# block 1

[src/rtl/dmem_pkg.sv]
// Shared types for the data-memory arbiter: requester ids, read-return tags
// and the default BRAM read latency.
package dmem_pkg;

  typedef enum logic {
    REQ_CORE = 1'b0,
    REQ_HOST = 1'b1
  } req_id_t;

  typedef struct packed {
    logic    v;
    req_id_t id;
  } rd_tag_t;

  localparam int DMEM_RD_LAT = 2;

endpackage

[src/rtl/dmem_arbiter_rd_tag_pipe.sv]
// Fixed-latency shift pipeline of read tags; the tag leaving the last stage
// says which requester the current mem_rdata belongs to.
module rd_tag_pipe
  import dmem_pkg::*;
#(
  parameter int DEPTH = 1 + DMEM_RD_LAT
) (
  input  logic    clk,
  input  logic    rst,
  input  rd_tag_t in_tag,
  output logic    m0_rvalid,
  output logic    m1_rvalid
);

  genvar gi;
  generate
    for (gi = 0; gi < DEPTH; gi++) begin : g_stage
      rd_tag_t tag_reg;
      if (gi == 0) begin : g_head
        always_ff @(posedge clk) begin
          if (rst) tag_reg <= '0;
          else     tag_reg <= in_tag;
        end
      end else begin : g_body
        always_ff @(posedge clk) begin
          if (rst) tag_reg <= '0;
          else     tag_reg <= g_stage[gi-1].tag_reg;
        end
      end
    end
  endgenerate

  rd_tag_t out_tag;
  assign out_tag = g_stage[DEPTH-1].tag_reg;

  // Returns are suppressed during reset so a stale tail tag cannot leak out.
  assign m0_rvalid = !rst && out_tag.v && (out_tag.id == REQ_CORE);
  assign m1_rvalid = !rst && out_tag.v && (out_tag.id == REQ_HOST);

endmodule

[src/rtl/dmem_arbiter.sv]
// Round-robin arbiter sharing one single-port data BRAM between the core (M0)
// and the host/loader (M1); read data is routed back by an in-order tag pipe.
module dmem_arbiter
  import dmem_pkg::*;
#(
  parameter int ADDR_W = 32,
  parameter int DATA_W = 32,
  parameter int RD_LAT = DMEM_RD_LAT
) (
  input  logic              clk,
  input  logic              rst,
  input  logic              m0_req,
  input  logic              m0_we,
  input  logic [ADDR_W-1:0] m0_addr,
  input  logic [DATA_W-1:0] m0_wdata,
  output logic              m0_gnt,
  output logic              m0_rvalid,
  output logic [DATA_W-1:0] m0_rdata,
  input  logic              m1_req,
  input  logic              m1_we,
  input  logic [ADDR_W-1:0] m1_addr,
  input  logic [DATA_W-1:0] m1_wdata,
  output logic              m1_gnt,
  output logic              m1_rvalid,
  output logic [DATA_W-1:0] m1_rdata,
  output logic              mem_wea,
  output logic [ADDR_W-1:0] mem_addr,
  output logic [DATA_W-1:0] mem_wdata,
  input  logic [DATA_W-1:0] mem_rdata
);

  req_id_t           ptr_reg, ptr_next;
  logic              gnt_any;
  logic              sel_we;
  logic [ADDR_W-1:0] sel_addr;
  logic [DATA_W-1:0] sel_wdata;
  rd_tag_t           rd_tag;

  // A lone requester always wins; on contention the pointer side wins.
  always_comb begin
    m0_gnt   = 1'b0;
    m1_gnt   = 1'b0;
    ptr_next = ptr_reg;
    if (!rst) begin
      if (m0_req && (!m1_req || ptr_reg == REQ_CORE)) m0_gnt = 1'b1;
      else if (m1_req)                                  m1_gnt = 1'b1;
    end
    if (m0_gnt)      ptr_next = REQ_HOST;
    else if (m1_gnt) ptr_next = REQ_CORE;
  end

  always_comb begin
    gnt_any   = m0_gnt | m1_gnt;
    sel_we    = m1_gnt ? m1_we    : m0_we;
    sel_addr  = m1_gnt ? m1_addr  : m0_addr;
    sel_wdata = m1_gnt ? m1_wdata : m0_wdata;
    rd_tag.v  = gnt_any && !sel_we;
    rd_tag.id = m1_gnt ? REQ_HOST : REQ_CORE;
  end

  always_ff @(posedge clk) begin
    if (rst) begin
      ptr_reg   <= REQ_CORE;
      mem_wea   <= 1'b0;
      mem_addr  <= '0;
      mem_wdata <= '0;
    end else begin
      ptr_reg <= ptr_next;
      mem_wea <= gnt_any && sel_we;
      if (gnt_any) begin
        mem_addr  <= sel_addr;
        mem_wdata <= sel_wdata;
      end
    end
  end

  rd_tag_pipe #(
    .DEPTH(1 + RD_LAT)
  ) u_rd_tag_pipe (
    .clk      (clk),
    .rst      (rst),
    .in_tag   (rd_tag),
    .m0_rvalid(m0_rvalid),
    .m1_rvalid(m1_rvalid)
  );

  // BRAM returns one word per cycle; only the port with rvalid consumes it.
  assign m0_rdata = mem_rdata;
  assign m1_rdata = mem_rdata;

endmodule
[config.mk]
export PLATFORM = sky130hd
export DESIGN_NAME = dmem_arbiter
export DESIGN_NICKNAME = d
export VERILOG_FILES = /design/src/rtl/dmem_pkg.sv /design/src/rtl/dmem_arbiter_rd_tag_pipe.sv /design/src/rtl/dmem_arbiter.sv
export SDC_FILE = /design/constraint.sdc
export NUM_CORES = 1
export LEC_CHECK = 0
export ABC_AREA = 0
export ABC_CLOCK_PERIOD_IN_PS = 2200
export CORE_AREA = 4 4 113 115
export CTS_CLUSTER_DIAMETER = 100
export DETAILED_ROUTE_END_ITERATION = 10
export DIE_AREA = 0 0 117 119
export PLACE_DENSITY = 0.78
export SYNTH_ARGS = -nofsm -noshare
export SYNTH_HDL_FRONTEND = slang
export SYNTH_SLANG_ARGS = --single-unit
export TNS_END_PERCENT = 1
[constraint.sdc]
create_clock -name clk -period 2.2 [get_ports clk]
set_input_delay 0.33 -clock clk [delete_from_list [all_inputs] [get_ports clk]]
set_output_delay 0.33 -clock clk [all_outputs]
set_load 0.005 [all_outputs]
# block 2

`config.mk`:
```
export PLATFORM = sky130hd
export DESIGN_NAME = sparse_bitmap_serdes_flat
export DESIGN_NICKNAME = d
export VERILOG_FILES = /design/src/rtl/sparse_bitmap_serdes_if.sv /design/src/rtl/sparse_bitmap_serdes.sv /design/src/flat_wrapper.sv
export SDC_FILE = /design/constraint.sdc
export NUM_CORES = 1
export LEC_CHECK = 0
export ABC_AREA = 1
export CAP_MARGIN = 20
export CORE_ASPECT_RATIO = 0.5
export CORE_MARGIN = 8
export CORE_UTILIZATION = 40
export CTS_CLUSTER_SIZE = 28
export DETAILED_ROUTE_END_ITERATION = 10
export PLACE_DENSITY_LB_ADDON = 0.1
export SLEW_MARGIN = 20
export SYNTH_ARGS = -nofsm -noshare
export SYNTH_HDL_FRONTEND = slang
export SYNTH_SLANG_ARGS = --single-unit
```
`constraint.sdc`:
```
create_clock -name clk -period 3.8 [get_ports clk]
set_clock_uncertainty 0.2 [all_clocks]
set_input_delay 0.76 -clock clk [delete_from_list [all_inputs] [get_ports clk]]
set_output_delay 0.76 -clock clk [all_outputs]
set_load 0.005 [all_outputs]
```
`src/rtl/sparse_bitmap_serdes_if.sv`:
```
// ---------------------------------------------------------------------------
// sparse_bitmap_serdes_if
// Command, address-drain and bitstream signals of one sparse_bitmap_serdes.
//   op_valid/op_ready/op/addr_in : command request and handshake
//   addr_out/addr_valid/addr_ready : drained address stream
//   tx_data/rx_data               : LANES-wide framed bitstream
//   busy/done                     : status
// master = the user of the block, slave = the block itself.
// ---------------------------------------------------------------------------
interface sparse_bitmap_serdes_if #(
   parameter int SIZE  = 16,
   parameter int LANES = 2
);
   localparam int ADDR_W = $clog2(SIZE);

   logic              op_valid;
   logic              op_ready;
   logic [2:0]        op;
   logic [ADDR_W-1:0] addr_in;
   logic [ADDR_W-1:0] addr_out;
   logic              addr_valid;
   logic              addr_ready;
   logic [LANES-1:0]  tx_data;
   logic [LANES-1:0]  rx_data;
   logic              busy;
   logic              done;

   modport master (
      output op_valid, op, addr_in, addr_ready, rx_data,
      input  op_ready, addr_out, addr_valid, tx_data, busy, done
   );

   modport slave (
      input  op_valid, op, addr_in, addr_ready, rx_data,
      output op_ready, addr_out, addr_valid, tx_data, busy, done
   );
endinterface

```
`src/rtl/sparse_bitmap_serdes.sv`:
```
// ---------------------------------------------------------------------------
// sparse_bitmap_serdes
// Holds a SIZE-bit occupancy bitmap of event addresses. The bitmap can be
// filled address by address, sent as a framed LANES-wide bitstream (one
// header beat with lane0=1, then SIZE/LANES data beats), loaded from such a
// frame, or drained back to addresses in ascending order.
// Ports:
//   clk    : clock, rising edge
//   reset  : synchronous, active-high
//   enable : clock enable; when low nothing changes and no handshake completes
//   bus    : sparse_bitmap_serdes_if.slave (command, drain, bitstream, status)
// ---------------------------------------------------------------------------
module sparse_bitmap_serdes #(
   parameter int SIZE  = 16,
   parameter int LANES = 2
) (
   input logic                   clk,
   input logic                   reset,
   input logic                   enable,
   sparse_bitmap_serdes_if.slave bus
);
   localparam int ADDR_W = $clog2(SIZE);
   localparam int BEATS  = SIZE / LANES;
   localparam int BEAT_W = (BEATS > 1) ? $clog2(BEATS) : 1;

   localparam logic [2:0] S_IDLE    = 3'd0;
   localparam logic [2:0] S_TX_HDR  = 3'd1;
   localparam logic [2:0] S_TX_DATA = 3'd2;
   localparam logic [2:0] S_RX_WAIT = 3'd3;
   localparam logic [2:0] S_RX_DATA = 3'd4;
   localparam logic [2:0] S_DRAIN   = 3'd5;

   localparam logic [2:0] OP_SET      = 3'd1;
   localparam logic [2:0] OP_CLEAR    = 3'd2;
   localparam logic [2:0] OP_TRANSMIT = 3'd3;
   localparam logic [2:0] OP_RECEIVE  = 3'd4;
   localparam logic [2:0] OP_DRAIN    = 3'd5;

   logic [2:0]        state;
   logic [SIZE-1:0]   bitmap;
   logic [BEAT_W-1:0] beat;
   logic [LANES-1:0]  tx_q;
   logic              done_q;
   logic [ADDR_W-1:0] low_idx;
   logic [SIZE-1:0]   low_hot;
   logic              last_beat;
   logic              accept;
   logic              pop;

   // Lowest set bit: scanning downward lets the last hit (lowest index) win.
   always_comb begin
      low_idx = '0;
      low_hot = '0;
      for (int i = SIZE - 1; i >= 0; i--) begin
         if (bitmap[i]) begin
            low_idx    = ADDR_W'(i);
            low_hot    = '0;
            low_hot[i] = 1'b1;
         end
      end
   end

   assign last_beat      = (beat == BEAT_W'(BEATS - 1));
   assign bus.op_ready   = (state == S_IDLE) && enable;
   assign accept         = bus.op_valid && bus.op_ready;
   assign bus.addr_valid = (state == S_DRAIN) && (bitmap != '0);
   assign bus.addr_out   = bus.addr_valid ? low_idx : '0;
   assign pop            = bus.addr_valid && bus.addr_ready && enable;
   assign bus.tx_data    = tx_q;
   assign bus.busy       = (state != S_IDLE);
   assign bus.done       = done_q;

   always_ff @(posedge clk) begin
      if (reset) begin
         state  <= S_IDLE;
         bitmap <= '0;
         beat   <= '0;
         tx_q   <= '0;
         done_q <= 1'b0;
      end else if (enable) begin
         done_q <= 1'b0;
         case (state)
            S_IDLE: begin
               if (accept) begin
                  case (bus.op)
                     OP_SET: begin
                        bitmap[bus.addr_in] <= 1'b1;
                        done_q              <= 1'b1;
                     end
                     OP_CLEAR: begin
                        bitmap <= '0;
                        done_q <= 1'b1;
                     end
                     OP_TRANSMIT: begin
                        state <= S_TX_HDR;
                        tx_q  <= LANES'(1);
                     end
                     OP_RECEIVE: state <= S_RX_WAIT;
                     OP_DRAIN: begin
                        // An empty bitmap finishes immediately without
                        // ever raising addr_valid.
                        if (bitmap == '0) done_q <= 1'b1;
                        else              state  <= S_DRAIN;
                     end
                     default: ;
                  endcase
               end
            end
            S_TX_HDR: begin
               state <= S_TX_DATA;
               beat  <= '0;
               tx_q  <= bitmap[0 +: LANES];
            end
            S_TX_DATA: begin
               if (last_beat) begin
                  state  <= S_IDLE;
                  tx_q   <= '0;
                  done_q <= 1'b1;
               end else begin
                  beat <= beat + 1'b1;
                  tx_q <= bitmap[(int'(beat) + 1) * LANES +: LANES];
               end
            end
            S_RX_WAIT: begin
               if (bus.rx_data[0]) begin
                  state <= S_RX_DATA;
                  beat  <= '0;
               end
            end
            S_RX_DATA: begin
               bitmap[int'(beat) * LANES +: LANES] <= bus.rx_data;
               if (last_beat) begin
                  state  <= S_IDLE;
                  done_q <= 1'b1;
               end else begin
                  beat <= beat + 1'b1;
               end
            end
            S_DRAIN: begin
               // Leave DRAIN on the same edge that clears the final bit so
               // addr_valid drops and done rises together.
               if (pop) begin
                  bitmap <= bitmap & ~low_hot;
                  if ((bitmap & ~low_hot) == '0) begin
                     state  <= S_IDLE;
                     done_q <= 1'b1;
                  end
               end else if (bitmap == '0) begin
                  state  <= S_IDLE;
                  done_q <= 1'b1;
               end
            end
            default: state <= S_IDLE;
         endcase
      end
   end
endmodule

```
`src/flat_wrapper.sv`:
```
// flat-port wrapper written by rule: the top's interface ports become plain ports
module sparse_bitmap_serdes_flat 
#(
   parameter int SIZE  = 16,
   parameter int LANES = 2
)
  (clk, reset, enable, bus_op_valid, bus_op, bus_addr_in, bus_addr_ready, bus_rx_data, bus_op_ready, bus_addr_out, bus_addr_valid, bus_tx_data, bus_busy, bus_done);
  sparse_bitmap_serdes_if #(.SIZE(SIZE), .LANES(LANES)) bus_i ();
  input logic clk;
  input logic reset;
  input logic enable;
  input wire logic [$bits(bus_i.op_valid)-1:0] bus_op_valid;
  input wire logic [$bits(bus_i.op)-1:0] bus_op;
  input wire logic [$bits(bus_i.addr_in)-1:0] bus_addr_in;
  input wire logic [$bits(bus_i.addr_ready)-1:0] bus_addr_ready;
  input wire logic [$bits(bus_i.rx_data)-1:0] bus_rx_data;
  output wire logic [$bits(bus_i.op_ready)-1:0] bus_op_ready;
  output wire logic [$bits(bus_i.addr_out)-1:0] bus_addr_out;
  output wire logic [$bits(bus_i.addr_valid)-1:0] bus_addr_valid;
  output wire logic [$bits(bus_i.tx_data)-1:0] bus_tx_data;
  output wire logic [$bits(bus_i.busy)-1:0] bus_busy;
  output wire logic [$bits(bus_i.done)-1:0] bus_done;
  assign bus_i.op_valid = bus_op_valid;
  assign bus_i.op = bus_op;
  assign bus_i.addr_in = bus_addr_in;
  assign bus_i.addr_ready = bus_addr_ready;
  assign bus_i.rx_data = bus_rx_data;
  assign bus_op_ready = bus_i.op_ready;
  assign bus_addr_out = bus_i.addr_out;
  assign bus_addr_valid = bus_i.addr_valid;
  assign bus_tx_data = bus_i.tx_data;
  assign bus_busy = bus_i.busy;
  assign bus_done = bus_i.done;
  sparse_bitmap_serdes #(.SIZE(SIZE), .LANES(LANES)) u_core (.clk(clk), .reset(reset), .enable(enable), .bus(bus_i));
endmodule
```
Block 1, placed cells, one color a class:
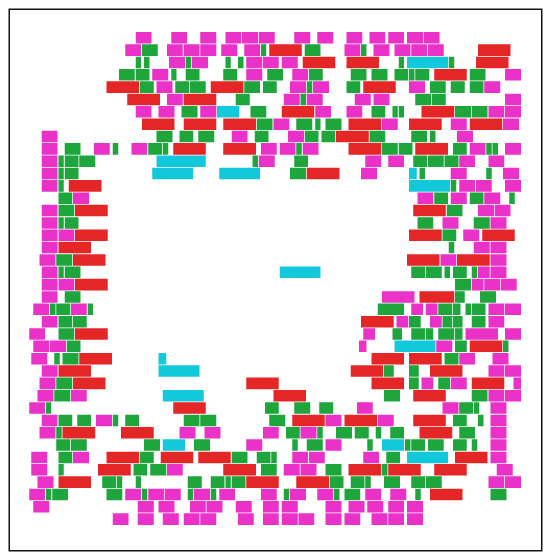
[red] sequential cells | cells: 72
[magenta] remaining buffers and delay cells | cells: 212
[cyan] clock drivers and dummy loads | cells: 15
[green] combinational and other logic | cells: 212

==> flow_summary_export.csv, block 1 <==
group,metric,value,unit
run_status,status,"finished, final reports clean",
pwr,switchingPower,0.000846,W
place,dp_slack,0.184,ns
route,vias,3533,
route,highest_layer,"met4",
route,first_pass_iters,7,
worst_setup_path,worstSetupStartpointType,"primary input",
cells_and_area,lay_top_count,"clkdlybuf4s50_1",
clocking,cts_setup_buffers,0,
grt,busiest_layer,"met2",
cells_and_area,nNonClkInverters,65,
clocking,htree_levels,3,
worst_setup_path,worstSetupPathType,"in -> out",
cells_and_area,clkCellAreaFrac,5.44,%
clocking,clk_pin_slew_worst_paths,0.05,ns
cells_and_area,nClkBuffers,12,
worst_setup_path,timing.rr.end,"mem_wdata[10]$_SDFFE_PP0P_",
pwr,ir_worst_vdd,0.000414,V
route,wl_per_cell,18.3,um
logic_synthesis,ys_sh_simple,2.89,%
logic_synthesis,edf_count,0,
die,fp.dieW,117,um
min_path,hold_end,"u_rd_tag_pipe.g_stage[2].tag_reg[0]$_SDFF_PP0_",
logic_synthesis,syn_avg_cell_area,9.54,um2
worst_setup_path,critPathMaxFanout,3,
cells_and_area,utilization,47.7,%
clocking,cts_tree,"done",
final_timing,period_used_share,91.7,%
logic_synthesis,yosysTopAreaCell,"dfxtp_1",
place,dp_cells,643,
logic_synthesis,yosysWarningCount,0,
pwr,p_comb,0.000736,W
grt,grt_usage,16.7,%
cells_and_area,most-common-layout-cells,"clkdlybuf4s50_1, dfxtp_1, inv_1, a2111oi_0, a221o_1",
min_path,min_from,"rst",
Block 2, placed cells, one color a class:
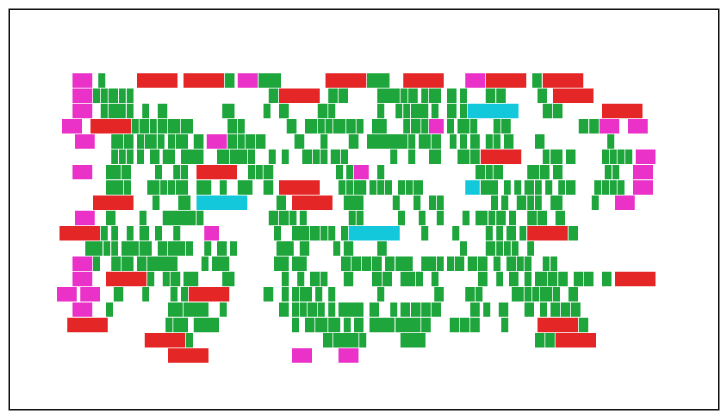
[cyan] clock drivers and dummy loads | cells: 4
[magenta] remaining buffers and delay cells | cells: 26
[green] combinational and other logic | cells: 372
[red] sequential cells | cells: 25
fraction of area in registers: 17.9%
Core ar.: 5960 um2
Final Instance Area: 2800 um2
Cell Rows: 20

Block 2, sequential cells colored by netlist name:
Bar = 50 um. Other sequential cells in the stronger gray, the rest of the logic in the fainter gray.
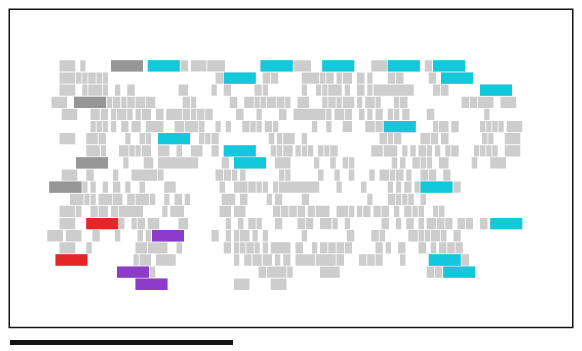
[cyan] `u_core.bitmap` | placed flops: 16
[purple] `u_core.beat` | placed flops: 3
[red] `u_core.bus.tx_data` | placed flops: 2
register area: 500 um2
sequential power: 0.000388 W
final core occ: 47.0%

==> flow_summary_export.csv, block 2 <==
group,metric,value,unit
run_status,status,"finished, final reports clean",
grt,antenna_found_initial,0,
place,dp_slack,0.686,ns
cells_and_area,dominant-cell-class,"combinational gates",
final_timing,timing.fmax,300,MHz
route,vias,2941,
route,dr_wl_met2,3.38,mm
logic_synthesis,ys_async_sr_fraction,0,%
logic_synthesis,ys_sh_simple,34.7,%
clocking,cts_resized,0,
place,dp_cells,500,
die,fp.dieW,126,um
clocking,cts_setup_buffers,0,
min_path,holdPathStages,2,
final_timing,rsz0062_at_grt,"false",
clocking,clk_pin_slew_worst_paths,0.07,ns
pwr,clock_power_share,16.2,%
worst_setup_path,worstPathArrival,2.37,ns
final_timing,hold_slack,0.283,ns
pwr,p_comb,0.000945,W
final_timing,worst_slew_pin_slew,0.597,ns
route,first_pass_iters,5,
pwr,ir_worst_vdd,0.000250,V

==> notes/layouts.md <==
Pictures saved along the way, in no particular order.

Signal wires by layer.
picture 1
Bar = 20 um.
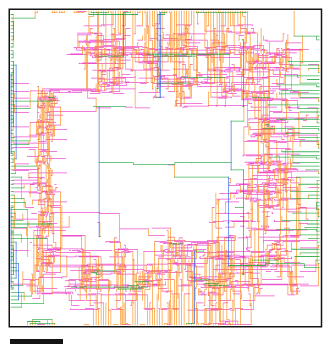
picture 2
Bar = 50 um.
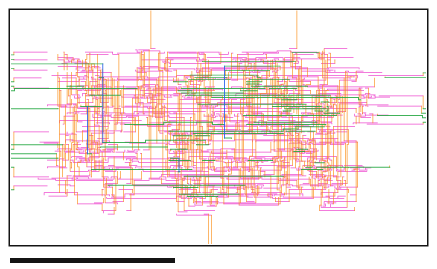
block 1: picture 1
block 2: picture 2
Of these, most wire: picture 1
Of these, largest die: picture 1


# block 3

$ cat src/rtl/systolic_pkg.sv
// Shared types and elaboration helpers for the systolic operand path.
// Widths here match the default line geometry (4 lanes, 16-bit line address).
package systolic_pkg;

    localparam int LANE_W = 2;
    localparam int LINE_W = 16;

    typedef logic [LANE_W-1:0] lane_idx_t;
    typedef logic [LINE_W-1:0] line_addr_t;

    typedef enum logic {
        IDLE = 1'b0,
        FILL = 1'b1
    } fill_state_e;

    function automatic bit line_width_ok(input int data_size,
                                         input int systolic_size,
                                         input int memory_data_size);
        return memory_data_size == data_size * systolic_size;
    endfunction

endpackage

$ cat src/rtl/operand_line_packer.sv
// Packs single host words into systolic_size-wide operand RAM lines and issues
// each line as one registered write, full on completion or partial on eviction/flush.
module operand_line_packer
    import systolic_pkg::*;
#(
    parameter int data_size        = 32,
    parameter int systolic_size    = 4,
    parameter int memory_data_size = 128,
    parameter int ADDR_W           = 2,
    parameter int LINE_AW          = 16
) (
    input  logic                        clk,
    input  logic                        reset,
    input  logic                        wready_q,
    input  logic [31:0]                 write_addr,
    input  logic [31:0]                 hello_world_q,
    input  logic                        A_cho,
    input  logic                        B_cho,
    input  logic                        flush,
    output logic                        mem_we_a,
    output logic                        mem_we_b,
    output logic [LINE_AW-1:0]          mem_addr,
    output logic [memory_data_size-1:0] mem_wdata,
    output logic [systolic_size-1:0]    mem_wmask,
    output logic [15:0]                 lines_written,
    output logic                        busy,
    output logic                        sel_err
);

    if (!line_width_ok(data_size, systolic_size, memory_data_size)) begin : g_bad_width
        $error("memory_data_size must equal data_size*systolic_size");
    end
    if (systolic_size < 2 || (1 << ADDR_W) != systolic_size) begin : g_bad_lanes
        $error("systolic_size must be a power of two >= 2 with ADDR_W = log2(systolic_size)");
    end

    typedef logic [systolic_size-1:0][data_size-1:0] line_t;

    fill_state_e              state_q, state_d;
    logic [LINE_AW-1:0]       line_q, line_d;
    logic                     bank_q, bank_d;
    line_t                    buf_q, buf_d, merged;
    logic [systolic_size-1:0] mask_q, mask_d, merged_mask;

    logic                     accept, keep_old;
    logic [ADDR_W-1:0]        in_lane;
    logic [LINE_AW-1:0]       in_line;
    logic                     same_line;

    logic                     emit, emit_bank;
    logic [LINE_AW-1:0]       emit_addr;
    line_t                    emit_data;
    logic [systolic_size-1:0] emit_mask;

    logic                     we_a_q, we_b_q;
    logic [LINE_AW-1:0]       addr_q;
    line_t                    wdata_q;
    logic [systolic_size-1:0] wmask_q;
    logic [15:0]              lines_q;
    logic                     sel_err_q;

    assign accept    = wready_q && (A_cho != B_cho);
    assign in_lane   = write_addr[ADDR_W-1:0];
    assign in_line   = write_addr[ADDR_W+LINE_AW-1:ADDR_W];
    assign same_line = (state_q == FILL) && (in_line == line_q) && (B_cho == bank_q);
    // The open line survives this cycle unless a word for another line/bank evicts it.
    assign keep_old  = (state_q == FILL) && (!accept || same_line);

    for (genvar l = 0; l < systolic_size; l++) begin : g_lane
        logic lane_hit;
        assign lane_hit       = accept && (in_lane == ADDR_W'(l));
        assign merged[l]      = lane_hit ? hello_world_q[data_size-1:0]
                                         : (keep_old ? buf_q[l] : '0);
        assign merged_mask[l] = lane_hit || (keep_old && mask_q[l]);
    end

    if (ADDR_W + LINE_AW < 32) begin : g_unused_addr
        logic unused_addr_bits;
        assign unused_addr_bits = ^write_addr[31:ADDR_W+LINE_AW];
    end
    if (data_size < 32) begin : g_unused_data
        logic unused_data_bits;
        assign unused_data_bits = ^hello_world_q[31:data_size];
    end

    always_comb begin
        state_d   = state_q;
        line_d    = line_q;
        bank_d    = bank_q;
        buf_d     = buf_q;
        mask_d    = mask_q;
        emit      = 1'b0;
        emit_bank = bank_q;
        emit_addr = line_q;
        emit_data = buf_q;
        emit_mask = mask_q;

        if (accept) begin
            buf_d   = merged;
            mask_d  = merged_mask;
            state_d = FILL;
            if (!keep_old) begin
                // Eviction writes the old line out as-is while the new word opens a fresh one.
                line_d = in_line;
                bank_d = B_cho;
                emit   = (state_q == FILL);
            end
        end

        if (keep_old && ((accept && &merged_mask) || flush)) begin
            emit      = 1'b1;
            emit_data = merged;
            emit_mask = merged_mask;
            state_d   = IDLE;
            buf_d     = '0;
            mask_d    = '0;
        end
    end

    // NOTE: the line buffer is reset with the rest of the state so stale lanes can never
    // leak into a later partial write; it is a handful of flops, not a RAM.
    always_ff @(posedge clk) begin
        if (reset) begin
            state_q   <= IDLE;
            line_q    <= '0;
            bank_q    <= 1'b0;
            buf_q     <= '0;
            mask_q    <= '0;
            we_a_q    <= 1'b0;
            we_b_q    <= 1'b0;
            addr_q    <= '0;
            wdata_q   <= '0;
            wmask_q   <= '0;
            lines_q   <= '0;
            sel_err_q <= 1'b0;
        end else begin
            // NOTE: non-blocking assignments throughout so every register samples
            // the pre-edge values, independent of statement order.
            state_q <= state_d;
            line_q  <= line_d;
            bank_q  <= bank_d;
            buf_q   <= buf_d;
            mask_q  <= mask_d;
            we_a_q  <= emit && !emit_bank;
            we_b_q  <= emit && emit_bank;
            addr_q  <= emit ? emit_addr : '0;
            wdata_q <= emit ? emit_data : '0;
            wmask_q <= emit ? emit_mask : '0;
            lines_q <= lines_q + 16'(emit);
            if (wready_q && (A_cho == B_cho)) begin
                sel_err_q <= 1'b1;
            end
        end
    end

    assign mem_we_a      = we_a_q;
    assign mem_we_b      = we_b_q;
    assign mem_addr      = addr_q;
    assign mem_wdata     = wdata_q;
    assign mem_wmask     = wmask_q;
    assign lines_written = lines_q;
    assign busy          = (state_q == FILL);
    assign sel_err       = sel_err_q;

endmodule

$ cat config.mk
export PLATFORM = sky130hd
export DESIGN_NAME = operand_line_packer
export DESIGN_NICKNAME = d
export VERILOG_FILES = /design/src/rtl/systolic_pkg.sv /design/src/rtl/operand_line_packer.sv
export SDC_FILE = /design/constraint.sdc
export NUM_CORES = 1
export LEC_CHECK = 0
export CORE_ASPECT_RATIO = 0.5
export CORE_UTILIZATION = 55
export CTS_CLUSTER_DIAMETER = 80
export CTS_CLUSTER_SIZE = 25
export DETAILED_ROUTE_END_ITERATION = 7
export PLACE_DENSITY = 0.89
export SLEW_MARGIN = 20
export SYNTH_ARGS = -nofsm -noshare
export SYNTH_HDL_FRONTEND = slang
export SYNTH_SLANG_ARGS = --single-unit
$ cat constraint.sdc
create_clock -name clk -period 5 [get_ports clk]
set_input_delay 0.75 -clock clk [delete_from_list [all_inputs] [get_ports clk]]
set_output_delay 0.75 -clock clk [all_outputs]
set_load 0.02 [all_outputs]
# block 4

===== config.mk =====
export PLATFORM = sky130hd
export DESIGN_NAME = add_seq_ctrl
export DESIGN_NICKNAME = d
export VERILOG_FILES = /design/src/rtl/add_seq_ctrl.sv
export SDC_FILE = /design/constraint.sdc
export NUM_CORES = 1
export LEC_CHECK = 0
export CAP_MARGIN = 10
export CORE_MARGIN = 2
export CORE_UTILIZATION = 50
export CTS_CLUSTER_SIZE = 40
export DETAILED_ROUTE_END_ITERATION = 8
export PLACE_DENSITY = 0.83
export SLEW_MARGIN = 30
export SYNTH_ARGS = -nofsm -noshare
export SYNTH_HDL_FRONTEND = slang
export SYNTH_SLANG_ARGS = --single-unit
export TNS_END_PERCENT = 10

===== constraint.sdc =====
create_clock -name clk -period 3.9 [get_ports clk]
set_clock_uncertainty 0.15 [all_clocks]
set_input_delay 0.975 -clock clk [delete_from_list [all_inputs] [get_ports clk]]
set_output_delay 0.975 -clock clk [all_outputs]
set_load 0.01 [all_outputs]

===== src/rtl/add_seq_ctrl.sv =====
// Nibble-serial WIDTH-bit adder built around one add_4 ripple slice.
// Define SUB_EN to enable a - b (B inverted, carry forced to 1).
module add_4 (
   input  logic [3:0] a,
   input  logic [3:0] b,
   input  logic       ci,
   output logic [3:0] s,
   output logic       co
);
   logic [4:0] c;

   always_comb begin
      c    = '0;
      s    = '0;
      c[0] = ci;
      for (int i = 0; i < 4; i++) begin
         s[i]   = a[i] ^ b[i] ^ c[i];
         c[i+1] = (a[i] & b[i]) | (c[i] & (a[i] ^ b[i]));
      end
   end

   assign co = c[4];
endmodule

module add_seq_ctrl #(
   parameter int WIDTH = 16
) (
   input  logic             clk,
   input  logic             rst,
   input  logic             in_valid,
   output logic             in_ready,
   input  logic [WIDTH-1:0] a,
   input  logic [WIDTH-1:0] b,
   input  logic             ci,
   input  logic             sub,
   output logic             out_valid,
   input  logic             out_ready,
   output logic [WIDTH-1:0] sum,
   output logic             co,
   output logic             busy
);
   localparam int NIBBLES = WIDTH / 4;
   localparam int CW      = $clog2(NIBBLES);

   typedef enum logic [1:0] {
      IDLE,
      RUN,
      DONE
   } state_t;

   state_t           state;
   state_t           state_n;
   logic [CW-1:0]    cnt;
   logic [WIDTH-1:0] a_q;
   logic [WIDTH-1:0] b_q;
   logic [WIDTH-1:0] sum_q;
   logic             c_q;
   logic             co_q;
   logic             accept;
   logic             last;
   logic [3:0]       a_nib;
   logic [3:0]       b_nib;
   logic [3:0]       s_nib;
   logic             c_nib;

   assign accept = in_valid && in_ready;
   assign last   = (cnt == CW'(NIBBLES - 1));
   assign a_nib  = a_q[{cnt, 2'b00} +: 4];

`ifdef SUB_EN
   logic sub_q;

   assign b_nib = b_q[{cnt, 2'b00} +: 4] ^ {4{sub_q}};

   always_ff @(posedge clk) begin
      if (rst) begin
         sub_q <= 1'b0;
      end else if (accept) begin
         sub_q <= sub;
      end
   end
`else
   logic unused_sub;

   assign unused_sub = sub;
   assign b_nib      = b_q[{cnt, 2'b00} +: 4];
`endif

   add_4 u_add (
      .a  (a_nib),
      .b  (b_nib),
      .ci (c_q),
      .s  (s_nib),
      .co (c_nib)
   );

   always_ff @(posedge clk) begin
      if (rst) begin
         state <= IDLE;
      end else begin
         state <= state_n;
      end
   end

   // Handshake outputs are masked during reset so nothing is offered or taken.
   always_comb begin
      state_n   = state;
      in_ready  = 1'b0;
      out_valid = 1'b0;
      busy      = 1'b0;
      unique case (state)
         IDLE: begin
            in_ready = !rst;
            if (in_valid && !rst) begin
               state_n = RUN;
            end
         end
         RUN: begin
            busy = 1'b1;
            if (last) begin
               state_n = DONE;
            end
         end
         DONE: begin
            busy      = 1'b1;
            out_valid = !rst;
            if (out_ready) begin
               state_n = IDLE;
            end
         end
         default: begin
            state_n = IDLE;
         end
      endcase
   end

   always_ff @(posedge clk) begin
      if (rst) begin
         cnt   <= '0;
         a_q   <= '0;
         b_q   <= '0;
         sum_q <= '0;
         c_q   <= 1'b0;
         co_q  <= 1'b0;
      end else begin
         unique case (state)
            IDLE: begin
               if (accept) begin
                  a_q <= a;
                  b_q <= b;
                  cnt <= '0;
`ifdef SUB_EN
                  c_q <= ci | sub;
`else
                  c_q <= ci;
`endif
               end
            end
            RUN: begin
               sum_q[{cnt, 2'b00} +: 4] <= s_nib;
               c_q <= c_nib;
               // hold on the last nibble so cnt never wraps
               if (last) begin
                  co_q <= c_nib;
               end else begin
                  cnt <= cnt + 1'b1;
               end
            end
            default: begin
            end
         endcase
      end
   end

   assign sum = sum_q;
   assign co  = co_q;
endmodule

# block 5

[src/rtl/simd_drain.sv]
// simd_drain: snapshots a completed accumulator tile and streams requantized elements one per beat.
module simd_drain #(
  parameter int DIM_A = 4,
  parameter int DIM_C = 4,
  parameter int IN_W  = 20,
  parameter int OUT_W = 8,
  parameter int SHIFT = 4,
  localparam int CW = DIM_C > 1 ? $clog2(DIM_C) : 1,
  localparam int AW = DIM_A > 1 ? $clog2(DIM_A) : 1
) (
  input  logic                          clk,
  input  logic                          rst,
  input  logic [DIM_C*DIM_A*IN_W-1:0]   acc_in,
  input  logic                          acc_valid,
  output logic [OUT_W-1:0]              out_data,
  output logic [CW-1:0]                 out_c,
  output logic [AW-1:0]                 out_a,
  output logic                          out_valid,
  input  logic                          out_ready,
  output logic                          out_last,
  output logic                          busy,
  output logic                          drop_err
);
  localparam logic [0:0] IDLE = 1'b0;
  localparam logic [0:0] STREAM = 1'b1;
  localparam logic [IN_W:0] RND = SHIFT > 0 ? (IN_W+1)'(1) << (SHIFT > 0 ? SHIFT - 1 : 0) : '0;
  localparam logic [IN_W:0] MAX = (IN_W+1)'((1 << OUT_W) - 1);

  logic [0:0]      state_q, state_d;
  logic [CW-1:0]   c_q, c_d;
  logic [AW-1:0]   a_q, a_d;
  logic            drop_q, drop_d;
  logic [IN_W-1:0] snap_q [DIM_C][DIM_A];
  logic [IN_W-1:0] snap_d [DIM_C][DIM_A];
  logic [IN_W-1:0] v;
  logic [IN_W:0]   r;
  logic            hs, fin, cap, last_a, last_c;

  always_comb begin
    last_a = a_q == AW'(DIM_A - 1);
    last_c = c_q == CW'(DIM_C - 1);
    hs = (state_q == STREAM) & out_ready;
    fin = hs & last_a & last_c;
    // a new tile is only accepted when idle or on the final handshake of the current one
    cap = acc_valid & ((state_q == IDLE) | fin);
    drop_d = drop_q | (acc_valid & (state_q == STREAM) & ~fin);
    state_d = cap ? STREAM : fin ? IDLE : state_q;
    a_d = cap ? '0 : hs ? (last_a ? '0 : a_q + AW'(1)) : a_q;
    c_d = cap ? '0 : (hs & last_a) ? (last_c ? '0 : c_q + CW'(1)) : c_q;
    snap_d = snap_q;
    for (int c = 0; c < DIM_C; c++)
      for (int a = 0; a < DIM_A; a++)
        if (cap) snap_d[c][a] = acc_in[(c*DIM_A+a)*IN_W +: IN_W];
    v = snap_q[c_q][a_q];
    r = ({1'b0, v} + RND) >> SHIFT;
    out_data = (r > MAX) ? '1 : r[OUT_W-1:0];
  end

  always_ff @(posedge clk) begin
    if (rst) begin
      state_q <= IDLE;
      c_q <= '0;
      a_q <= '0;
      drop_q <= 1'b0;
      for (int c = 0; c < DIM_C; c++)
        for (int a = 0; a < DIM_A; a++)
          snap_q[c][a] <= '0;
    end else begin
      state_q <= state_d;
      c_q <= c_d;
      a_q <= a_d;
      drop_q <= drop_d;
      snap_q <= snap_d;
    end
  end

  assign out_valid = state_q == STREAM;
  assign busy = out_valid;
  assign out_last = out_valid & last_a & last_c;
  assign out_c = c_q;
  assign out_a = a_q;
  assign drop_err = drop_q;
endmodule

[config.mk]
export PLATFORM = sky130hd
export DESIGN_NAME = simd_drain
export DESIGN_NICKNAME = d
export VERILOG_FILES = /design/src/rtl/simd_drain.sv
export SDC_FILE = /design/constraint.sdc
export NUM_CORES = 1
export LEC_CHECK = 0
export CAP_MARGIN = 0
export CELL_PAD_IN_SITES_DETAIL_PLACEMENT = 0
export CELL_PAD_IN_SITES_GLOBAL_PLACEMENT = 1
export CORE_MARGIN = 2
export CORE_UTILIZATION = 35
export DETAILED_ROUTE_END_ITERATION = 7
export PLACE_DENSITY = 0.83
export SYNTH_ARGS = -nofsm -noshare
export SYNTH_HDL_FRONTEND = slang
export SYNTH_SLANG_ARGS = --single-unit
[constraint.sdc]
create_clock -name clk -period 4.31 [get_ports clk]
set_clock_uncertainty 0.1 [all_clocks]
set_input_delay 0.862 -clock clk [delete_from_list [all_inputs] [get_ports clk]]
set_output_delay 0.862 -clock clk [all_outputs]
set_load 0.1 [all_outputs]
# block 6

## src/rtl/data_mem_sched.sv

```systemverilog
// data_mem_sched: zero-fills the data memory after reset or on request, then round-robins
// one core/host access per cycle onto it, registering read data for a uniform 1-cycle latency.
`default_nettype none

module data_mem_sched #(
  parameter int AW = 8
) (
  input  logic          clk,
  input  logic          rst_n,
  input  logic          core_req_i,
  input  logic          core_we_i,
  input  logic [AW-1:0] core_addr_i,
  input  logic [7:0]    core_wdata_i,
  output logic          core_gnt_o,
  output logic          core_rvalid_o,
  output logic [7:0]    core_rdata_o,
  input  logic          host_req_i,
  input  logic          host_we_i,
  input  logic [AW-1:0] host_addr_i,
  input  logic [7:0]    host_wdata_i,
  output logic          host_gnt_o,
  output logic          host_rvalid_o,
  output logic [7:0]    host_rdata_o,
  input  logic          clear_start_i,
  output logic          busy_o,
  output logic [AW-1:0] mem_read_addr_o,
  output logic [AW-1:0] mem_write_addr_o,
  output logic          mem_read_en_o,
  output logic          mem_write_en_o,
  output logic [7:0]    mem_wdata_o,
  input  logic [7:0]    mem_rdata_i
);

  typedef enum logic [1:0] {
    S_INIT  = 2'd0,
    S_CLEAR = 2'd1,
    S_IDLE  = 2'd2
  } state_e;

  localparam logic          GNT_CORE = 1'b0;
  localparam logic          GNT_HOST = 1'b1;
  localparam logic [AW:0]   CLR_ONE  = {{AW{1'b0}}, 1'b1};

  state_e        state_q, state_d;
  logic [AW:0]   clr_cnt_q, clr_cnt_d;
  logic          last_gnt_q, last_gnt_d;
  logic          core_rvalid_q, host_rvalid_q;
  logic [7:0]    core_rdata_q, host_rdata_q;

  logic          core_win, host_win, any_gnt, clearing;
  logic          sel_we;
  logic [AW-1:0] sel_addr;
  logic [7:0]    sel_wdata;

  always_comb begin
    state_d    = state_q;
    clr_cnt_d  = clr_cnt_q;
    last_gnt_d = last_gnt_q;
    core_win   = 1'b0;
    host_win   = 1'b0;
    case (state_q)
      S_INIT: state_d = S_CLEAR;
      S_CLEAR: begin
        clr_cnt_d = clr_cnt_q + CLR_ONE;
        if (&clr_cnt_q[AW-1:0]) state_d = S_IDLE;
      end
      S_IDLE: begin
        if (clear_start_i) begin
          clr_cnt_d = '0;
          state_d   = S_CLEAR;
        end else begin
          // On a tie the port that did not win last time goes first.
          core_win = core_req_i & (~host_req_i | (last_gnt_q == GNT_HOST));
          host_win = host_req_i & ~core_win;
          if (core_win)      last_gnt_d = GNT_CORE;
          else if (host_win) last_gnt_d = GNT_HOST;
        end
      end
      default: state_d = S_INIT;
    endcase
  end

  assign any_gnt   = core_win | host_win;
  assign clearing  = (state_q == S_CLEAR);
  assign sel_we    = core_win ? core_we_i    : host_we_i;
  assign sel_addr  = core_win ? core_addr_i  : host_addr_i;
  assign sel_wdata = core_win ? core_wdata_i : host_wdata_i;

  always_comb begin
    mem_write_en_o   = 1'b0;
    mem_write_addr_o = '0;
    mem_wdata_o      = 8'h00;
    mem_read_en_o    = 1'b0;
    mem_read_addr_o  = '0;
    if (clearing) begin
      mem_write_en_o   = 1'b1;
      mem_write_addr_o = clr_cnt_q[AW-1:0];
    end else if (any_gnt && sel_we) begin
      mem_write_en_o   = 1'b1;
      mem_write_addr_o = sel_addr;
      mem_wdata_o      = sel_wdata;
    end else if (any_gnt) begin
      mem_read_en_o    = 1'b1;
      mem_read_addr_o  = sel_addr;
    end
  end

  always_ff @(posedge clk or negedge rst_n) begin
    if (!rst_n) begin
      state_q       <= S_INIT;
      clr_cnt_q     <= '0;
      last_gnt_q    <= GNT_HOST;
      core_rvalid_q <= 1'b0;
      host_rvalid_q <= 1'b0;
      core_rdata_q  <= 8'h00;
      host_rdata_q  <= 8'h00;
    end else begin
      state_q       <= state_d;
      clr_cnt_q     <= clr_cnt_d;
      last_gnt_q    <= last_gnt_d;
      core_rvalid_q <= core_win & ~core_we_i;
      host_rvalid_q <= host_win & ~host_we_i;
      if (core_win && !core_we_i) core_rdata_q <= mem_rdata_i;
      if (host_win && !host_we_i) host_rdata_q <= mem_rdata_i;
    end
  end

  assign core_gnt_o    = core_win;
  assign host_gnt_o    = host_win;
  assign core_rvalid_o = core_rvalid_q;
  assign host_rvalid_o = host_rvalid_q;
  assign core_rdata_o  = core_rdata_q;
  assign host_rdata_o  = host_rdata_q;
  assign busy_o        = (state_q != S_IDLE);

endmodule

`default_nettype wire

```

## config.mk

```make
export PLATFORM = sky130hd
export DESIGN_NAME = data_mem_sched
export DESIGN_NICKNAME = d
export VERILOG_FILES = /design/src/rtl/data_mem_sched.sv
export SDC_FILE = /design/constraint.sdc
export NUM_CORES = 1
export LEC_CHECK = 0
export ABC_AREA = 1
export CAP_MARGIN = 15
export CORE_ASPECT_RATIO = 1.25
export CORE_MARGIN = 2
export CORE_UTILIZATION = 35
export DETAILED_ROUTE_END_ITERATION = 8
export PLACE_DENSITY = 0.76
export REMOVE_ABC_BUFFERS = 1
export SETUP_SLACK_MARGIN = 0.1
export SLEW_MARGIN = 20
export SYNTH_ARGS = -nofsm -noshare
export SYNTH_HDL_FRONTEND = slang
export SYNTH_SLANG_ARGS = --single-unit
export TNS_END_PERCENT = 1
```

## constraint.sdc

```tcl
create_clock -name clk -period 2.1 [get_ports clk]
set_input_delay 0.63 -clock clk [delete_from_list [all_inputs] [get_ports clk]]
set_output_delay 0.63 -clock clk [all_outputs]
set_load 0.01 [all_outputs]
```

# block 7

[src/rtl/alu_pkg.sv]
// rtl/alu_pkg.sv - opcodes, flag bit positions and FSM state type for alu_pipe
package alu_pkg;

    typedef enum logic [3:0] {
        ALU_ADD = 4'd0,
        ALU_SUB = 4'd1,
        ALU_AND = 4'd2,
        ALU_OR  = 4'd3,
        ALU_XOR = 4'd4,
        ALU_SHL = 4'd5,
        ALU_SHR = 4'd6,
        ALU_SLT = 4'd7,
        ALU_MUL = 4'd8
    } alu_op_e;

    localparam int FLG_ZERO  = 0;
    localparam int FLG_CARRY = 1;
    localparam int FLG_OVF   = 2;
    localparam int FLG_NEG   = 3;
    localparam int FLG_ERR   = 4;
    localparam int FLG_W     = 5;

    typedef enum logic {
        ST_IDLE = 1'b0,
        ST_MULT = 1'b1
    } alu_state_e;

endpackage

[src/rtl/alu_mul_seq.sv]
// rtl/alu_mul_seq.sv - iterative shift-add unsigned multiplier, one step per cycle
module alu_mul_seq #(
    parameter int WIDTH = 8
) (
    input  logic                 clk,
    input  logic                 rst,
    input  logic                 start,
    input  logic [WIDTH-1:0]     a,
    input  logic [WIDTH-1:0]     b,
    input  logic                 ack,
    output logic                 busy,
    output logic                 done,
    output logic [2*WIDTH-1:0]   product
);

    localparam int CW = $clog2(WIDTH + 1);
    localparam logic [CW-1:0] LAST = CW'(WIDTH);

    logic [CW-1:0]    cnt;
    logic [WIDTH-1:0] mcand;
    logic [2*WIDTH-1:0] prod;
    logic [WIDTH:0]   sum;

    // Upper half accumulates the multiplicand; lower half shifts the multiplier out.
    always_comb begin
        sum = {1'b0, prod[2*WIDTH-1:WIDTH]} + (prod[0] ? {1'b0, mcand} : '0);
    end

    always_ff @(posedge clk) begin
        if (rst) begin
            busy  <= 1'b0;
            cnt   <= '0;
            mcand <= '0;
            prod  <= '0;
        end else if (start && !busy) begin
            busy  <= 1'b1;
            cnt   <= '0;
            mcand <= a;
            prod  <= {{WIDTH{1'b0}}, b};
        end else if (busy) begin
            if (cnt != LAST) begin
                prod <= {sum, prod[WIDTH-1:1]};
                cnt  <= cnt + 1'b1;
            end else if (ack) begin
                busy <= 1'b0;
            end
        end
    end

    assign done    = busy && (cnt == LAST);
    assign product = prod;

endmodule

[src/rtl/alu_pipe.sv]
// rtl/alu_pipe.sv - registered WIDTH-bit ALU with valid/ready handshakes and iterative multiply
module alu_pipe
    import alu_pkg::*;
#(
    parameter int WIDTH = 8
) (
    input  logic             clk,
    input  logic             rst,
    input  logic             in_valid,
    output logic             in_ready,
    input  logic [WIDTH-1:0] op_a,
    input  logic [WIDTH-1:0] op_b,
    input  logic [3:0]       alu_op,
    output logic             out_valid,
    input  logic             out_ready,
    output logic [WIDTH-1:0] result,
    output logic [4:0]       flags
);

    localparam int SHW = $clog2(WIDTH);

    // Returns {flags, result} for every opcode except MUL.
    function automatic logic [FLG_W+WIDTH-1:0] alu_eval(
        input logic [3:0]       op,
        input logic [WIDTH-1:0] a,
        input logic [WIDTH-1:0] b
    );
        logic [WIDTH-1:0] r;
        logic [FLG_W-1:0] f;
        logic [WIDTH:0]   ext;
        r   = '0;
        f   = '0;
        ext = '0;
        case (op)
            ALU_ADD: begin
                ext        = {1'b0, a} + {1'b0, b};
                r          = ext[WIDTH-1:0];
                f[FLG_CARRY] = ext[WIDTH];
                f[FLG_OVF] = (a[WIDTH-1] == b[WIDTH-1]) && (r[WIDTH-1] != a[WIDTH-1]);
            end
            ALU_SUB: begin
                ext        = {1'b0, a} - {1'b0, b};
                r          = ext[WIDTH-1:0];
                f[FLG_CARRY] = ext[WIDTH];
                f[FLG_OVF] = (a[WIDTH-1] != b[WIDTH-1]) && (r[WIDTH-1] != a[WIDTH-1]);
            end
            ALU_AND: r = a & b;
            ALU_OR:  r = a | b;
            ALU_XOR: r = a ^ b;
            ALU_SHL: r = a << b[SHW-1:0];
            ALU_SHR: r = a >> b[SHW-1:0];
            ALU_SLT: r = {{(WIDTH-1){1'b0}}, ($signed(a) < $signed(b))};
            default: f[FLG_ERR] = 1'b1;
        endcase
        f[FLG_ZERO] = (r == '0);
        f[FLG_NEG]  = r[WIDTH-1];
        return {f, r};
    endfunction

    alu_state_e state_q, state_d;

    logic                 out_free;
    logic                 accept;
    logic                 is_mul;
    logic                 mul_start;
    logic                 mul_busy;
    logic                 mul_done;
    logic                 load_single;
    logic                 load_mul;
    logic [2*WIDTH-1:0]   mul_prod;
    logic [WIDTH-1:0]     load_result;
    logic [FLG_W-1:0]     load_flags;

    assign out_free    = !out_valid || out_ready;
    assign in_ready    = !rst && (state_q == ST_IDLE) && out_free;
    assign accept      = in_valid && in_ready;
    assign is_mul      = (alu_op == ALU_MUL);
    assign mul_start   = accept && is_mul && !mul_busy;
    assign load_single = accept && !is_mul;
    // A finished multiply waits in the sequencer until the output register is free.
    assign load_mul    = (state_q == ST_MULT) && mul_done && out_free;

    alu_mul_seq #(.WIDTH(WIDTH)) u_mul (
        .clk     (clk),
        .rst     (rst),
        .start   (mul_start),
        .a       (op_a),
        .b       (op_b),
        .ack     (load_mul),
        .busy    (mul_busy),
        .done    (mul_done),
        .product (mul_prod)
    );

    always_comb begin
        load_result = '0;
        load_flags  = '0;
        if (load_mul) begin
            load_result            = mul_prod[WIDTH-1:0];
            load_flags[FLG_ZERO]   = (mul_prod[WIDTH-1:0] == '0);
            load_flags[FLG_NEG]    = mul_prod[WIDTH-1];
            load_flags[FLG_CARRY]  = |mul_prod[2*WIDTH-1:WIDTH];
            load_flags[FLG_OVF]    = |mul_prod[2*WIDTH-1:WIDTH];
        end else begin
            {load_flags, load_result} = alu_eval(alu_op, op_a, op_b);
        end
    end

    always_comb begin
        state_d = state_q;
        case (state_q)
            ST_IDLE: if (mul_start) state_d = ST_MULT;
            ST_MULT: if (load_mul)  state_d = ST_IDLE;
            default: state_d = ST_IDLE;
        endcase
    end

    always_ff @(posedge clk) begin
        if (rst) state_q <= ST_IDLE;
        else     state_q <= state_d;
    end

    always_ff @(posedge clk) begin
        if (rst) begin
            out_valid <= 1'b0;
            result    <= '0;
            flags     <= '0;
        end else if (load_single || load_mul) begin
            out_valid <= 1'b1;
            result    <= load_result;
            flags     <= load_flags;
        end else if (out_ready) begin
            out_valid <= 1'b0;
        end
    end

endmodule

[config.mk]
export PLATFORM = sky130hd
export DESIGN_NAME = alu_pipe
export DESIGN_NICKNAME = d
export VERILOG_FILES = /design/src/rtl/alu_pkg.sv /design/src/rtl/alu_mul_seq.sv /design/src/rtl/alu_pipe.sv
export SDC_FILE = /design/constraint.sdc
export NUM_CORES = 1
export LEC_CHECK = 0
export ABC_AREA = 0
export CAP_MARGIN = 20
export CORE_MARGIN = 8
export CORE_UTILIZATION = 49
export DETAILED_ROUTE_END_ITERATION = 6
export PLACE_DENSITY = 0.7
export SLEW_MARGIN = 20
export SYNTH_ARGS = -nofsm -noshare
export SYNTH_HDL_FRONTEND = slang
export SYNTH_SLANG_ARGS = --single-unit
[constraint.sdc]
create_clock -name clk -period 3.6 [get_ports clk]
set_input_delay 0.72 -clock clk [delete_from_list [all_inputs] [get_ports clk]]
set_output_delay 0.72 -clock clk [all_outputs]
set_load 0.05 [all_outputs]
Block 3, sequential cells colored by netlist name:
Bar = 50 um. Other sequential cells in the stronger gray, the rest of the logic in the fainter gray.
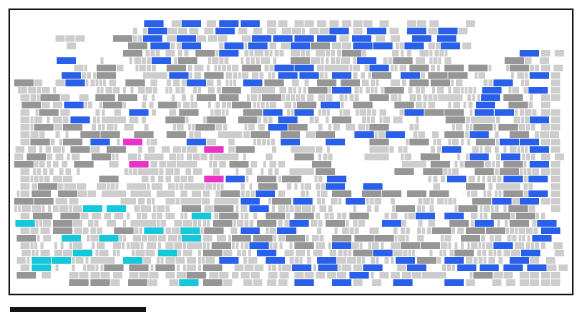
[cyan] `emit_addr` | placed flops: 16 | where: bottom left
[blue] `mem_wdata` | placed flops: 128 | where: all over the die
[magenta] `mask_q` | placed flops: 4

==> flow_summary_export.csv, block 3 <==
group,metric,value,unit
run_status,status,"finished, violations left",
run_status,violations,"DRC",
route,routed-wl-met3,2.62,mm
pwr,powerSeq,0.00258,W
route,drc,9,
logic_synthesis,syn-cell-area,11500,um2
cells_and_area,area_growth_syn_to_layout,23.2,%
logic_synthesis,synth_cell_types,38,
logic_synthesis,flop_cell,"dfxtp_1",
cells_and_area,antenna-diode-count,0,
cells_and_area,utilization,71.1,%
logic_synthesis,edf_count,0,
clocking,cts_made_buffers,16,
worst_setup_path,worst-path-buf-inv,2,
cells_and_area,seq_cells,317,
route,highest_layer,"met4",
final_timing,timing.fmax,276,MHz
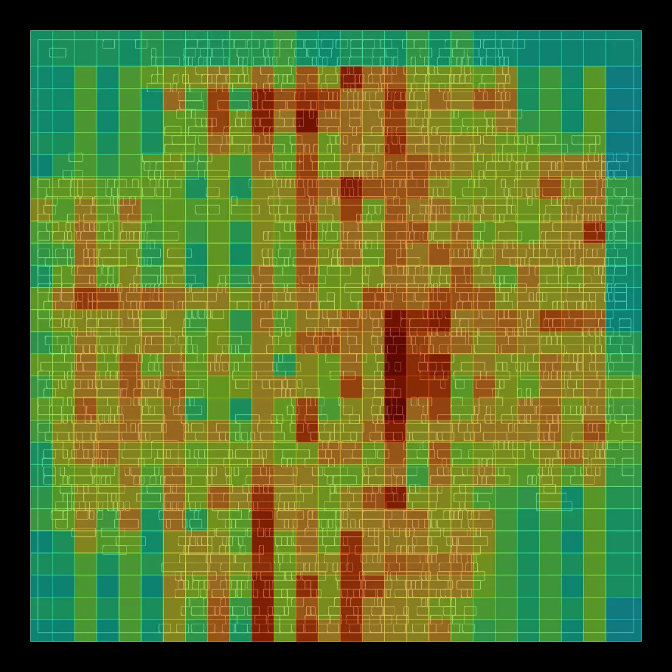
Block 5: track usage over the die
final core occ: 49.9%
met1 GRT Util: 28.7%
met2 Use GR: 34.9%
busiest metal layer after global routing: met2

Block 5, sequential cells colored by netlist name:
Bar = 50 um. Other sequential cells in the stronger gray, the rest of the logic in the fainter gray.
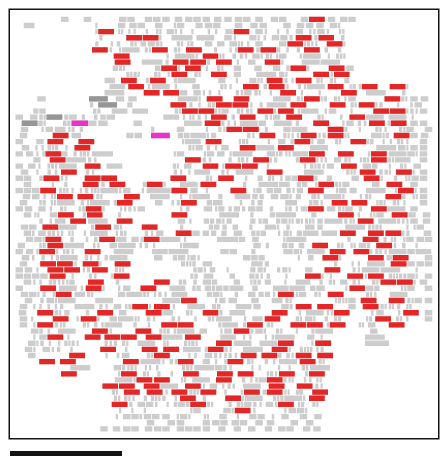
[red] `snap_q` | placed flops: 272 | where: all over the die
[magenta] `out_a` | placed flops: 2
not colored: 4
register area: 5580 um2
fraction of area in registers: 32.5%
sequential power: 0.00279 W

==> flow_summary_export.csv, block 5 <==
group,metric,value,unit
run_status,status,"finished, violations left",
run_status,violations,"setup timing",
worst_setup_path,cpMaxStageDelayCell,"mux4_2",
cells_and_area,top_register,"snap_q",
clocking,cts_tree,"done",
logic_synthesis,xor_share,0.576,%
logic_synthesis,synthMuxAreaShare,14.0,%
final_timing,setup_ws,-0.493,ns
clocking,cts.sinks,278,
route,drt_iter0_markers,632,
logic_synthesis,top_area_share,45.7,%
min_path,hold_end,"snap_q[170]$_SDFFE_PP0P_",
worst_setup_path,worstSetupPathType,"reg -> out",
min_path,min_from,"snap_q[170]$_SDFFE_PP0P_",
worst_setup_path,path_cells,"buf_12 -> mux4_2 -> a22oi_2 -> and3_4 -> inv_2 -> ha_4 -> a21boi_4 -> and3b_2 -> or3_4 -> a221oi_4 -> buf_4 -> o211ai_1 -> buf_12",
pwr,switchingPower,0.00163,W
final_timing,finalSetupViolCount,8,
cells_and_area,n_fill_cell,3268,
final_timing,timing.fmax,208,MHz
cells_and_area,final_cells,2211,
die,initial_core_util,35.4,%
cells_and_area,clkCellAreaFrac,5.66,%
worst_setup_path,r2r_slack,1.52,ns
clocking,clk_pin_slew_worst_paths,0.06,ns
logic_synthesis,synthMostInstantiatedCell,"nand2_1",
grt,grt_max_degree,116,
worst_setup_path,cp.required,3.35,ns
route,first_pass_iters,5,
clocking,cts_made_buffers,30,
logic_synthesis,yosysTopAreaCell,"dfxtp_1",
cells_and_area,logic_gate_count,1052,
logic_synthesis,fa_ha_area_share,0.308,%
pwr,power.total,0.00640,W
die,fp.dieW,191,um
logic_synthesis,ys_sh_simple,20.8,%
die,io_pins,340,
die,die-area,36300,um2
clocking,cts_resized,9,
final_timing,slew_violations,0,
route,dr_wl_met2,18.6,mm
grt,first_global_vias,10700,
clocking,htree_levels,1,
logic_synthesis,synth_cell_types,55,
clocking,hold_buffers,0,
worst_setup_path,worstPathArrival,3.84,ns
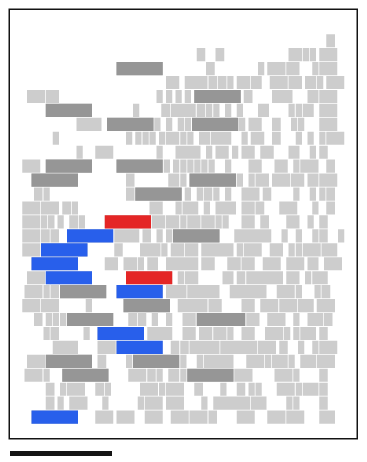
Block 6: sequential cells colored by netlist name
Bar = 20 um. Other sequential cells in the stronger gray, the rest of the logic in the fainter gray.
[blue] `core_rdata_o` | placed flops: 8
[red] `state_q` | placed flops: 2
not colored: 19

==> flow_summary_export.csv, block 6 <==
group,metric,value,unit
route,ant_nets,0,
final_timing,slew_violations,0,
clocking,clk_pin_slew_worst_paths,0.06,ns
logic_synthesis,xor_share,0,%
cells_and_area,nonClockBufferCount,121,
final_timing,setup_ws,-0.357,ns
worst_setup_path,cp.required,1.47,ns
run_status,violations,"setup timing",
worst_setup_path,crit_top_cell,"nand2_8",
clocking,cts_setup_buffers,3,
die,tap_cells,60,
die,initial_core_util,36.9,%
route,dr_wl_met2,2.57,mm
cells_and_area,lay_top_count,"clkdlybuf4s50_1",
logic_synthesis,top_logic_kind,"simple AND/OR/NAND/NOR gates",
grt,first_global_vias,1939,
final_timing,finalSetupViolCount,27,
cells_and_area,nets,405,
pwr,power-top-group,"registers",
pwr,powerDensity,585,nW/um2
final_timing,period_minus_slack,2.46,ns
cells_and_area,antenna-diode-count,0,
pwr,switching_share,31.4,%
pwr,seqPwrFrac,40.2,%
grt,grt_overflow,0,
clocking,clockRootBuffer,"clkbuf_8",
grt,grt_max_degree,30,
min_path,hp-class,"reg -> reg",
route,wl_met1,1.98,mm
run_status,status,"finished, violations left",
pwr,ir_worst_vdd,0.000446,V
place,dp_slack,-1.11,ns
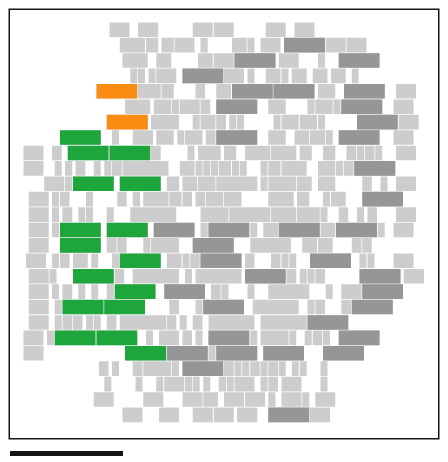
Block 4: sequential cells colored by netlist name
Bar = 20 um. Other sequential cells in the stronger gray, the rest of the logic in the fainter gray.
[orange] `state` | placed flops: 2
[green] `b_q` | placed flops: 16
not colored: 36
fraction of area in registers: 33.4%
register area: 1080 um2
final core occ: 64.6%

==> flow_summary_export.csv, block 4 <==
group,metric,value,unit
final_timing,timing.fmax,288,MHz
worst_setup_path,max_stage_delay,0.58,ns
logic_synthesis,top_area_share,42.2,%
logic_synthesis,synthMuxAreaShare,7.92,%
logic_synthesis,ys_area,2560,um2
pwr,powerSeq,0.000661,W
clocking,clk_path_buf_depth,2,
place,placed_area,3160,um2
logic_synthesis,numSynthFlops,54,
run_status,status,"finished, final reports clean",
logic_synthesis,fa_ha_area_share,7.53,%
worst_setup_path,crit_family,"adder cells",
worst_setup_path,worstSetupStartpointType,"flop",
clocking,cts.sinks,54,
route,wl_per_cell,11.8,um
route,drt_iter0_markers,115,
final_timing,period_used_share,89.0,%
worst_setup_path,worstPathArrival,3.56,ns
route,routed-wl-met3,179,um
route,wl_met1,2.20,mm
grt,grt_usage,18.9,%
cells_and_area,logic_gate_count,205,
Block 7, routed metal per tile:
Bar = 20 um. The die is cut into 21 by 21 equal tiles; dark blue is low, red is high, scaled to the fullest tile. Values are wire area over tile area, all layers added.
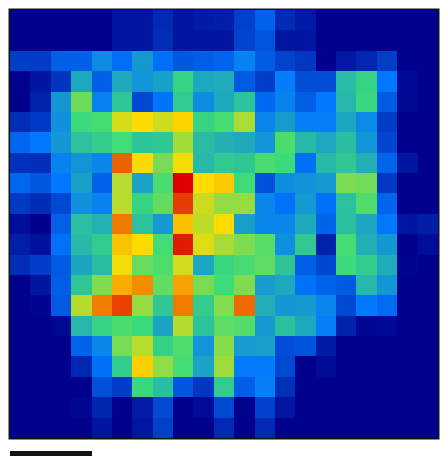
densest ninth of the die: middle
tiles over half the peak: 17%
emptiest ninth of the die: bottom right
GRT Total Usage: 20.1%
via count: 3791
drt total wl: 11.3 mm

Block 7, sequential cells colored by netlist name:
Bar = 20 um. Other sequential cells in the stronger gray, the rest of the logic in the fainter gray.
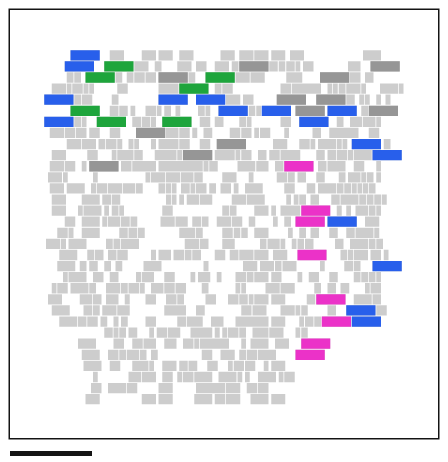
[green] `result` | placed flops: 7 | where: top left
[magenta] `u_mul.mcand` | placed flops: 8
[blue] `u_mul.product` | placed flops: 16
not colored: 12
sequential power: 0.000493 W
fraction of area in registers: 18.8%

==> flow_summary_export.csv, block 7 <==
group,metric,value,unit
flow_run,warnings,46,
final_timing,hold_slack,0.470,ns
cells_and_area,logic_gate_count,383,
grt,grt_first_pass_wirelength,18.6,mm
pwr,powerDensity,273,nW/um2
final_timing,finalSetupViolCount,0,
final_timing,rsz0062_at_grt,"false",
logic_synthesis,common_cells,"nand2_1, dfxtp_1, ha_1",
route,highest_layer,"met4",
worst_setup_path,path_depth,11,
clocking,cts_tree,"done",
die,core_area,7690,um2
cells_and_area,logic_area,2730,um2
worst_setup_path,max_stage_delay,0.51,ns
pwr,p_comb,0.000377,W
run_status,status,"finished, final reports clean",
final_timing,slew_violations,0,
pwr,power.total,0.00125,W
route,via_per_inst,5.92,
pwr,p_leak,1.88,nW
logic_synthesis,ys_sh_simple,22.9,%
grt,met1_usage,24.5,%
worst_setup_path,critPathCapture,"flags[0]$_SDFFE_PP0P_",
cells_and_area,nonClkBufAreaFrac,13.7,%
pwr,seqPwrFrac,39.4,%
logic_synthesis,synthCells,492,
min_path,min_from,"u_mul.mcand[6]$_SDFFE_PP0P_",
pwr,intPower,0.000849,W
cells_and_area,nNonClkInverters,34,
final_timing,period_minus_slack,3.23,ns
clocking,cts_setup_buffers,0,
final_timing,fin_setup_tns,0,ns
grt,busiest_layer,"met2",
logic_synthesis,ys_area,3880,um2
clocking,clk_path_buf_depth,2,
logic_synthesis,xor_share,1.58,%
logic_synthesis,syn-cell-area,3880,um2
cells_and_area,comb_share,59.5,%
logic_synthesis,edf_count,0,
pwr,clock_power_share,30.4,%
worst_setup_path,cp.required,3.80,ns
place,dp_slack,0.107,ns
clocking,cts_resized,0,
worst_setup_path,r2r_slack,0.94,ns

## Gallery

Signal wires by layer.
image #1
Bar = 20 um.
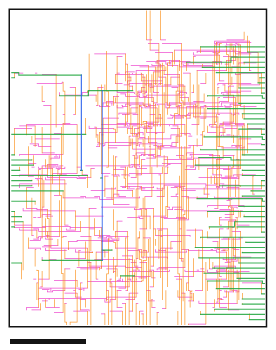
image #2
Bar = 50 um.
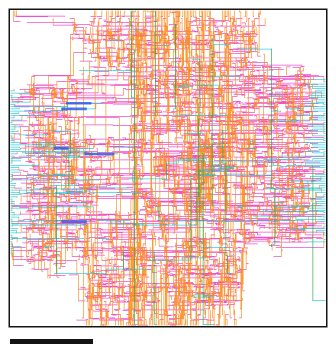
image #3
Bar = 50 um.
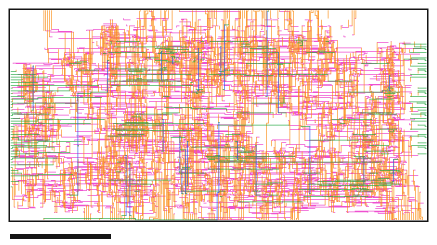
image #4
Bar = 20 um.
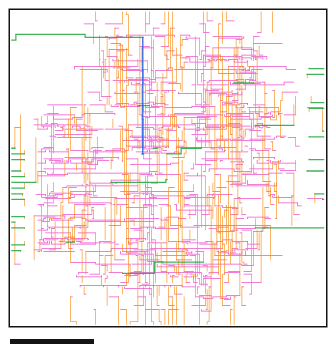
image #5
Bar = 20 um.
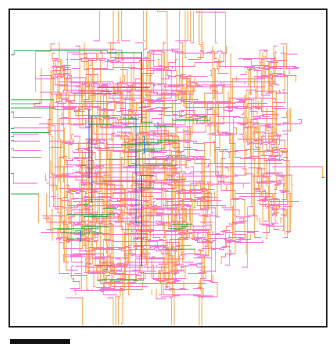
Image #1 is block 6.
Image #5 is block 7.
Image #4 is block 4.
Image #2 is block 5.
Image #3 is block 3.
- most wire: image #2
- largest die: image #2


# block 8

Block 8, pin map:
Pins as bars across the die edge, other pins in gray.
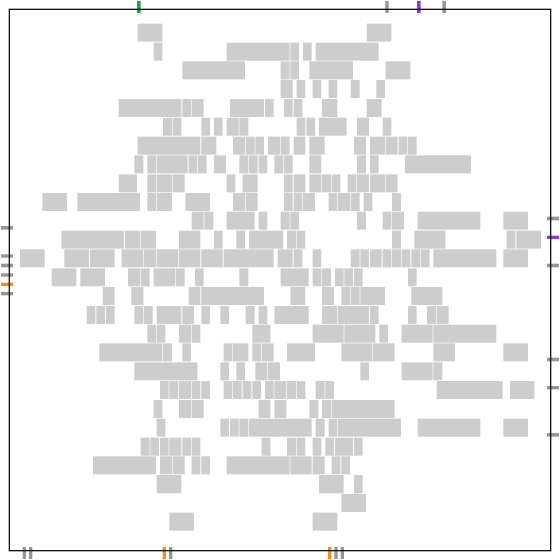

[src/rtl/elevator_dispatcher.sv]
// Call scheduler and motion sequencer for a 3-floor elevator car.
// Latches calls, runs a keep-direction (collective-selective) policy, and times the door dwell.
module elevator_dispatcher #(
  parameter int DOOR_CYCLES = 4
) (
  input  logic       clk,
  input  logic       rst,
  input  logic [2:0] floor_sensor,
  input  logic [2:0] car_call,
  input  logic [2:0] hall_up,
  input  logic [2:0] hall_dn,
  output logic [1:0] ac,
  output logic [1:0] display,
  output logic       door_open,
  output logic [2:0] pending,
  output logic       fault
);

  localparam int CW = (DOOR_CYCLES > 1) ? $clog2(DOOR_CYCLES) : 1;

  typedef enum logic [2:0] {IDLE, MOVE_UP, MOVE_DN, DOOR, HALT} state_t;

  state_t        state, state_nx;
  logic [1:0]    floor, floor_nx, arr;
  logic          dir_up, dir_up_nx, fault_nx, further, stop;
  logic [CW-1:0] dwell, dwell_nx;
  logic [2:0]    car_q, up_q, dn_q, all_q;
  logic [2:0]    car_clr, up_clr, dn_clr, block, here_btn, here_reg, arr_oh;
  logic [2:0]    hall_up_m, hall_dn_m;

  function automatic logic [2:0] onehot(input logic [1:0] f);
    case (f)
      2'd1:    return 3'b001;
      2'd2:    return 3'b010;
      2'd3:    return 3'b100;
      default: return 3'b000;
    endcase
  endfunction

  function automatic logic above(input logic [1:0] f, input logic [2:0] c);
    case (f)
      2'd1:    return c[2] | c[1];
      2'd2:    return c[2];
      default: return 1'b0;
    endcase
  endfunction

  function automatic logic below(input logic [1:0] f, input logic [2:0] c);
    case (f)
      2'd3:    return c[1] | c[0];
      2'd2:    return c[0];
      default: return 1'b0;
    endcase
  endfunction

  assign hall_up_m = hall_up & 3'b011;
  assign hall_dn_m = hall_dn & 3'b110;
  assign all_q     = car_q | up_q | dn_q;
  assign here_btn  = (car_call | hall_up_m | hall_dn_m) & onehot(floor);
  assign here_reg  = all_q & onehot(floor);

  always_comb begin
    state_nx  = state;
    floor_nx  = floor;
    dir_up_nx = dir_up;
    dwell_nx  = dwell;
    fault_nx  = fault;
    car_clr   = 3'b000;
    up_clr    = 3'b000;
    dn_clr    = 3'b000;
    arr       = 2'd0;
    arr_oh    = 3'b000;
    further   = 1'b0;
    stop      = 1'b0;
    if (state == HALT)
      block = 3'b111;
    else if (state == IDLE || state == DOOR)
      block = onehot(floor);
    else
      block = 3'b000;

    case (state)
      IDLE: begin
        if (|(here_btn | here_reg)) begin
          state_nx = DOOR;
          dwell_nx = CW'(DOOR_CYCLES - 1);
          car_clr  = onehot(floor);
          up_clr   = onehot(floor);
          dn_clr   = onehot(floor);
        end else if (above(floor, all_q)) begin
          state_nx  = MOVE_UP;
          dir_up_nx = 1'b1;
        end else if (below(floor, all_q)) begin
          state_nx  = MOVE_DN;
          dir_up_nx = 1'b0;
        end
      end
      MOVE_UP, MOVE_DN: begin
        arr    = (state == MOVE_UP) ? floor + 2'd1 : floor - 2'd1;
        arr_oh = onehot(arr);
        // A sensor still showing the floor just left is a wide pulse, not an error.
        if (floor_sensor == 3'b000 || floor_sensor == onehot(floor)) begin
          state_nx = state;
        end else if (floor_sensor != arr_oh) begin
          fault_nx = 1'b1;
          state_nx = HALT;
        end else begin
          floor_nx = arr;
          further  = (state == MOVE_UP) ? above(arr, all_q) : below(arr, all_q);
          stop     = |(car_q & arr_oh) | ~further |
                     ((state == MOVE_UP) ? |(up_q & arr_oh) : |(dn_q & arr_oh));
          if (stop) begin
            state_nx = DOOR;
            dwell_nx = CW'(DOOR_CYCLES - 1);
            car_clr  = arr_oh;
            if (state == MOVE_UP) up_clr = arr_oh;
            else                  dn_clr = arr_oh;
            if (!further) begin
              if (state == MOVE_UP) dn_clr = arr_oh;
              else                  up_clr = arr_oh;
              dir_up_nx = (state == MOVE_DN);
            end
          end
        end
      end
      DOOR: begin
        if (|here_btn) begin
          dwell_nx = CW'(DOOR_CYCLES - 1);
        end else if (dwell == '0) begin
          if (dir_up ? above(floor, all_q) : below(floor, all_q)) begin
            state_nx = dir_up ? MOVE_UP : MOVE_DN;
          end else if (dir_up ? below(floor, all_q) : above(floor, all_q)) begin
            dir_up_nx = ~dir_up;
            state_nx  = dir_up ? MOVE_DN : MOVE_UP;
          end else begin
            state_nx = IDLE;
          end
        end else begin
          dwell_nx = dwell - CW'(1);
        end
      end
      HALT:    state_nx = HALT;
      default: state_nx = IDLE;
    endcase
  end

  // Clear beats a same-edge set so a served call never lingers.
  always_ff @(posedge clk or posedge rst) begin
    if (rst) begin
      state   <= IDLE;
      floor   <= 2'd1;
      dir_up  <= 1'b1;
      dwell   <= '0;
      fault   <= 1'b0;
      car_q   <= 3'b000;
      up_q    <= 3'b000;
      dn_q    <= 3'b000;
      pending <= 3'b000;
    end else begin
      state   <= state_nx;
      floor   <= floor_nx;
      dir_up  <= dir_up_nx;
      dwell   <= dwell_nx;
      fault   <= fault_nx;
      car_q   <= (car_q | (car_call & ~block)) & ~car_clr;
      up_q    <= (up_q | (hall_up_m & ~block)) & ~up_clr;
      dn_q    <= (dn_q | (hall_dn_m & ~block)) & ~dn_clr;
      pending <= all_q;
    end
  end

  always_comb begin
    ac = 2'b00;
    case (state)
      MOVE_UP: ac = 2'b01;
      MOVE_DN: ac = 2'b10;
      default: ac = 2'b00;
    endcase
  end

  assign door_open = (state == DOOR);
  assign display   = floor;

endmodule

[config.mk]
export PLATFORM = sky130hd
export DESIGN_NAME = elevator_dispatcher
export DESIGN_NICKNAME = d
export VERILOG_FILES = /design/src/rtl/elevator_dispatcher.sv
export SDC_FILE = /design/constraint.sdc
export NUM_CORES = 1
export LEC_CHECK = 0
export ABC_AREA = 1
export CAP_MARGIN = 20
export CORE_MARGIN = 1
export CORE_UTILIZATION = 30
export DETAILED_ROUTE_END_ITERATION = 10
export SLEW_MARGIN = 20
export SYNTH_ARGS = -nofsm -noshare
export SYNTH_HDL_FRONTEND = slang
export SYNTH_SLANG_ARGS = --single-unit
[constraint.sdc]
create_clock -name clk -period 5.39 [get_ports clk]
set_clock_uncertainty 0.15 [all_clocks]
set_input_delay 1.078 -clock clk [delete_from_list [all_inputs] [get_ports clk]]
set_output_delay 1.078 -clock clk [all_outputs]
set_load 0.1 [all_outputs]
# block 9

--- src/rtl/if_fetch_stage.sv ---
// RV32I fetch stage: one outstanding imem read, {pc, insn} FIFO toward decode, redirect squash.
// Define IF_PERF_CNT_EN to add saturating perf_fetched / perf_squashed / perf_starved counters.
module if_fetch_stage #(
  parameter logic [31:0] RESET_PC   = 32'h0000_0060,
  parameter int          FIFO_DEPTH = 2
) (
  input  logic        clk,
  input  logic        rst,
  output logic        imem_read,
  output logic [31:0] imem_address,
  input  logic [31:0] imem_rdata,
  input  logic        imem_resp,
  input  logic        redirect,
  input  logic [31:0] redirect_pc,
  input  logic        id_stall,
  output logic        if_valid,
  output logic [31:0] if_insn,
  output logic [31:0] if_pc
`ifdef IF_PERF_CNT_EN
  ,
  output logic [31:0] perf_fetched,
  output logic [31:0] perf_squashed,
  output logic [31:0] perf_starved
`endif
);
  localparam int PW = $clog2(FIFO_DEPTH);
  localparam int CW = $clog2(FIFO_DEPTH + 1);

  typedef enum logic [1:0] {IDLE, REQ, DRAIN} state_t;
  typedef struct packed {
    logic [31:0] pc;
    logic [31:0] insn;
  } entry_t;

  state_t        state, state_next;
  logic [31:0]   fetch_pc, fetch_pc_next;
  logic [31:0]   req_addr, req_addr_next;
  entry_t        fifo_q [FIFO_DEPTH];
  logic [PW-1:0] rd_ptr, wr_ptr;
  logic [CW-1:0] count, count_next;
  logic          push, pop, room;
  logic [31:0]   redir_tgt, seq_pc;

  assign redir_tgt    = redirect_pc & ~32'd3;
  assign seq_pc       = req_addr + 32'd4;
  assign imem_read    = (state != IDLE);
  assign imem_address = req_addr;

  assign if_valid = (count != '0);
  assign if_pc    = if_valid ? fifo_q[rd_ptr].pc   : 32'd0;
  assign if_insn  = if_valid ? fifo_q[rd_ptr].insn : 32'd0;

  // Responses are only accepted in REQ; anything arriving in DRAIN belongs to a squashed fetch.
  assign push = (state == REQ) && imem_resp && !redirect;
  assign pop  = if_valid && !id_stall && !redirect;

  always_comb begin
    count_next = count;
    if (redirect) count_next = '0;
    else          count_next = count + CW'(push) - CW'(pop);
  end

  assign room = (count_next < CW'(FIFO_DEPTH));

  always_comb begin
    state_next    = state;
    fetch_pc_next = fetch_pc;
    req_addr_next = req_addr;
    case (state)
      IDLE: begin
        if (redirect) begin
          fetch_pc_next = redir_tgt;
          req_addr_next = redir_tgt;
          state_next    = REQ;
        end else if (room) begin
          req_addr_next = fetch_pc;
          state_next    = REQ;
        end
      end
      REQ: begin
        if (redirect && imem_resp) begin
          fetch_pc_next = redir_tgt;
          req_addr_next = redir_tgt;
        end else if (redirect) begin
          // address must stay stable until the in-flight read returns
          fetch_pc_next = redir_tgt;
          state_next    = DRAIN;
        end else if (imem_resp) begin
          fetch_pc_next = seq_pc;
          if (room) req_addr_next = seq_pc;
          else      state_next    = IDLE;
        end
      end
      DRAIN: begin
        if (redirect) fetch_pc_next = redir_tgt;
        if (imem_resp) begin
          req_addr_next = redirect ? redir_tgt : fetch_pc;
          state_next    = REQ;
        end
      end
      default: state_next = IDLE;
    endcase
  end

  always_ff @(posedge clk) begin
    if (rst) begin
      state    <= IDLE;
      fetch_pc <= RESET_PC;
      req_addr <= RESET_PC;
      count    <= '0;
      rd_ptr   <= '0;
      wr_ptr   <= '0;
    end else begin
      state    <= state_next;
      fetch_pc <= fetch_pc_next;
      req_addr <= req_addr_next;
      count    <= count_next;
      if (redirect) begin
        rd_ptr <= '0;
        wr_ptr <= '0;
      end else begin
        if (push) wr_ptr <= wr_ptr + PW'(1);
        if (pop)  rd_ptr <= rd_ptr + PW'(1);
      end
    end
  end

  always_ff @(posedge clk) begin
    if (push) fifo_q[wr_ptr] <= '{pc: req_addr, insn: imem_rdata};
  end

  a_no_resp_in_idle: assert property (@(posedge clk) disable iff (rst) !(state == IDLE && imem_resp));

`ifdef IF_PERF_CNT_EN
  logic        drop;
  logic [31:0] squash_inc;

  function automatic logic [31:0] sat_add(input logic [31:0] a, input logic [31:0] b);
    logic [32:0] s;
    s = {1'b0, a} + {1'b0, b};
    return s[32] ? 32'hFFFF_FFFF : s[31:0];
  endfunction

  assign drop       = imem_resp && ((state == REQ && redirect) || state == DRAIN);
  assign squash_inc = (redirect ? 32'(count) : 32'd0) + 32'(drop);

  always_ff @(posedge clk) begin
    if (rst) begin
      perf_fetched  <= '0;
      perf_squashed <= '0;
      perf_starved  <= '0;
    end else begin
      perf_fetched  <= sat_add(perf_fetched, 32'(push));
      perf_squashed <= sat_add(perf_squashed, squash_inc);
      perf_starved  <= sat_add(perf_starved, 32'(!if_valid));
    end
  end
`endif
endmodule

--- config.mk ---
export PLATFORM = sky130hd
export DESIGN_NAME = if_fetch_stage
export DESIGN_NICKNAME = d
export VERILOG_FILES = /design/src/rtl/if_fetch_stage.sv
export SDC_FILE = /design/constraint.sdc
export NUM_CORES = 1
export LEC_CHECK = 0
export CORE_ASPECT_RATIO = 1.1
export CORE_MARGIN = 4
export CORE_UTILIZATION = 53
export CTS_BUF_LIST = sky130_fd_sc_hd__clkbuf_4
export CTS_CLUSTER_DIAMETER = 40
export CTS_CLUSTER_SIZE = 10
export DETAILED_ROUTE_END_ITERATION = 16
export PLACE_DENSITY = 0.8
export SETUP_SLACK_MARGIN = 0.3
export SYNTH_ARGS = -nofsm -noshare
export SYNTH_HDL_FRONTEND = slang
export SYNTH_SLANG_ARGS = --single-unit
export TNS_END_PERCENT = 30
--- constraint.sdc ---
create_clock -name clk -period 6.95 [get_ports clk]
set_input_delay 1.39 -clock clk [delete_from_list [all_inputs] [get_ports clk]]
set_output_delay 1.39 -clock clk [all_outputs]
set_load 0.005 [all_outputs]
# block 10

===== config.mk =====
export PLATFORM = sky130hd
export DESIGN_NAME = fetch_unit
export DESIGN_NICKNAME = d
export VERILOG_FILES = /design/src/rtl/fetch_unit.sv
export SDC_FILE = /design/constraint.sdc
export NUM_CORES = 1
export LEC_CHECK = 0
export CORE_ASPECT_RATIO = 0.5
export CORE_MARGIN = 8
export CORE_UTILIZATION = 55
export DETAILED_ROUTE_END_ITERATION = 7
export HOLD_SLACK_MARGIN = 0.03
export PLACE_DENSITY = 0.83
export REMOVE_ABC_BUFFERS = 1
export SETUP_SLACK_MARGIN = 0.02
export SLEW_MARGIN = 40
export SYNTH_ARGS = -nofsm -noshare
export SYNTH_HDL_FRONTEND = slang
export SYNTH_SLANG_ARGS = --single-unit

===== constraint.sdc =====
create_clock -name clk -period 16.8 [get_ports clk]
set_input_delay 1.68 -clock clk [delete_from_list [all_inputs] [get_ports clk]]
set_output_delay 1.68 -clock clk [all_outputs]
set_load 0.02 [all_outputs]

===== src/rtl/fetch_unit.sv =====
// fetch_unit: single-outstanding instruction fetcher feeding a
// 2-entry instruction FIFO, with redirect flush and bus timeout.
module fetch_unit #(
  parameter logic [31:0] RESET_PC = 32'h0000_0000,
  parameter int          TIMEOUT  = 16
) (
  input  logic        clk,
  input  logic        rst,
  output logic        imemReq,
  output logic [31:0] imemAddr,
  input  logic        imemValid,
  input  logic [31:0] imemData,
  input  logic        redirect,
  input  logic [31:0] redirectPc,
  output logic        instValid,
  output logic [31:0] instData,
  output logic [31:0] instPc,
  input  logic        instReady,
  output logic        busErr
);

  localparam int CW = $clog2(TIMEOUT + 1);

  typedef enum logic [1:0] {
    IDLE = 2'd0,
    WAIT = 2'd1,
    ERR  = 2'd2
  } state_t;

  state_t        state;
  state_t        state_nx;
  logic [31:0]   pc;
  logic [31:0]   addr;
  logic          drop;
  logic [CW-1:0] cnt;
  logic [31:0]   fifo_data [2];
  logic [31:0]   fifo_pc   [2];
  logic          rd_ptr;
  logic          wr_ptr;
  logic [1:0]    count;

  logic redir_ok;
  logic redir_bad;
  logic resp;
  logic expire;
  logic push;
  logic pop;
  logic flush;
  logic issue;

  // Event decode; ERR ignores every bus and redirect input
  always_comb begin
    redir_ok  = redirect && (redirectPc[1:0] == 2'b00)
                && (state != ERR);
    redir_bad = redirect && (redirectPc[1:0] != 2'b00)
                && (state != ERR);
    resp      = (state == WAIT) && imemValid;
    expire    = (state == WAIT) && !imemValid
                && (cnt == CW'(TIMEOUT - 1));
    push      = resp && !drop && !redirect;
    pop       = instValid && instReady && !redirect;
    flush     = redir_ok || redir_bad || expire;
    issue     = (state == IDLE) && (state_nx == WAIT);
  end

  // State register
  always_ff @(posedge clk or posedge rst) begin
    if (rst) state <= IDLE;
    else     state <= state_nx;
  end

  // Next-state: request only while the FIFO can absorb the reply
  always_comb begin
    state_nx = state;
    unique case (state)
      IDLE: begin
        if (redir_bad)
          state_nx = ERR;
        else if (!redir_ok && (count < 2'd2))
          state_nx = WAIT;
      end
      WAIT: begin
        if (redir_bad)      state_nx = ERR;
        else if (imemValid) state_nx = IDLE;
        else if (expire)    state_nx = ERR;
      end
      ERR:     state_nx = ERR;
      default: state_nx = IDLE;
    endcase
  end

  // Outputs; the FIFO head is hidden whenever it is empty
  always_comb begin
    imemReq   = (state == WAIT);
    imemAddr  = addr;
    busErr    = (state == ERR);
    instValid = (state != ERR) && (count != 2'd0);
    instData  = instValid ? fifo_data[rd_ptr] : '0;
    instPc    = instValid ? fifo_pc[rd_ptr]   : '0;
  end

  // Fetch pc, latched request address, drop flag, wait counter
  always_ff @(posedge clk or posedge rst) begin
    if (rst) begin
      pc   <= RESET_PC;
      addr <= RESET_PC;
      drop <= 1'b0;
      cnt  <= '0;
    end else if (state != ERR) begin
      if (issue) begin
        addr <= pc;
        cnt  <= '0;
      end else if ((state == WAIT) && !imemValid) begin
        cnt <= cnt + CW'(1);
      end
      if (state == WAIT) begin
        if (imemValid)     drop <= 1'b0;
        else if (redirect) drop <= 1'b1;
      end
      if (redir_ok)  pc <= redirectPc;
      else if (push) pc <= pc + 32'd4;
    end
  end

  // Two-entry FIFO; a flush beats any push or pop that cycle
  always_ff @(posedge clk or posedge rst) begin
    if (rst) begin
      rd_ptr       <= 1'b0;
      wr_ptr       <= 1'b0;
      count        <= 2'd0;
      fifo_data[0] <= '0;
      fifo_data[1] <= '0;
      fifo_pc[0]   <= '0;
      fifo_pc[1]   <= '0;
    end else if (flush) begin
      rd_ptr <= 1'b0;
      wr_ptr <= 1'b0;
      count  <= 2'd0;
    end else begin
      if (push) begin
        fifo_data[wr_ptr] <= imemData;
        fifo_pc[wr_ptr]   <= addr;
        wr_ptr            <= ~wr_ptr;
      end
      if (pop) rd_ptr <= ~rd_ptr;
      count <= count + {1'b0, push} - {1'b0, pop};
    end
  end

endmodule


# block 11

<file path="src/rtl/spike_encoder.sv">
// spike_encoder: rate-codes one pixel frame into N_STEPS spike vectors.
// Define SPIKE_ENC_DETERMINISTIC_EN for phase-accumulator coding instead of LFSRs.
module spike_encoder #(
    parameter int         N_INPUTS   = 4,
    parameter int         PIX_W      = 8,
    parameter int         N_STEPS    = 10,
    parameter int         STEP_CNT_W = 5,
    parameter logic [7:0] LFSR_SEED  = 8'hA5
) (
    input  logic                      clk,
    input  logic                      rst,
    input  logic                      pix_valid,
    output logic                      pix_ready,
    input  logic [N_INPUTS*PIX_W-1:0] pix_data,
    input  logic                      sample,
    output logic                      sample_ready,
    output logic [N_INPUTS-1:0]       spikes_out,
    output logic [STEP_CNT_W-1:0]     step_idx,
    output logic                      done
);

    typedef enum logic {
        IDLE,
        RUN
    } state_t;

    state_t state, state_nxt;

    logic                load;
    logic                consume;
    logic                last;
    logic [N_INPUTS-1:0] spk_load;
    logic [N_INPUTS-1:0] spk_step;

    assign pix_ready    = (state == IDLE);
    assign sample_ready = (state == RUN);
    assign load         = pix_ready & pix_valid;
    assign consume      = sample_ready & sample;
    assign last         = (step_idx == STEP_CNT_W'(N_STEPS - 1));

    always_ff @(posedge clk or posedge rst) begin
        if (rst) begin
            state <= IDLE;
        end else begin
            state <= state_nxt;
        end
    end

    always_comb begin
        state_nxt = state;
        unique case (state)
            IDLE: if (pix_valid) state_nxt = RUN;
            RUN:  if (consume && last) state_nxt = IDLE;
            default: state_nxt = IDLE;
        endcase
    end

    always_ff @(posedge clk or posedge rst) begin
        if (rst) begin
            spikes_out <= '0;
            step_idx   <= '0;
            done       <= 1'b0;
        end else begin
            done <= 1'b0;
            if (load) begin
                spikes_out <= spk_load;
                step_idx   <= '0;
            end else if (consume) begin
                if (last) begin
                    spikes_out <= '0;
                    step_idx   <= '0;
                    done       <= 1'b1;
                end else begin
                    spikes_out <= spk_step;
                    step_idx   <= step_idx + STEP_CNT_W'(1);
                end
            end
        end
    end

    for (genvar i = 0; i < N_INPUTS; i++) begin : g_ch
        logic [PIX_W-1:0] pix_in;
        logic [PIX_W-1:0] pix_q;

        assign pix_in = pix_data[i*PIX_W +: PIX_W];

        always_ff @(posedge clk or posedge rst) begin
            if (rst) begin
                pix_q <= '0;
            end else if (load) begin
                pix_q <= pix_in;
            end
        end

`ifdef SPIKE_ENC_DETERMINISTIC_EN
        logic [PIX_W-1:0] acc;
        logic [PIX_W-1:0] acc_nxt;

        assign acc_nxt = acc + pix_q;
        // 0 + pix can never carry, so step 0 is always silent
        assign spk_load[i] = 1'b0;
        // carry of acc_nxt + pix_q: a + b overflows iff a > ~b
        assign spk_step[i] = (acc_nxt > ~pix_q);

        always_ff @(posedge clk or posedge rst) begin
            if (rst) begin
                acc <= '0;
            end else if (load) begin
                acc <= '0;
            end else if (consume) begin
                acc <= acc_nxt;
            end
        end
`else
        localparam logic [7:0] SEED_SUM = 8'(int'(LFSR_SEED) + i);
        localparam logic [7:0] SEED     = (SEED_SUM == 8'd0) ? 8'd1 : SEED_SUM;

        logic [7:0] rnd;
        logic [7:0] rnd_nxt;

        assign rnd_nxt     = {rnd[6:0], rnd[7] ^ rnd[5] ^ rnd[4] ^ rnd[3]};
        assign spk_load[i] = (SEED <= pix_in);
        assign spk_step[i] = (rnd_nxt <= pix_q);

        always_ff @(posedge clk or posedge rst) begin
            if (rst) begin
                rnd <= SEED;
            end else if (load) begin
                rnd <= SEED;
            end else if (consume) begin
                rnd <= rnd_nxt;
            end
        end
`endif
    end

endmodule

</file>
<file path="config.mk">
export PLATFORM = sky130hd
export DESIGN_NAME = spike_encoder
export DESIGN_NICKNAME = d
export VERILOG_FILES = /design/src/rtl/spike_encoder.sv
export SDC_FILE = /design/constraint.sdc
export NUM_CORES = 1
export LEC_CHECK = 0
export ABC_CLOCK_PERIOD_IN_PS = 5000
export CAP_MARGIN = 20
export CORE_MARGIN = 8
export CORE_UTILIZATION = 53
export CTS_BUF_LIST = sky130_fd_sc_hd__clkbuf_2 sky130_fd_sc_hd__clkbuf_4 sky130_fd_sc_hd__clkbuf_8
export DETAILED_ROUTE_END_ITERATION = 12
export DONT_BUFFER_PORTS = 1
export GPL_TIMING_DRIVEN = 0
export PLACE_DENSITY = 0.79
export SYNTH_ARGS = -nofsm -noshare
export SYNTH_HDL_FRONTEND = slang
export SYNTH_SLANG_ARGS = --single-unit
</file>
<file path="constraint.sdc">
create_clock -name clk -period 5 [get_ports clk]
set_input_delay 1.5 -clock clk [delete_from_list [all_inputs] [get_ports clk]]
set_output_delay 1.5 -clock clk [all_outputs]
set_load 0.005 [all_outputs]
</file>
Block 10, signal wires by layer:
Bar = 50 um.
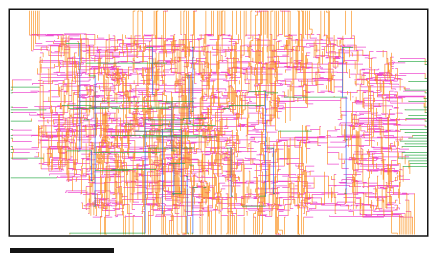
[magenta] metal 1 | wire length: 9260 um
[green] metal 3 | wire length: 938 um
[blue] metal 4 | wire length: 580 um
[orange] metal 2 | wire length: 11000 um

==> flow_summary_export.csv, block 10 <==
group,metric,value,unit
die,io_pins,168,
place,gp_congestion,0.788,
logic_synthesis,top_logic_kind,"multiplexers",
route,drt_iter0_markers,367,
final_timing,timing.fmax,215,MHz
grt,grt_max_degree,135,
grt,first_global_vias,6847,
worst_setup_path,timing.rr.end,"fifo_data[60]$_DFFE_PP0P_",
cells_and_area,dominant-cell-class,"registers",
clocking,hold_buffers,0,
worst_setup_path,cp-end-kind,"primary output",
logic_synthesis,fa_ha_area_share,0.670,%
pwr,power.total,0.00188,W
clocking,cts_resized,0,
pwr,p_clk,0.000468,W
worst_setup_path,worstSetupPathType,"reg -> out",
worst_setup_path,reg2reg_from,"state[1]$_DFF_PP0_",
route,highest_layer,"met4",
cells_and_area,nonClkBufAreaFrac,14.7,%
logic_synthesis,ys_sh_simple,9.97,%
run_status,status,"finished, final reports clean",
place,io_buffers,167,
die,initial_core_util,56.6,%
logic_synthesis,yosysTopAreaCell,"dfrtp_1",
worst_setup_path,path_depth,4,
place,placed_area,11200,um2
cells_and_area,seq_area,5110,um2
cells_and_area,most-common-layout-cells,"dfrtp_1, clkdlybuf4s50_1, mux2_2, nor2_1, mux2_1",
final_timing,slew_violations,0,
die,die_h,108,um
pwr,switching_share,33.5,%
route,via_per_inst,5.51,
worst_setup_path,path_cells,"buf_4 -> mux2i_1 -> nor2_1 -> clkdlybuf4s50_1",
final_timing,period_minus_slack,4.64,ns
worst_setup_path,cpMaxStageDelayCell,"dfrtp_4",
clocking,cts_setup_buffers,0,
cells_and_area,logic_gate_count,484,
logic_synthesis,synthAoiAreaFrac,2.69,%
cells_and_area,final_cell_area,11900,um2
route,ant_nets,0,
logic_synthesis,edf_count,0,
route,drc,0,
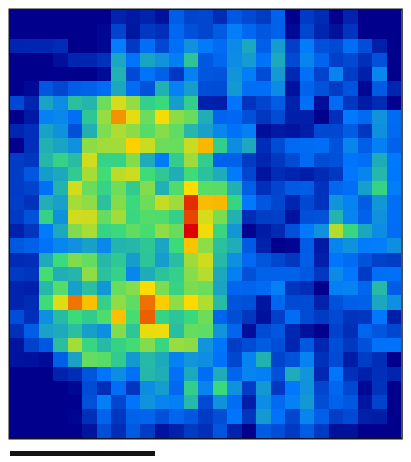
Block 9: routed metal per tile
Bar = 50 um. The die is cut into 27 by 30 equal tiles; dark blue is low, red is high, scaled to the fullest tile. Values are wire area over tile area, all layers added.
mean over tiles: 0.20
densest ninth of the die: middle
fullest tile: 0.76
nearly empty tiles: 10%
tiles over half the peak: 14%
GRT Total Usage: 23.7%
via count: 7608
drt total wl: 24.1 mm

Block 9, placed cells, one color a class:
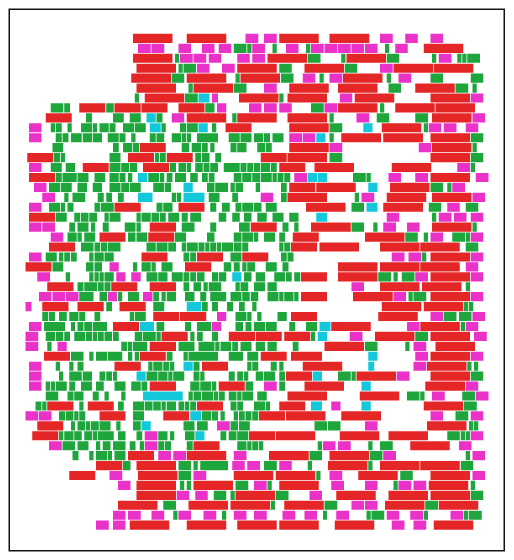
[cyan] clock drivers and dummy loads | cells: 32
[red] sequential cells | cells: 199
[green] combinational and other logic | cells: 606
[magenta] remaining buffers and delay cells | cells: 174
final core occ: 66.3%
fraction of area in registers: 46.0%
Final Instance Area: 11400 um2
Core ar.: 17300 um2
Cell Rows: 50

==> flow_summary_export.csv, block 9 <==
group,metric,value,unit
run_status,status,"finished, final reports clean",
route,wl_met1,9.91,mm
cells_and_area,layout-drive-gt1-share,6.73,%
logic_synthesis,yosys-stat-cells,872,
pwr,powerSeq,0.00137,W
logic_synthesis,ys_sh_simple,14.4,%
place,dp_hpwl,15.6,mm
pwr,power-top-group,"registers",
route,drt_iter0_markers,753,
logic_synthesis,yosysTopAreaCell,"edfxtp_1",
logic_synthesis,synthMuxAreaShare,7.79,%
flow_run,maxCapViolCount,0,
logic_synthesis,numSynthFlops,199,
cells_and_area,comb_share,33.3,%
clocking,cts_made_buffers,17,
logic_synthesis,ys_area,9420,um2
final_timing,hold_slack,0.503,ns
logic_synthesis,common_cells,"edfxtp_1, nor2_1, dfxtp_1",
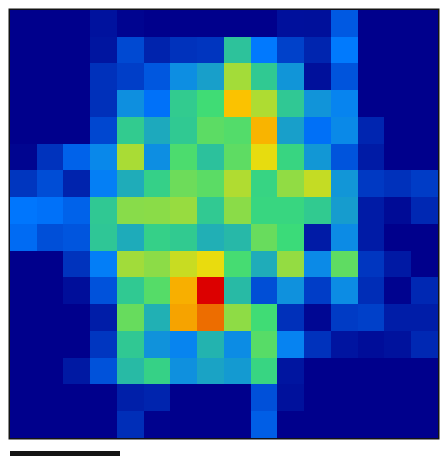
Block 8: routed metal per tile
Bar = 20 um. The die is cut into 16 by 16 equal tiles; dark blue is low, red is high, scaled to the fullest tile. Values are wire area over tile area, all layers added.
densest ninth of the die: middle
emptiest ninth of the die: bottom right
nearly empty tiles: 34%
tiles over half the peak: 14%
GRT Total Usage: 16.3%
drt total wl: 4.27 mm
via count: 1643
Routed WL per cell: 12.1 um

Notes on 'pin map' of block 8 above:
[purple] `ac` | pins: 2 | direction: output | edge: 1 right, 1 top
[orange] `car_call` | pins: 3 | direction: input | edge: 2 bottom, 1 left
[green] `rst` | pins: 1 | direction: input | edge: top
Port-buffer cells: 20
Die Ht: 78.1 um

==> flow_summary_export.csv, block 8 <==
group,metric,value,unit
run_status,status,"finished, final reports clean",
cells_and_area,comb_share,49.0,%
route,drt_iter0_markers,93,
route,drc,0,
worst_setup_path,reg2reg_from,"display[0]$_DFFE_PP1P_",
final_timing,period_used_share,66.5,%
worst_setup_path,critPathCapture,"door_open",
final_timing,fin_setup_tns,0,ns
route,wl_met1,2.11,mm
logic_synthesis,syn-cell-area,1740,um2
logic_synthesis,common_cells,"nand2_1, inv_1, nand3_1",
logic_synthesis,ys_area,1740,um2
place,gp_congestion,0.897,
worst_setup_path,timing.rr.end,"up_q[0]$_DFF_PP0_",
cells_and_area,layout-drive-gt1-share,9.64,%
cells_and_area,nClkBuffers,3,
worst_setup_path,r2r_cells,13,
route,highest_layer,"met4",
final_timing,slew_violations,0,
clocking,cts_made_buffers,3,
final_timing,timing.fmax,279,MHz
logic_synthesis,numSynthFlops,21,
cells_and_area,nets,304,
cells_and_area,n_fill_cell,604,
pwr,intPower,0.000598,W
cells_and_area,nNonClkInverters,48,
die,tap_cells,72,
final_timing,period_minus_slack,3.59,ns
logic_synthesis,yosysSeqAreaShare,30.4,%
grt,busiest_layer,"met2",
place,dp_slack,2.09,ns
cells_and_area,nonClockBufferCount,20,
cells_and_area,seq_area_share,25.7,%
cells_and_area,utilization,37.1,%
clocking,cts_resized,0,
die,row_count,27,
pwr,switching_share,57.4,%
pwr,powerSeq,0.000274,W
Block 11, placed cells, one color a class:
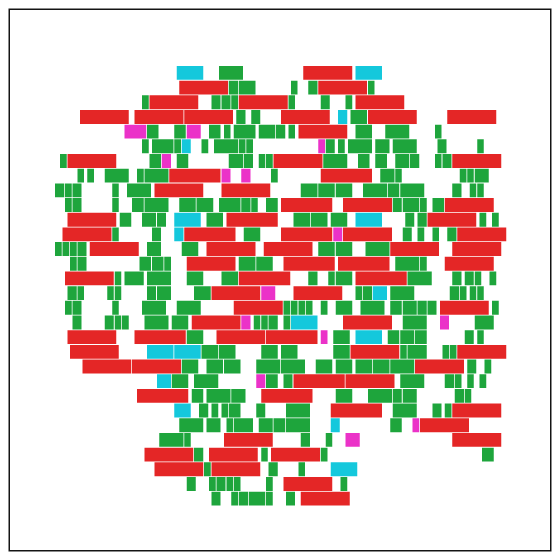
[green] combinational and other logic | cells: 274
[magenta] remaining buffers and delay cells | cells: 14
[red] sequential cells | cells: 75
[cyan] clock drivers and dummy loads | cells: 16
final core occ: 59.1%
fraction of area in registers: 47.0%
Final Instance Area: 4040 um2
Core ar.: 6830 um2

==> flow_summary_export.csv, block 11 <==
group,metric,value,unit
logic_synthesis,synthMuxAreaShare,0,%
clocking,clk_path_buf_depth,2,
clocking,worstSkewPairLatency,0.36,ns
final_timing,finalHoldViolations,0,
pwr,pwr-share-comb,40.4,%
flow_run,maxCapViolCount,0,
worst_setup_path,r2r_cells,8,
final_timing,setup_ws,2.57,ns
place,gp_congestion,0.808,
cells_and_area,logic_gate_count,242,
logic_synthesis,xor_share,3.27,%
grt,antenna_found_initial,0,
logic_synthesis,ys_sh_simple,11.5,%
grt,grt_overflow,0,
logic_synthesis,syn-cell-area,3740,um2
worst_setup_path,timing.rr.end,"spikes_out[0]$_DFFE_PP0P_",
worst_setup_path,reg2reg_from,"g_ch[0].rnd[5]$_DFFE_PP1P_",
worst_setup_path,cp-end-kind,"primary output",
cells_and_area,nonClockBufferCount,14,
route,first_pass_iters,4,
pwr,intPower,0.00161,W
die,row_count,30,
cells_and_area,final_cells,475,
logic_synthesis,numSynthFlops,75,
cells_and_area,seq_area,1900,um2
final_timing,relSlewSlack,39.9,%
place,placed_area,3870,um2
cells_and_area,nNonClkInverters,32,
run_status,status,"finished, final reports clean",
logic_synthesis,top_area_share,39.4,%
cells_and_area,nClkBuffers,9,
die,die_h,100,um
pwr,power-top-group,"registers",
clocking,cts_resized,0,

# block 12

Block 12, signal wires by layer:
Bar = 20 um.
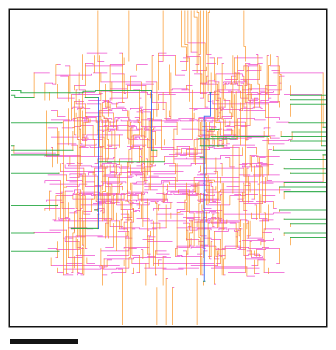

`src/rtl/cnn_pkg.sv`:
```
// Shared types and constants for the CNN batch runner.
// Optional min/max latency statistics are enabled by defining CNN_BATCH_LAT_STATS_EN.
package cnn_pkg;

    // Default width of the class result and the expected label
    localparam int CNN_CLASS_W = 4;

    // Nominal system clock
    localparam int unsigned CLK_HZ = 100_000_000;

    // Batch sequencer states
    typedef enum logic [2:0] {
        S_IDLE,
        S_LAUNCH,
        S_WAIT,
        S_NEXT,
        S_GAP
    } run_state_e;

    // Width of a counter that must hold values 0..gap (at least one bit)
    function automatic int gap_width(input int gap);
        return (gap < 2) ? 1 : $clog2(gap + 1);
    endfunction

endpackage

```
`src/rtl/cnn_batch_runner_if.sv`:
```
// Handshake bundle between the batch runner (master) and the CNN core plus
// its expected-label ROM (slave side).
interface cnn_batch_runner_if
    import cnn_pkg::*;
#(
    parameter int CLASS_W = CNN_CLASS_W,
    parameter int IDX_W   = 3
);

    logic               cnn_start;
    logic               cnn_done;
    logic [CLASS_W-1:0] cnn_class;
    logic [CLASS_W-1:0] exp_class;
    logic [IDX_W-1:0]   run_idx;

    modport master (
        output cnn_start,
        output run_idx,
        input  cnn_done,
        input  cnn_class,
        input  exp_class
    );

    modport slave (
        input  cnn_start,
        input  run_idx,
        output cnn_done,
        output cnn_class,
        output exp_class
    );

endinterface

```
`src/rtl/cnn_lat_timer.sv`:
```
// Per-run latency timer: loadable up-counter that saturates at TIMEOUT.
// tc flags the cycle whose increment brings the count to TIMEOUT, so the
// sequencer can leave its wait state exactly TIMEOUT cycles after the start.
module cnn_lat_timer #(
    parameter int LAT_W   = 17,
    parameter int TIMEOUT = 61000
) (
    input  logic             clk_in,
    input  logic             rst_n,
    input  logic             load,
    input  logic             en,
    output logic [LAT_W-1:0] count,
    output logic             tc
);

    localparam logic [LAT_W-1:0] LIMIT = LAT_W'(TIMEOUT);

    // Count register: load to 1, then count up while enabled, holding at LIMIT
    always_ff @(posedge clk_in or negedge rst_n) begin
        if (!rst_n) begin
            count <= '0;
        end else if (load) begin
            // NOTE: sequential state always uses non-blocking assignment so every
            // flop samples pre-edge values regardless of block ordering.
            count <= LAT_W'(1);
        end else if (en && (count != LIMIT)) begin
            count <= count + 1'b1;
        end
    end

    assign tc = en && (count >= (LIMIT - 1'b1));

endmodule

```
`src/rtl/cnn_batch_runner.sv`:
```
// Batch sequencer for the CNN core: launches NUM_RUNS inferences, waits for
// each result with a timeout, checks the class against an external label ROM
// and accumulates pass/fail/timeout counts and the last good latency.
// Optional: define CNN_BATCH_LAT_STATS_EN to add lat_min/lat_max outputs.
module cnn_batch_runner
    import cnn_pkg::*;
#(
    parameter int CLASS_W  = CNN_CLASS_W,
    parameter int NUM_RUNS = 8,
    parameter int IDX_W    = 3,
    parameter int TIMEOUT  = 61000,
    parameter int LAT_W    = 17,
    parameter int GAP      = 4
) (
    input  logic                clk_in,
    input  logic                rst_n,
    input  logic                go,
    cnn_batch_runner_if.master  core,
    output logic                busy,
    output logic                batch_done,
    output logic [IDX_W:0]      pass_cnt,
    output logic [IDX_W:0]      fail_cnt,
    output logic [IDX_W:0]      tmo_cnt,
    output logic [CLASS_W-1:0]  last_class,
    output logic [LAT_W-1:0]    last_lat
`ifdef CNN_BATCH_LAT_STATS_EN
    ,
    output logic [LAT_W-1:0]    lat_min,
    output logic [LAT_W-1:0]    lat_max
`endif
);

    localparam int               GAP_W    = gap_width(GAP);
    localparam logic [IDX_W-1:0] LAST_IDX = IDX_W'(NUM_RUNS - 1);

    logic [1:0]       rst_sync;
    logic             rst_int_n;
    run_state_e       state;
    run_state_e       state_nxt;
    logic [IDX_W-1:0] run_idx;
    logic [GAP_W-1:0] gap_cnt;
    logic [LAT_W-1:0] lat_cnt;
    logic             lat_tc;
    logic             cnn_start;
    logic             done_seen;
    logic             tmo_hit;
    logic             is_last;
    logic             go_accept;

    // Reset synchroniser: assert asynchronously, release on the clock
    always_ff @(posedge clk_in or negedge rst_n) begin
        if (!rst_n) begin
            rst_sync <= '0;
        end else begin
            rst_sync <= {rst_sync[0], 1'b1};
        end
    end

    assign rst_int_n = rst_sync[1];

    // Per-run latency / timeout counter
    cnn_lat_timer #(
        .LAT_W   (LAT_W),
        .TIMEOUT (TIMEOUT)
    ) u_lat_timer (
        .clk_in (clk_in),
        .rst_n  (rst_int_n),
        .load   (state == S_LAUNCH),
        .en     (state == S_WAIT),
        .count  (lat_cnt),
        .tc     (lat_tc)
    );

    // Result events only exist in WAIT; done takes priority over timeout
    assign go_accept = (state == S_IDLE) && go;
    assign done_seen = (state == S_WAIT) && core.cnn_done;
    assign tmo_hit   = (state == S_WAIT) && !core.cnn_done && lat_tc;
    assign is_last   = (run_idx == LAST_IDX);

    // FSM state register
    always_ff @(posedge clk_in or negedge rst_int_n) begin
        if (!rst_int_n) begin
            state <= S_IDLE;
        end else begin
            state <= state_nxt;
        end
    end

    // Next-state and state-decoded outputs
    always_comb begin
        // NOTE: every signal written here gets a default first so no path can
        // leave it unassigned and infer a latch.
        state_nxt  = state;
        cnn_start  = 1'b0;
        busy       = 1'b1;
        batch_done = 1'b0;
        unique case (state)
            S_IDLE: begin
                busy = 1'b0;
                if (go) state_nxt = S_LAUNCH;
            end
            S_LAUNCH: begin
                cnn_start = 1'b1;
                state_nxt = S_WAIT;
            end
            S_WAIT: begin
                if (core.cnn_done || lat_tc) state_nxt = S_NEXT;
            end
            S_NEXT: begin
                if (is_last) begin
                    batch_done = 1'b1;
                    state_nxt  = S_IDLE;
                end else if (GAP == 0) begin
                    state_nxt = S_LAUNCH;
                end else begin
                    state_nxt = S_GAP;
                end
            end
            S_GAP: begin
                if (gap_cnt == GAP_W'(GAP)) state_nxt = S_LAUNCH;
            end
            default: begin
                state_nxt = S_IDLE;
            end
        endcase
    end

    assign core.cnn_start = cnn_start;
    assign core.run_idx   = run_idx;

    // Run index, gap counter, result counts and last-result capture
    always_ff @(posedge clk_in or negedge rst_int_n) begin
        if (!rst_int_n) begin
            run_idx    <= '0;
            gap_cnt    <= '0;
            pass_cnt   <= '0;
            fail_cnt   <= '0;
            tmo_cnt    <= '0;
            last_class <= '0;
            last_lat   <= '0;
        end else begin
            if (go_accept) begin
                run_idx  <= '0;
                pass_cnt <= '0;
                fail_cnt <= '0;
                tmo_cnt  <= '0;
            end

            if (done_seen) begin
                last_class <= core.cnn_class;
                last_lat   <= lat_cnt;
                if (core.cnn_class == core.exp_class) begin
                    pass_cnt <= pass_cnt + 1'b1;
                end else begin
                    fail_cnt <= fail_cnt + 1'b1;
                end
            end else if (tmo_hit) begin
                tmo_cnt <= tmo_cnt + 1'b1;
            end

            if ((state == S_NEXT) && !is_last) begin
                run_idx <= run_idx + 1'b1;
            end

            if (state == S_NEXT) begin
                gap_cnt <= GAP_W'(1);
            end else if (state == S_GAP) begin
                gap_cnt <= gap_cnt + 1'b1;
            end
        end
    end

`ifdef CNN_BATCH_LAT_STATS_EN
    // Min/max latency over the good runs of the current batch
    always_ff @(posedge clk_in or negedge rst_int_n) begin
        if (!rst_int_n) begin
            lat_min <= '1;
            lat_max <= '0;
        end else if (go_accept) begin
            lat_min <= '1;
            lat_max <= '0;
        end else if (done_seen) begin
            if (lat_cnt < lat_min) lat_min <= lat_cnt;
            if (lat_cnt > lat_max) lat_max <= lat_cnt;
        end
    end
`endif

endmodule

```
`src/flat_wrapper.sv`:
```
// flat-port wrapper written by rule: the top's interface ports become plain ports
module cnn_batch_runner_flat import cnn_pkg::*;
#(
    parameter int CLASS_W  = CNN_CLASS_W,
    parameter int NUM_RUNS = 8,
    parameter int IDX_W    = 3,
    parameter int TIMEOUT  = 61000,
    parameter int LAT_W    = 17,
    parameter int GAP      = 4
)
  (clk_in, rst_n, go, busy, batch_done, pass_cnt, fail_cnt, tmo_cnt, last_class, last_lat, core_cnn_start, core_run_idx, core_cnn_done, core_cnn_class, core_exp_class);
  cnn_batch_runner_if #(.CLASS_W(CLASS_W), .IDX_W(IDX_W)) core_i ();
  input  logic clk_in;
  input  logic rst_n;
  input  logic go;
  output logic busy;
  output logic batch_done;
  output logic [IDX_W:0] pass_cnt;
  output logic [IDX_W:0] fail_cnt;
  output logic [IDX_W:0] tmo_cnt;
  output logic [CLASS_W-1:0] last_class;
  output logic [LAT_W-1:0] last_lat;
  output wire logic [$bits(core_i.cnn_start)-1:0] core_cnn_start;
  output wire logic [$bits(core_i.run_idx)-1:0] core_run_idx;
  input wire logic [$bits(core_i.cnn_done)-1:0] core_cnn_done;
  input wire logic [$bits(core_i.cnn_class)-1:0] core_cnn_class;
  input wire logic [$bits(core_i.exp_class)-1:0] core_exp_class;
  assign core_cnn_start = core_i.cnn_start;
  assign core_run_idx = core_i.run_idx;
  assign core_i.cnn_done = core_cnn_done;
  assign core_i.cnn_class = core_cnn_class;
  assign core_i.exp_class = core_exp_class;
  cnn_batch_runner #(.CLASS_W(CLASS_W), .NUM_RUNS(NUM_RUNS), .IDX_W(IDX_W), .TIMEOUT(TIMEOUT), .LAT_W(LAT_W), .GAP(GAP)) u_core (.clk_in(clk_in), .rst_n(rst_n), .go(go), .core(core_i), .busy(busy), .batch_done(batch_done), .pass_cnt(pass_cnt), .fail_cnt(fail_cnt), .tmo_cnt(tmo_cnt), .last_class(last_class), .last_lat(last_lat));
endmodule
```
`config.mk`:
```
export PLATFORM = sky130hd
export DESIGN_NAME = cnn_batch_runner_flat
export DESIGN_NICKNAME = d
export VERILOG_FILES = /design/src/rtl/cnn_pkg.sv /design/src/rtl/cnn_batch_runner_if.sv /design/src/rtl/cnn_lat_timer.sv /design/src/rtl/cnn_batch_runner.sv /design/src/flat_wrapper.sv
export SDC_FILE = /design/constraint.sdc
export NUM_CORES = 1
export LEC_CHECK = 0
export CORE_MARGIN = 10
export CORE_UTILIZATION = 55
export DETAILED_ROUTE_END_ITERATION = 10
export HOLD_SLACK_MARGIN = 0.02
export PLACE_DENSITY = 0.86
export SLEW_MARGIN = 30
export SYNTH_ARGS = -nofsm -noshare
export SYNTH_HDL_FRONTEND = slang
export SYNTH_SLANG_ARGS = --single-unit
```
`constraint.sdc`:
```
create_clock -name clk_in -period 4.4 [get_ports clk_in]
set_input_delay 1.1 -clock clk_in [delete_from_list [all_inputs] [get_ports clk_in]]
set_output_delay 1.1 -clock clk_in [all_outputs]
set_load 0.05 [all_outputs]
```
# block 13

### config.mk
export PLATFORM = sky130hd
export DESIGN_NAME = rptr_empty_flat
export DESIGN_NICKNAME = d
export VERILOG_FILES = /design/src/rtl/rptr_empty_if.sv /design/src/rtl/rptr_empty.sv /design/src/flat_wrapper.sv
export SDC_FILE = /design/constraint.sdc
export NUM_CORES = 1
export LEC_CHECK = 0
export CAP_MARGIN = 15
export CORE_ASPECT_RATIO = 1.25
export CORE_UTILIZATION = 52
export CTS_CLUSTER_SIZE = 28
export DETAILED_ROUTE_END_ITERATION = 8
export PLACE_DENSITY = 0.78
export SLEW_MARGIN = 20
export SYNTH_ARGS = -nofsm -noshare
export SYNTH_HDL_FRONTEND = slang
export SYNTH_SLANG_ARGS = --single-unit
### constraint.sdc
create_clock -name rclk -period 8.3 [get_ports rclk]
set_input_delay 1.66 -clock rclk [delete_from_list [all_inputs] [get_ports rclk]]
set_output_delay 1.66 -clock rclk [all_outputs]
set_load 0.005 [all_outputs]
### src/rtl/rptr_empty_if.sv
// Read-side FIFO pointer bundle: read request and async write pointer in, address/pointer/flags out.
// The block connects through the slave modport; the reader/driver side uses master.
interface rptr_empty_if #(
    parameter int ADDRSIZE = 4
);
    logic                rinc;
    logic [ADDRSIZE:0]   rwptr;
    logic [ADDRSIZE-1:0] raddr;
    logic [ADDRSIZE:0]   rptr;
    logic                rempty;
    logic                ralmost_empty;
    logic [ADDRSIZE:0]   rlevel;

    modport master (
        output rinc, rwptr,
        input  raddr, rptr, rempty, ralmost_empty, rlevel
    );

    modport slave (
        input  rinc, rwptr,
        output raddr, rptr, rempty, ralmost_empty, rlevel
    );
endinterface

### src/rtl/rptr_empty.sv
// Read pointer, empty/almost-empty flags and fill level for the dual-clock FIFO read domain.
// Define RPTR_SYNC3_EN for a 3-flop write-pointer synchronizer (default is 2 flops).
module rptr_empty #(
    parameter int ADDRSIZE  = 4,
    parameter int AE_THRESH = 2
) (
    input logic          rclk,
    input logic          rrst,
    rptr_empty_if.slave  rif
);

`ifdef RPTR_SYNC3_EN
    localparam int SYNC_STAGES = 3;
`else
    localparam int SYNC_STAGES = 2;
`endif

    localparam logic [ADDRSIZE:0] AE_LIMIT = (ADDRSIZE+1)'(AE_THRESH);

    logic [ADDRSIZE:0] wptrSync_q [SYNC_STAGES];
    logic [ADDRSIZE:0] rq2_wptr;
    logic [ADDRSIZE:0] wbin_s;

    logic [ADDRSIZE:0] rbin_q,  rbin_d;
    logic [ADDRSIZE:0] rgray_q, rgray_d;
    logic [ADDRSIZE:0] rlevel_q, rlevel_d;
    logic              rempty_q, rempty_d;
    logic              ralmostEmpty_q, ralmostEmpty_d;
    logic              readEn;

    always_ff @(posedge rclk or negedge rrst) begin
        if (!rrst) begin
            for (int i = 0; i < SYNC_STAGES; i++) begin
                wptrSync_q[i] <= '0;
            end
        end else begin
            wptrSync_q[0] <= rif.rwptr;
            for (int i = 1; i < SYNC_STAGES; i++) begin
                wptrSync_q[i] <= wptrSync_q[i-1];
            end
        end
    end

    assign rq2_wptr = wptrSync_q[SYNC_STAGES-1];

    // Gray-to-binary: each bit is the XOR of all Gray bits at or above it.
    always_comb begin
        wbin_s = '0;
        wbin_s[ADDRSIZE] = rq2_wptr[ADDRSIZE];
        for (int i = ADDRSIZE - 1; i >= 0; i--) begin
            wbin_s[i] = wbin_s[i+1] ^ rq2_wptr[i];
        end
    end

    always_comb begin
        readEn         = rif.rinc & ~rempty_q;
        rbin_d         = rbin_q + {{ADDRSIZE{1'b0}}, readEn};
        rgray_d        = (rbin_d >> 1) ^ rbin_d;
        rlevel_d       = wbin_s - rbin_d;
        rempty_d       = (rgray_d == rq2_wptr);
        ralmostEmpty_d = (rlevel_d <= AE_LIMIT);
    end

    // Flags come from next-state pointers so a read and a fresh write pointer on one edge never glitch empty.
    always_ff @(posedge rclk or negedge rrst) begin
        if (!rrst) begin
            rbin_q         <= '0;
            rgray_q        <= '0;
            rlevel_q       <= '0;
            rempty_q       <= 1'b1;
            ralmostEmpty_q <= 1'b1;
        end else begin
            rbin_q         <= rbin_d;
            rgray_q        <= rgray_d;
            rlevel_q       <= rlevel_d;
            rempty_q       <= rempty_d;
            ralmostEmpty_q <= ralmostEmpty_d;
        end
    end

    assign rif.raddr         = rbin_q[ADDRSIZE-1:0];
    assign rif.rptr          = rgray_q;
    assign rif.rempty        = rempty_q;
    assign rif.ralmost_empty = ralmostEmpty_q;
    assign rif.rlevel        = rlevel_q;

endmodule

### src/flat_wrapper.sv
// flat-port wrapper written by rule: the top's interface ports become plain ports
module rptr_empty_flat 
#(
    parameter int ADDRSIZE  = 4,
    parameter int AE_THRESH = 2
)
  (rclk, rrst, rif_rinc, rif_rwptr, rif_raddr, rif_rptr, rif_rempty, rif_ralmost_empty, rif_rlevel);
  rptr_empty_if #(.ADDRSIZE(ADDRSIZE)) rif_i ();
  input logic rclk;
  input logic rrst;
  input wire logic [$bits(rif_i.rinc)-1:0] rif_rinc;
  input wire logic [$bits(rif_i.rwptr)-1:0] rif_rwptr;
  output wire logic [$bits(rif_i.raddr)-1:0] rif_raddr;
  output wire logic [$bits(rif_i.rptr)-1:0] rif_rptr;
  output wire logic [$bits(rif_i.rempty)-1:0] rif_rempty;
  output wire logic [$bits(rif_i.ralmost_empty)-1:0] rif_ralmost_empty;
  output wire logic [$bits(rif_i.rlevel)-1:0] rif_rlevel;
  assign rif_i.rinc = rif_rinc;
  assign rif_i.rwptr = rif_rwptr;
  assign rif_raddr = rif_i.raddr;
  assign rif_rptr = rif_i.rptr;
  assign rif_rempty = rif_i.rempty;
  assign rif_ralmost_empty = rif_i.ralmost_empty;
  assign rif_rlevel = rif_i.rlevel;
  rptr_empty #(.ADDRSIZE(ADDRSIZE), .AE_THRESH(AE_THRESH)) u_core (.rclk(rclk), .rrst(rrst), .rif(rif_i));
endmodule
Block 13, placed cells, one color a class:
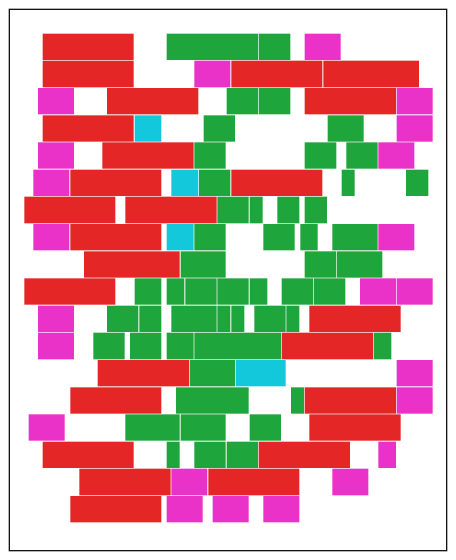
[cyan] clock drivers and dummy loads | cells: 4
[green] combinational and other logic | cells: 51
[red] sequential cells | cells: 26
[magenta] remaining buffers and delay cells | cells: 23

==> flow_summary_export.csv, block 13 <==
group,metric,value,unit
worst_setup_path,cp-end-kind,"flop",
die,fp.dieW,43.6,um
worst_setup_path,r2r_slack,5.44,ns
place,dp_slack,4.00,ns
worst_setup_path,cpMaxStageDelayCell,"clkdlybuf4s50_1",
final_timing,period_minus_slack,3.98,ns
route,dr_wl_met2,862,um
cells_and_area,logic_area,434,um2
grt,first_global_vias,591,
logic_synthesis,synthCells,79,
clocking,cts_setup_buffers,0,
cells_and_area,nonClockBufferCount,23,
pwr,ir_worst_vdd,0.000285,V
cells_and_area,n_fill_cell,136,
logic_synthesis,flop_cell,"dfrtp_1",
run_status,violations,"DRC",
pwr,p_comb,0.000324,W
logic_synthesis,common_cells,"dfrtp_1, xnor2_1, ha_1, inv_1, xor2_1",
worst_setup_path,critPathMaxFanout,5,
logic_synthesis,top_logic_kind,"XOR/XNOR gates",
flow_run,maxCapViolCount,0,
final_timing,finClkSkew,0.00586,ns
run_status,status,"finished, violations left",
cells_and_area,layout-drive-gt1-share,8.65,%
pwr,switchingPower,0.000206,W
logic_synthesis,area_leaders,"dfrtp_1, xnor2_1, ha_1",
logic_synthesis,syn_avg_cell_area,14.2,um2
cells_and_area,antenna-diode-count,0,
route,drc,2,
cells_and_area,logic_gate_count,45,
worst_setup_path,worst-path-buf-inv,1,
Block 12, placed cells, one color a class:
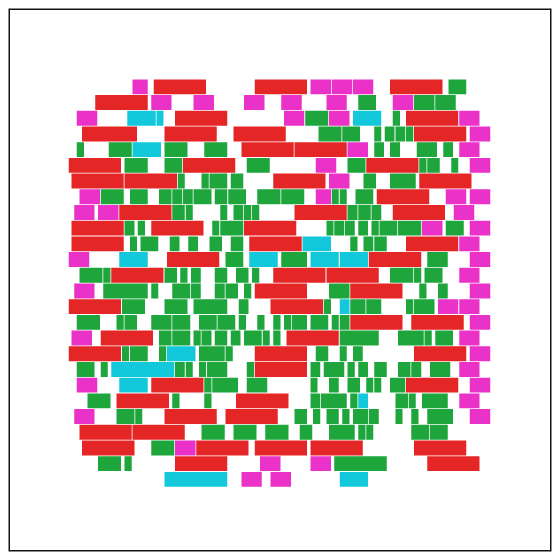
[magenta] remaining buffers and delay cells | cells: 52
[cyan] clock drivers and dummy loads | cells: 16
[red] sequential cells | cells: 61
[green] combinational and other logic | cells: 202
Final Instance Area: 3760 um2
Cell Rows: 26
final core occ: 72.8%
Core ar.: 5170 um2

About 'signal wires by layer' of block 12:
[blue] metal 4 | wire length: 114 um
[green] metal 3 | wire length: 443 um
[magenta] metal 1 | wire length: 2660 um
[orange] metal 2 | wire length: 3110 um
via count: 2220
Routed WL per cell: 15.8 um
drt total wl: 6.33 mm

==> flow_summary_export.csv, block 12 <==
group,metric,value,unit
logic_synthesis,xor_share,6.48,%
cells_and_area,final_cells,401,
worst_setup_path,cp-end-kind,"primary output",
worst_setup_path,cp.required,3.30,ns
final_timing,finClkSkew,0.00632,ns
final_timing,slew_violations,0,
route,wl_met1,2.66,mm
logic_synthesis,fp_nets,295,
clocking,worstSkewPairLatency,0.34,ns
worst_setup_path,crit_family,"buffers and inverters",
cells_and_area,n_fill_cell,395,
min_path,hold_end,"u_core.rst_sync[1]$_DFF_PN0_",
worst_setup_path,path_cells,"nand2_1 -> inv_1 -> clkdlybuf4s50_1",
place,gp_congestion,0.846,
final_timing,hold_slack,0.358,ns
logic_synthesis,synthMostInstantiatedCell,"dfrtp_1",
cells_and_area,area_growth_syn_to_layout,26.5,%
final_timing,finalSetupViolCount,0,
worst_setup_path,startpoint,"u_core.state[0]$_DFFE_PN0P_",
flow_run,maxCapViolCount,0,
worst_setup_path,r2r_cells,5,
grt,busiest_layer,"met2",
worst_setup_path,path_depth,3,
logic_synthesis,synthAoiAreaFrac,5.80,%
final_timing,setup_ws,0.804,ns
pwr,power.total,0.00197,W
worst_setup_path,timing.rr.end,"u_core.fail_cnt[2]$_DFF_PN0_",
pwr,p_leak,1.69,nW
logic_synthesis,numSynthFlops,61,
clocking,cts_tree,"done",
clocking,clockRootBuffer,"clkbuf_8",
cells_and_area,nonClockBufferCount,52,
die,io_pins,51,
final_timing,period_minus_slack,3.60,ns
cells_and_area,layout-drive-gt1-share,14.2,%
place,io_buffers,50,
logic_synthesis,area_leaders,"dfrtp_1, mux2_2, ha_1",
cells_and_area,comb_share,36.5,%
clocking,htree_levels,3,
pwr,switchingPower,0.000731,W
run_status,status,"finished, final reports clean",
clocking,cts_setup_buffers,0,

# block 14

Block 14, placed cells, one color a class:
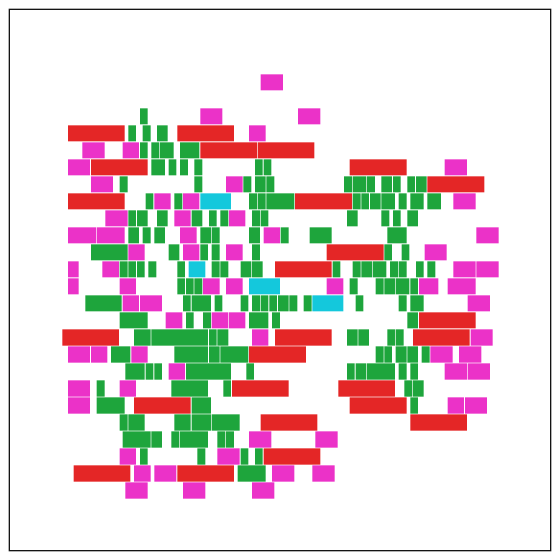

**src/rtl/writeptr_full_ctrl.sv**
```systemverilog
// Write-domain pointer and flag controller for an asynchronous FIFO.
// Keeps the binary and Gray write pointers and derives the registered full,
// almost-full, fill-level, sticky-overflow and dropped-write-count outputs
// from the read pointer that has already been synchronised into w_clk.
module writeptr_full_ctrl #(
  parameter int A_SIZE = 4,
  parameter int OVF_CW = 8
) (
  input  logic              w_clk,
  input  logic              w_rst_n,
  input  logic              w_inc,
  input  logic [A_SIZE:0]   rptr_sync,
  input  logic [A_SIZE:0]   w_afull_thresh,
  input  logic              w_ovf_clr,
  output logic [A_SIZE-1:0] waddr,
  output logic [A_SIZE:0]   wptr,
  output logic              wen,
  output logic              wfull,
  output logic              walmost_full,
  output logic [A_SIZE:0]   wlevel,
  output logic              wovf,
  output logic [OVF_CW-1:0] w_drop_cnt
);

  // Binary write pointer; the extra MSB is the wrap bit that tells a full
  // FIFO apart from an empty one when the address bits match.
  logic [A_SIZE:0]   wbin;

  logic [A_SIZE:0]   wbin_next;
  logic [A_SIZE:0]   wgray_next;
  logic [A_SIZE:0]   rbin;
  logic [A_SIZE:0]   lvl_next;
  logic              full_next;
  logic              afull_next;
  logic              rejected;
  logic              ovf_next;
  logic [OVF_CW-1:0] drop_next;

  // A write is accepted only while the registered full flag is low, so the
  // enable never depends combinationally on the read pointer.
  assign wen      = w_inc & ~wfull;
  assign rejected = w_inc & wfull;
  assign waddr    = wbin[A_SIZE-1:0];

  // Next pointer values, read-pointer decode and all flag predictions.
  always_comb begin
    // NOTE: every signal driven here gets a default first, so no path can
    // leave a value unassigned and infer a latch.
    rbin       = '0;
    ovf_next   = wovf;
    drop_next  = w_drop_cnt;

    wbin_next  = wbin + (A_SIZE+1)'(wen);
    wgray_next = (wbin_next >> 1) ^ wbin_next;

    // Gray-to-binary: each binary bit is the XOR of all Gray bits at or above it.
    for (int i = 0; i <= A_SIZE; i++) begin
      rbin[i] = ^(rptr_sync >> i);
    end

    // Full when the write pointer is exactly one lap ahead of the read pointer;
    // in Gray code that means the top two bits differ and the rest match.
    full_next  = (wgray_next == {~rptr_sync[A_SIZE:A_SIZE-1], rptr_sync[A_SIZE-2:0]});

    // Level uses the delayed read pointer, so it can over-report but never under-report.
    lvl_next   = wbin_next - rbin;
    afull_next = (lvl_next >= w_afull_thresh);

    // A clear wipes prior history, but a drop in the same cycle still registers.
    if (w_ovf_clr) begin
      ovf_next  = rejected;
      drop_next = OVF_CW'(rejected);
    end else if (rejected) begin
      ovf_next  = 1'b1;
      drop_next = (&w_drop_cnt) ? w_drop_cnt : w_drop_cnt + 1'b1;
    end
  end

  // State register: pointers and all registered flags, cleared asynchronously.
  always_ff @(posedge w_clk or negedge w_rst_n) begin
    if (!w_rst_n) begin
      wbin         <= '0;
      wptr         <= '0;
      wfull        <= 1'b0;
      walmost_full <= 1'b0;
      wlevel       <= '0;
      wovf         <= 1'b0;
      w_drop_cnt   <= '0;
    end else begin
      // NOTE: non-blocking assignments so every register samples the values
      // from before this edge, independent of statement order.
      wbin         <= wbin_next;
      wptr         <= wgray_next;
      wfull        <= full_next;
      walmost_full <= afull_next;
      wlevel       <= lvl_next;
      wovf         <= ovf_next;
      w_drop_cnt   <= drop_next;
    end
  end

endmodule

```
**config.mk**
```make
export PLATFORM = sky130hd
export DESIGN_NAME = writeptr_full_ctrl
export DESIGN_NICKNAME = d
export VERILOG_FILES = /design/src/rtl/writeptr_full_ctrl.sv
export SDC_FILE = /design/constraint.sdc
export NUM_CORES = 1
export LEC_CHECK = 0
export ABC_AREA = 1
export ABC_CLOCK_PERIOD_IN_PS = 3300
export CAP_MARGIN = 20
export CORE_MARGIN = 8
export CORE_UTILIZATION = 30
export DETAILED_ROUTE_END_ITERATION = 16
export GPL_ROUTABILITY_DRIVEN = 0
export PLACE_DENSITY_LB_ADDON = 0.3
export SYNTH_ARGS = -nofsm -noshare
export SYNTH_HDL_FRONTEND = slang
export SYNTH_SLANG_ARGS = --single-unit
```
**constraint.sdc**
```tcl
create_clock -name w_clk -period 3.3 [get_ports w_clk]
set_clock_uncertainty 0.05 [all_clocks]
set_input_delay 0.99 -clock w_clk [delete_from_list [all_inputs] [get_ports w_clk]]
set_output_delay 0.99 -clock w_clk [all_outputs]
set_load 0.02 [all_outputs]
```
# block 15

`src/rtl/mem_port_arbiter.sv`:
```
// Shares one single-port synchronous RAM between the instruction-fetch and load/store ports.
// One access is granted per cycle; read data returns READ_LAT cycles later on the owner's port.
module mem_port_arbiter #(
  parameter int unsigned ADDR_W     = 10,
  parameter int unsigned READ_LAT   = 1,
  parameter int unsigned STARVE_MAX = 3
) (
  input  logic              clk,
  input  logic              rst,

  input  logic              i_req,
  input  logic [ADDR_W-1:0] i_addr,
  output logic              i_gnt,
  output logic              i_rvalid,
  output logic [31:0]       i_rdata,

  input  logic              d_req,
  input  logic [3:0]        d_we,
  input  logic [ADDR_W-1:0] d_addr,
  input  logic [31:0]       d_wdata,
  output logic              d_gnt,
  output logic              d_rvalid,
  output logic [31:0]       d_rdata,

  output logic              ram_ena,
  output logic [3:0]        ram_wea,
  output logic [ADDR_W-1:0] ram_addr,
  output logic [31:0]       ram_din,
  input  logic [31:0]       ram_dout,

  output logic              stall
);

  localparam logic [3:0] StarveLim = 4'(STARVE_MAX);

  logic                win_i;
  logic                win_d;
  logic                fetch_urgent;
  logic [3:0]          wait_cnt_q;
  logic [3:0]          wait_cnt_d;

  // Response pipeline: one {valid, owner} entry per RAM latency stage; owner 1 = data port.
  logic [READ_LAT-1:0] pipe_valid_q;
  logic [READ_LAT-1:0] pipe_valid_d;
  logic [READ_LAT-1:0] pipe_owner_q;
  logic [READ_LAT-1:0] pipe_owner_d;
  logic                push_valid;
  logic                head_valid;
  logic                head_owner;

  // Arbitration; everything is forced idle while reset is asserted.
  always_comb begin
    fetch_urgent = (wait_cnt_q == StarveLim);
    win_i        = 1'b0;
    win_d        = 1'b0;
    if (rst) begin
      if (i_req && d_req) begin
        win_i = fetch_urgent;
        win_d = !fetch_urgent;
      end else begin
        win_i = i_req;
        win_d = d_req;
      end
    end
  end

  assign i_gnt = win_i;
  assign d_gnt = win_d;
  assign stall = rst & ((i_req & ~win_i) | (d_req & ~win_d));

  // RAM drive from the winner of this cycle.
  always_comb begin
    ram_ena  = win_i | win_d;
    ram_wea  = 4'b0000;
    ram_addr = '0;
    ram_din  = 32'h0;
    if (win_d) begin
      ram_wea  = d_we;
      ram_addr = d_addr;
      ram_din  = d_wdata;
    end else if (win_i) begin
      ram_addr = i_addr;
    end
  end

  // Count consecutive cycles the fetch port was held off, saturating at the starvation limit.
  always_comb begin
    wait_cnt_d = wait_cnt_q;
    if (!i_req || win_i) begin
      wait_cnt_d = 4'd0;
    end else if (wait_cnt_q != StarveLim) begin
      wait_cnt_d = wait_cnt_q + 4'd1;
    end
  end

  // Writes still occupy a slot (as an empty entry) so ordering against the RAM stays aligned.
  always_comb begin
    push_valid      = win_i | (win_d & (d_we == 4'b0000));
    pipe_valid_d    = pipe_valid_q;
    pipe_owner_d    = pipe_owner_q;
    pipe_valid_d[0] = push_valid;
    pipe_owner_d[0] = win_d;
    for (int unsigned k = 1; k < READ_LAT; k++) begin
      pipe_valid_d[k] = pipe_valid_q[k-1];
      pipe_owner_d[k] = pipe_owner_q[k-1];
    end
  end

  always_ff @(posedge clk or negedge rst) begin
    if (!rst) begin
      wait_cnt_q   <= 4'd0;
      pipe_valid_q <= '0;
      pipe_owner_q <= '0;
    end else begin
      wait_cnt_q   <= wait_cnt_d;
      pipe_valid_q <= pipe_valid_d;
      pipe_owner_q <= pipe_owner_d;
    end
  end

  assign head_valid = pipe_valid_q[READ_LAT-1];
  assign head_owner = pipe_owner_q[READ_LAT-1];

  always_comb begin
    i_rvalid = rst & head_valid & ~head_owner;
    d_rvalid = rst & head_valid & head_owner;
    i_rdata  = i_rvalid ? ram_dout : 32'h0;
    d_rdata  = d_rvalid ? ram_dout : 32'h0;
  end

endmodule

```
`config.mk`:
```
export PLATFORM = sky130hd
export DESIGN_NAME = mem_port_arbiter
export DESIGN_NICKNAME = d
export VERILOG_FILES = /design/src/rtl/mem_port_arbiter.sv
export SDC_FILE = /design/constraint.sdc
export NUM_CORES = 1
export LEC_CHECK = 0
export CAP_MARGIN = 20
export CORE_AREA = 5 5 78 80
export CTS_CLUSTER_DIAMETER = 100
export CTS_CLUSTER_SIZE = 16
export DETAILED_ROUTE_END_ITERATION = 6
export DIE_AREA = 0 0 83 85
export DONT_BUFFER_PORTS = 1
export GPL_TIMING_DRIVEN = 0
export MAX_ROUTING_LAYER = met4
export PLACE_DENSITY = 0.45
export REMOVE_ABC_BUFFERS = 1
export SYNTH_ARGS = -nofsm -noshare
export SYNTH_HDL_FRONTEND = slang
export SYNTH_SLANG_ARGS = --single-unit
```
`constraint.sdc`:
```
create_clock -name clk -period 2.3 [get_ports clk]
set_input_delay 0.23 -clock clk [delete_from_list [all_inputs] [get_ports clk]]
set_output_delay 0.23 -clock clk [all_outputs]
set_load 0.05 [all_outputs]
```
# block 16

File: src/rtl/col_drain_scheduler_pkg.sv
// col_drain_scheduler_pkg: shared state encoding and width helpers for the column drain scheduler
package col_drain_scheduler_pkg;
  typedef enum logic [1:0] {IDLE, ISSUE, WAIT, DONE} state_e;
  function automatic int idx_w(input int n);
    return (n > 1) ? $clog2(n) : 1;
  endfunction
  function automatic int cnt_w(input int n);
    return $clog2(n + 1);
  endfunction
endpackage

File: src/rtl/col_drain_scheduler_if.sv
// col_drain_scheduler_if: column FIFO array and shared output FIFO signals of the drain scheduler
interface col_drain_scheduler_if #(
  parameter int COL = 3,
  parameter int W_DATA = 8,
  parameter int W_IDX = col_drain_scheduler_pkg::idx_w(COL)
);
  logic [COL-1:0] i_fifo_empty;
  logic [COL*W_DATA-1:0] i_data;
  logic [COL-1:0] i_data_valid;
  logic i_out_full;
  logic [COL-1:0] o_read_enable;
  logic [W_DATA-1:0] o_data;
  logic [W_IDX-1:0] o_col_idx;
  logic o_wren;
  logic o_tile_done;
  logic o_busy;
  logic o_err;
  modport master (
    output i_fifo_empty, i_data, i_data_valid, i_out_full,
    input o_read_enable, o_data, o_col_idx, o_wren, o_tile_done, o_busy, o_err
  );
  modport slave (
    input i_fifo_empty, i_data, i_data_valid, i_out_full,
    output o_read_enable, o_data, o_col_idx, o_wren, o_tile_done, o_busy, o_err
  );
endinterface

File: src/rtl/col_drain_scheduler_rr_arbiter.sv
// col_drain_scheduler_rr_arbiter: combinational round-robin pick starting at ptr, with next pointer
module col_drain_scheduler_rr_arbiter #(
  parameter int COL = 3,
  parameter int W_IDX = 2
) (
  input  logic [COL-1:0] req,
  input  logic [W_IDX-1:0] ptr,
  output logic [COL-1:0] gnt,
  output logic [W_IDX-1:0] idx,
  output logic [W_IDX-1:0] nxt
);
  // lowest requester at or above ptr wins, otherwise the lowest requester overall (wrap)
  always_comb begin
    idx = '0;
    for (int c = COL - 1; c >= 0; c--) if (req[c]) idx = W_IDX'(c);
    for (int c = COL - 1; c >= 0; c--) if (req[c] && W_IDX'(c) >= ptr) idx = W_IDX'(c);
    gnt = (|req) ? COL'(1) << idx : '0;
    nxt = (idx == W_IDX'(COL - 1)) ? '0 : idx + 1'b1;
  end
endmodule

File: src/rtl/col_drain_scheduler.sv
// col_drain_scheduler: tile-framed round-robin drain of column FIFOs into the shared output FIFO
module col_drain_scheduler
  import col_drain_scheduler_pkg::*;
#(
  parameter int COL = 3,
  parameter int ROW = 9,
  parameter int W_DATA = 8,
  parameter int W_IDX = idx_w(COL),
  parameter int W_CNT = cnt_w(ROW)
) (
  input logic i_clk,
  input logic i_rst,
  col_drain_scheduler_if.slave bus
);
  state_e state_q, state_d;
  logic [W_IDX-1:0] ptr_q, ptr_d, gnt_q, gnt_d, col_idx_q, col_idx_d, arb_idx, arb_nxt;
  logic [COL-1:0][W_CNT-1:0] cnt_q, cnt_d;
  logic [COL-1:0][W_DATA-1:0] col_data;
  logic [COL-1:0] rden_q, rden_d, req, sat, arb_gnt;
  logic [W_DATA-1:0] data_q, data_d;
  logic wren_q, wren_d, done_q, done_d, busy_q, busy_d, err_q, err_d;
  assign col_data = bus.i_data;
  // a column may be read only while it has data and has not yet delivered its full tile
  always_comb begin
    for (int c = 0; c < COL; c++) begin
      sat[c] = cnt_q[c] == W_CNT'(ROW);
      req[c] = !bus.i_fifo_empty[c] && !sat[c];
    end
  end
  col_drain_scheduler_rr_arbiter #(.COL(COL), .W_IDX(W_IDX)) u_arb (
    .req(req),
    .ptr(ptr_q),
    .gnt(arb_gnt),
    .idx(arb_idx),
    .nxt(arb_nxt)
  );
  // sequencer next state: one read in flight at most, full only sampled between reads
  always_comb begin
    state_d = state_q;
    ptr_d = ptr_q;
    gnt_d = gnt_q;
    cnt_d = cnt_q;
    rden_d = '0;
    data_d = data_q;
    col_idx_d = col_idx_q;
    wren_d = 1'b0;
    done_d = 1'b0;
    err_d = err_q;
    case (state_q)
      IDLE: begin
        if (!bus.i_out_full && |req) begin
          state_d = ISSUE;
          gnt_d = arb_idx;
          ptr_d = arb_nxt;
          rden_d = arb_gnt;
        end else if (&sat) begin
          state_d = DONE;
          done_d = 1'b1;
        end
      end
      ISSUE: begin
        cnt_d[gnt_q] = cnt_q[gnt_q] + 1'b1;
        state_d = WAIT;
      end
      WAIT: begin
        err_d = err_q | (|(bus.i_data_valid & ~(COL'(1) << gnt_q)));
        if (bus.i_data_valid[gnt_q]) begin
          data_d = col_data[gnt_q];
          col_idx_d = gnt_q;
          wren_d = 1'b1;
          state_d = IDLE;
        end
      end
      DONE: begin
        cnt_d = '0;
        state_d = IDLE;
      end
    endcase
    busy_d = state_d != IDLE;
  end
  // state and registered outputs
  always_ff @(posedge i_clk) begin
    if (i_rst) begin
      state_q <= IDLE;
      ptr_q <= '0;
      gnt_q <= '0;
      cnt_q <= '0;
      rden_q <= '0;
      data_q <= '0;
      col_idx_q <= '0;
      wren_q <= 1'b0;
      done_q <= 1'b0;
      busy_q <= 1'b0;
      err_q <= 1'b0;
    end else begin
      state_q <= state_d;
      ptr_q <= ptr_d;
      gnt_q <= gnt_d;
      cnt_q <= cnt_d;
      rden_q <= rden_d;
      data_q <= data_d;
      col_idx_q <= col_idx_d;
      wren_q <= wren_d;
      done_q <= done_d;
      busy_q <= busy_d;
      err_q <= err_d;
    end
  end
  assign bus.o_read_enable = rden_q;
  assign bus.o_data = data_q;
  assign bus.o_col_idx = col_idx_q;
  assign bus.o_wren = wren_q;
  assign bus.o_tile_done = done_q;
  assign bus.o_busy = busy_q;
  assign bus.o_err = err_q;
endmodule

File: src/flat_wrapper.sv
// flat-port wrapper written by rule: the top's interface ports become plain ports
module col_drain_scheduler_flat import col_drain_scheduler_pkg::*;
#(
  parameter int COL = 3,
  parameter int ROW = 9,
  parameter int W_DATA = 8,
  parameter int W_IDX = idx_w(COL),
  parameter int W_CNT = cnt_w(ROW)
)
  (i_clk, i_rst, bus_i_fifo_empty, bus_i_data, bus_i_data_valid, bus_i_out_full, bus_o_read_enable, bus_o_data, bus_o_col_idx, bus_o_wren, bus_o_tile_done, bus_o_busy, bus_o_err);
  col_drain_scheduler_if #(.COL(COL), .W_DATA(W_DATA), .W_IDX(W_IDX)) bus_i ();
  input logic i_clk;
  input logic i_rst;
  input wire logic [$bits(bus_i.i_fifo_empty)-1:0] bus_i_fifo_empty;
  input wire logic [$bits(bus_i.i_data)-1:0] bus_i_data;
  input wire logic [$bits(bus_i.i_data_valid)-1:0] bus_i_data_valid;
  input wire logic [$bits(bus_i.i_out_full)-1:0] bus_i_out_full;
  output wire logic [$bits(bus_i.o_read_enable)-1:0] bus_o_read_enable;
  output wire logic [$bits(bus_i.o_data)-1:0] bus_o_data;
  output wire logic [$bits(bus_i.o_col_idx)-1:0] bus_o_col_idx;
  output wire logic [$bits(bus_i.o_wren)-1:0] bus_o_wren;
  output wire logic [$bits(bus_i.o_tile_done)-1:0] bus_o_tile_done;
  output wire logic [$bits(bus_i.o_busy)-1:0] bus_o_busy;
  output wire logic [$bits(bus_i.o_err)-1:0] bus_o_err;
  assign bus_i.i_fifo_empty = bus_i_fifo_empty;
  assign bus_i.i_data = bus_i_data;
  assign bus_i.i_data_valid = bus_i_data_valid;
  assign bus_i.i_out_full = bus_i_out_full;
  assign bus_o_read_enable = bus_i.o_read_enable;
  assign bus_o_data = bus_i.o_data;
  assign bus_o_col_idx = bus_i.o_col_idx;
  assign bus_o_wren = bus_i.o_wren;
  assign bus_o_tile_done = bus_i.o_tile_done;
  assign bus_o_busy = bus_i.o_busy;
  assign bus_o_err = bus_i.o_err;
  col_drain_scheduler #(.COL(COL), .ROW(ROW), .W_DATA(W_DATA), .W_IDX(W_IDX), .W_CNT(W_CNT)) u_core (.i_clk(i_clk), .i_rst(i_rst), .bus(bus_i));
endmodule
File: config.mk
export PLATFORM = sky130hd
export DESIGN_NAME = col_drain_scheduler_flat
export DESIGN_NICKNAME = d
export VERILOG_FILES = /design/src/rtl/col_drain_scheduler_pkg.sv /design/src/rtl/col_drain_scheduler_if.sv /design/src/rtl/col_drain_scheduler_rr_arbiter.sv /design/src/rtl/col_drain_scheduler.sv /design/src/flat_wrapper.sv
export SDC_FILE = /design/constraint.sdc
export NUM_CORES = 1
export LEC_CHECK = 0
export ABC_AREA = 1
export CORE_MARGIN = 2
export CORE_UTILIZATION = 51
export DETAILED_ROUTE_END_ITERATION = 8
export GPL_TIMING_DRIVEN = 0
export PLACE_DENSITY_LB_ADDON = 0.08
export REMOVE_ABC_BUFFERS = 1
export SETUP_SLACK_MARGIN = 0.02
export SLEW_MARGIN = 20
export SYNTH_ARGS = -nofsm -noshare
export SYNTH_HDL_FRONTEND = slang
export SYNTH_SLANG_ARGS = --single-unit
File: constraint.sdc
create_clock -name i_clk -period 3.55 [get_ports i_clk]
set_input_delay 0.71 -clock i_clk [delete_from_list [all_inputs] [get_ports i_clk]]
set_output_delay 0.71 -clock i_clk [all_outputs]
set_load 0.01 [all_outputs]
Block 16, placed cells, one color a class:
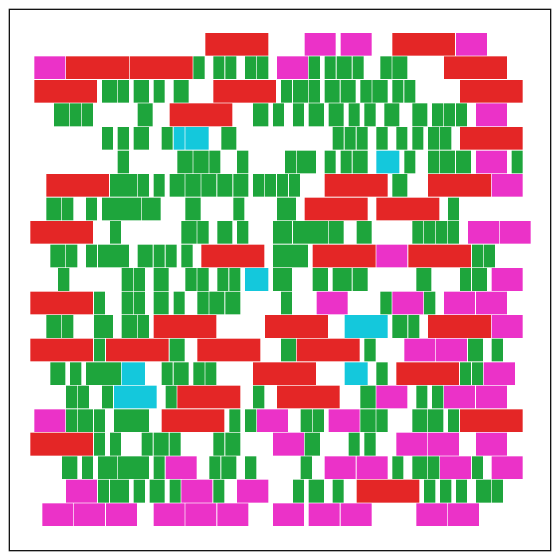
[cyan] clock drivers and dummy loads | cells: 8
[green] combinational and other logic | cells: 222
[magenta] remaining buffers and delay cells | cells: 49
[red] sequential cells | cells: 35

Block 16, sequential cells colored by netlist name:
Bar = 20 um. Other sequential cells in the stronger gray, the rest of the logic in the fainter gray.
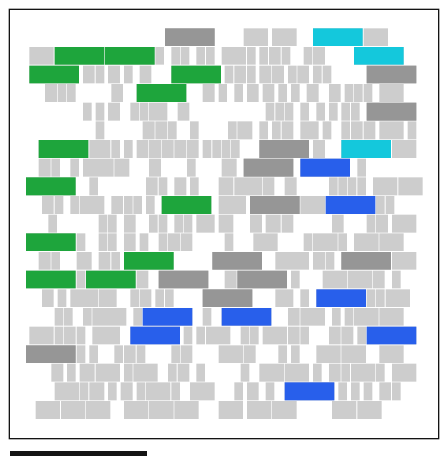
[cyan] `u_core.bus.o_read_enable` | placed flops: 3
[green] `u_core.cnt_q` | placed flops: 12
[blue] `u_core.bus.o_data` | placed flops: 8
not colored: 12
sequential power: 0.000421 W
register area: 701 um2

==> flow_summary_export.csv, block 16 <==
group,metric,value,unit
cells_and_area,lay_top_count,"nand2_1",
grt,use_met2,43.3,%
final_timing,worst_slew_pin_slew,0.696,ns
grt,antenna_found_initial,0,
route,wirelength,4.41,mm
worst_setup_path,r2r_cells,7,
route,highest_layer,"met4",
place,placed_area,2240,um2
worst_setup_path,reg2reg_from,"u_core.gnt_q[0]$_SDFFE_PP0P_",
min_path,holdPathStages,2,
worst_setup_path,cp-end-kind,"flop",
worst_setup_path,worstPathArrival,2.30,ns
route,first_pass_iters,4,
final_timing,setup_ws,1.46,ns
cells_and_area,clkCellAreaFrac,2.97,%
pwr,intPower,0.000600,W
cells_and_area,logic_gate_count,196,
worst_setup_path,cpMaxStageDelayCell,"clkdlybuf4s50_1",
pwr,powerDensity,359,nW/um2
logic_synthesis,synthMuxAreaShare,0,%
cells_and_area,top_register,"u_core.cnt_q",
clocking,cts.sinks,35,
route,wl_met1,2.00,mm
logic_synthesis,flop_cell,"dfxtp_1",
place,dp_hpwl,3.29,mm
clocking,worstSkewPairLatency,0.34,ns
logic_synthesis,area_leaders,"dfxtp_1, nand2_1, nand3_1",
clocking,cts_tree,"done",
grt,grt_first_pass_wirelength,7.98,mm
pwr,power.total,0.000830,W
run_status,status,"finished, final reports clean",
cells_and_area,largest_reg_flops,12,
pwr,seqPwrFrac,50.7,%
route,routed-wl-met3,259,um
worst_setup_path,critPathMaxFanout,20,
grt,grt_overflow,0,
flow_run,warnings,25,
clocking,htree_levels,2,
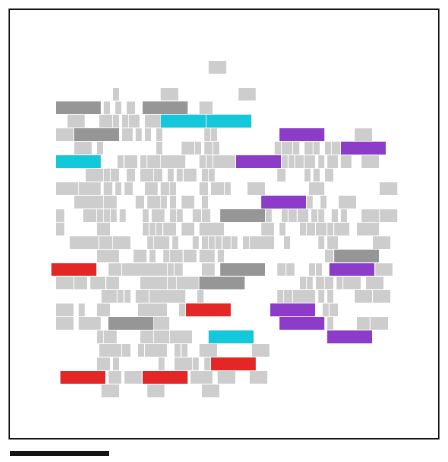
Block 14: sequential cells colored by netlist name
Bar = 20 um. Other sequential cells in the stronger gray, the rest of the logic in the fainter gray.
[red] `wlevel` | placed flops: 5
[cyan] `wptr` | placed flops: 4
[purple] `w_drop_cnt` | placed flops: 8
not colored: 8

Block 14, track usage over the die:
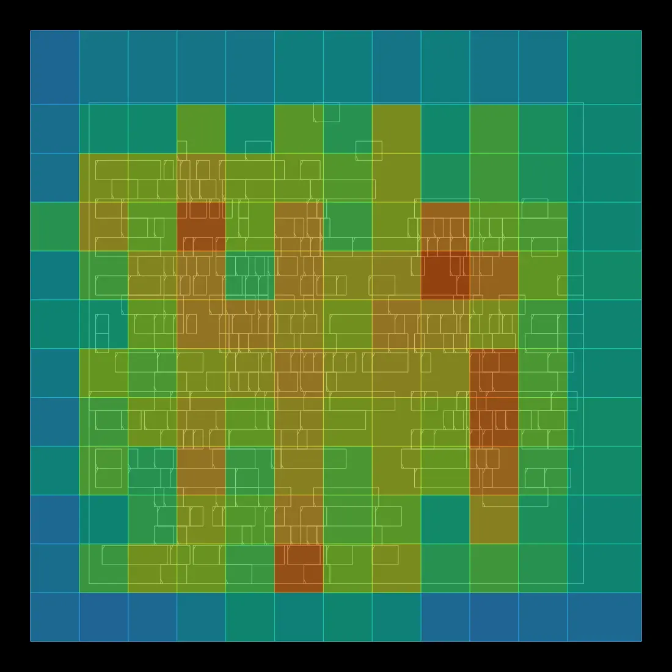
met1 GRT Util: 13.2%
met2 Use GR: 16.9%
GRT Total Usage: 10.6%

About 'placed cells, one color a class' of block 14:
[magenta] remaining buffers and delay cells | cells: 68
[cyan] clock drivers and dummy loads | cells: 4
[red] sequential cells | cells: 25
[green] combinational and other logic | cells: 162

==> flow_summary_export.csv, block 14 <==
group,metric,value,unit
die,row_count,25,
logic_synthesis,syn_avg_cell_area,7.94,um2
place,dp_slack,-0.485,ns
logic_synthesis,syn-cell-area,1490,um2
logic_synthesis,area_leaders,"dfrtp_1, nand2_1, inv_1",
cells_and_area,seq_cells,25,
clocking,worstSkewPairLatency,0.28,ns
run_status,status,"finished, final reports clean",
final_timing,slew_violations,0,
die,initial_core_util,31.2,%
logic_synthesis,ys_area,1490,um2
logic_synthesis,top_area_share,42.1,%
cells_and_area,final_cells,326,
logic_synthesis,common_cells,"nand2_1, inv_1, dfrtp_1",
cells_and_area,seq_area_share,27.8,%
route,wl_per_cell,11.6,um
worst_setup_path,cpMaxStageDelayCell,"ha_1",
final_timing,finalSetupViolCount,0,
cells_and_area,nClkBuffers,3,
cells_and_area,clkCellAreaFrac,2.17,%
route,dr_wl_met2,1.68,mm
worst_setup_path,max_stage_delay,0.26,ns
clocking,cts.sinks,25,
worst_setup_path,worstSetupStartpointType,"primary input",
logic_synthesis,yosys-stat-cells,187,
grt,first_global_vias,1409,
pwr,intPower,0.00118,W
pwr,p_comb,0.00133,W
cells_and_area,nNonClkInverters,39,
worst_setup_path,r2r_cells,14,
route,drc,0,
die,core_area,4750,um2
grt,busiest_layer,"met2",
place,placed_area,2150,um2
die,die-area,7460,um2
cells_and_area,nonClockBufferCount,68,
worst_setup_path,critPathMaxFanout,3,
logic_synthesis,yosysSeqAreaShare,42.1,%
logic_synthesis,synth_cell_types,19,
route,highest_layer,"met4",
clocking,cts_resized,4,
cells_and_area,seq_area,626,um2
cells_and_area,area_growth_syn_to_layout,51.7,%
route,wirelength,3.79,mm
Block 15, pin map:
Pins as bars across the die edge, other pins in gray.
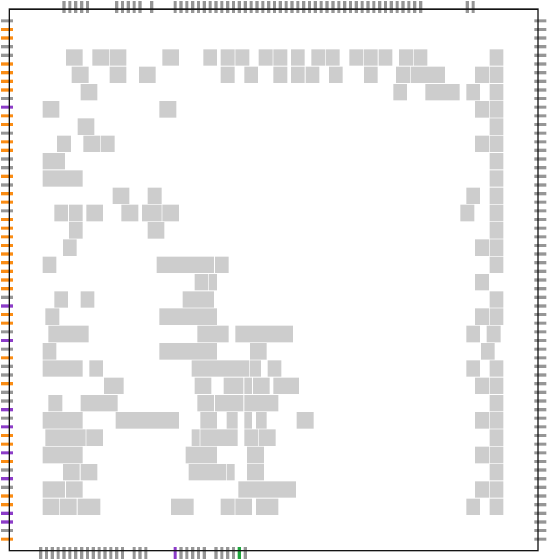
[green] `rst` | pins: 1 | direction: input | edge: bottom
[purple] `i_addr` | pins: 10 | direction: input | edge: 9 left, 1 bottom
[orange] `d_wdata` | pins: 32 | direction: input | edge: left
all pins by edge: 61 left, 61 right, 56 top, 30 bottom
Die Ht: 85 um
Port-buffer cells: 0
Die Width: 83 um

==> flow_summary_export.csv, block 15 <==
group,metric,value,unit
clocking,cts_resized,25,
logic_synthesis,synth_cell_types,25,
worst_setup_path,startpoint,"wait_cnt_q[1]$_DFFE_PN0P_",
logic_synthesis,ys_async_sr_fraction,100,%
grt,grt_usage,14.0,%
worst_setup_path,worstSetupPathType,"reg -> out",
cells_and_area,area_growth_syn_to_layout,24.6,%
logic_synthesis,syn-cell-area,1130,um2
logic_synthesis,yosysSeqAreaShare,13.3,%
cells_and_area,nonClkBufAreaFrac,6.39,%
pwr,p_leak,0.611,nW
cells_and_area,logic_gate_count,140,
worst_setup_path,path_depth,4,
worst_setup_path,worst-path-buf-inv,0,
place,dp_hpwl,4.55,mm
logic_synthesis,yosysWarningCount,0,
pwr,p_clk,0.000158,W
clocking,htree_levels,1,
cells_and_area,seq_area_share,10.7,%
flow_run,maxCapViolCount,0,
run_status,status,"finished, final reports clean",
grt,grt_overflow,0,
route,first_pass_iters,4,
logic_synthesis,top_area_share,55.3,%
logic_synthesis,numSynthFlops,6,
clocking,cts_setup_buffers,0,
grt,met1_usage,11.9,%
final_timing,finalSetupViolCount,0,
cells_and_area,dominant-cell-class,"combinational gates",
final_timing,slew_violations,0,
logic_synthesis,area_leaders,"and2_1, dfrtp_1, a22o_2",
logic_synthesis,yosysTopAreaCell,"and2_1",
worst_setup_path,worstSetupStartpointType,"flop",
final_timing,worst_slew_pin_slew,0.615,ns
route,ant_nets,0,

# block 17

$ cat src/rtl/writeback_arbiter.sv
// Two-entry result queue: registered head, count and wrapping pointers.
// Latency: an entry pushed at edge T is visible at head_dat after edge T.
// Backpressure: a push when count==2 is dropped; the owner gates with count.
module wb_fifo #(
    parameter int WIDTH = 8
) (
    input  logic             clk,
    input  logic             reset,
    input  logic             clear,
    input  logic             push,
    input  logic [WIDTH-1:0] push_dat,
    input  logic             pop,
    output logic [WIDTH-1:0] head_dat,
    output logic [1:0]       count
);
    logic [WIDTH-1:0] mem [2];
    logic             head;
    logic             tail;
    logic             do_push;
    logic             do_pop;

    assign do_push  = push && (count != 2'd2);
    assign do_pop   = pop && (count != 2'd0);
    assign head_dat = mem[head];

    always_ff @(posedge clk) begin
        if (reset || clear) begin
            head  <= 1'b0;
            tail  <= 1'b0;
            count <= 2'd0;
        end else begin
            if (do_push) begin
                mem[tail] <= push_dat;
                tail      <= ~tail;
            end
            if (do_pop)
                head <= ~head;
            case ({do_push, do_pop})
                2'b10:   count <= count + 2'd1;
                2'b01:   count <= count - 2'd1;
                default: count <= count;
            endcase
        end
    end
endmodule

// Three-source writeback arbiter: alu/lsu/br queues round-robin onto one CDB.
// Latency: a beat accepted at edge T into an idle path is on cdb_* after edge T+1.
// Backpressure: s_ready drops while that source's queue holds 2 entries or flush is high.
module writeback_arbiter #(
    parameter int DATA_WIDTH = 32,
    parameter int PREG_WIDTH = 7,
    parameter int ROB_WIDTH  = 5,
    parameter int QDEPTH     = 2
) (
    input  logic                  clk,
    input  logic                  reset,
    input  logic                  flush,
    input  logic                  alu_valid,
    output logic                  alu_ready,
    input  logic [PREG_WIDTH-1:0] alu_dest,
    input  logic [DATA_WIDTH-1:0] alu_data,
    input  logic [ROB_WIDTH-1:0]  alu_rob_tag,
    input  logic                  lsu_valid,
    output logic                  lsu_ready,
    input  logic [PREG_WIDTH-1:0] lsu_dest,
    input  logic [DATA_WIDTH-1:0] lsu_data,
    input  logic [ROB_WIDTH-1:0]  lsu_rob_tag,
    input  logic                  br_valid,
    output logic                  br_ready,
    input  logic [PREG_WIDTH-1:0] br_dest,
    input  logic [DATA_WIDTH-1:0] br_data,
    input  logic [ROB_WIDTH-1:0]  br_rob_tag,
    output logic                  cdb_valid,
    output logic [PREG_WIDTH-1:0] cdb_dest,
    output logic [DATA_WIDTH-1:0] cdb_data,
    output logic [ROB_WIDTH-1:0]  cdb_rob_tag
);
    typedef struct packed {
        logic [PREG_WIDTH-1:0] dest;
        logic [DATA_WIDTH-1:0] data;
        logic [ROB_WIDTH-1:0]  rob_tag;
    } entry_t;

    localparam logic [1:0] FULL = 2'(QDEPTH);

    logic [2:0] src_vld;
    logic [2:0] src_rdy;
    logic [2:0] push;
    logic [2:0] pop;
    logic [2:0] nonempty;
    entry_t     src_dat  [3];
    entry_t     head_dat [3];
    logic [1:0] cnt      [3];

    logic [1:0] rr_ptr;
    logic [1:0] ord0, ord1, ord2;
    logic [1:0] winner;
    logic       grant_vld;
    entry_t     win_dat;

    function automatic logic [1:0] rr_next(input logic [1:0] i);
        return (i == 2'd2) ? 2'd0 : i + 2'd1;
    endfunction

    assign src_vld    = {br_valid, lsu_valid, alu_valid};
    assign src_dat[0] = {alu_dest, alu_data, alu_rob_tag};
    assign src_dat[1] = {lsu_dest, lsu_data, lsu_rob_tag};
    assign src_dat[2] = {br_dest, br_data, br_rob_tag};

    for (genvar s = 0; s < 3; s++) begin : g_src
        assign src_rdy[s]  = (cnt[s] != FULL) && !flush;
        assign push[s]     = src_vld[s] && src_rdy[s];
        assign nonempty[s] = (cnt[s] != 2'd0);

        wb_fifo #(.WIDTH($bits(entry_t))) u_fifo (
            .clk      (clk),
            .reset    (reset),
            .clear    (flush),
            .push     (push[s]),
            .push_dat (src_dat[s]),
            .pop      (pop[s]),
            .head_dat (head_dat[s]),
            .count    (cnt[s])
        );
    end

    assign alu_ready = src_rdy[0];
    assign lsu_ready = src_rdy[1];
    assign br_ready  = src_rdy[2];

    // Search order starts at rr_ptr and wraps 2 -> 0.
    always_comb begin
        ord0      = rr_ptr;
        ord1      = rr_next(ord0);
        ord2      = rr_next(ord1);
        grant_vld = 1'b1;
        winner    = rr_ptr;
        if (nonempty[ord0])      winner = ord0;
        else if (nonempty[ord1]) winner = ord1;
        else if (nonempty[ord2]) winner = ord2;
        else                     grant_vld = 1'b0;

        case (winner)
            2'd0:    win_dat = head_dat[0];
            2'd1:    win_dat = head_dat[1];
            default: win_dat = head_dat[2];
        endcase

        pop = (grant_vld && !flush) ? (3'b001 << winner) : 3'b000;
    end

    always_ff @(posedge clk) begin
        if (reset) begin
            rr_ptr      <= 2'd0;
            cdb_valid   <= 1'b0;
            cdb_dest    <= '0;
            cdb_data    <= '0;
            cdb_rob_tag <= '0;
        end else if (flush) begin
            cdb_valid <= 1'b0;
        end else if (grant_vld) begin
            cdb_valid   <= 1'b1;
            cdb_dest    <= win_dat.dest;
            cdb_data    <= win_dat.data;
            cdb_rob_tag <= win_dat.rob_tag;
            rr_ptr      <= rr_next(winner);
        end else begin
            cdb_valid <= 1'b0;
        end
    end
endmodule

$ cat config.mk
export PLATFORM = sky130hd
export DESIGN_NAME = writeback_arbiter
export DESIGN_NICKNAME = d
export VERILOG_FILES = /design/src/rtl/writeback_arbiter.sv
export SDC_FILE = /design/constraint.sdc
export NUM_CORES = 1
export LEC_CHECK = 0
export CORE_UTILIZATION = 55
export CTS_BUF_LIST = sky130_fd_sc_hd__clkbuf_8
export DETAILED_ROUTE_END_ITERATION = 10
export HOLD_SLACK_MARGIN = 0.05
export PLACE_DENSITY = 0.8
export SLEW_MARGIN = 20
export SYNTH_ARGS = -nofsm -noshare
export SYNTH_HDL_FRONTEND = slang
export SYNTH_SLANG_ARGS = --single-unit
$ cat constraint.sdc
create_clock -name clk -period 5.6 [get_ports clk]
set_input_delay 1.12 -clock clk [delete_from_list [all_inputs] [get_ports clk]]
set_output_delay 1.12 -clock clk [all_outputs]
set_load 0.01 [all_outputs]
# block 18

[src/rtl/sd_bank_writer.sv]
// ---------------------------------------------------------------------------
// sd_bank_writer
//   Takes the generator's packed state word, word address and bank-toggle
//   level, and commits each finished word into ping-pong on-chip RAM. When the
//   generator flips banks, a full bank is flagged to the host for SD-card copy.
//   A second flip that arrives before the host acknowledges sets a sticky
//   overrun flag.
//
// Ports
//   clk, rst     : clock and synchronous active-high reset
//   sd_data_in   : packed state word from the generator
//   adr_in       : generator word address; a change means the old word is done
//   cpy_en_in    : bank-toggle level; each flip marks a full bank
//   mem_we       : RAM write strobe, one cycle per word
//   mem_addr     : RAM word address
//   mem_wdata    : RAM write data
//   bank_ready   : a full bank is waiting for the host
//   bank_id      : index of the bank that is waiting
//   bank_ack     : host pulse, copy of bank_id finished
//   overrun      : sticky, a bank completed while the previous one was pending
//   words_out    : running count of committed words
//
// Build option
//   LOG_WORD_COUNT_EN : when defined, words_out counts mem_we cycles and wraps
//                       at 2^32. When undefined, words_out is tied to zero.
// ---------------------------------------------------------------------------
module sd_bank_writer #(
    parameter int ADDR_W     = 15,
    parameter int DATA_W     = 32,
    parameter int BANK_SPLIT = 16383
) (
    input  logic              clk,
    input  logic              rst,
    input  logic [DATA_W-1:0] sd_data_in,
    input  logic [ADDR_W-1:0] adr_in,
    input  logic              cpy_en_in,
    output logic              mem_we,
    output logic [ADDR_W-1:0] mem_addr,
    output logic [DATA_W-1:0] mem_wdata,
    output logic              bank_ready,
    output logic              bank_id,
    input  logic              bank_ack,
    output logic              overrun,
    output logic [31:0]       words_out
);

    localparam logic [ADDR_W-1:0] SPLIT = ADDR_W'(BANK_SPLIT);

    typedef enum logic {B_IDLE, B_READY} bank_st_e;

    logic [DATA_W-1:0] sd_q;
    logic [ADDR_W-1:0] adr_q;
    logic              cpy_q;

    logic              mem_we_q;
    logic [ADDR_W-1:0] mem_addr_q;
    logic [DATA_W-1:0] mem_wdata_q;

    bank_st_e          state_q, state_d;
    logic              bank_id_q, bank_id_d;
    logic              overrun_q, overrun_d;

    logic              adr_chg;
    logic              toggle;
    logic              filled_bank;

    assign adr_chg     = (adr_in != adr_q);
    assign toggle      = (cpy_en_in != cpy_q);
    // Bank that just completed is judged by the last captured address.
    assign filled_bank = (adr_q > SPLIT);

    // Input capture runs through reset too, so releasing reset never shows a
    // stale address or toggle edge.
    always_ff @(posedge clk) begin
        sd_q  <= sd_data_in;
        adr_q <= adr_in;
        cpy_q <= cpy_en_in;
    end

    // Word commit: an address change means the word at adr_q is complete.
    always_ff @(posedge clk) begin
        if (rst) begin
            mem_we_q    <= 1'b0;
            mem_addr_q  <= '0;
            mem_wdata_q <= '0;
        end else begin
            mem_we_q <= adr_chg;
            if (adr_chg) begin
                mem_addr_q  <= adr_q;
                mem_wdata_q <= sd_q;
            end
        end
    end

    // Bank FSM state register
    always_ff @(posedge clk) begin
        if (rst) begin
            state_q   <= B_IDLE;
            bank_id_q <= 1'b0;
            overrun_q <= 1'b0;
        end else begin
            state_q   <= state_d;
            bank_id_q <= bank_id_d;
            overrun_q <= overrun_d;
        end
    end

    // Bank FSM next state. A toggle in the same cycle as an ack takes
    // priority: the new bank is reported and no overrun is recorded, since
    // the host did finish the previous bank.
    always_comb begin
        state_d   = state_q;
        bank_id_d = bank_id_q;
        overrun_d = overrun_q;
        unique case (state_q)
            B_IDLE: begin
                if (toggle) begin
                    state_d   = B_READY;
                    bank_id_d = filled_bank;
                end
            end
            B_READY: begin
                if (toggle) begin
                    bank_id_d = filled_bank;
                    if (!bank_ack) overrun_d = 1'b1;
                end else if (bank_ack) begin
                    state_d = B_IDLE;
                end
            end
            default: state_d = B_IDLE;
        endcase
    end

`ifdef LOG_WORD_COUNT_EN
    logic [31:0] words_q, words_d;

    assign words_d = words_q + 32'd1;

    always_ff @(posedge clk) begin
        if (rst)           words_q <= '0;
        else if (mem_we_q) words_q <= words_d;
    end

    assign words_out = words_q;
`else
    assign words_out = 32'd0;
`endif

    assign mem_we     = mem_we_q;
    assign mem_addr   = mem_addr_q;
    assign mem_wdata  = mem_wdata_q;
    assign bank_ready = (state_q == B_READY);
    assign bank_id    = bank_id_q;
    assign overrun    = overrun_q;

endmodule
[config.mk]
export PLATFORM = sky130hd
export DESIGN_NAME = sd_bank_writer
export DESIGN_NICKNAME = d
export VERILOG_FILES = /design/src/rtl/sd_bank_writer.sv
export SDC_FILE = /design/constraint.sdc
export NUM_CORES = 1
export LEC_CHECK = 0
export CORE_MARGIN = 5
export CORE_UTILIZATION = 47
export CTS_CLUSTER_DIAMETER = 150
export DETAILED_ROUTE_END_ITERATION = 6
export GPL_TIMING_DRIVEN = 0
export PLACE_DENSITY = 0.82
export RECOVER_POWER = 25
export SLEW_MARGIN = 30
export SYNTH_ARGS = -nofsm -noshare
export SYNTH_HDL_FRONTEND = slang
export SYNTH_SLANG_ARGS = --single-unit
[constraint.sdc]
create_clock -name clk -period 3.81 [get_ports clk]
set_input_delay 0.762 -clock clk [delete_from_list [all_inputs] [get_ports clk]]
set_output_delay 0.762 -clock clk [all_outputs]
set_load 0.01 [all_outputs]
# block 19

[src/rtl/core_pkg.sv]
// Shared core constants used by the fetch front end and its queue.
package core_pkg;

    localparam int unsigned     XLEN     = 32;
    localparam int unsigned     INST_W   = 32;
    localparam logic [XLEN-1:0] RESET_PC = '0;
    localparam int unsigned     PC_STEP  = 4;

endpackage : core_pkg

[src/rtl/fetch_queue.sv]
// Prefetch FIFO holding {pc, instruction} pairs between memory and decode.
// Power-of-two depth with free-wrapping pointers; flush empties it in one cycle.
module fetch_queue
    import core_pkg::*;
#(
    parameter int unsigned DEPTH  = 4,
    parameter int unsigned PC_W   = XLEN,
    parameter int unsigned DATA_W = INST_W
) (
    input  logic                   clk,
    input  logic                   rst,
    input  logic                   flush_i,
    input  logic                   push_i,
    input  logic [PC_W-1:0]        push_pc_i,
    input  logic [DATA_W-1:0]      push_data_i,
    input  logic                   pop_i,
    output logic                   head_valid_o,
    output logic [PC_W-1:0]        head_pc_o,
    output logic [DATA_W-1:0]      head_data_o,
    output logic [$clog2(DEPTH):0] count_o
);

    localparam int unsigned PTR_W = $clog2(DEPTH);
    localparam int unsigned CNT_W = PTR_W + 1;

    logic [PC_W-1:0]   pc_q   [DEPTH];
    logic [DATA_W-1:0] data_q [DEPTH];
    logic [PTR_W-1:0]  wr_ptr_q, wr_ptr_d;
    logic [PTR_W-1:0]  rd_ptr_q, rd_ptr_d;
    logic [CNT_W-1:0]  count_q, count_d;
    logic              do_push;
    logic              do_pop;
    logic              full;

    assign full    = (count_q == CNT_W'(DEPTH));
    assign do_pop  = pop_i && (count_q != '0) && !flush_i;
    assign do_push = push_i && !flush_i;

    // Pointer and occupancy update; flush wins over push and pop.
    always_comb begin
        wr_ptr_d = wr_ptr_q;
        rd_ptr_d = rd_ptr_q;
        count_d  = count_q;
        if (flush_i) begin
            wr_ptr_d = '0;
            rd_ptr_d = '0;
            count_d  = '0;
        end else begin
            if (do_push) begin
                wr_ptr_d = wr_ptr_q + PTR_W'(1);
            end
            if (do_pop) begin
                rd_ptr_d = rd_ptr_q + PTR_W'(1);
            end
            case ({do_push, do_pop})
                2'b10:   count_d = count_q + CNT_W'(1);
                2'b01:   count_d = count_q - CNT_W'(1);
                default: count_d = count_q;
            endcase
        end
    end

    // Pointer and count registers.
    always_ff @(posedge clk) begin
        if (rst) begin
            wr_ptr_q <= '0;
            rd_ptr_q <= '0;
            count_q  <= '0;
        end else begin
            wr_ptr_q <= wr_ptr_d;
            rd_ptr_q <= rd_ptr_d;
            count_q  <= count_d;
        end
    end

    // Entry storage; cleared on reset so the head reads zero out of reset.
    always_ff @(posedge clk) begin
        if (rst) begin
            for (int i = 0; i < int'(DEPTH); i++) begin
                pc_q[i]   <= '0;
                data_q[i] <= '0;
            end
        end else if (do_push) begin
            pc_q[wr_ptr_q]   <= push_pc_i;
            data_q[wr_ptr_q] <= push_data_i;
        end
    end

    assign head_valid_o = (count_q != '0);
    assign head_pc_o    = pc_q[rd_ptr_q];
    assign head_data_o  = data_q[rd_ptr_q];
    assign count_o      = count_q;

    // The request credit scheme must keep a push from landing in a full queue.
    a_no_overflow : assert property (@(posedge clk) disable iff (rst)
        !(do_push && full && !do_pop));

endmodule : fetch_queue

[src/rtl/fetch_unit.sv]
// Instruction fetch front end: owns the PC, issues credit-limited word requests,
// tags in-order responses with their PC, and discards stale responses after a redirect.
module fetch_unit
    import core_pkg::*;
#(
    parameter int unsigned    XLEN     = core_pkg::XLEN,
    parameter int unsigned    DEPTH    = 4,
    parameter logic [XLEN-1:0] RESET_PC = XLEN'(core_pkg::RESET_PC)
) (
    input  logic              clk,
    input  logic              rst,
    input  logic              redirect_valid,
    input  logic [XLEN-1:0]   redirect_pc,
    output logic              imem_req_valid,
    input  logic              imem_req_ready,
    output logic [XLEN-1:0]   imem_req_addr,
    input  logic              imem_rsp_valid,
    input  logic [INST_W-1:0] imem_rsp_data,
    output logic              inst_valid,
    input  logic              inst_ready,
    output logic [INST_W-1:0] inst_data,
    output logic [XLEN-1:0]   inst_pc
);

    localparam int unsigned CNT_W = $clog2(DEPTH) + 1;
    localparam int unsigned SUM_W = CNT_W + 1;

    logic [XLEN-1:0]  fetch_pc_q, fetch_pc_d;
    logic [XLEN-1:0]  rsp_pc_q, rsp_pc_d;
    logic [CNT_W-1:0] outstanding_q, outstanding_d;
    logic [CNT_W-1:0] drop_q, drop_d;
    logic [CNT_W-1:0] queue_count;
    logic [SUM_W-1:0] credit_used;
    logic [XLEN-1:0]  redirect_aligned;
    logic             req_fire;
    logic             push;
    logic             pop;

    // Queue slots plus in-flight requests may never exceed the queue depth.
    assign credit_used      = SUM_W'(queue_count) + SUM_W'(outstanding_q);
    assign imem_req_valid   = !rst && !redirect_valid && (credit_used < SUM_W'(DEPTH));
    assign imem_req_addr    = fetch_pc_q;
    assign req_fire         = imem_req_valid && imem_req_ready;
    assign redirect_aligned = redirect_pc & ~XLEN'(3);
    assign pop              = inst_valid && inst_ready && !redirect_valid;

    // Next-state for PCs and the in-flight / to-be-dropped response counters.
    always_comb begin
        fetch_pc_d    = fetch_pc_q;
        rsp_pc_d      = rsp_pc_q;
        outstanding_d = outstanding_q;
        drop_d        = drop_q;
        push          = 1'b0;

        if (req_fire) begin
            fetch_pc_d    = fetch_pc_q + XLEN'(PC_STEP);
            outstanding_d = outstanding_q + CNT_W'(1);
        end

        if (imem_rsp_valid) begin
            outstanding_d = outstanding_d - CNT_W'(1);
            if (drop_q != '0) begin
                drop_d = drop_q - CNT_W'(1);
            end else begin
                push     = !redirect_valid;
                rsp_pc_d = rsp_pc_q + XLEN'(PC_STEP);
            end
        end

        // Everything still in flight after this cycle belongs to the old path.
        if (redirect_valid) begin
            fetch_pc_d = redirect_aligned;
            rsp_pc_d   = redirect_aligned;
            drop_d     = outstanding_d;
            push       = 1'b0;
        end
    end

    // Fetch state registers.
    always_ff @(posedge clk) begin
        if (rst) begin
            fetch_pc_q    <= RESET_PC;
            rsp_pc_q      <= RESET_PC;
            outstanding_q <= '0;
            drop_q        <= '0;
        end else begin
            fetch_pc_q    <= fetch_pc_d;
            rsp_pc_q      <= rsp_pc_d;
            outstanding_q <= outstanding_d;
            drop_q        <= drop_d;
        end
    end

    fetch_queue #(
        .DEPTH  (DEPTH),
        .PC_W   (XLEN),
        .DATA_W (INST_W)
    ) u_queue (
        .clk          (clk),
        .rst          (rst),
        .flush_i      (redirect_valid),
        .push_i       (push),
        .push_pc_i    (rsp_pc_q),
        .push_data_i  (imem_rsp_data),
        .pop_i        (pop),
        .head_valid_o (inst_valid),
        .head_pc_o    (inst_pc),
        .head_data_o  (inst_data),
        .count_o      (queue_count)
    );

    // Memory must only answer requests it has accepted.
    a_no_spurious_rsp : assert property (@(posedge clk) disable iff (rst)
        !(imem_rsp_valid && (outstanding_q == '0)));

    a_drop_bounded : assert property (@(posedge clk) disable iff (rst)
        drop_q <= outstanding_q);

endmodule : fetch_unit

[config.mk]
export PLATFORM = sky130hd
export DESIGN_NAME = fetch_unit
export DESIGN_NICKNAME = d
export VERILOG_FILES = /design/src/rtl/core_pkg.sv /design/src/rtl/fetch_queue.sv /design/src/rtl/fetch_unit.sv
export SDC_FILE = /design/constraint.sdc
export NUM_CORES = 1
export LEC_CHECK = 0
export CAP_MARGIN = 30
export CORE_ASPECT_RATIO = 0.8
export CORE_UTILIZATION = 35
export DETAILED_ROUTE_END_ITERATION = 10
export DONT_BUFFER_PORTS = 1
export GPL_TIMING_DRIVEN = 0
export PLACE_DENSITY = 0.52
export SLEW_MARGIN = 5
export SYNTH_ARGS = -nofsm -noshare
export SYNTH_HDL_FRONTEND = slang
export SYNTH_HIERARCHICAL = 1
export SYNTH_SLANG_ARGS = --single-unit
[constraint.sdc]
create_clock -name clk -period 4 [get_ports clk]
set_input_delay 0.4 -clock clk [delete_from_list [all_inputs] [get_ports clk]]
set_output_delay 0.4 -clock clk [all_outputs]
set_load 0.02 [all_outputs]
# block 20

**src/rtl/clk_sel_ctrl.sv**
```systemverilog
// Glitch-safe clock-source selection controller: heartbeat liveness tracking per
// candidate clock, gate-off / select / settle / gate-on sequencing, optional failover.
module clk_sel_ctrl #(
  parameter int CH_NUM      = 4,
  parameter int SEL_W       = $clog2(CH_NUM),
  parameter int SYNC_STAGES = 2,
  parameter int HB_TIMEOUT  = 64,
  parameter int GUARD_CYC   = 8,
  parameter int SETTLE_CYC  = 16,
  parameter int DEFAULT_SEL = 0
) (
  input  logic              clk_i,
  input  logic              arst_n_i,
  input  logic [CH_NUM-1:0] hb_tgl_i,
  input  logic [SEL_W-1:0]  sel_req_i,
  input  logic              sel_req_vld_i,
  input  logic              auto_en_i,
  output logic [SEL_W-1:0]  mux_sel_o,
  output logic              clk_en_o,
  output logic [SEL_W-1:0]  sel_cur_o,
  output logic [CH_NUM-1:0] clk_alive_o,
  output logic              busy_o,
  output logic              req_err_o,
  output logic              failover_o,
  output logic              all_dead_o
);

  localparam int MAX_GS  = (GUARD_CYC > SETTLE_CYC) ? GUARD_CYC : SETTLE_CYC;
  localparam int MAX_CYC = (MAX_GS > HB_TIMEOUT) ? MAX_GS : HB_TIMEOUT;
  localparam int CNT_W   = $clog2(MAX_CYC + 1);

  localparam logic [CNT_W-1:0] HB_MAX    = CNT_W'(HB_TIMEOUT);
  localparam logic [CNT_W-1:0] GUARD_M1  = CNT_W'(GUARD_CYC - 1);
  localparam logic [CNT_W-1:0] SETTLE_M1 = CNT_W'(SETTLE_CYC - 1);
  localparam logic [SEL_W-1:0] DEF_SEL   = SEL_W'(DEFAULT_SEL);

  typedef enum logic [1:0] {ST_BOOT, ST_RUN, ST_GATE_OFF, ST_SETTLE} state_t;

  logic [SYNC_STAGES-1:0] sync_q [CH_NUM];
  logic [SYNC_STAGES-1:0] sync_d [CH_NUM];
  logic [CNT_W-1:0]       hb_cnt_q [CH_NUM];
  logic [CNT_W-1:0]       hb_cnt_d [CH_NUM];
  logic [CH_NUM-1:0]      hb_prev_q, hb_prev_d;
  logic [CH_NUM-1:0]      alive_q, alive_d;

  state_t           state_q, state_d;
  logic [CNT_W-1:0] tmr_q, tmr_d;
  logic [SEL_W-1:0] tgt_q, tgt_d;
  logic [SEL_W-1:0] mux_sel_q, mux_sel_d;
  logic [SEL_W-1:0] sel_cur_q, sel_cur_d;
  logic             clk_en_q, clk_en_d;
  logic             busy_q, busy_d;
  logic             req_err_q, req_err_d;
  logic             failover_q, failover_d;
  logic             all_dead_q, all_dead_d;

  logic             fo_found;
  logic [SEL_W-1:0] fo_idx;
  logic             req_ok;
  logic             cur_dead;

  // A toggle seen at the synchroniser output restarts the silence counter.
  always_comb begin
    for (int i = 0; i < CH_NUM; i++) begin
      sync_d[i]    = {sync_q[i][SYNC_STAGES-2:0], hb_tgl_i[i]};
      hb_prev_d[i] = sync_q[i][SYNC_STAGES-1];
      if (sync_q[i][SYNC_STAGES-1] ^ hb_prev_q[i]) begin
        hb_cnt_d[i] = '0;
      end else if (hb_cnt_q[i] < HB_MAX) begin
        hb_cnt_d[i] = hb_cnt_q[i] + 1'b1;
      end else begin
        hb_cnt_d[i] = hb_cnt_q[i];
      end
      alive_d[i] = (hb_cnt_d[i] < HB_MAX);
    end
  end

  always_ff @(posedge clk_i or negedge arst_n_i) begin
    if (!arst_n_i) begin
      for (int i = 0; i < CH_NUM; i++) begin
        sync_q[i]   <= '0;
        hb_cnt_q[i] <= HB_MAX;
      end
      hb_prev_q <= '0;
      alive_q   <= '0;
    end else begin
      for (int i = 0; i < CH_NUM; i++) begin
        sync_q[i]   <= sync_d[i];
        hb_cnt_q[i] <= hb_cnt_d[i];
      end
      hb_prev_q <= hb_prev_d;
      alive_q   <= alive_d;
    end
  end

  // Lowest-index alive channel other than the active one.
  always_comb begin
    fo_found = 1'b0;
    fo_idx   = '0;
    for (int i = CH_NUM - 1; i >= 0; i--) begin
      if (alive_q[i] && (SEL_W'(i) != sel_cur_q)) begin
        fo_found = 1'b1;
        fo_idx   = SEL_W'(i);
      end
    end
  end

  assign req_ok   = (int'(sel_req_i) < CH_NUM) && alive_q[sel_req_i];
  assign cur_dead = !alive_q[sel_cur_q];

  always_comb begin
    state_d    = state_q;
    tmr_d      = tmr_q;
    tgt_d      = tgt_q;
    mux_sel_d  = mux_sel_q;
    sel_cur_d  = sel_cur_q;
    req_err_d  = 1'b0;
    failover_d = 1'b0;
    all_dead_d = 1'b0;
    case (state_q)
      ST_BOOT: begin
        req_err_d = sel_req_vld_i;
        if (alive_q[DEF_SEL]) begin
          state_d = ST_SETTLE;
          tmr_d   = SETTLE_M1;
          tgt_d   = DEF_SEL;
        end
      end
      ST_RUN: begin
        if (auto_en_i && cur_dead && fo_found) begin
          failover_d = 1'b1;
          req_err_d  = sel_req_vld_i;
          tgt_d      = fo_idx;
          state_d    = ST_GATE_OFF;
          tmr_d      = GUARD_M1;
        end else begin
          all_dead_d = auto_en_i && cur_dead;
          if (sel_req_vld_i) begin
            if (!req_ok) begin
              req_err_d = 1'b1;
            end else if (sel_req_i != sel_cur_q) begin
              tgt_d   = sel_req_i;
              state_d = ST_GATE_OFF;
              tmr_d   = GUARD_M1;
            end
          end
        end
      end
      ST_GATE_OFF: begin
        req_err_d = sel_req_vld_i;
        if (tmr_q == '0) begin
          state_d   = ST_SETTLE;
          tmr_d     = SETTLE_M1;
          mux_sel_d = tgt_q;
        end else begin
          tmr_d = tmr_q - 1'b1;
        end
      end
      ST_SETTLE: begin
        req_err_d = sel_req_vld_i;
        if (tmr_q == '0) begin
          state_d   = ST_RUN;
          sel_cur_d = tgt_q;
        end else begin
          tmr_d = tmr_q - 1'b1;
        end
      end
      default: state_d = ST_BOOT;
    endcase
    clk_en_d = (state_d == ST_RUN);
    busy_d   = (state_d != ST_RUN);
  end

  always_ff @(posedge clk_i or negedge arst_n_i) begin
    if (!arst_n_i) begin
      state_q    <= ST_BOOT;
      tmr_q      <= '0;
      tgt_q      <= DEF_SEL;
      mux_sel_q  <= DEF_SEL;
      sel_cur_q  <= DEF_SEL;
      clk_en_q   <= 1'b0;
      busy_q     <= 1'b1;
      req_err_q  <= 1'b0;
      failover_q <= 1'b0;
      all_dead_q <= 1'b0;
    end else begin
      state_q    <= state_d;
      tmr_q      <= tmr_d;
      tgt_q      <= tgt_d;
      mux_sel_q  <= mux_sel_d;
      sel_cur_q  <= sel_cur_d;
      clk_en_q   <= clk_en_d;
      busy_q     <= busy_d;
      req_err_q  <= req_err_d;
      failover_q <= failover_d;
      all_dead_q <= all_dead_d;
    end
  end

  assign mux_sel_o   = mux_sel_q;
  assign clk_en_o    = clk_en_q;
  assign sel_cur_o   = sel_cur_q;
  assign clk_alive_o = alive_q;
  assign busy_o      = busy_q;
  assign req_err_o   = req_err_q;
  assign failover_o  = failover_q;
  assign all_dead_o  = all_dead_q;

endmodule

```
**config.mk**
```make
export PLATFORM = sky130hd
export DESIGN_NAME = clk_sel_ctrl
export DESIGN_NICKNAME = d
export VERILOG_FILES = /design/src/rtl/clk_sel_ctrl.sv
export SDC_FILE = /design/constraint.sdc
export NUM_CORES = 1
export LEC_CHECK = 0
export CORE_MARGIN = 2
export CORE_UTILIZATION = 35
export CTS_BUF_LIST = sky130_fd_sc_hd__clkbuf_8
export CTS_CLUSTER_DIAMETER = 150
export CTS_CLUSTER_SIZE = 12
export DETAILED_ROUTE_END_ITERATION = 6
export GPL_TIMING_DRIVEN = 0
export MAX_ROUTING_LAYER = met4
export PLACE_DENSITY_LB_ADDON = 0.12
export SLEW_MARGIN = 20
export SYNTH_ARGS = -nofsm -noshare
export SYNTH_HDL_FRONTEND = slang
export SYNTH_SLANG_ARGS = --single-unit
```
**constraint.sdc**
```tcl
create_clock -name clk_i -period 2.67 [get_ports clk_i]
set_input_delay 0.267 -clock clk_i [delete_from_list [all_inputs] [get_ports clk_i]]
set_output_delay 0.267 -clock clk_i [all_outputs]
set_load 0.01 [all_outputs]
```
Block 20, routed metal per tile:
Bar = 20 um. The die is cut into 19 by 19 equal tiles; dark blue is low, red is high, scaled to the fullest tile. Values are wire area over tile area, all layers added.
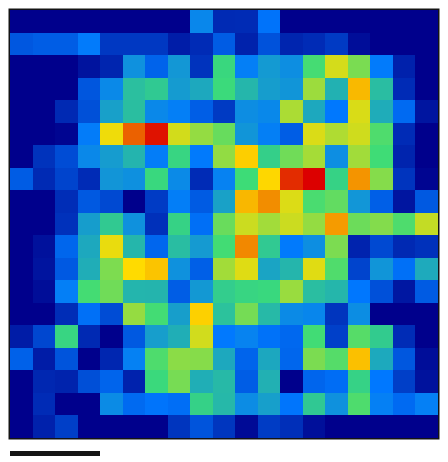
tiles over half the peak: 20%
nearly empty tiles: 18%
emptiest ninth of the die: bottom left
densest ninth of the die: middle
fullest tile: 0.31
mean over tiles: 0.086

==> flow_summary_export.csv, block 20 <==
group,metric,value,unit
logic_synthesis,yosysTopAreaCell,"dfrtp_1",
clocking,clk_path_buf_depth,2,
die,row_count,33,
worst_setup_path,critPathMaxFanout,6,
final_timing,slew_violations,0,
cells_and_area,nClkBuffers,11,
final_timing,timing.fmax,446,MHz
worst_setup_path,worstPathArrival,2.46,ns
pwr,p_clk,0.000713,W
grt,grt_max_degree,42,
grt,met3_usage,5.45,%
cells_and_area,nonClockBufferCount,28,
final_timing,finalHoldViolations,0,
die,die-area,9090,um2
logic_synthesis,numSynthFlops,64,
worst_setup_path,crit_family,"simple AND/OR/NAND/NOR gates",
route,first_pass_iters,4,
pwr,clock_power_share,26.8,%
route,wirelength,5.01,mm
run_status,status,"finished, final reports clean",
logic_synthesis,fa_ha_area_share,2.14,%
cells_and_area,logic_area,1230,um2
logic_synthesis,top_area_share,50.6,%
route,wl_met1,2.44,mm
final_timing,relSlewSlack,63.9,%
grt,first_global_vias,1901,
logic_synthesis,fp_nets,261,
clocking,cts.sinks,64,
route,routed-wl-met3,232,um
final_timing,setup_ws,0.430,ns
route,highest_layer,"met4",
route,ant_nets,0,
route,via_per_inst,4.76,
place,dp_slack,0.212,ns
grt,grt_first_pass_wirelength,8.94,mm
final_timing,period_minus_slack,2.24,ns
worst_setup_path,startpoint,"tmr_q[0]$_DFFE_PN0P_",
worst_setup_path,critPathCapture,"tmr_q[1]$_DFFE_PN0P_",
cells_and_area,area_growth_syn_to_layout,18.9,%
grt,met1_usage,17.0,%
die,fp.dieW,95.3,um
cells_and_area,layout-drive-gt1-share,14.3,%
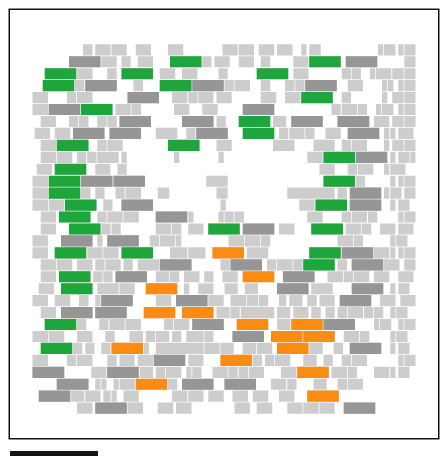
Block 18: sequential cells colored by netlist name
Bar = 20 um. Other sequential cells in the stronger gray, the rest of the logic in the fainter gray.
[green] `sd_q` | placed flops: 32
[orange] `adr_q` | placed flops: 15
not colored: 52

Block 18, track usage over the die:
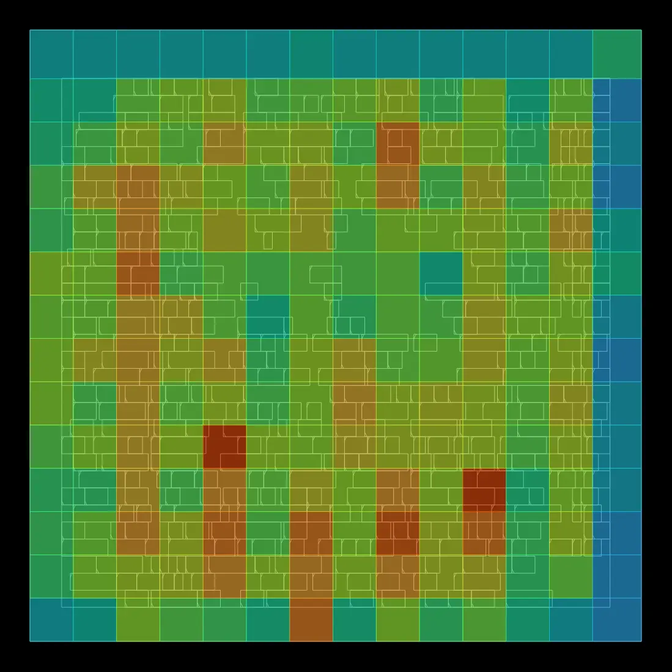
met2 Use GR: 25.8%
busiest metal layer after global routing: met2
Routed WL per cell: 12.3 um

==> flow_summary_export.csv, block 18 <==
group,metric,value,unit
worst_setup_path,cpMaxStageDelayCell,"dlygate4sd3_1",
pwr,powerSeq,0.00112,W
final_timing,period_used_share,64.0,%
grt,grt_usage,15.2,%
logic_synthesis,synthMuxAreaShare,13.4,%
final_timing,finClkSkew,0.00843,ns
logic_synthesis,yosysTopAreaCell,"dfxtp_1",
worst_setup_path,crit_top_cell,"buf_6",
cells_and_area,lay_top_count,"dfxtp_1",
clocking,cts_tree,"done",
cells_and_area,clkCellAreaFrac,4.05,%
logic_synthesis,syn-cell-area,3600,um2
logic_synthesis,synthCells,317,
route,first_pass_iters,4,
run_status,status,"finished, final reports clean",
cells_and_area,logic_area,1400,um2
final_timing,fin_setup_tns,0,ns
route,drc,0,
logic_synthesis,ys_async_sr_fraction,0,%
clocking,clk_pin_slew_worst_paths,0.09,ns
cells_and_area,layout-drive-gt1-share,11.0,%
cells_and_area,comb_share,27.8,%
worst_setup_path,cp-end-kind,"flop",
pwr,switching_share,21.6,%
grt,antenna_found_initial,1,
clocking,htree_levels,3,
route,drt_iter0_markers,41,
worst_setup_path,cp.required,4.08,ns
route,ant_nets,0,
grt,met3_usage,7.54,%
worst_setup_path,startpoint,"adr_in[5]",
flow_run,warnings,26,
flow_run,maxCapViolCount,0,
logic_synthesis,edf_count,0,
cells_and_area,utilization,68.4,%
route,wl_met1,2.87,mm
grt,met1_usage,17.3,%
min_path,hold_end,"mem_wdata[31]$_SDFFE_PP0P_",
cells_and_area,antenna-diode-count,0,
worst_setup_path,worstPathArrival,2.71,ns
pwr,pwr-share-comb,11.9,%
Block 19, sequential cells colored by netlist name:
Bar = 50 um. Other sequential cells in the stronger gray, the rest of the logic in the fainter gray.
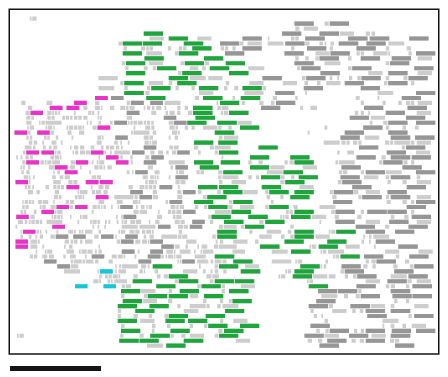
[cyan] `u_queue/count_o` | placed flops: 3
[green] `u_queue/pc_q` | placed flops: 128
[magenta] `imem_req_addr` | placed flops: 30 | where: left middle
not colored: 170

==> flow_summary_export.csv, block 19 <==
group,metric,value,unit
run_status,status,"finished, final reports clean",
die,initial_core_util,35.9,%
clocking,cts_resized,0,
pwr,powerSeq,0.00399,W
logic_synthesis,numSynthFlops,331,
route,drt_iter0_markers,676,
clocking,cts_made_buffers,37,
grt,grt_max_degree,40,
logic_synthesis,syn-cell-area,15200,um2
worst_setup_path,worst-path-buf-inv,5,
final_timing,worst_slew_pin_slew,1.04,ns
worst_setup_path,path_cells,"clkbuf_1 -> clkbuf_1 -> buf_1 -> nor2_1 -> or3b_4 -> nor3_2 -> buf_4 -> or2_4 -> buf_12",
min_path,hp-class,"in -> reg",
final_timing,hold_slack,0.0278,ns
cells_and_area,nonClkBufAreaFrac,2.53,%
grt,busiest_layer,"met2",
route,wl_met1,18.6,mm
route,wirelength,40.1,mm
worst_setup_path,max_stage_delay,0.57,ns
pwr,powerDensity,453,nW/um2
logic_synthesis,syn_avg_cell_area,13.6,um2
pwr,p_leak,6.04,nW
logic_synthesis,flop_cell,"edfxtp_1",
cells_and_area,utilization,40.7,%
final_timing,finClkSkew,0.0111,ns
min_path,hold_end,"rsp_pc_q[6]$_SDFFE_PP0P_",
flow_run,maxCapViolCount,0,
final_timing,finalSetupViolCount,0,
flow_run,warnings,29,
die,core_area,42300,um2
cells_and_area,nets,1252,
worst_setup_path,cpMaxStageDelayCell,"or2_4",
place,dp_cells,1685,
clocking,clockRootBuffer,"clkbuf_16",
cells_and_area,comb_share,32.8,%
logic_synthesis,synthMuxAreaShare,9.83,%
cells_and_area,most-common-layout-cells,"edfxtp_1, and2_1, dfxtp_1, and2_2, mux4_2",
final_timing,timing.fmax,296,MHz
pwr,power.total,0.00780,W
die,io_pins,168,
logic_synthesis,common_cells,"edfxtp_1, and2_1, dfxtp_1",
final_timing,rsz0062_at_grt,"false",
worst_setup_path,startpoint,"redirect_valid",
final_timing,finalHoldViolations,0,
route,vias,9074,
Block 17, placed cells, one color a class:
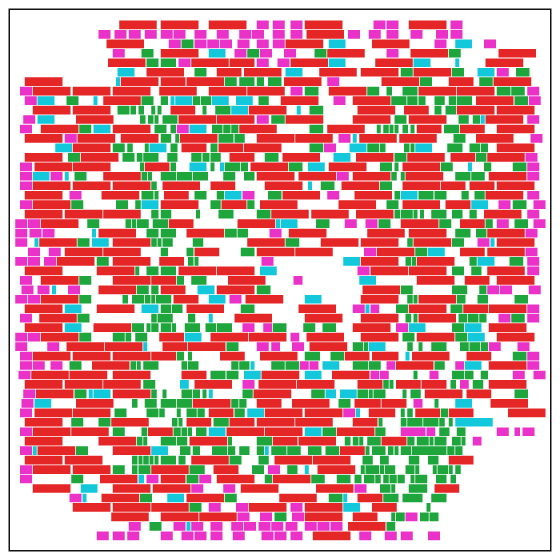
[magenta] remaining buffers and delay cells | cells: 202
[cyan] clock drivers and dummy loads | cells: 95
[red] sequential cells | cells: 326
[green] combinational and other logic | cells: 433
Core ar.: 22800 um2
fraction of area in registers: 56.9%
final core occ: 70.5%
Final Instance Area: 16100 um2

==> flow_summary_export.csv, block 17 <==
group,metric,value,unit
final_timing,period_used_share,66.8,%
route,wl_met1,11.7,mm
cells_and_area,n_fill_cell,1524,
die,fp.dieW,155,um
run_status,status,"finished, final reports clean",
route,wl_per_cell,20.2,um
logic_synthesis,area_leaders,"edfxtp_1, dfxtp_1, mux2i_1",
pwr,switching_share,21.7,%
logic_synthesis,synth_cell_types,40,
cells_and_area,seq_area,9170,um2
grt,grt_first_pass_wirelength,42.2,mm
min_path,holdPathStages,2,
logic_synthesis,fp_nets,958,
flow_run,warnings,26,
worst_setup_path,cpMaxStageDelayCell,"clkdlybuf4s50_1",
logic_synthesis,numSynthFlops,326,

# block 21

Block 21, placed cells, one color a class:
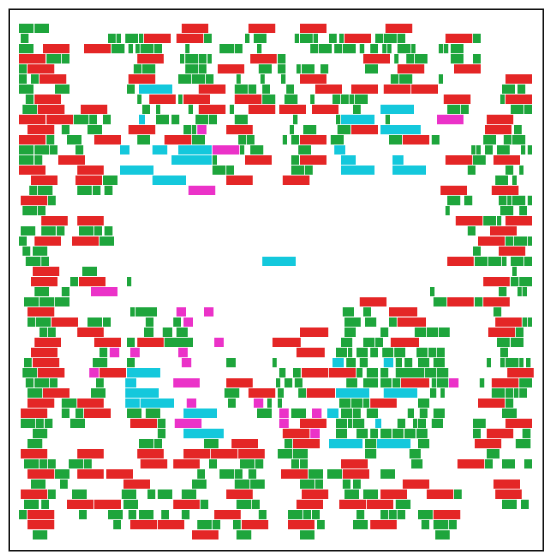

`config.mk`:
```
export PLATFORM = sky130hd
export DESIGN_NAME = id_ex_operand_stage
export DESIGN_NICKNAME = d
export VERILOG_FILES = /design/src/rtl/id_ex_operand_stage.sv
export SDC_FILE = /design/constraint.sdc
export NUM_CORES = 1
export LEC_CHECK = 0
export CAP_MARGIN = 5
export CORE_AREA = 2 2 141 143
export CTS_CLUSTER_SIZE = 24
export DETAILED_ROUTE_END_ITERATION = 8
export DIE_AREA = 0 0 143 145
export DONT_BUFFER_PORTS = 1
export PLACE_DENSITY = 0.5
export SYNTH_ARGS = -nofsm -noshare
export SYNTH_HDL_FRONTEND = slang
export SYNTH_SLANG_ARGS = --single-unit
export TNS_END_PERCENT = 100
```
`constraint.sdc`:
```
create_clock -name clk -period 2.5 [get_ports clk]
set_input_delay 0.5 -clock clk [delete_from_list [all_inputs] [get_ports clk]]
set_output_delay 0.5 -clock clk [all_outputs]
set_load 0.05 [all_outputs]
```
`src/rtl/id_ex_operand_stage.sv`:
```
// ID->EX operand-fetch stage: x0 forcing, writeback bypass, load-use tracking and a valid/ready output register.
// Define OPFETCH_WB_BYPASS_EN to enable the same-cycle writeback bypass; otherwise writeback matches stall one cycle.
module id_ex_operand_stage #(
    parameter int CTRL_W   = 16,
    parameter int LOAD_LAT = 2
) (
    input  logic              clk,
    input  logic              rst,
    input  logic              in_valid,
    output logic              in_ready,
    input  logic [4:0]        in_rs1,
    input  logic [4:0]        in_rs2,
    input  logic [4:0]        in_rd,
    input  logic              in_rd_we,
    input  logic              in_is_load,
    input  logic [31:0]       in_pc,
    input  logic [31:0]       in_imm,
    input  logic [CTRL_W-1:0] in_ctrl,
    output logic [4:0]        rf_a1,
    output logic [4:0]        rf_a2,
    input  logic [31:0]       rf_rd1,
    input  logic [31:0]       rf_rd2,
    input  logic              wb_we,
    input  logic [4:0]        wb_rd,
    input  logic [31:0]       wb_data,
    input  logic              flush,
    output logic              out_valid,
    input  logic              out_ready,
    output logic [31:0]       out_pc,
    output logic [31:0]       out_imm,
    output logic [31:0]       out_rs1_val,
    output logic [31:0]       out_rs2_val,
    output logic [4:0]        out_rd,
    output logic              out_rd_we,
    output logic              out_is_load,
    output logic [CTRL_W-1:0] out_ctrl
);

    logic              out_valid_q, out_valid_d;
    logic [31:0]       out_pc_q, out_pc_d;
    logic [31:0]       out_imm_q, out_imm_d;
    logic [31:0]       out_rs1_val_q, out_rs1_val_d;
    logic [31:0]       out_rs2_val_q, out_rs2_val_d;
    logic [4:0]        out_rd_q, out_rd_d;
    logic              out_rd_we_q, out_rd_we_d;
    logic              out_is_load_q, out_is_load_d;
    logic [CTRL_W-1:0] out_ctrl_q, out_ctrl_d;

    logic [LOAD_LAT-1:0] trk_valid_q, trk_valid_d;
    logic [4:0]          trk_rd_q [LOAD_LAT];
    logic [4:0]          trk_rd_d [LOAD_LAT];

    logic        hazard;
    logic [4:0]  src_rs;
    logic [31:0] rs1_val, rs2_val;
    logic        accept, handoff, insert;

    assign rf_a1 = in_rs1;
    assign rf_a2 = in_rs2;

`ifdef OPFETCH_WB_BYPASS_EN
    always_comb begin
        rs1_val = rf_rd1;
        rs2_val = rf_rd2;
        if (wb_we && wb_rd == in_rs1) rs1_val = wb_data;
        if (wb_we && wb_rd == in_rs2) rs2_val = wb_data;
        if (in_rs1 == 5'd0) rs1_val = 32'd0;
        if (in_rs2 == 5'd0) rs2_val = 32'd0;
    end
`else
    logic unused_wb_data;
    assign unused_wb_data = ^wb_data;

    always_comb begin
        rs1_val = rf_rd1;
        rs2_val = rf_rd2;
        if (in_rs1 == 5'd0) rs1_val = 32'd0;
        if (in_rs2 == 5'd0) rs2_val = 32'd0;
    end
`endif

    // A source is blocked by a held load, any in-flight tracked load, or (without bypass) a same-cycle writeback.
    always_comb begin
        hazard = 1'b0;
        src_rs = in_rs1;
        for (int s = 0; s < 2; s++) begin
            src_rs = (s == 0) ? in_rs1 : in_rs2;
            if (in_valid && src_rs != 5'd0) begin
                if (out_valid_q && out_is_load_q && out_rd_we_q && out_rd_q == src_rs) hazard = 1'b1;
                for (int i = 0; i < LOAD_LAT; i++) begin
                    if (trk_valid_q[i] && trk_rd_q[i] == src_rs) hazard = 1'b1;
                end
`ifndef OPFETCH_WB_BYPASS_EN
                if (wb_we && wb_rd == src_rs) hazard = 1'b1;
`endif
            end
        end
    end

    assign in_ready = !rst && !flush && !hazard && (!out_valid_q || out_ready);
    assign accept   = in_valid && in_ready;
    assign handoff  = out_valid_q && out_ready;
    assign insert   = handoff && out_is_load_q && out_rd_we_q && (out_rd_q != 5'd0);

    always_comb begin
        trk_valid_d[0] = insert;
        trk_rd_d[0]    = insert ? out_rd_q : 5'd0;
        for (int i = 1; i < LOAD_LAT; i++) begin
            trk_valid_d[i] = trk_valid_q[i-1];
            trk_rd_d[i]    = trk_rd_q[i-1];
        end
    end

    always_comb begin
        out_valid_d   = out_valid_q;
        out_pc_d      = out_pc_q;
        out_imm_d     = out_imm_q;
        out_rs1_val_d = out_rs1_val_q;
        out_rs2_val_d = out_rs2_val_q;
        out_rd_d      = out_rd_q;
        out_rd_we_d   = out_rd_we_q;
        out_is_load_d = out_is_load_q;
        out_ctrl_d    = out_ctrl_q;
        if (flush) begin
            out_valid_d = 1'b0;
        end else if (accept) begin
            out_valid_d   = 1'b1;
            out_pc_d      = in_pc;
            out_imm_d     = in_imm;
            out_rs1_val_d = rs1_val;
            out_rs2_val_d = rs2_val;
            out_rd_d      = in_rd;
            out_rd_we_d   = in_rd_we;
            out_is_load_d = in_is_load;
            out_ctrl_d    = in_ctrl;
        end else if (handoff) begin
            out_valid_d = 1'b0;
        end
    end

    always_ff @(posedge clk) begin
        if (rst) begin
            out_valid_q   <= 1'b0;
            out_pc_q      <= '0;
            out_imm_q     <= '0;
            out_rs1_val_q <= '0;
            out_rs2_val_q <= '0;
            out_rd_q      <= '0;
            out_rd_we_q   <= 1'b0;
            out_is_load_q <= 1'b0;
            out_ctrl_q    <= '0;
            trk_valid_q   <= '0;
            for (int i = 0; i < LOAD_LAT; i++) trk_rd_q[i] <= '0;
        end else begin
            out_valid_q   <= out_valid_d;
            out_pc_q      <= out_pc_d;
            out_imm_q     <= out_imm_d;
            out_rs1_val_q <= out_rs1_val_d;
            out_rs2_val_q <= out_rs2_val_d;
            out_rd_q      <= out_rd_d;
            out_rd_we_q   <= out_rd_we_d;
            out_is_load_q <= out_is_load_d;
            out_ctrl_q    <= out_ctrl_d;
            trk_valid_q   <= trk_valid_d;
            for (int i = 0; i < LOAD_LAT; i++) trk_rd_q[i] <= trk_rd_d[i];
        end
    end

    assign out_valid   = out_valid_q;
    assign out_pc      = out_pc_q;
    assign out_imm     = out_imm_q;
    assign out_rs1_val = out_rs1_val_q;
    assign out_rs2_val = out_rs2_val_q;
    assign out_rd      = out_rd_q;
    assign out_rd_we   = out_rd_we_q;
    assign out_is_load = out_is_load_q;
    assign out_ctrl    = out_ctrl_q;

endmodule

```
# block 22

--- src/rtl/demux4bit_4_reg.sv ---
// Registered 1-to-4 nibble distributor with per-channel valid/ready.
// Define DEMUX_AUTO_SEL_EN for round-robin channel selection.
module demux4bit_4_reg #(
  parameter int WIDTH = 4
) (
  input  logic             CLK,
  input  logic             RST,
  input  logic [WIDTH-1:0] Din,
  input  logic             Din_valid,
  output logic             Din_ready,
  input  logic             S0,
  input  logic             S1,
  output logic [WIDTH-1:0] D0,
  output logic [WIDTH-1:0] D1,
  output logic [WIDTH-1:0] D2,
  output logic [WIDTH-1:0] D3,
  output logic             V0,
  output logic             V1,
  output logic             V2,
  output logic             V3,
  input  logic             R0,
  input  logic             R1,
  input  logic             R2,
  input  logic             R3
);

  logic [1:0]       sel;
  logic [3:0]       v;
  logic [3:0]       r;
  logic [3:0]       load;
  logic [3:0]       consume;
  logic             accept;
  logic [WIDTH-1:0] d [4];

  assign r = {R3, R2, R1, R0};

`ifdef DEMUX_AUTO_SEL_EN
  logic [1:0] ptr;
  logic       sel_unused;

  assign sel_unused = S0 ^ S1;
  assign sel        = ptr;

  // Pointer advances only on accepted transfers, wrapping 3 -> 0.
  always_ff @(posedge CLK or posedge RST) begin
    if (RST) begin
      ptr <= 2'd0;
    end else if (accept) begin
      ptr <= ptr + 2'd1;
    end
  end
`else
  assign sel = {S1, S0};
`endif

  assign Din_ready = ~v[sel] | r[sel];
  assign accept    = Din_valid & Din_ready;

  always_comb begin
    load = 4'b0000;
    if (accept) begin
      load[sel] = 1'b1;
    end
  end

  assign consume = v & r;

  // A load on the same edge as a consume keeps the channel valid.
  always_ff @(posedge CLK or posedge RST) begin
    if (RST) begin
      v <= 4'b0000;
      for (int k = 0; k < 4; k++) begin
        d[k] <= '0;
      end
    end else begin
      v <= load | (v & ~consume);
      for (int k = 0; k < 4; k++) begin
        if (load[k]) begin
          d[k] <= Din;
        end
      end
    end
  end

  assign D0 = d[0];
  assign D1 = d[1];
  assign D2 = d[2];
  assign D3 = d[3];
  assign V0 = v[0];
  assign V1 = v[1];
  assign V2 = v[2];
  assign V3 = v[3];

endmodule

--- config.mk ---
export PLATFORM = sky130hd
export DESIGN_NAME = demux4bit_4_reg
export DESIGN_NICKNAME = d
export VERILOG_FILES = /design/src/rtl/demux4bit_4_reg.sv
export SDC_FILE = /design/constraint.sdc
export NUM_CORES = 1
export LEC_CHECK = 0
export CORE_UTILIZATION = 30
export CTS_BUF_LIST = sky130_fd_sc_hd__clkbuf_16
export DETAILED_ROUTE_END_ITERATION = 8
export SLEW_MARGIN = 20
export SYNTH_ARGS = -nofsm -noshare
export SYNTH_HDL_FRONTEND = slang
export SYNTH_SLANG_ARGS = --single-unit
--- constraint.sdc ---
create_clock -name CLK -period 2.9 [get_ports CLK]
set_input_delay 0.58 -clock CLK [delete_from_list [all_inputs] [get_ports CLK]]
set_output_delay 0.58 -clock CLK [all_outputs]
set_load 0.02 [all_outputs]
# block 23

==> src/rtl/hazard_controller_pkg.sv <==
// ---------------------------------------------------------------------------
// hazard_controller_pkg
// Shared types and constants for the pipeline hazard controller.
//   forward_mux_code : operand forward select for the instruction entering EX
//   hz_state_e       : flush sequencer state
//   CNT_W            : width of the saturating performance counters
// ---------------------------------------------------------------------------
package hazard_controller_pkg;

    localparam int CNT_W = 16;

    typedef enum logic [1:0] {
        FWD_NONE   = 2'd0,
        FWD_EX_MEM = 2'd1,
        FWD_MEM_WB = 2'd2
    } forward_mux_code;

    typedef enum logic {
        HZ_RUN   = 1'b0,
        HZ_FLUSH = 1'b1
    } hz_state_e;

    // Saturating increment: holds at all-ones instead of wrapping to zero.
    function automatic logic [CNT_W-1:0] sat_inc(input logic [CNT_W-1:0] v);
        return (v == {CNT_W{1'b1}}) ? v : v + 1'b1;
    endfunction

endpackage

==> src/rtl/hazard_controller_if.sv <==
// ---------------------------------------------------------------------------
// hazard_controller_if
// Groups the decode-stage instruction description, the EX redirect and the
// hazard controller's results into one bundle.
//   master : the pipeline side (drives decode info and redirect)
//   slave  : the hazard controller (drives forward selects, stall, flush,
//            performance counters)
// There is no valid/ready handshake here: id_valid_ip qualifies the decode
// slot every cycle, stall_op/flush_op are same-cycle control back to the
// pipeline, and fa/fb selects apply to the instruction entering EX.
// ---------------------------------------------------------------------------
import hazard_controller_pkg::*;

interface hazard_controller_if;
    logic            id_valid_ip;
    logic [4:0]      id_rs1_addr_ip;
    logic [4:0]      id_rs2_addr_ip;
    logic            id_rs1_used_ip;
    logic            id_rs2_used_ip;
    logic [4:0]      id_rd_addr_ip;
    logic            id_reg_write_ip;
    logic            id_is_load_ip;
    logic            ex_redirect_ip;
    forward_mux_code fa_mux_op;
    forward_mux_code fb_mux_op;
    logic            stall_op;
    logic            flush_op;
    logic [CNT_W-1:0] stall_count_op;
    logic [CNT_W-1:0] flush_count_op;

    modport master (
        output id_valid_ip, id_rs1_addr_ip, id_rs2_addr_ip,
               id_rs1_used_ip, id_rs2_used_ip, id_rd_addr_ip,
               id_reg_write_ip, id_is_load_ip, ex_redirect_ip,
        input  fa_mux_op, fb_mux_op, stall_op, flush_op,
               stall_count_op, flush_count_op
    );

    modport slave (
        input  id_valid_ip, id_rs1_addr_ip, id_rs2_addr_ip,
               id_rs1_used_ip, id_rs2_used_ip, id_rd_addr_ip,
               id_reg_write_ip, id_is_load_ip, ex_redirect_ip,
        output fa_mux_op, fb_mux_op, stall_op, flush_op,
               stall_count_op, flush_count_op
    );
endinterface

==> src/rtl/hazard_controller_fwd_select.sv <==
// ---------------------------------------------------------------------------
// fwd_select
// Combinational forward selection for one decode source register.
//   rs_addr_i / rs_used_i : the source and whether it is actually read
//   ex_rd_i / ex_wr_i     : shadow of the instruction now in EX
//   mem_rd_i / mem_wr_i   : shadow of the instruction now in MEM
//   sel_o                 : FWD_EX_MEM beats FWD_MEM_WB beats FWD_NONE
//   ex_match_o            : source hits a nonzero EX destination (used for
//                           load-use detection, independent of ex_wr)
// x0 is hard-wired to zero, so a zero source never matches anything.
// ---------------------------------------------------------------------------
module fwd_select
    import hazard_controller_pkg::*;
(
    input  logic [4:0]      rs_addr_i,
    input  logic            rs_used_i,
    input  logic [4:0]      ex_rd_i,
    input  logic            ex_wr_i,
    input  logic [4:0]      mem_rd_i,
    input  logic            mem_wr_i,
    output forward_mux_code sel_o,
    output logic            ex_match_o
);

    logic live;
    logic mem_match;

    assign live       = rs_used_i && (rs_addr_i != 5'd0);
    assign ex_match_o = live && (rs_addr_i == ex_rd_i);
    assign mem_match  = live && (rs_addr_i == mem_rd_i);

    always_comb begin
        sel_o = FWD_NONE;
        if (ex_match_o && ex_wr_i) begin
            sel_o = FWD_EX_MEM;
        end else if (mem_match && mem_wr_i) begin
            sel_o = FWD_MEM_WB;
        end
    end

endmodule

==> src/rtl/hazard_controller.sv <==
// ---------------------------------------------------------------------------
// hazard_controller
// Pipeline hazard unit: forwarding selects, load-use stall, redirect flush
// and saturating stall/flush performance counters.
//   clock : rising-edge pipeline clock
//   reset : asynchronous active-high reset
//   hz    : slave side of hazard_controller_if (decode info, ex_redirect_ip,
//           fa/fb_mux_op, stall_op, flush_op, stall/flush counters)
// The block shadows the destination info of the EX and MEM stages; a stall
// or flush loads a bubble into the EX shadow while MEM keeps advancing.
// ---------------------------------------------------------------------------
module hazard_controller
    import hazard_controller_pkg::*;
(
    input  logic             clock,
    input  logic             reset,
    hazard_controller_if.slave hz
);

    // Shadow slots
    logic [4:0] ex_rd_q, ex_rd_d;
    logic       ex_wr_q, ex_wr_d;
    logic       ex_load_q, ex_load_d;
    logic [4:0] mem_rd_q, mem_rd_d;
    logic       mem_wr_q, mem_wr_d;

    // Registered forward selects
    forward_mux_code fa_q, fa_d;
    forward_mux_code fb_q, fb_d;

    // Flush sequencer and counters
    hz_state_e        state_q, state_d;
    logic [CNT_W-1:0] stall_cnt_q, stall_cnt_d;
    logic [CNT_W-1:0] flush_cnt_q, flush_cnt_d;

    forward_mux_code fwd_a, fwd_b;
    logic            rs1_ex_hit, rs2_ex_hit;
    logic            load_use;
    logic            redirect_accept;
    logic            flush;
    logic            stall;
    logic            bubble;

    fwd_select u_fwd_rs1 (
        .rs_addr_i  (hz.id_rs1_addr_ip),
        .rs_used_i  (hz.id_rs1_used_ip),
        .ex_rd_i    (ex_rd_q),
        .ex_wr_i    (ex_wr_q),
        .mem_rd_i   (mem_rd_q),
        .mem_wr_i   (mem_wr_q),
        .sel_o      (fwd_a),
        .ex_match_o (rs1_ex_hit)
    );

    fwd_select u_fwd_rs2 (
        .rs_addr_i  (hz.id_rs2_addr_ip),
        .rs_used_i  (hz.id_rs2_used_ip),
        .ex_rd_i    (ex_rd_q),
        .ex_wr_i    (ex_wr_q),
        .mem_rd_i   (mem_rd_q),
        .mem_wr_i   (mem_wr_q),
        .sel_o      (fwd_b),
        .ex_match_o (rs2_ex_hit)
    );

    // A load in EX cannot forward its data yet; a dependent decode must wait.
    assign load_use = hz.id_valid_ip && ex_load_q && (rs1_ex_hit || rs2_ex_hit);

    // FSM next state and flush/stall decode. Reset masks both controls so
    // the pipeline sees neither while reset is held.
    always_comb begin
        state_d         = state_q;
        redirect_accept = 1'b0;
        flush           = 1'b0;
        case (state_q)
            HZ_RUN: begin
                if (hz.ex_redirect_ip) begin
                    redirect_accept = 1'b1;
                    flush           = 1'b1;
                    state_d         = HZ_FLUSH;
                end
            end
            HZ_FLUSH: begin
                // Redirect is ignored here: the second flush cycle is fixed.
                flush   = 1'b1;
                state_d = HZ_RUN;
            end
            default: begin
                state_d = HZ_RUN;
            end
        endcase
        if (reset) begin
            redirect_accept = 1'b0;
            flush           = 1'b0;
        end
    end

    // Flush wins over a coincident load-use.
    assign stall  = load_use && !flush && !reset;
    assign bubble = stall || flush;

    always_comb begin
        mem_rd_d    = ex_rd_q;
        mem_wr_d    = ex_wr_q;
        ex_rd_d     = hz.id_rd_addr_ip;
        ex_wr_d     = hz.id_valid_ip && hz.id_reg_write_ip;
        ex_load_d   = hz.id_valid_ip && hz.id_is_load_ip;
        fa_d        = fwd_a;
        fb_d        = fwd_b;
        if (bubble) begin
            ex_rd_d   = 5'd0;
            ex_wr_d   = 1'b0;
            ex_load_d = 1'b0;
            fa_d      = FWD_NONE;
            fb_d      = FWD_NONE;
        end
        stall_cnt_d = stall ? sat_inc(stall_cnt_q) : stall_cnt_q;
        flush_cnt_d = redirect_accept ? sat_inc(flush_cnt_q) : flush_cnt_q;
    end

    always_ff @(posedge clock or posedge reset) begin
        if (reset) begin
            state_q     <= HZ_RUN;
            ex_rd_q     <= 5'd0;
            ex_wr_q     <= 1'b0;
            ex_load_q   <= 1'b0;
            mem_rd_q    <= 5'd0;
            mem_wr_q    <= 1'b0;
            fa_q        <= FWD_NONE;
            fb_q        <= FWD_NONE;
            stall_cnt_q <= '0;
            flush_cnt_q <= '0;
        end else begin
            state_q     <= state_d;
            ex_rd_q     <= ex_rd_d;
            ex_wr_q     <= ex_wr_d;
            ex_load_q   <= ex_load_d;
            mem_rd_q    <= mem_rd_d;
            mem_wr_q    <= mem_wr_d;
            fa_q        <= fa_d;
            fb_q        <= fb_d;
            stall_cnt_q <= stall_cnt_d;
            flush_cnt_q <= flush_cnt_d;
        end
    end

    assign hz.fa_mux_op      = fa_q;
    assign hz.fb_mux_op      = fb_q;
    assign hz.stall_op       = stall;
    assign hz.flush_op       = flush;
    assign hz.stall_count_op = stall_cnt_q;
    assign hz.flush_count_op = flush_cnt_q;

endmodule
==> src/flat_wrapper.sv <==
// flat-port wrapper written by rule: the top's interface ports become plain ports
module hazard_controller_flat import hazard_controller_pkg::*;
  (clock, reset, hz_id_valid_ip, hz_id_rs1_addr_ip, hz_id_rs2_addr_ip, hz_id_rs1_used_ip, hz_id_rs2_used_ip, hz_id_rd_addr_ip, hz_id_reg_write_ip, hz_id_is_load_ip, hz_ex_redirect_ip, hz_fa_mux_op, hz_fb_mux_op, hz_stall_op, hz_flush_op, hz_stall_count_op, hz_flush_count_op);
  hazard_controller_if hz_i ();
  input  logic clock;
  input  logic reset;
  input wire logic [$bits(hz_i.id_valid_ip)-1:0] hz_id_valid_ip;
  input wire logic [$bits(hz_i.id_rs1_addr_ip)-1:0] hz_id_rs1_addr_ip;
  input wire logic [$bits(hz_i.id_rs2_addr_ip)-1:0] hz_id_rs2_addr_ip;
  input wire logic [$bits(hz_i.id_rs1_used_ip)-1:0] hz_id_rs1_used_ip;
  input wire logic [$bits(hz_i.id_rs2_used_ip)-1:0] hz_id_rs2_used_ip;
  input wire logic [$bits(hz_i.id_rd_addr_ip)-1:0] hz_id_rd_addr_ip;
  input wire logic [$bits(hz_i.id_reg_write_ip)-1:0] hz_id_reg_write_ip;
  input wire logic [$bits(hz_i.id_is_load_ip)-1:0] hz_id_is_load_ip;
  input wire logic [$bits(hz_i.ex_redirect_ip)-1:0] hz_ex_redirect_ip;
  output wire logic [$bits(hz_i.fa_mux_op)-1:0] hz_fa_mux_op;
  output wire logic [$bits(hz_i.fb_mux_op)-1:0] hz_fb_mux_op;
  output wire logic [$bits(hz_i.stall_op)-1:0] hz_stall_op;
  output wire logic [$bits(hz_i.flush_op)-1:0] hz_flush_op;
  output wire logic [$bits(hz_i.stall_count_op)-1:0] hz_stall_count_op;
  output wire logic [$bits(hz_i.flush_count_op)-1:0] hz_flush_count_op;
  assign hz_i.id_valid_ip = hz_id_valid_ip;
  assign hz_i.id_rs1_addr_ip = hz_id_rs1_addr_ip;
  assign hz_i.id_rs2_addr_ip = hz_id_rs2_addr_ip;
  assign hz_i.id_rs1_used_ip = hz_id_rs1_used_ip;
  assign hz_i.id_rs2_used_ip = hz_id_rs2_used_ip;
  assign hz_i.id_rd_addr_ip = hz_id_rd_addr_ip;
  assign hz_i.id_reg_write_ip = hz_id_reg_write_ip;
  assign hz_i.id_is_load_ip = hz_id_is_load_ip;
  assign hz_i.ex_redirect_ip = hz_ex_redirect_ip;
  assign hz_fa_mux_op = hz_i.fa_mux_op;
  assign hz_fb_mux_op = hz_i.fb_mux_op;
  assign hz_stall_op = hz_i.stall_op;
  assign hz_flush_op = hz_i.flush_op;
  assign hz_stall_count_op = hz_i.stall_count_op;
  assign hz_flush_count_op = hz_i.flush_count_op;
  hazard_controller u_core (.clock(clock), .reset(reset), .hz(hz_i));
endmodule
==> config.mk <==
export PLATFORM = sky130hd
export DESIGN_NAME = hazard_controller_flat
export DESIGN_NICKNAME = d
export VERILOG_FILES = /design/src/rtl/hazard_controller_pkg.sv /design/src/rtl/hazard_controller_if.sv /design/src/rtl/hazard_controller_fwd_select.sv /design/src/rtl/hazard_controller.sv /design/src/flat_wrapper.sv
export SDC_FILE = /design/constraint.sdc
export NUM_CORES = 1
export LEC_CHECK = 0
export CAP_MARGIN = 20
export CORE_ASPECT_RATIO = 1.1
export CORE_MARGIN = 10
export CORE_UTILIZATION = 25
export CTS_CLUSTER_SIZE = 12
export DETAILED_ROUTE_END_ITERATION = 6
export GPL_ROUTABILITY_DRIVEN = 0
export PLACE_DENSITY_LB_ADDON = 0.15
export SETUP_SLACK_MARGIN = 0.5
export SLEW_MARGIN = 20
export SYNTH_ARGS = -nofsm -noshare
export SYNTH_HDL_FRONTEND = slang
export SYNTH_HIERARCHICAL = 1
export SYNTH_SLANG_ARGS = --single-unit
==> constraint.sdc <==
create_clock -name clock -period 4.5 [get_ports clock]
set_clock_uncertainty 0.05 [all_clocks]
set_input_delay 0.45 -clock clock [delete_from_list [all_inputs] [get_ports clock]]
set_output_delay 0.45 -clock clock [all_outputs]
set_load 0.02 [all_outputs]
# block 24

## config.mk

```make
export PLATFORM = sky130hd
export DESIGN_NAME = if_stage_prefetch
export DESIGN_NICKNAME = d
export VERILOG_FILES = /design/src/rtl/if_pkg.sv /design/src/rtl/if_prefetch_fifo.sv /design/src/rtl/if_stage_prefetch.sv
export SDC_FILE = /design/constraint.sdc
export NUM_CORES = 1
export LEC_CHECK = 0
export ABC_AREA = 1
export CORE_ASPECT_RATIO = 1.5
export CORE_MARGIN = 10
export CORE_UTILIZATION = 30
export DETAILED_ROUTE_END_ITERATION = 8
export SLEW_MARGIN = 20
export SYNTH_ARGS = -nofsm -noshare
export SYNTH_HDL_FRONTEND = slang
export SYNTH_HIERARCHICAL = 1
export SYNTH_SLANG_ARGS = --single-unit
```

## constraint.sdc

```tcl
create_clock -name clk -period 7 [get_ports clk]
set_clock_uncertainty 0.05 [all_clocks]
set_input_delay 1.75 -clock clk [delete_from_list [all_inputs] [get_ports clk]]
set_output_delay 1.75 -clock clk [all_outputs]
set_load 0.005 [all_outputs]
```

## src/rtl/if_pkg.sv

```systemverilog
// Shared widths, entry type and immediate sign-extension for the fetch stage.
// Optional perf counters in the top are enabled with IF_PERF_CNT_EN.
package if_pkg;

  localparam int PC_W_D       = 8;
  localparam int INSTR_W_D    = 16;
  localparam int OFS_W_D      = 6;
  localparam int FIFO_DEPTH_D = 4;
  localparam logic [PC_W_D-1:0] RESET_PC_D = '0;

  typedef struct packed {
    logic [PC_W_D-1:0]    pc;
    logic [INSTR_W_D-1:0] instr;
  } fetch_entry_t;

  // Sign-extend the low ofs_w bits of imm to 32 bits.
  function automatic logic [31:0] sext(
    input logic [31:0] imm,
    input int          ofs_w
  );
    logic [31:0] v;
    v = imm << (32 - ofs_w);
    return $signed(v) >>> (32 - ofs_w);
  endfunction

endpackage

```

## src/rtl/if_prefetch_fifo.sv

```systemverilog
// Synchronous prefetch FIFO with flush, push/pop, occupancy and head read.
// Flush wins over any push or pop in the same cycle.
module if_prefetch_fifo #(
  parameter int DEPTH = 4,
  parameter int WIDTH = 24
) (
  input  logic                   i_clk,
  input  logic                   i_rst_n,
  input  logic                   i_flush,
  input  logic                   i_push,
  input  logic                   i_pop,
  input  logic [WIDTH-1:0]       i_data,
  output logic [WIDTH-1:0]       o_head,
  output logic [$clog2(DEPTH):0] o_count
);

  localparam int AW = $clog2(DEPTH);
  localparam int CW = AW + 1;

  logic [WIDTH-1:0] r_mem [DEPTH];
  logic [AW-1:0]    r_wr;
  logic [AW-1:0]    r_rd;
  logic [CW-1:0]    r_count;
  logic             w_push;
  logic             w_pop;

  assign w_push  = i_push & ~i_flush;
  assign w_pop   = i_pop & ~i_flush & (r_count != '0);
  assign o_head  = r_mem[r_rd];
  assign o_count = r_count;

  always_ff @(posedge i_clk or negedge i_rst_n) begin
    if (!i_rst_n) begin
      r_wr    <= '0;
      r_rd    <= '0;
      r_count <= '0;
    end else if (i_flush) begin
      r_wr    <= '0;
      r_rd    <= '0;
      r_count <= '0;
    end else begin
      if (w_push) r_wr <= r_wr + AW'(1);
      if (w_pop)  r_rd <= r_rd + AW'(1);
      if (w_push && !w_pop)
        r_count <= r_count + CW'(1);
      else if (w_pop && !w_push)
        r_count <= r_count - CW'(1);
    end
  end

  always_ff @(posedge i_clk) begin
    if (w_push) r_mem[r_wr] <= i_data;
  end

  a_no_overflow: assert property (
    @(posedge i_clk) disable iff (!i_rst_n)
    !(w_push && !w_pop && r_count == CW'(DEPTH))
  );

endmodule

```

## src/rtl/if_stage_prefetch.sv

```systemverilog
// Fetch stage: PC gen, 1-cycle imem port, prefetch queue, redirect flush.
// Define IF_PERF_CNT_EN to add saturating fetch/flush counters.
module if_stage_prefetch
  import if_pkg::*;
#(
  parameter int              PC_W       = PC_W_D,
  parameter int              INSTR_W    = INSTR_W_D,
  parameter int              OFS_W      = OFS_W_D,
  parameter int              FIFO_DEPTH = FIFO_DEPTH_D,
  parameter logic [PC_W-1:0] RESET_PC   = PC_W'(RESET_PC_D)
) (
  input  logic                        clk,
  input  logic                        rst,
  input  logic                        fetch_en,
  input  logic                        branch_taken,
  input  logic                        jump,
  input  logic [OFS_W-1:0]            imm_offset,
  input  logic [PC_W-1:0]             br_base_pc,
  output logic                        imem_req,
  output logic [PC_W-1:0]             imem_addr,
  input  logic [INSTR_W-1:0]          imem_rdata,
  output logic                        out_valid,
  input  logic                        out_ready,
  output logic [PC_W-1:0]             out_pc,
  output logic [INSTR_W-1:0]          out_instr,
  output logic [$clog2(FIFO_DEPTH):0] fifo_count
`ifdef IF_PERF_CNT_EN
  ,
  output logic [15:0]                 perf_fetch_cnt,
  output logic [15:0]                 perf_flush_cnt
`endif
);

  localparam int CNT_W = $clog2(FIFO_DEPTH) + 1;
  localparam int CW1   = CNT_W + 1;
  localparam int E_W   = PC_W + INSTR_W;

  logic [PC_W-1:0]  r_fpc;
  logic [PC_W-1:0]  r_req_pc;
  logic             r_inflight;
  logic             w_redirect;
  logic             w_credit;
  logic             w_req;
  logic             w_push;
  logic             w_pop;
  logic [PC_W-1:0]  w_sext;
  logic [PC_W-1:0]  w_target;
  logic [E_W-1:0]   w_head;
  logic [CNT_W-1:0] w_count;

  assign w_redirect = jump | branch_taken;
  assign w_sext     = PC_W'(sext(32'(imm_offset), OFS_W));
  assign w_target   = jump ? w_sext
                           : br_base_pc + PC_W'(1) + w_sext;

  // Pop of this cycle is not credited so the request path stays short.
  assign w_credit = (CW1'(w_count) + CW1'(r_inflight)) < CW1'(FIFO_DEPTH);
  assign w_req    = rst & fetch_en & ~w_redirect & w_credit;

  assign imem_req  = w_req;
  assign imem_addr = r_fpc;

  assign w_push = r_inflight & ~w_redirect;
  assign w_pop  = out_valid & out_ready & ~w_redirect;

  always_ff @(posedge clk or negedge rst) begin
    if (!rst) begin
      r_fpc      <= RESET_PC;
      r_req_pc   <= '0;
      r_inflight <= 1'b0;
    end else begin
      r_inflight <= w_req;
      if (w_redirect) begin
        r_fpc <= w_target;
      end else if (w_req) begin
        r_fpc    <= r_fpc + PC_W'(1);
        r_req_pc <= r_fpc;
      end
    end
  end

  if_prefetch_fifo #(
    .DEPTH (FIFO_DEPTH),
    .WIDTH (E_W)
  ) u_fifo (
    .i_clk   (clk),
    .i_rst_n (rst),
    .i_flush (w_redirect),
    .i_push  (w_push),
    .i_pop   (w_pop),
    .i_data  ({r_req_pc, imem_rdata}),
    .o_head  (w_head),
    .o_count (w_count)
  );

  assign fifo_count = w_count;
  assign out_valid  = (w_count != '0);
  assign {out_pc, out_instr} = out_valid ? w_head : '0;

`ifdef IF_PERF_CNT_EN
  logic [15:0] r_fetch_cnt;
  logic [15:0] r_flush_cnt;

  always_ff @(posedge clk or negedge rst) begin
    if (!rst) begin
      r_fetch_cnt <= '0;
      r_flush_cnt <= '0;
    end else begin
      if (w_push && r_fetch_cnt != 16'hFFFF)
        r_fetch_cnt <= r_fetch_cnt + 16'd1;
      if (w_redirect && r_flush_cnt != 16'hFFFF)
        r_flush_cnt <= r_flush_cnt + 16'd1;
    end
  end

  assign perf_fetch_cnt = r_fetch_cnt;
  assign perf_flush_cnt = r_flush_cnt;
`endif

endmodule
```


==> notes/layouts.md <==
Pictures saved along the way, in no particular order.

Signal wires by layer.
Plate I
Bar = 20 um.
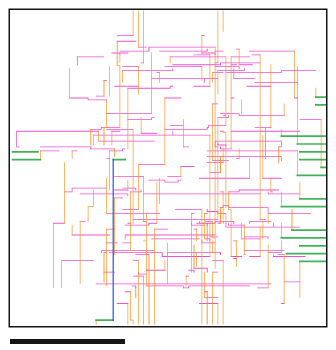
Plate II
Bar = 50 um.
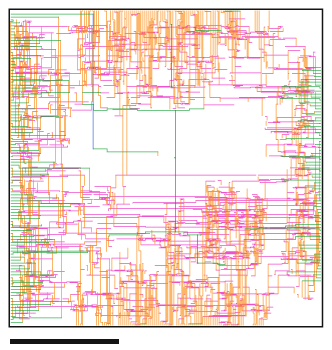
Plate III
Bar = 50 um.
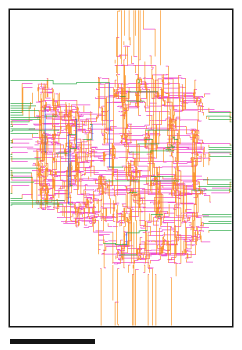
Plate IV
Bar = 20 um.
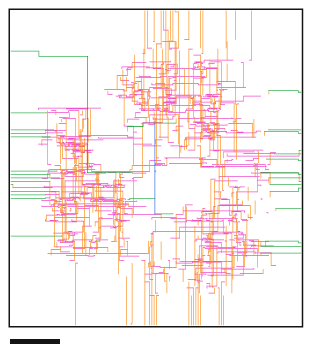
The one with the most wire is Plate II.
The one with the smallest die is Plate I.
Plate II -> block 21
Plate IV -> block 23
Plate I -> block 22
Plate III -> block 24

Block 22, track usage over the die:
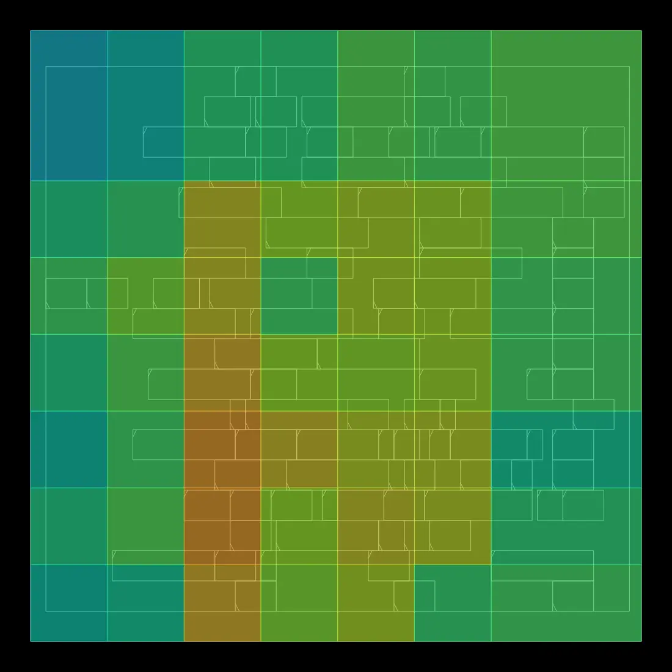
GR Util met3: 1.64%
GRT Total Usage: 13.0%

==> flow_summary_export.csv, block 22 <==
group,metric,value,unit
route,ant_nets,0,
cells_and_area,nonClockBufferCount,34,
logic_synthesis,synthMuxAreaShare,26.4,%
run_status,status,"finished, final reports clean",
logic_synthesis,ys_sh_simple,12.4,%
worst_setup_path,critPathCapture,"Din_ready",
clocking,clk_path_buf_depth,2,
cells_and_area,layout-drive-gt1-share,25.0,%
worst_setup_path,crit_family,"buffers and inverters",
grt,met1_usage,17.1,%
logic_synthesis,synth_cell_types,15,
worst_setup_path,path_cells,"clkdlybuf4s50_1 -> nand2b_1 -> mux4_1 -> clkdlybuf4s50_1",
pwr,p_comb,0.000272,W
pwr,p_leak,0.556,nW
logic_synthesis,syn-cell-area,840,um2
cells_and_area,lay_top_count,"clkdlybuf4s50_1",
route,highest_layer,"met4",
worst_setup_path,worstPathArrival,2.19,ns
place,placed_area,1210,um2
cells_and_area,antenna-diode-count,0,
worst_setup_path,worst-path-buf-inv,2,
cells_and_area,logic_gate_count,33,
clocking,cts_setup_buffers,0,
grt,grt_first_pass_wirelength,2.57,mm
route,drc,0,
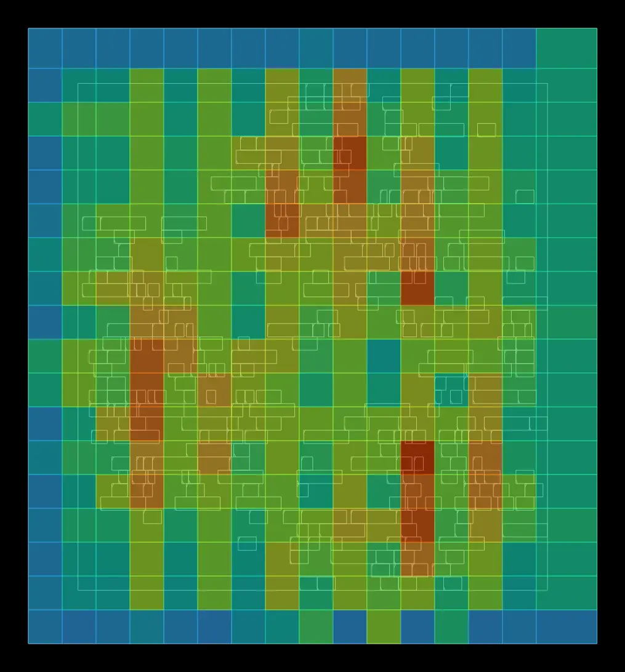
Block 23: track usage over the die
met1 GRT Util: 10.9%
GR Util met3: 3.54%
GRT Total Usage: 9.18%
busiest metal layer after global routing: met2
met2 Use GR: 15.0%

==> flow_summary_export.csv, block 23 <==
group,metric,value,unit
run_status,status,"finished, final reports clean",
logic_synthesis,ys_area,2530,um2
route,ant_nets,0,
cells_and_area,comb_share,36.9,%
cells_and_area,nNonClkInverters,4,
cells_and_area,n_fill_cell,1041,
logic_synthesis,synthAoiAreaFrac,5.00,%
logic_synthesis,numSynthFlops,50,
flow_run,maxCapViolCount,0,
worst_setup_path,crit_family,"buffers and inverters",
pwr,ir_worst_vdd,0.000140,V
clocking,worstSkewPairLatency,0.30,ns
pwr,intPower,0.000748,W
worst_setup_path,worstPathArrival,2.86,ns
pwr,powerDensity,314,nW/um2
route,wirelength,6.50,mm
pwr,clock_power_share,29.0,%
worst_setup_path,max_stage_delay,0.65,ns
pwr,pwr-share-comb,20.4,%
die,die-area,14500,um2
clocking,clk_pin_slew_worst_paths,0.09,ns
worst_setup_path,worst-path-buf-inv,3,
worst_setup_path,cpMaxStageDelayCell,"clkdlybuf4s50_1",
logic_synthesis,top_logic_kind,"simple AND/OR/NAND/NOR gates",
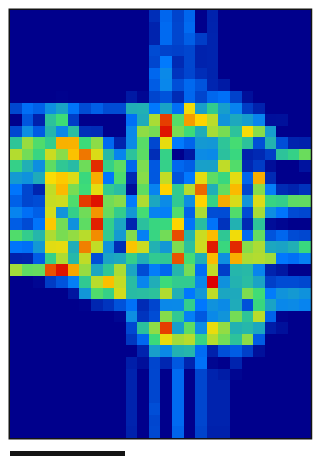
Block 24: routed metal per tile
Bar = 50 um. The die is cut into 26 by 37 equal tiles; dark blue is low, red is high, scaled to the fullest tile. Values are wire area over tile area, all layers added.
fullest tile: 0.38
mean over tiles: 0.083
tiles over half the peak: 17%
densest ninth of the die: left middle
nearly empty tiles: 41%
drt total wl: 12.5 mm
Routed WL per cell: 14.9 um
via count: 3926
GRT Total Usage: 10.7%

Block 24, sequential cells colored by netlist name:
Bar = 50 um. Other sequential cells in the stronger gray, the rest of the logic in the fainter gray.
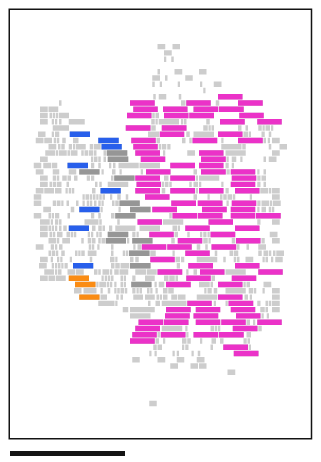
[orange] `u_fifo/o_count` | placed flops: 3
[blue] `imem_addr` | placed flops: 8 | where: left middle
[magenta] `u_fifo/r_mem` | placed flops: 96
not colored: 13
sequential power: 0.000837 W
final core occ: 39.0%
register area: 3480 um2
fraction of area in registers: 49.5%

==> flow_summary_export.csv, block 24 <==
group,metric,value,unit
run_status,status,"finished, final reports clean",
worst_setup_path,timing.rr.end,"u_fifo/o_count[2]$_DFFE_PN0P_",
clocking,cts_made_buffers,17,
cells_and_area,seq_cells,120,
route,dr_wl_met2,6.31,mm
min_path,holdPathStages,0,
worst_setup_path,crit_family,"buffers and inverters",
place,dp_slack,1.40,ns
grt,met3_usage,3.82,%
route,first_pass_iters,6,
logic_synthesis,synthMostInstantiatedCell,"nor2_1",
clocking,cts_setup_buffers,0,
worst_setup_path,path_cells,"clkdlybuf4s50_1 -> buf_4 -> nand2_1 -> nor2_1 -> nand3_4 -> inv_1 -> clkdlybuf4s50_1",
logic_synthesis,fa_ha_area_share,3.45,%
route,routed-wl-met3,909,um
cells_and_area,logic_gate_count,321,
worst_setup_path,worst-path-buf-inv,4,
final_timing,slew_violations,0,
cells_and_area,final_cell_area,7030,um2
place,gp_congestion,0.791,
cells_and_area,layout-drive-gt1-share,8.32,%
die,io_pins,73,
route,drc,0,
logic_synthesis,fp_nets,582,
grt,busiest_layer,"met2",
final_timing,finalSetupViolCount,0,
route,wl_met1,5.15,mm
grt,antenna_found_initial,0,
clocking,cts.sinks,120,
worst_setup_path,cpMaxStageDelayCell,"clkdlybuf4s50_1",
cells_and_area,clkCellAreaFrac,8.04,%
Block 21, sequential cells colored by netlist name:
Bar = 50 um. Other sequential cells in the stronger gray, the rest of the logic in the fainter gray.
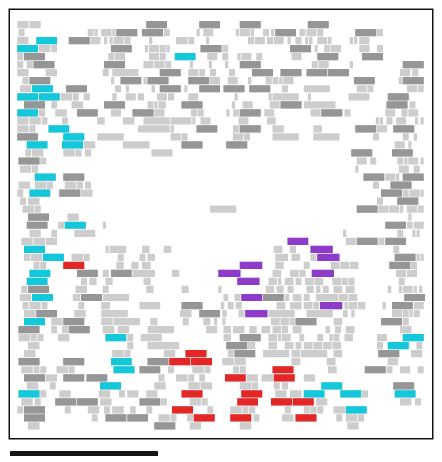
[red] `out_ctrl` | placed flops: 16 | where: bottom middle
[purple] `trk_rd_q` | placed flops: 10
[cyan] `out_imm` | placed flops: 32 | where: all over the die
not colored: 106
sequential power: 0.00321 W
fraction of area in registers: 41.2%
final core occ: 41.6%
register area: 3290 um2

About 'placed cells, one color a class' of block 21:
[cyan] clock drivers and dummy loads | cells: 32
[red] sequential cells | cells: 164
[green] combinational and other logic | cells: 458
[magenta] remaining buffers and delay cells | cells: 23

==> flow_summary_export.csv, block 21 <==
group,metric,value,unit
logic_synthesis,synthMuxAreaShare,22.9,%
final_timing,finClkSkew,0.00867,ns
worst_setup_path,max_stage_delay,0.33,ns
final_timing,worst_slew_pin_slew,0.585,ns
worst_setup_path,critPathMaxFanout,3,
final_timing,period_used_share,99.0,%
final_timing,hold_slack,0.204,ns
route,wl_met1,6.59,mm
route,ant_nets,0,
logic_synthesis,yosys-stat-cells,682,
pwr,ir_worst_vdd,0.000416,V
run_status,status,"finished, final reports clean",
cells_and_area,layout-drive-gt1-share,19.5,%
clocking,cts_resized,13,
clocking,htree_levels,4,
die,io_pins,367,
logic_synthesis,synthMostInstantiatedCell,"dfxtp_1",
pwr,powerDensity,794,nW/um2
logic_synthesis,xor_share,4.95,%
route,routed-wl-met3,1.92,mm
cells_and_area,nClkBuffers,17,
cells_and_area,seq_cells,164,
cells_and_area,clkCellAreaFrac,7.73,%
grt,use_met2,28.6,%
cells_and_area,logic_gate_count,457,
grt,met1_usage,17.1,%
worst_setup_path,startpoint,"trk_rd_q[0][5]$_SDFF_PP0_",
worst_setup_path,critPathCapture,"in_ready",
grt,first_global_vias,4700,

# block 25

Block 25, sequential cells colored by netlist name:
Bar = 20 um. Other sequential cells in the stronger gray, the rest of the logic in the fainter gray.
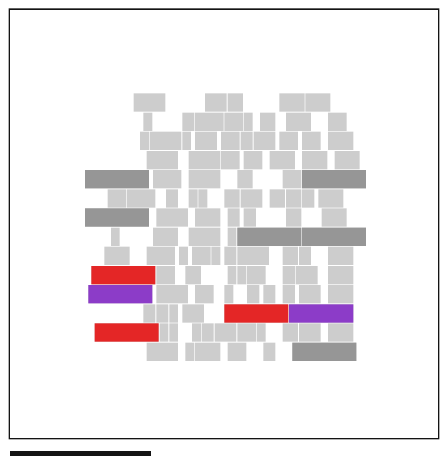

--- src/rtl/rr_hold_arbiter_pkg.sv ---
// Shared types and width helpers for the round-robin hold arbiter.
package arb_pkg;

    localparam int MAX_N_REQ = 8;

    typedef enum logic {
        IDLE  = 1'b0,
        GRANT = 1'b1
    } arb_state_e;

    // gnt_id needs room for "none" plus one code per requester.
    function automatic int id_width(input int n_req);
        return $clog2(n_req + 1);
    endfunction

    function automatic int idx_width(input int n_req);
        return (n_req > 1) ? $clog2(n_req) : 1;
    endfunction

endpackage

--- src/rtl/rr_hold_arbiter_pick.sv ---
// Combinational round-robin picker: first requester at or after ptr, skipping the masked owner.
module rr_pick
    import arb_pkg::*;
#(
    parameter int N_REQ = 3,
    localparam int IW = idx_width(N_REQ)
) (
    input  logic [N_REQ-1:0] req,
    input  logic [IW-1:0]    ptr,
    input  logic [N_REQ-1:0] mask_owner,
    output logic             valid,
    output logic [IW-1:0]    idx
);

    logic [N_REQ-1:0] cand;
    logic [N_REQ-1:0] rot;
    logic             found;

    // ptr is always < N_REQ, so one conditional subtract is a full modulo.
    function automatic logic [IW-1:0] wrap_add(input logic [IW-1:0] base, input int off);
        int s;
        s = int'(base) + off;
        if (s >= N_REQ) begin
            s = s - N_REQ;
        end
        return IW'(s);
    endfunction

    always_comb begin
        cand  = req & ~mask_owner;
        rot   = '0;
        valid = 1'b0;
        idx   = '0;
        found = 1'b0;
        for (int i = 0; i < N_REQ; i++) begin
            rot[i] = cand[wrap_add(ptr, i)];
        end
        valid = |rot;
        for (int i = 0; i < N_REQ; i++) begin
            if (!found && rot[i]) begin
                found = 1'b1;
                idx   = wrap_add(ptr, i);
            end
        end
    end

endmodule

--- src/rtl/rr_hold_arbiter.sv ---
// Registered round-robin arbiter; the owner keeps the grant while requesting,
// but yields after MAX_HOLD cycles whenever someone else is waiting.
module rr_hold_arbiter
    import arb_pkg::*;
#(
    parameter int N_REQ    = 3,
    parameter int MAX_HOLD = 4
) (
    input  logic                       clk,
    input  logic                       rst_n,
    input  logic [N_REQ-1:0]           req,
    output logic [N_REQ-1:0]           gnt,
    output logic [id_width(N_REQ)-1:0] gnt_id,
    output logic                       busy
);

    localparam int IW = idx_width(N_REQ);
    localparam int GW = id_width(N_REQ);
    localparam int HW = $clog2(MAX_HOLD + 1);

    arb_state_e       state;
    logic [IW-1:0]    ptr;
    logic [HW-1:0]    hold_cnt;

    logic [N_REQ-1:0] mask_owner;
    logic             pick_valid;
    logic [IW-1:0]    pick_idx;
    logic             owner_req;
    logic             hold_full;
    logic             take;
    logic             release_gnt;
    logic [GW-1:0]    enc_id;

    // ptr already sits at owner+1 during a grant, so masking the owner makes
    // the same scan serve IDLE pick, preemption and handoff.
    assign mask_owner = (state == GRANT) ? gnt : '0;

    rr_pick #(.N_REQ(N_REQ)) u_pick (
        .req        (req),
        .ptr        (ptr),
        .mask_owner (mask_owner),
        .valid      (pick_valid),
        .idx        (pick_idx)
    );

    assign owner_req = |(req & gnt);
    assign hold_full = (hold_cnt == HW'(MAX_HOLD));

    always_comb begin
        take        = 1'b0;
        release_gnt = 1'b0;
        if (state == IDLE) begin
            take = pick_valid;
        end else if (owner_req) begin
            take = pick_valid && hold_full;
        end else begin
            take        = pick_valid;
            release_gnt = !pick_valid;
        end
    end

    always_ff @(posedge clk or negedge rst_n) begin
        if (!rst_n) begin
            state    <= IDLE;
            ptr      <= '0;
            hold_cnt <= '0;
            gnt      <= '0;
            gnt_id   <= '0;
            busy     <= 1'b0;
        end else if (take) begin
            state    <= GRANT;
            ptr      <= (pick_idx == IW'(N_REQ - 1)) ? '0 : pick_idx + 1'b1;
            hold_cnt <= HW'(1);
            gnt      <= N_REQ'(1) << pick_idx;
            gnt_id   <= GW'(pick_idx) + GW'(1);
            busy     <= 1'b1;
        end else if (release_gnt) begin
            state    <= IDLE;
            hold_cnt <= '0;
            gnt      <= '0;
            gnt_id   <= '0;
            busy     <= 1'b0;
        end else if (state == GRANT && !hold_full) begin
            hold_cnt <= hold_cnt + 1'b1;
        end
    end

    // Independent decode of gnt used only to cross-check the registered id.
    always_comb begin
        enc_id = '0;
        for (int i = 0; i < N_REQ; i++) begin
            if (gnt[i]) begin
                enc_id = GW'(i + 1);
            end
        end
    end

    a_onehot: assert property (@(posedge clk) disable iff (!rst_n) $onehot0(gnt));
    a_id_zero: assert property (@(posedge clk) disable iff (!rst_n) (gnt_id == '0) == (gnt == '0));
    a_busy: assert property (@(posedge clk) disable iff (!rst_n) busy == (|gnt));
    a_encode: assert property (@(posedge clk) disable iff (!rst_n) gnt_id == enc_id);

endmodule

--- config.mk ---
export PLATFORM = sky130hd
export DESIGN_NAME = rr_hold_arbiter
export DESIGN_NICKNAME = d
export VERILOG_FILES = /design/src/rtl/rr_hold_arbiter_pkg.sv /design/src/rtl/rr_hold_arbiter_pick.sv /design/src/rtl/rr_hold_arbiter.sv
export SDC_FILE = /design/constraint.sdc
export NUM_CORES = 1
export LEC_CHECK = 0
export CORE_MARGIN = 10
export CORE_UTILIZATION = 53
export CTS_CLUSTER_SIZE = 30
export DETAILED_ROUTE_END_ITERATION = 12
export GPL_TIMING_DRIVEN = 0
export PLACE_DENSITY = 0.8
export SLEW_MARGIN = 20
export SYNTH_ARGS = -nofsm -noshare
export SYNTH_HDL_FRONTEND = slang
export SYNTH_SLANG_ARGS = --single-unit
--- constraint.sdc ---
create_clock -name clk -period 2.8 [get_ports clk]
set_clock_uncertainty 0.1 [all_clocks]
set_input_delay 0.56 -clock clk [delete_from_list [all_inputs] [get_ports clk]]
set_output_delay 0.56 -clock clk [all_outputs]
set_load 0.05 [all_outputs]
# block 26

## src/rtl/cn_rst_seq.sv

```systemverilog
// Power-on reset and BIST sequencer. It walks the chip from power-good through
// DC-OK, reset hold, BIST clear, BIST run and reset release. Software can
// re-run the sequence from the reset-hold phase.
`timescale 1ns/1ps
module cn_rst_seq #(
  parameter int unsigned DCOK_DLY     = 16,
  parameter int unsigned RST_HOLD_CYC = 32,
  parameter int unsigned CLEAR_CYC    = 4,
  parameter int unsigned BIST_TIMEOUT = 1024,
  parameter int unsigned RELEASE_DLY  = 8,
  parameter int unsigned CNT_W        = 16
) (
  input  logic clk,
  input  logic rst,
  input  logic pwr_good,
  input  logic bist_complete,
  input  logic sw_rst_req,
  output logic dcok,
  output logic rst_n,
  output logic clear_bist,
  output logic start_bist,
  output logic ready,
  output logic bist_pass,
  output logic bist_fail
);

  // Counters load N-1 on entry so that each timed phase lasts exactly N cycles.
  localparam logic [CNT_W-1:0] DcokLoad  = CNT_W'(DCOK_DLY - 1);
  localparam logic [CNT_W-1:0] HoldLoad  = CNT_W'(RST_HOLD_CYC - 1);
  localparam logic [CNT_W-1:0] ClearLoad = CNT_W'(CLEAR_CYC - 1);
  localparam logic [CNT_W-1:0] BistLoad  = CNT_W'(BIST_TIMEOUT - 1);
  localparam logic [CNT_W-1:0] RelLoad   = CNT_W'(RELEASE_DLY - 1);

  typedef enum logic [2:0] {
    StOff,
    StDcokWait,
    StRstHold,
    StClear,
    StBist,
    StRelease,
    StReady,
    StError
  } state_e;

  state_e           state_q, state_d;
  logic [CNT_W-1:0] cnt_q, cnt_d, cnt_dec;
  logic             cnt_done;
  logic             pg_meta, pg_s;
  logic             pass_d, fail_d;
  logic             dcok_d, rst_n_d, clear_d, start_d, ready_d;

  // Two-flop synchronizer for the asynchronous power-good input.
  always_ff @(posedge clk or posedge rst) begin
    if (rst) begin
      pg_meta <= 1'b0;
      pg_s    <= 1'b0;
    end else begin
      pg_meta <= pwr_good;
      pg_s    <= pg_meta;
    end
  end

  assign cnt_done = (cnt_q == '0);
  assign cnt_dec  = cnt_q - CNT_W'(1);

  // Next-state, phase counter and sticky BIST result logic.
  always_comb begin
    state_d = state_q;
    cnt_d   = cnt_q;
    pass_d  = bist_pass;
    fail_d  = bist_fail;
    if (!pg_s) begin
      // Power loss overrides every other event and drops the BIST result.
      state_d = StOff;
      pass_d  = 1'b0;
      fail_d  = 1'b0;
    end else begin
      unique case (state_q)
        StOff: begin
          state_d = StDcokWait;
          cnt_d   = DcokLoad;
        end
        StDcokWait: begin
          if (cnt_done) begin
            state_d = StRstHold;
            cnt_d   = HoldLoad;
          end else begin
            cnt_d = cnt_dec;
          end
        end
        StRstHold: begin
          if (cnt_done) begin
            state_d = StClear;
            cnt_d   = ClearLoad;
          end else begin
            cnt_d = cnt_dec;
          end
        end
        StClear: begin
          // bist_complete is deliberately not looked at here.
          if (cnt_done) begin
            state_d = StBist;
            cnt_d   = BistLoad;
            pass_d  = 1'b0;
            fail_d  = 1'b0;
          end else begin
            cnt_d = cnt_dec;
          end
        end
        StBist: begin
          // Completion is checked first so it wins over a same-edge timeout.
          if (bist_complete) begin
            state_d = StRelease;
            cnt_d   = RelLoad;
            pass_d  = 1'b1;
          end else if (cnt_done) begin
            state_d = StError;
            fail_d  = 1'b1;
          end else begin
            cnt_d = cnt_dec;
          end
        end
        StRelease: begin
          if (cnt_done) begin
            state_d = StReady;
          end else begin
            cnt_d = cnt_dec;
          end
        end
        StReady, StError: begin
          if (sw_rst_req) begin
            state_d = StRstHold;
            cnt_d   = HoldLoad;
          end
        end
        default: state_d = StOff;
      endcase
    end
  end

  // Output decode from the next state so registered outputs track the state.
  always_comb begin
    dcok_d  = (state_d != StOff) && (state_d != StDcokWait);
    rst_n_d = (state_d == StReady);
    clear_d = (state_d == StClear);
    start_d = (state_d == StBist);
    ready_d = (state_d == StReady);
  end

  // State, counter and registered outputs.
  always_ff @(posedge clk or posedge rst) begin
    if (rst) begin
      state_q    <= StOff;
      cnt_q      <= '0;
      dcok       <= 1'b0;
      rst_n      <= 1'b0;
      clear_bist <= 1'b0;
      start_bist <= 1'b0;
      ready      <= 1'b0;
      bist_pass  <= 1'b0;
      bist_fail  <= 1'b0;
    end else begin
      state_q    <= state_d;
      cnt_q      <= cnt_d;
      dcok       <= dcok_d;
      rst_n      <= rst_n_d;
      clear_bist <= clear_d;
      start_bist <= start_d;
      ready      <= ready_d;
      bist_pass  <= pass_d;
      bist_fail  <= fail_d;
    end
  end

endmodule

```

## config.mk

```make
export PLATFORM = sky130hd
export DESIGN_NAME = cn_rst_seq
export DESIGN_NICKNAME = d
export VERILOG_FILES = /design/src/rtl/cn_rst_seq.sv
export SDC_FILE = /design/constraint.sdc
export NUM_CORES = 1
export LEC_CHECK = 0
export CORE_MARGIN = 1
export CORE_UTILIZATION = 57
export DETAILED_ROUTE_END_ITERATION = 16
export PLACE_DENSITY = 0.75
export SYNTH_ARGS = -nofsm -noshare
export SYNTH_HDL_FRONTEND = slang
export SYNTH_SLANG_ARGS = --single-unit
```

## constraint.sdc

```tcl
create_clock -name clk -period 3.2 [get_ports clk]
set_clock_uncertainty 0.15 [all_clocks]
set_input_delay 0.32 -clock clk [delete_from_list [all_inputs] [get_ports clk]]
set_output_delay 0.32 -clock clk [all_outputs]
set_load 0.05 [all_outputs]
```

Block 26, signal wires by layer:
Bar = 20 um.
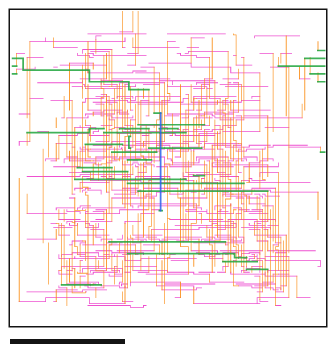
[blue] metal 4 | wire length: 17.0 um
[orange] metal 2 | wire length: 1690 um
[green] metal 3 | wire length: 263 um
[magenta] metal 1 | wire length: 1720 um
via count: 1480
GRT Total Usage: 27.2%
drt total wl: 3.69 mm

==> flow_summary_export.csv, block 26 <==
group,metric,value,unit
final_timing,timing.fmax,362,MHz
final_timing,worst_slew_pin_slew,0.998,ns
logic_synthesis,syn_avg_cell_area,8.70,um2
min_path,holdPathStages,0,
cells_and_area,comb_share,47.7,%
final_timing,fin_setup_tns,0,ns
final_timing,hold_slack,0.232,ns
cells_and_area,antenna-diode-count,0,
worst_setup_path,r2r_slack,0.44,ns
flow_run,warnings,26,
run_status,status,"finished, final reports clean",
clocking,clk_pin_slew_worst_paths,0.13,ns
die,tap_cells,30,
clocking,cts_tree,"done",
cells_and_area,biggestRegsByFlops,"cnt_q: 16 flops, state_q: 3 flops",
pwr,power-top-group,"registers",
cells_and_area,nonClockBufferCount,15,
pwr,powerDensity,348,nW/um2
pwr,switchingPower,0.000173,W
flow_run,maxCapViolCount,0,
Block 25, placed cells, one color a class:
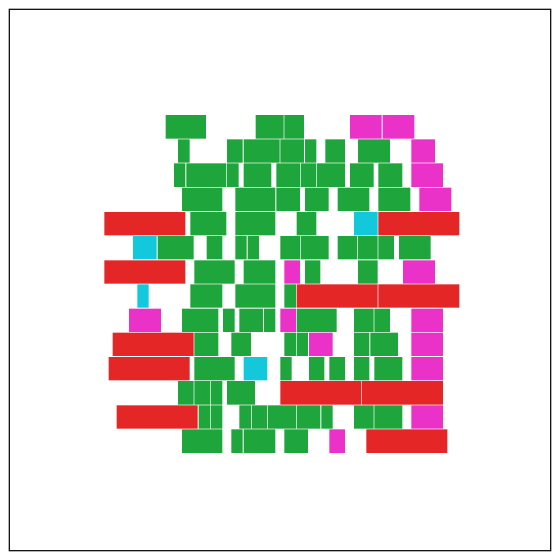
[green] combinational and other logic | cells: 81
[cyan] clock drivers and dummy loads | cells: 4
[magenta] remaining buffers and delay cells | cells: 15
[red] sequential cells | cells: 11
Core ar.: 1540 um2
Cell Rows: 14
Final Instance Area: 1040 um2
final core occ: 67.5%
fraction of area in registers: 26.4%

## Picture notes: 'sequential cells colored by netlist name' of block 25
[purple] `gnt_id` | placed flops: 2
[red] `hold_cnt` | placed flops: 3
not colored: 6

==> flow_summary_export.csv, block 25 <==
group,metric,value,unit
route,drt_iter0_markers,19,
pwr,powerSeq,0.000317,W
worst_setup_path,reg2reg_from,"ptr[0]$_DFFE_PN0P_",
logic_synthesis,flop_cell,"dfrtp_1",
grt,busiest_layer,"met2",
logic_synthesis,ys_async_sr_fraction,100,%
clocking,htree_levels,1,
cells_and_area,nClkBuffers,4,
cells_and_area,seq_area,275,um2
grt,grt_max_degree,12,
place,gp_congestion,0.813,
clocking,cts_setup_buffers,0,
route,wirelength,1.96,mm
route,wl_met1,891,um
run_status,status,"finished, final reports clean",
clocking,clk_path_buf_depth,2,
clocking,cts_tree,"done",
worst_setup_path,crit_family,"simple AND/OR/NAND/NOR gates",
grt,use_met2,17.8,%
worst_setup_path,max_stage_delay,0.65,ns
logic_synthesis,area_leaders,"dfrtp_1, ha_1, a2bb2oi_1",
cells_and_area,dominant-cell-class,"combinational gates",
pwr,p_comb,0.00101,W
logic_synthesis,syn-cell-area,880,um2
logic_synthesis,top_area_share,31.3,%
logic_synthesis,fa_ha_area_share,13.9,%
pwr,p_clk,0.000108,W
worst_setup_path,cp.required,2.86,ns

# block 27

Block 27, track usage over the die:
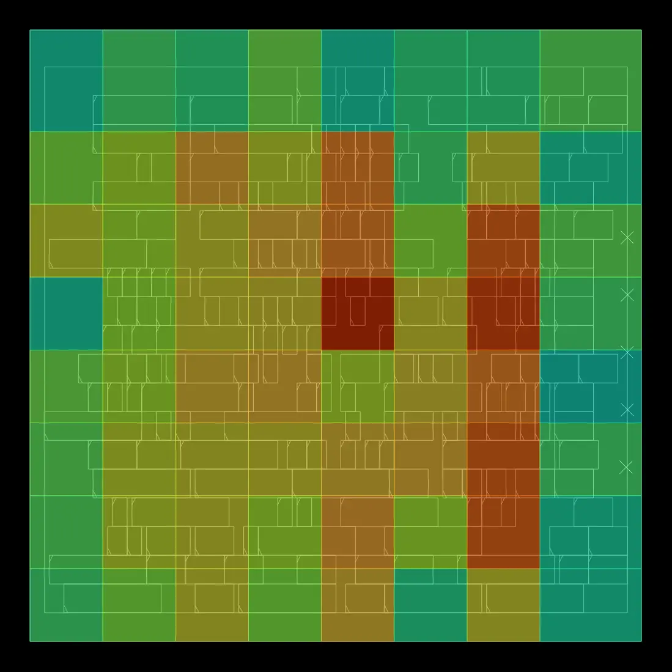
Block 27, pin map:
Pins as bars across the die edge, other pins in gray.
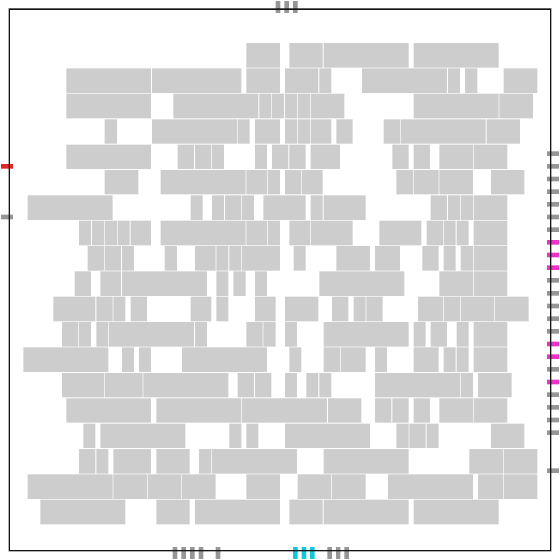
### src/rtl/operand_arbiter.sv
// Round-robin arbiter that lends one shared 2-bit combinational unit to three
// requesters: latch operands, drive them for SETTLE cycles, capture, then ack.
module operand_arbiter #(
  parameter int unsigned SETTLE = 1
) (
  input  logic       clk,
  input  logic       rst_n,
  input  logic [2:0] req,
  input  logic [5:0] a1_in,
  input  logic [5:0] a2_in,
  input  logic [5:0] a3_in,
  output logic [1:0] u_a1,
  output logic [1:0] u_a2,
  output logic [1:0] u_a3,
  input  logic [1:0] u_y,
  output logic [2:0] gnt,
  output logic [2:0] ack,
  output logic [1:0] y_out,
  output logic       busy
);

  localparam int unsigned CW = 3;
  localparam int unsigned OW = 2;

  typedef enum logic [1:0] {IDLE, DRIVE, CAPTURE, ACK} state_e;

  state_e          state_q, state_d;
  logic [1:0]      ptr_q, ptr_d;
  logic [1:0]      win_q, win_d;
  logic [2:0]      gnt_q, gnt_d;
  logic [2:0]      ack_q, ack_d;
  logic [OW-1:0]   y_q, y_d;
  logic            busy_q, busy_d;
  logic [CW-1:0]   cnt_q, cnt_d;
  logic [OW-1:0]   op1_q, op1_d, op2_q, op2_d, op3_q, op3_d;
  logic [OW-1:0]   ua1_q, ua1_d, ua2_q, ua2_d, ua3_q, ua3_d;
  logic [1:0]      pick;

  function automatic logic [1:0] next_idx(input logic [1:0] i);
    return (i == 2'd2) ? 2'd0 : 2'(i + 2'd1);
  endfunction

  function automatic logic [OW-1:0] lane(input logic [5:0] v, input logic [1:0] i);
    case (i)
      2'd1:    return v[3:2];
      2'd2:    return v[5:4];
      default: return v[1:0];
    endcase
  endfunction

  // Round-robin search starting one past the last winner
  always_comb begin
    pick = ptr_q;
    if (req[next_idx(ptr_q)])                pick = next_idx(ptr_q);
    else if (req[next_idx(next_idx(ptr_q))]) pick = next_idx(next_idx(ptr_q));
  end

  always_comb begin
    state_d = state_q;
    ptr_d   = ptr_q;
    win_d   = win_q;
    gnt_d   = gnt_q;
    ack_d   = '0;
    y_d     = y_q;
    cnt_d   = cnt_q;
    op1_d   = op1_q;
    op2_d   = op2_q;
    op3_d   = op3_q;
    ua1_d   = '0;
    ua2_d   = '0;
    ua3_d   = '0;
    case (state_q)
      IDLE: begin
        if (|req) begin
          win_d   = pick;
          gnt_d   = 3'(3'd1 << pick);
          op1_d   = lane(a1_in, pick);
          op2_d   = lane(a2_in, pick);
          op3_d   = lane(a3_in, pick);
          ua1_d   = op1_d;
          ua2_d   = op2_d;
          ua3_d   = op3_d;
          cnt_d   = '0;
          state_d = DRIVE;
        end
      end
      DRIVE: begin
        ua1_d = op1_q;
        ua2_d = op2_q;
        ua3_d = op3_q;
        if (cnt_q == CW'(SETTLE - 1)) state_d = CAPTURE;
        else                          cnt_d   = CW'(cnt_q + 1'b1);
      end
      CAPTURE: begin
        y_d     = u_y;
        ack_d   = gnt_q;
        state_d = ACK;
      end
      ACK: begin
        ptr_d   = win_q;
        gnt_d   = '0;
        state_d = IDLE;
      end
      default: state_d = IDLE;
    endcase
    busy_d = (state_d != IDLE);
  end

  always_ff @(posedge clk or negedge rst_n) begin
    if (!rst_n) begin
      state_q <= IDLE;
      ptr_q   <= 2'd2;
      win_q   <= '0;
      gnt_q   <= '0;
      ack_q   <= '0;
      y_q     <= '0;
      busy_q  <= 1'b0;
      cnt_q   <= '0;
      op1_q   <= '0;
      op2_q   <= '0;
      op3_q   <= '0;
      ua1_q   <= '0;
      ua2_q   <= '0;
      ua3_q   <= '0;
    end else begin
      state_q <= state_d;
      ptr_q   <= ptr_d;
      win_q   <= win_d;
      gnt_q   <= gnt_d;
      ack_q   <= ack_d;
      y_q     <= y_d;
      busy_q  <= busy_d;
      cnt_q   <= cnt_d;
      op1_q   <= op1_d;
      op2_q   <= op2_d;
      op3_q   <= op3_d;
      ua1_q   <= ua1_d;
      ua2_q   <= ua2_d;
      ua3_q   <= ua3_d;
    end
  end

  assign u_a1  = ua1_q;
  assign u_a2  = ua2_q;
  assign u_a3  = ua3_q;
  assign gnt   = gnt_q;
  assign ack   = ack_q;
  assign y_out = y_q;
  assign busy  = busy_q;

endmodule

### config.mk
export PLATFORM = sky130hd
export DESIGN_NAME = operand_arbiter
export DESIGN_NICKNAME = d
export VERILOG_FILES = /design/src/rtl/operand_arbiter.sv
export SDC_FILE = /design/constraint.sdc
export NUM_CORES = 1
export LEC_CHECK = 0
export ABC_AREA = 1
export ABC_CLOCK_PERIOD_IN_PS = 5700
export CORE_MARGIN = 1
export CORE_UTILIZATION = 45
export CTS_BUF_LIST = sky130_fd_sc_hd__clkbuf_16
export DETAILED_ROUTE_END_ITERATION = 7
export HOLD_SLACK_MARGIN = 0.1
export MAX_ROUTING_LAYER = met4
export PLACE_DENSITY = 0.76
export SLEW_MARGIN = 20
export SYNTH_ARGS = -nofsm -noshare
export SYNTH_HDL_FRONTEND = slang
export SYNTH_SLANG_ARGS = --single-unit
### constraint.sdc
create_clock -name clk -period 5.7 [get_ports clk]
set_clock_uncertainty 0.15 [all_clocks]
set_input_delay 0.57 -clock clk [delete_from_list [all_inputs] [get_ports clk]]
set_output_delay 0.57 -clock clk [all_outputs]
set_load 0.01 [all_outputs]
==> flow_summary_export.csv <==
group,metric,value,unit
flow_run,warnings,29,
clocking,clockRootBuffer,"clkbuf_16",
logic_synthesis,synthAoiAreaFrac,11.7,%
clocking,htree_levels,2,
worst_setup_path,worstSetupStartpointType,"primary input",
worst_setup_path,cpMaxStageDelayCell,"clkdlybuf4s50_1",
cells_and_area,comb_share,28.2,%
worst_setup_path,worst-path-buf-inv,3,
final_timing,finalSetupViolCount,0,
worst_setup_path,max_stage_delay,0.51,ns
route,via_per_inst,5.08,
grt,use_met2,35.5,%
route,vias,1174,
route,dr_wl_met2,1.47,mm
worst_setup_path,reg2reg_from,"ptr_q[1]$_DFFE_PN1P_",
route,routed-wl-met3,228,um
worst_setup_path,critPathCapture,"u_a2[1]$_DFF_PN0_",
logic_synthesis,syn-cell-area,1410,um2
pwr,powerDensity,557,nW/um2
logic_synthesis,yosysTopAreaCell,"dfrtp_1",
logic_synthesis,synthMostInstantiatedCell,"nand2_1",
final_timing,slew_violations,0,
pwr,pwr-share-comb,47.3,%
route,drc,5,
run_status,violations,"DRC",
cells_and_area,nClkBuffers,5,
run_status,status,"finished, violations left",
route,drt_iter0_markers,71,
min_path,hp-class,"reg -> reg",
grt,grt_max_degree,31,
pwr,clock_power_share,22.0,%
logic_synthesis,xor_share,0,%
final_timing,rsz0062_at_grt,"false",
cells_and_area,nonClkBufAreaFrac,20.3,%
worst_setup_path,cp-end-kind,"flop",
worst_setup_path,worstPathArrival,2.58,ns
pwr,intPower,0.000671,W
final_timing,fin_setup_tns,0,ns
route,wl_met1,1.31,mm
About 'track usage over the die' of block 27:
GR Util met3: 6.47%
busiest metal layer after global routing: met2
GRT Total Usage: 21.2%
met1 GRT Util: 23.9%
Routed WL per cell: 13.3 um

About 'pin map' of block 27:
[cyan] `gnt` | pins: 3 | direction: output | edge: bottom
[red] `clk` | pins: 1 | direction: input | edge: left
[magenta] `a3_in` | pins: 6 | direction: input | edge: right
all pins by edge: 24 right, 11 bottom, 3 top, 2 left
Die Width: 57.9 um
Die Ht: 57.9 um



==> screenshots <==
Track usage over the die.
(a)
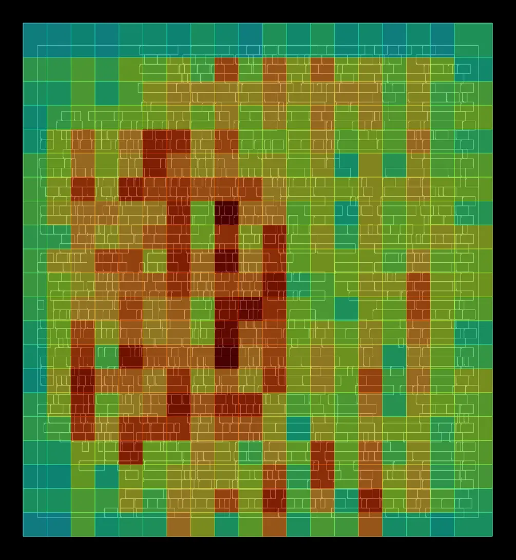
(b)
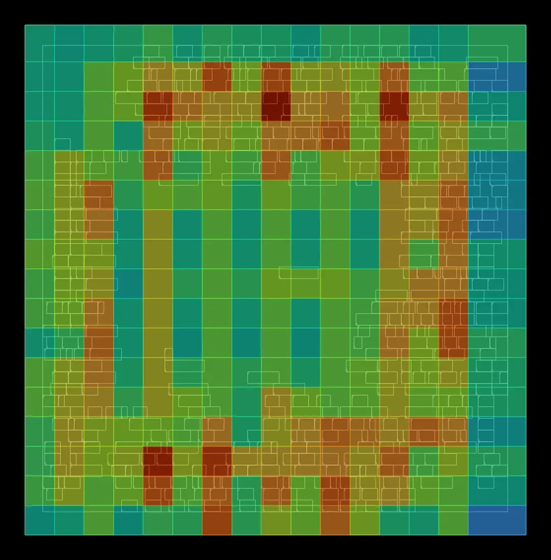
(c)
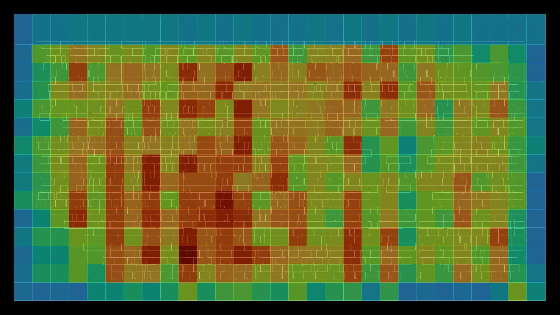
(d)
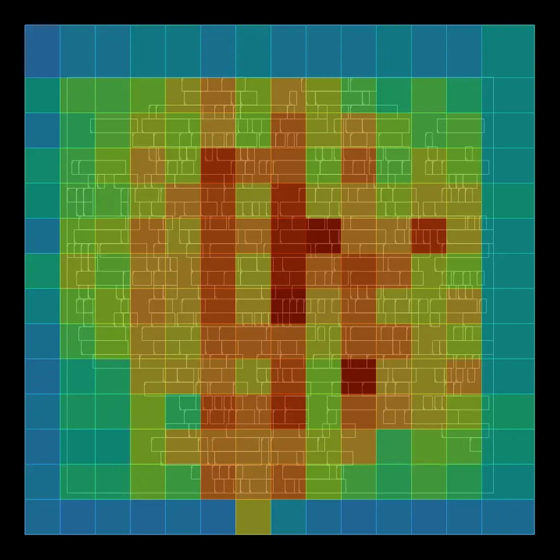
(e)
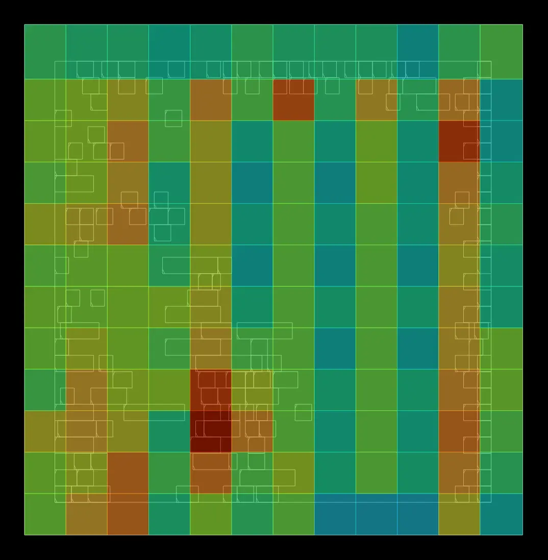
(f)
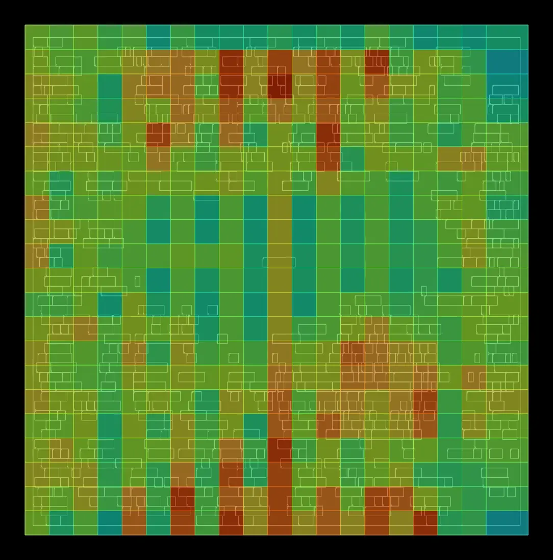
- (e) = block 15
- (f) = block 21
- (d) = block 11
- (c) = block 10
- (b) = block 1
- (a) = block 9
The one with the lowest utilization is (e).
The one with the lowest track usage is (e).


==> gallery <==
Routed metal per tile.
panel A
Bar = 10 um. The die is cut into 9 by 11 equal tiles; dark blue is low, red is high, scaled to the fullest tile. Values are wire area over tile area, all layers added.
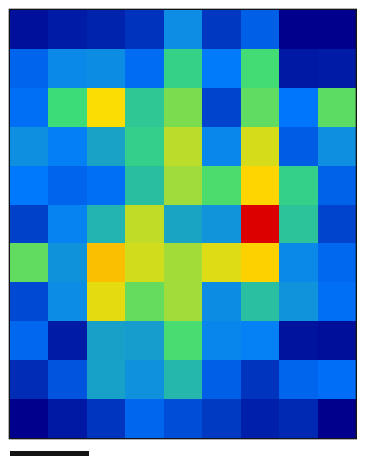
panel B
Bar = 20 um. The die is cut into 20 by 20 equal tiles; dark blue is low, red is high, scaled to the fullest tile. Values are wire area over tile area, all layers added.
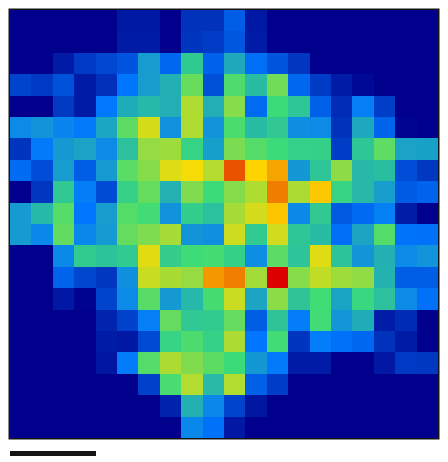
panel C
Bar = 20 um. The die is cut into 11 by 11 equal tiles; dark blue is low, red is high, scaled to the fullest tile. Values are wire area over tile area, all layers added.
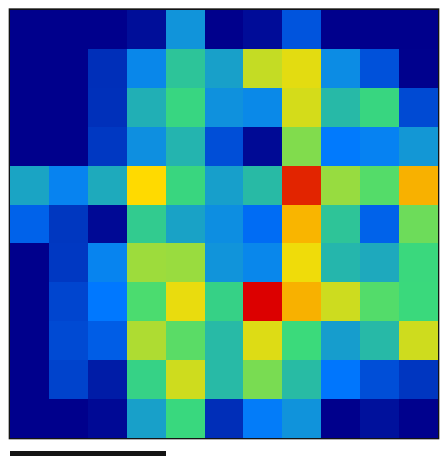
panel D
Bar = 20 um. The die is cut into 12 by 12 equal tiles; dark blue is low, red is high, scaled to the fullest tile. Values are wire area over tile area, all layers added.
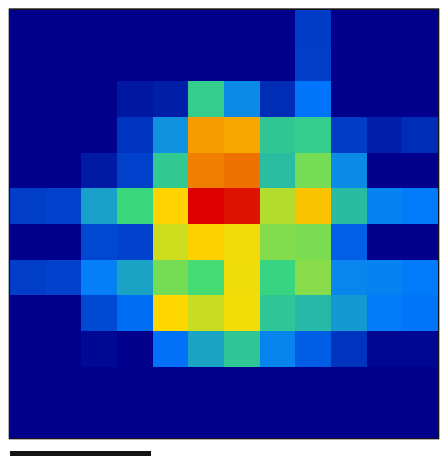
panel E
Bar = 20 um. The die is cut into 12 by 12 equal tiles; dark blue is low, red is high, scaled to the fullest tile. Values are wire area over tile area, all layers added.
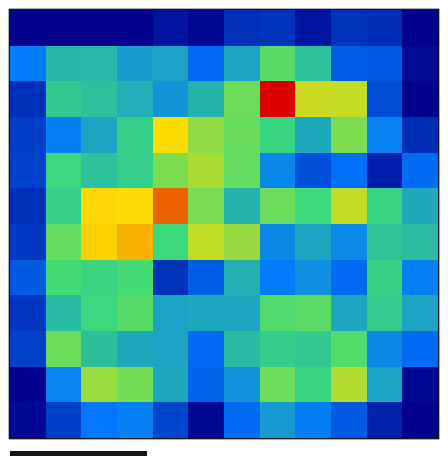
panel F
Bar = 50 um. The die is cut into 31 by 31 equal tiles; dark blue is low, red is high, scaled to the fullest tile. Values are wire area over tile area, all layers added.
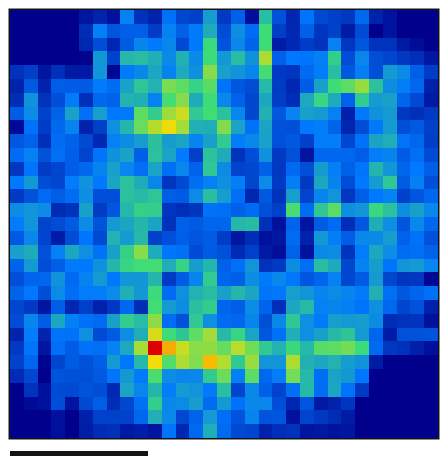
Panel A is block 13.
Panel D is block 25.
Panel E is block 16.
Panel B is block 11.
Panel C is block 22.
Panel F is block 17.
The one with the smallest die is panel A.
The one with the largest die is panel F.

Key to panel B:
densest ninth of the die: middle
tiles over half the peak: 19%
mean over tiles: 0.13

Power and IR drop assume default switching activity.
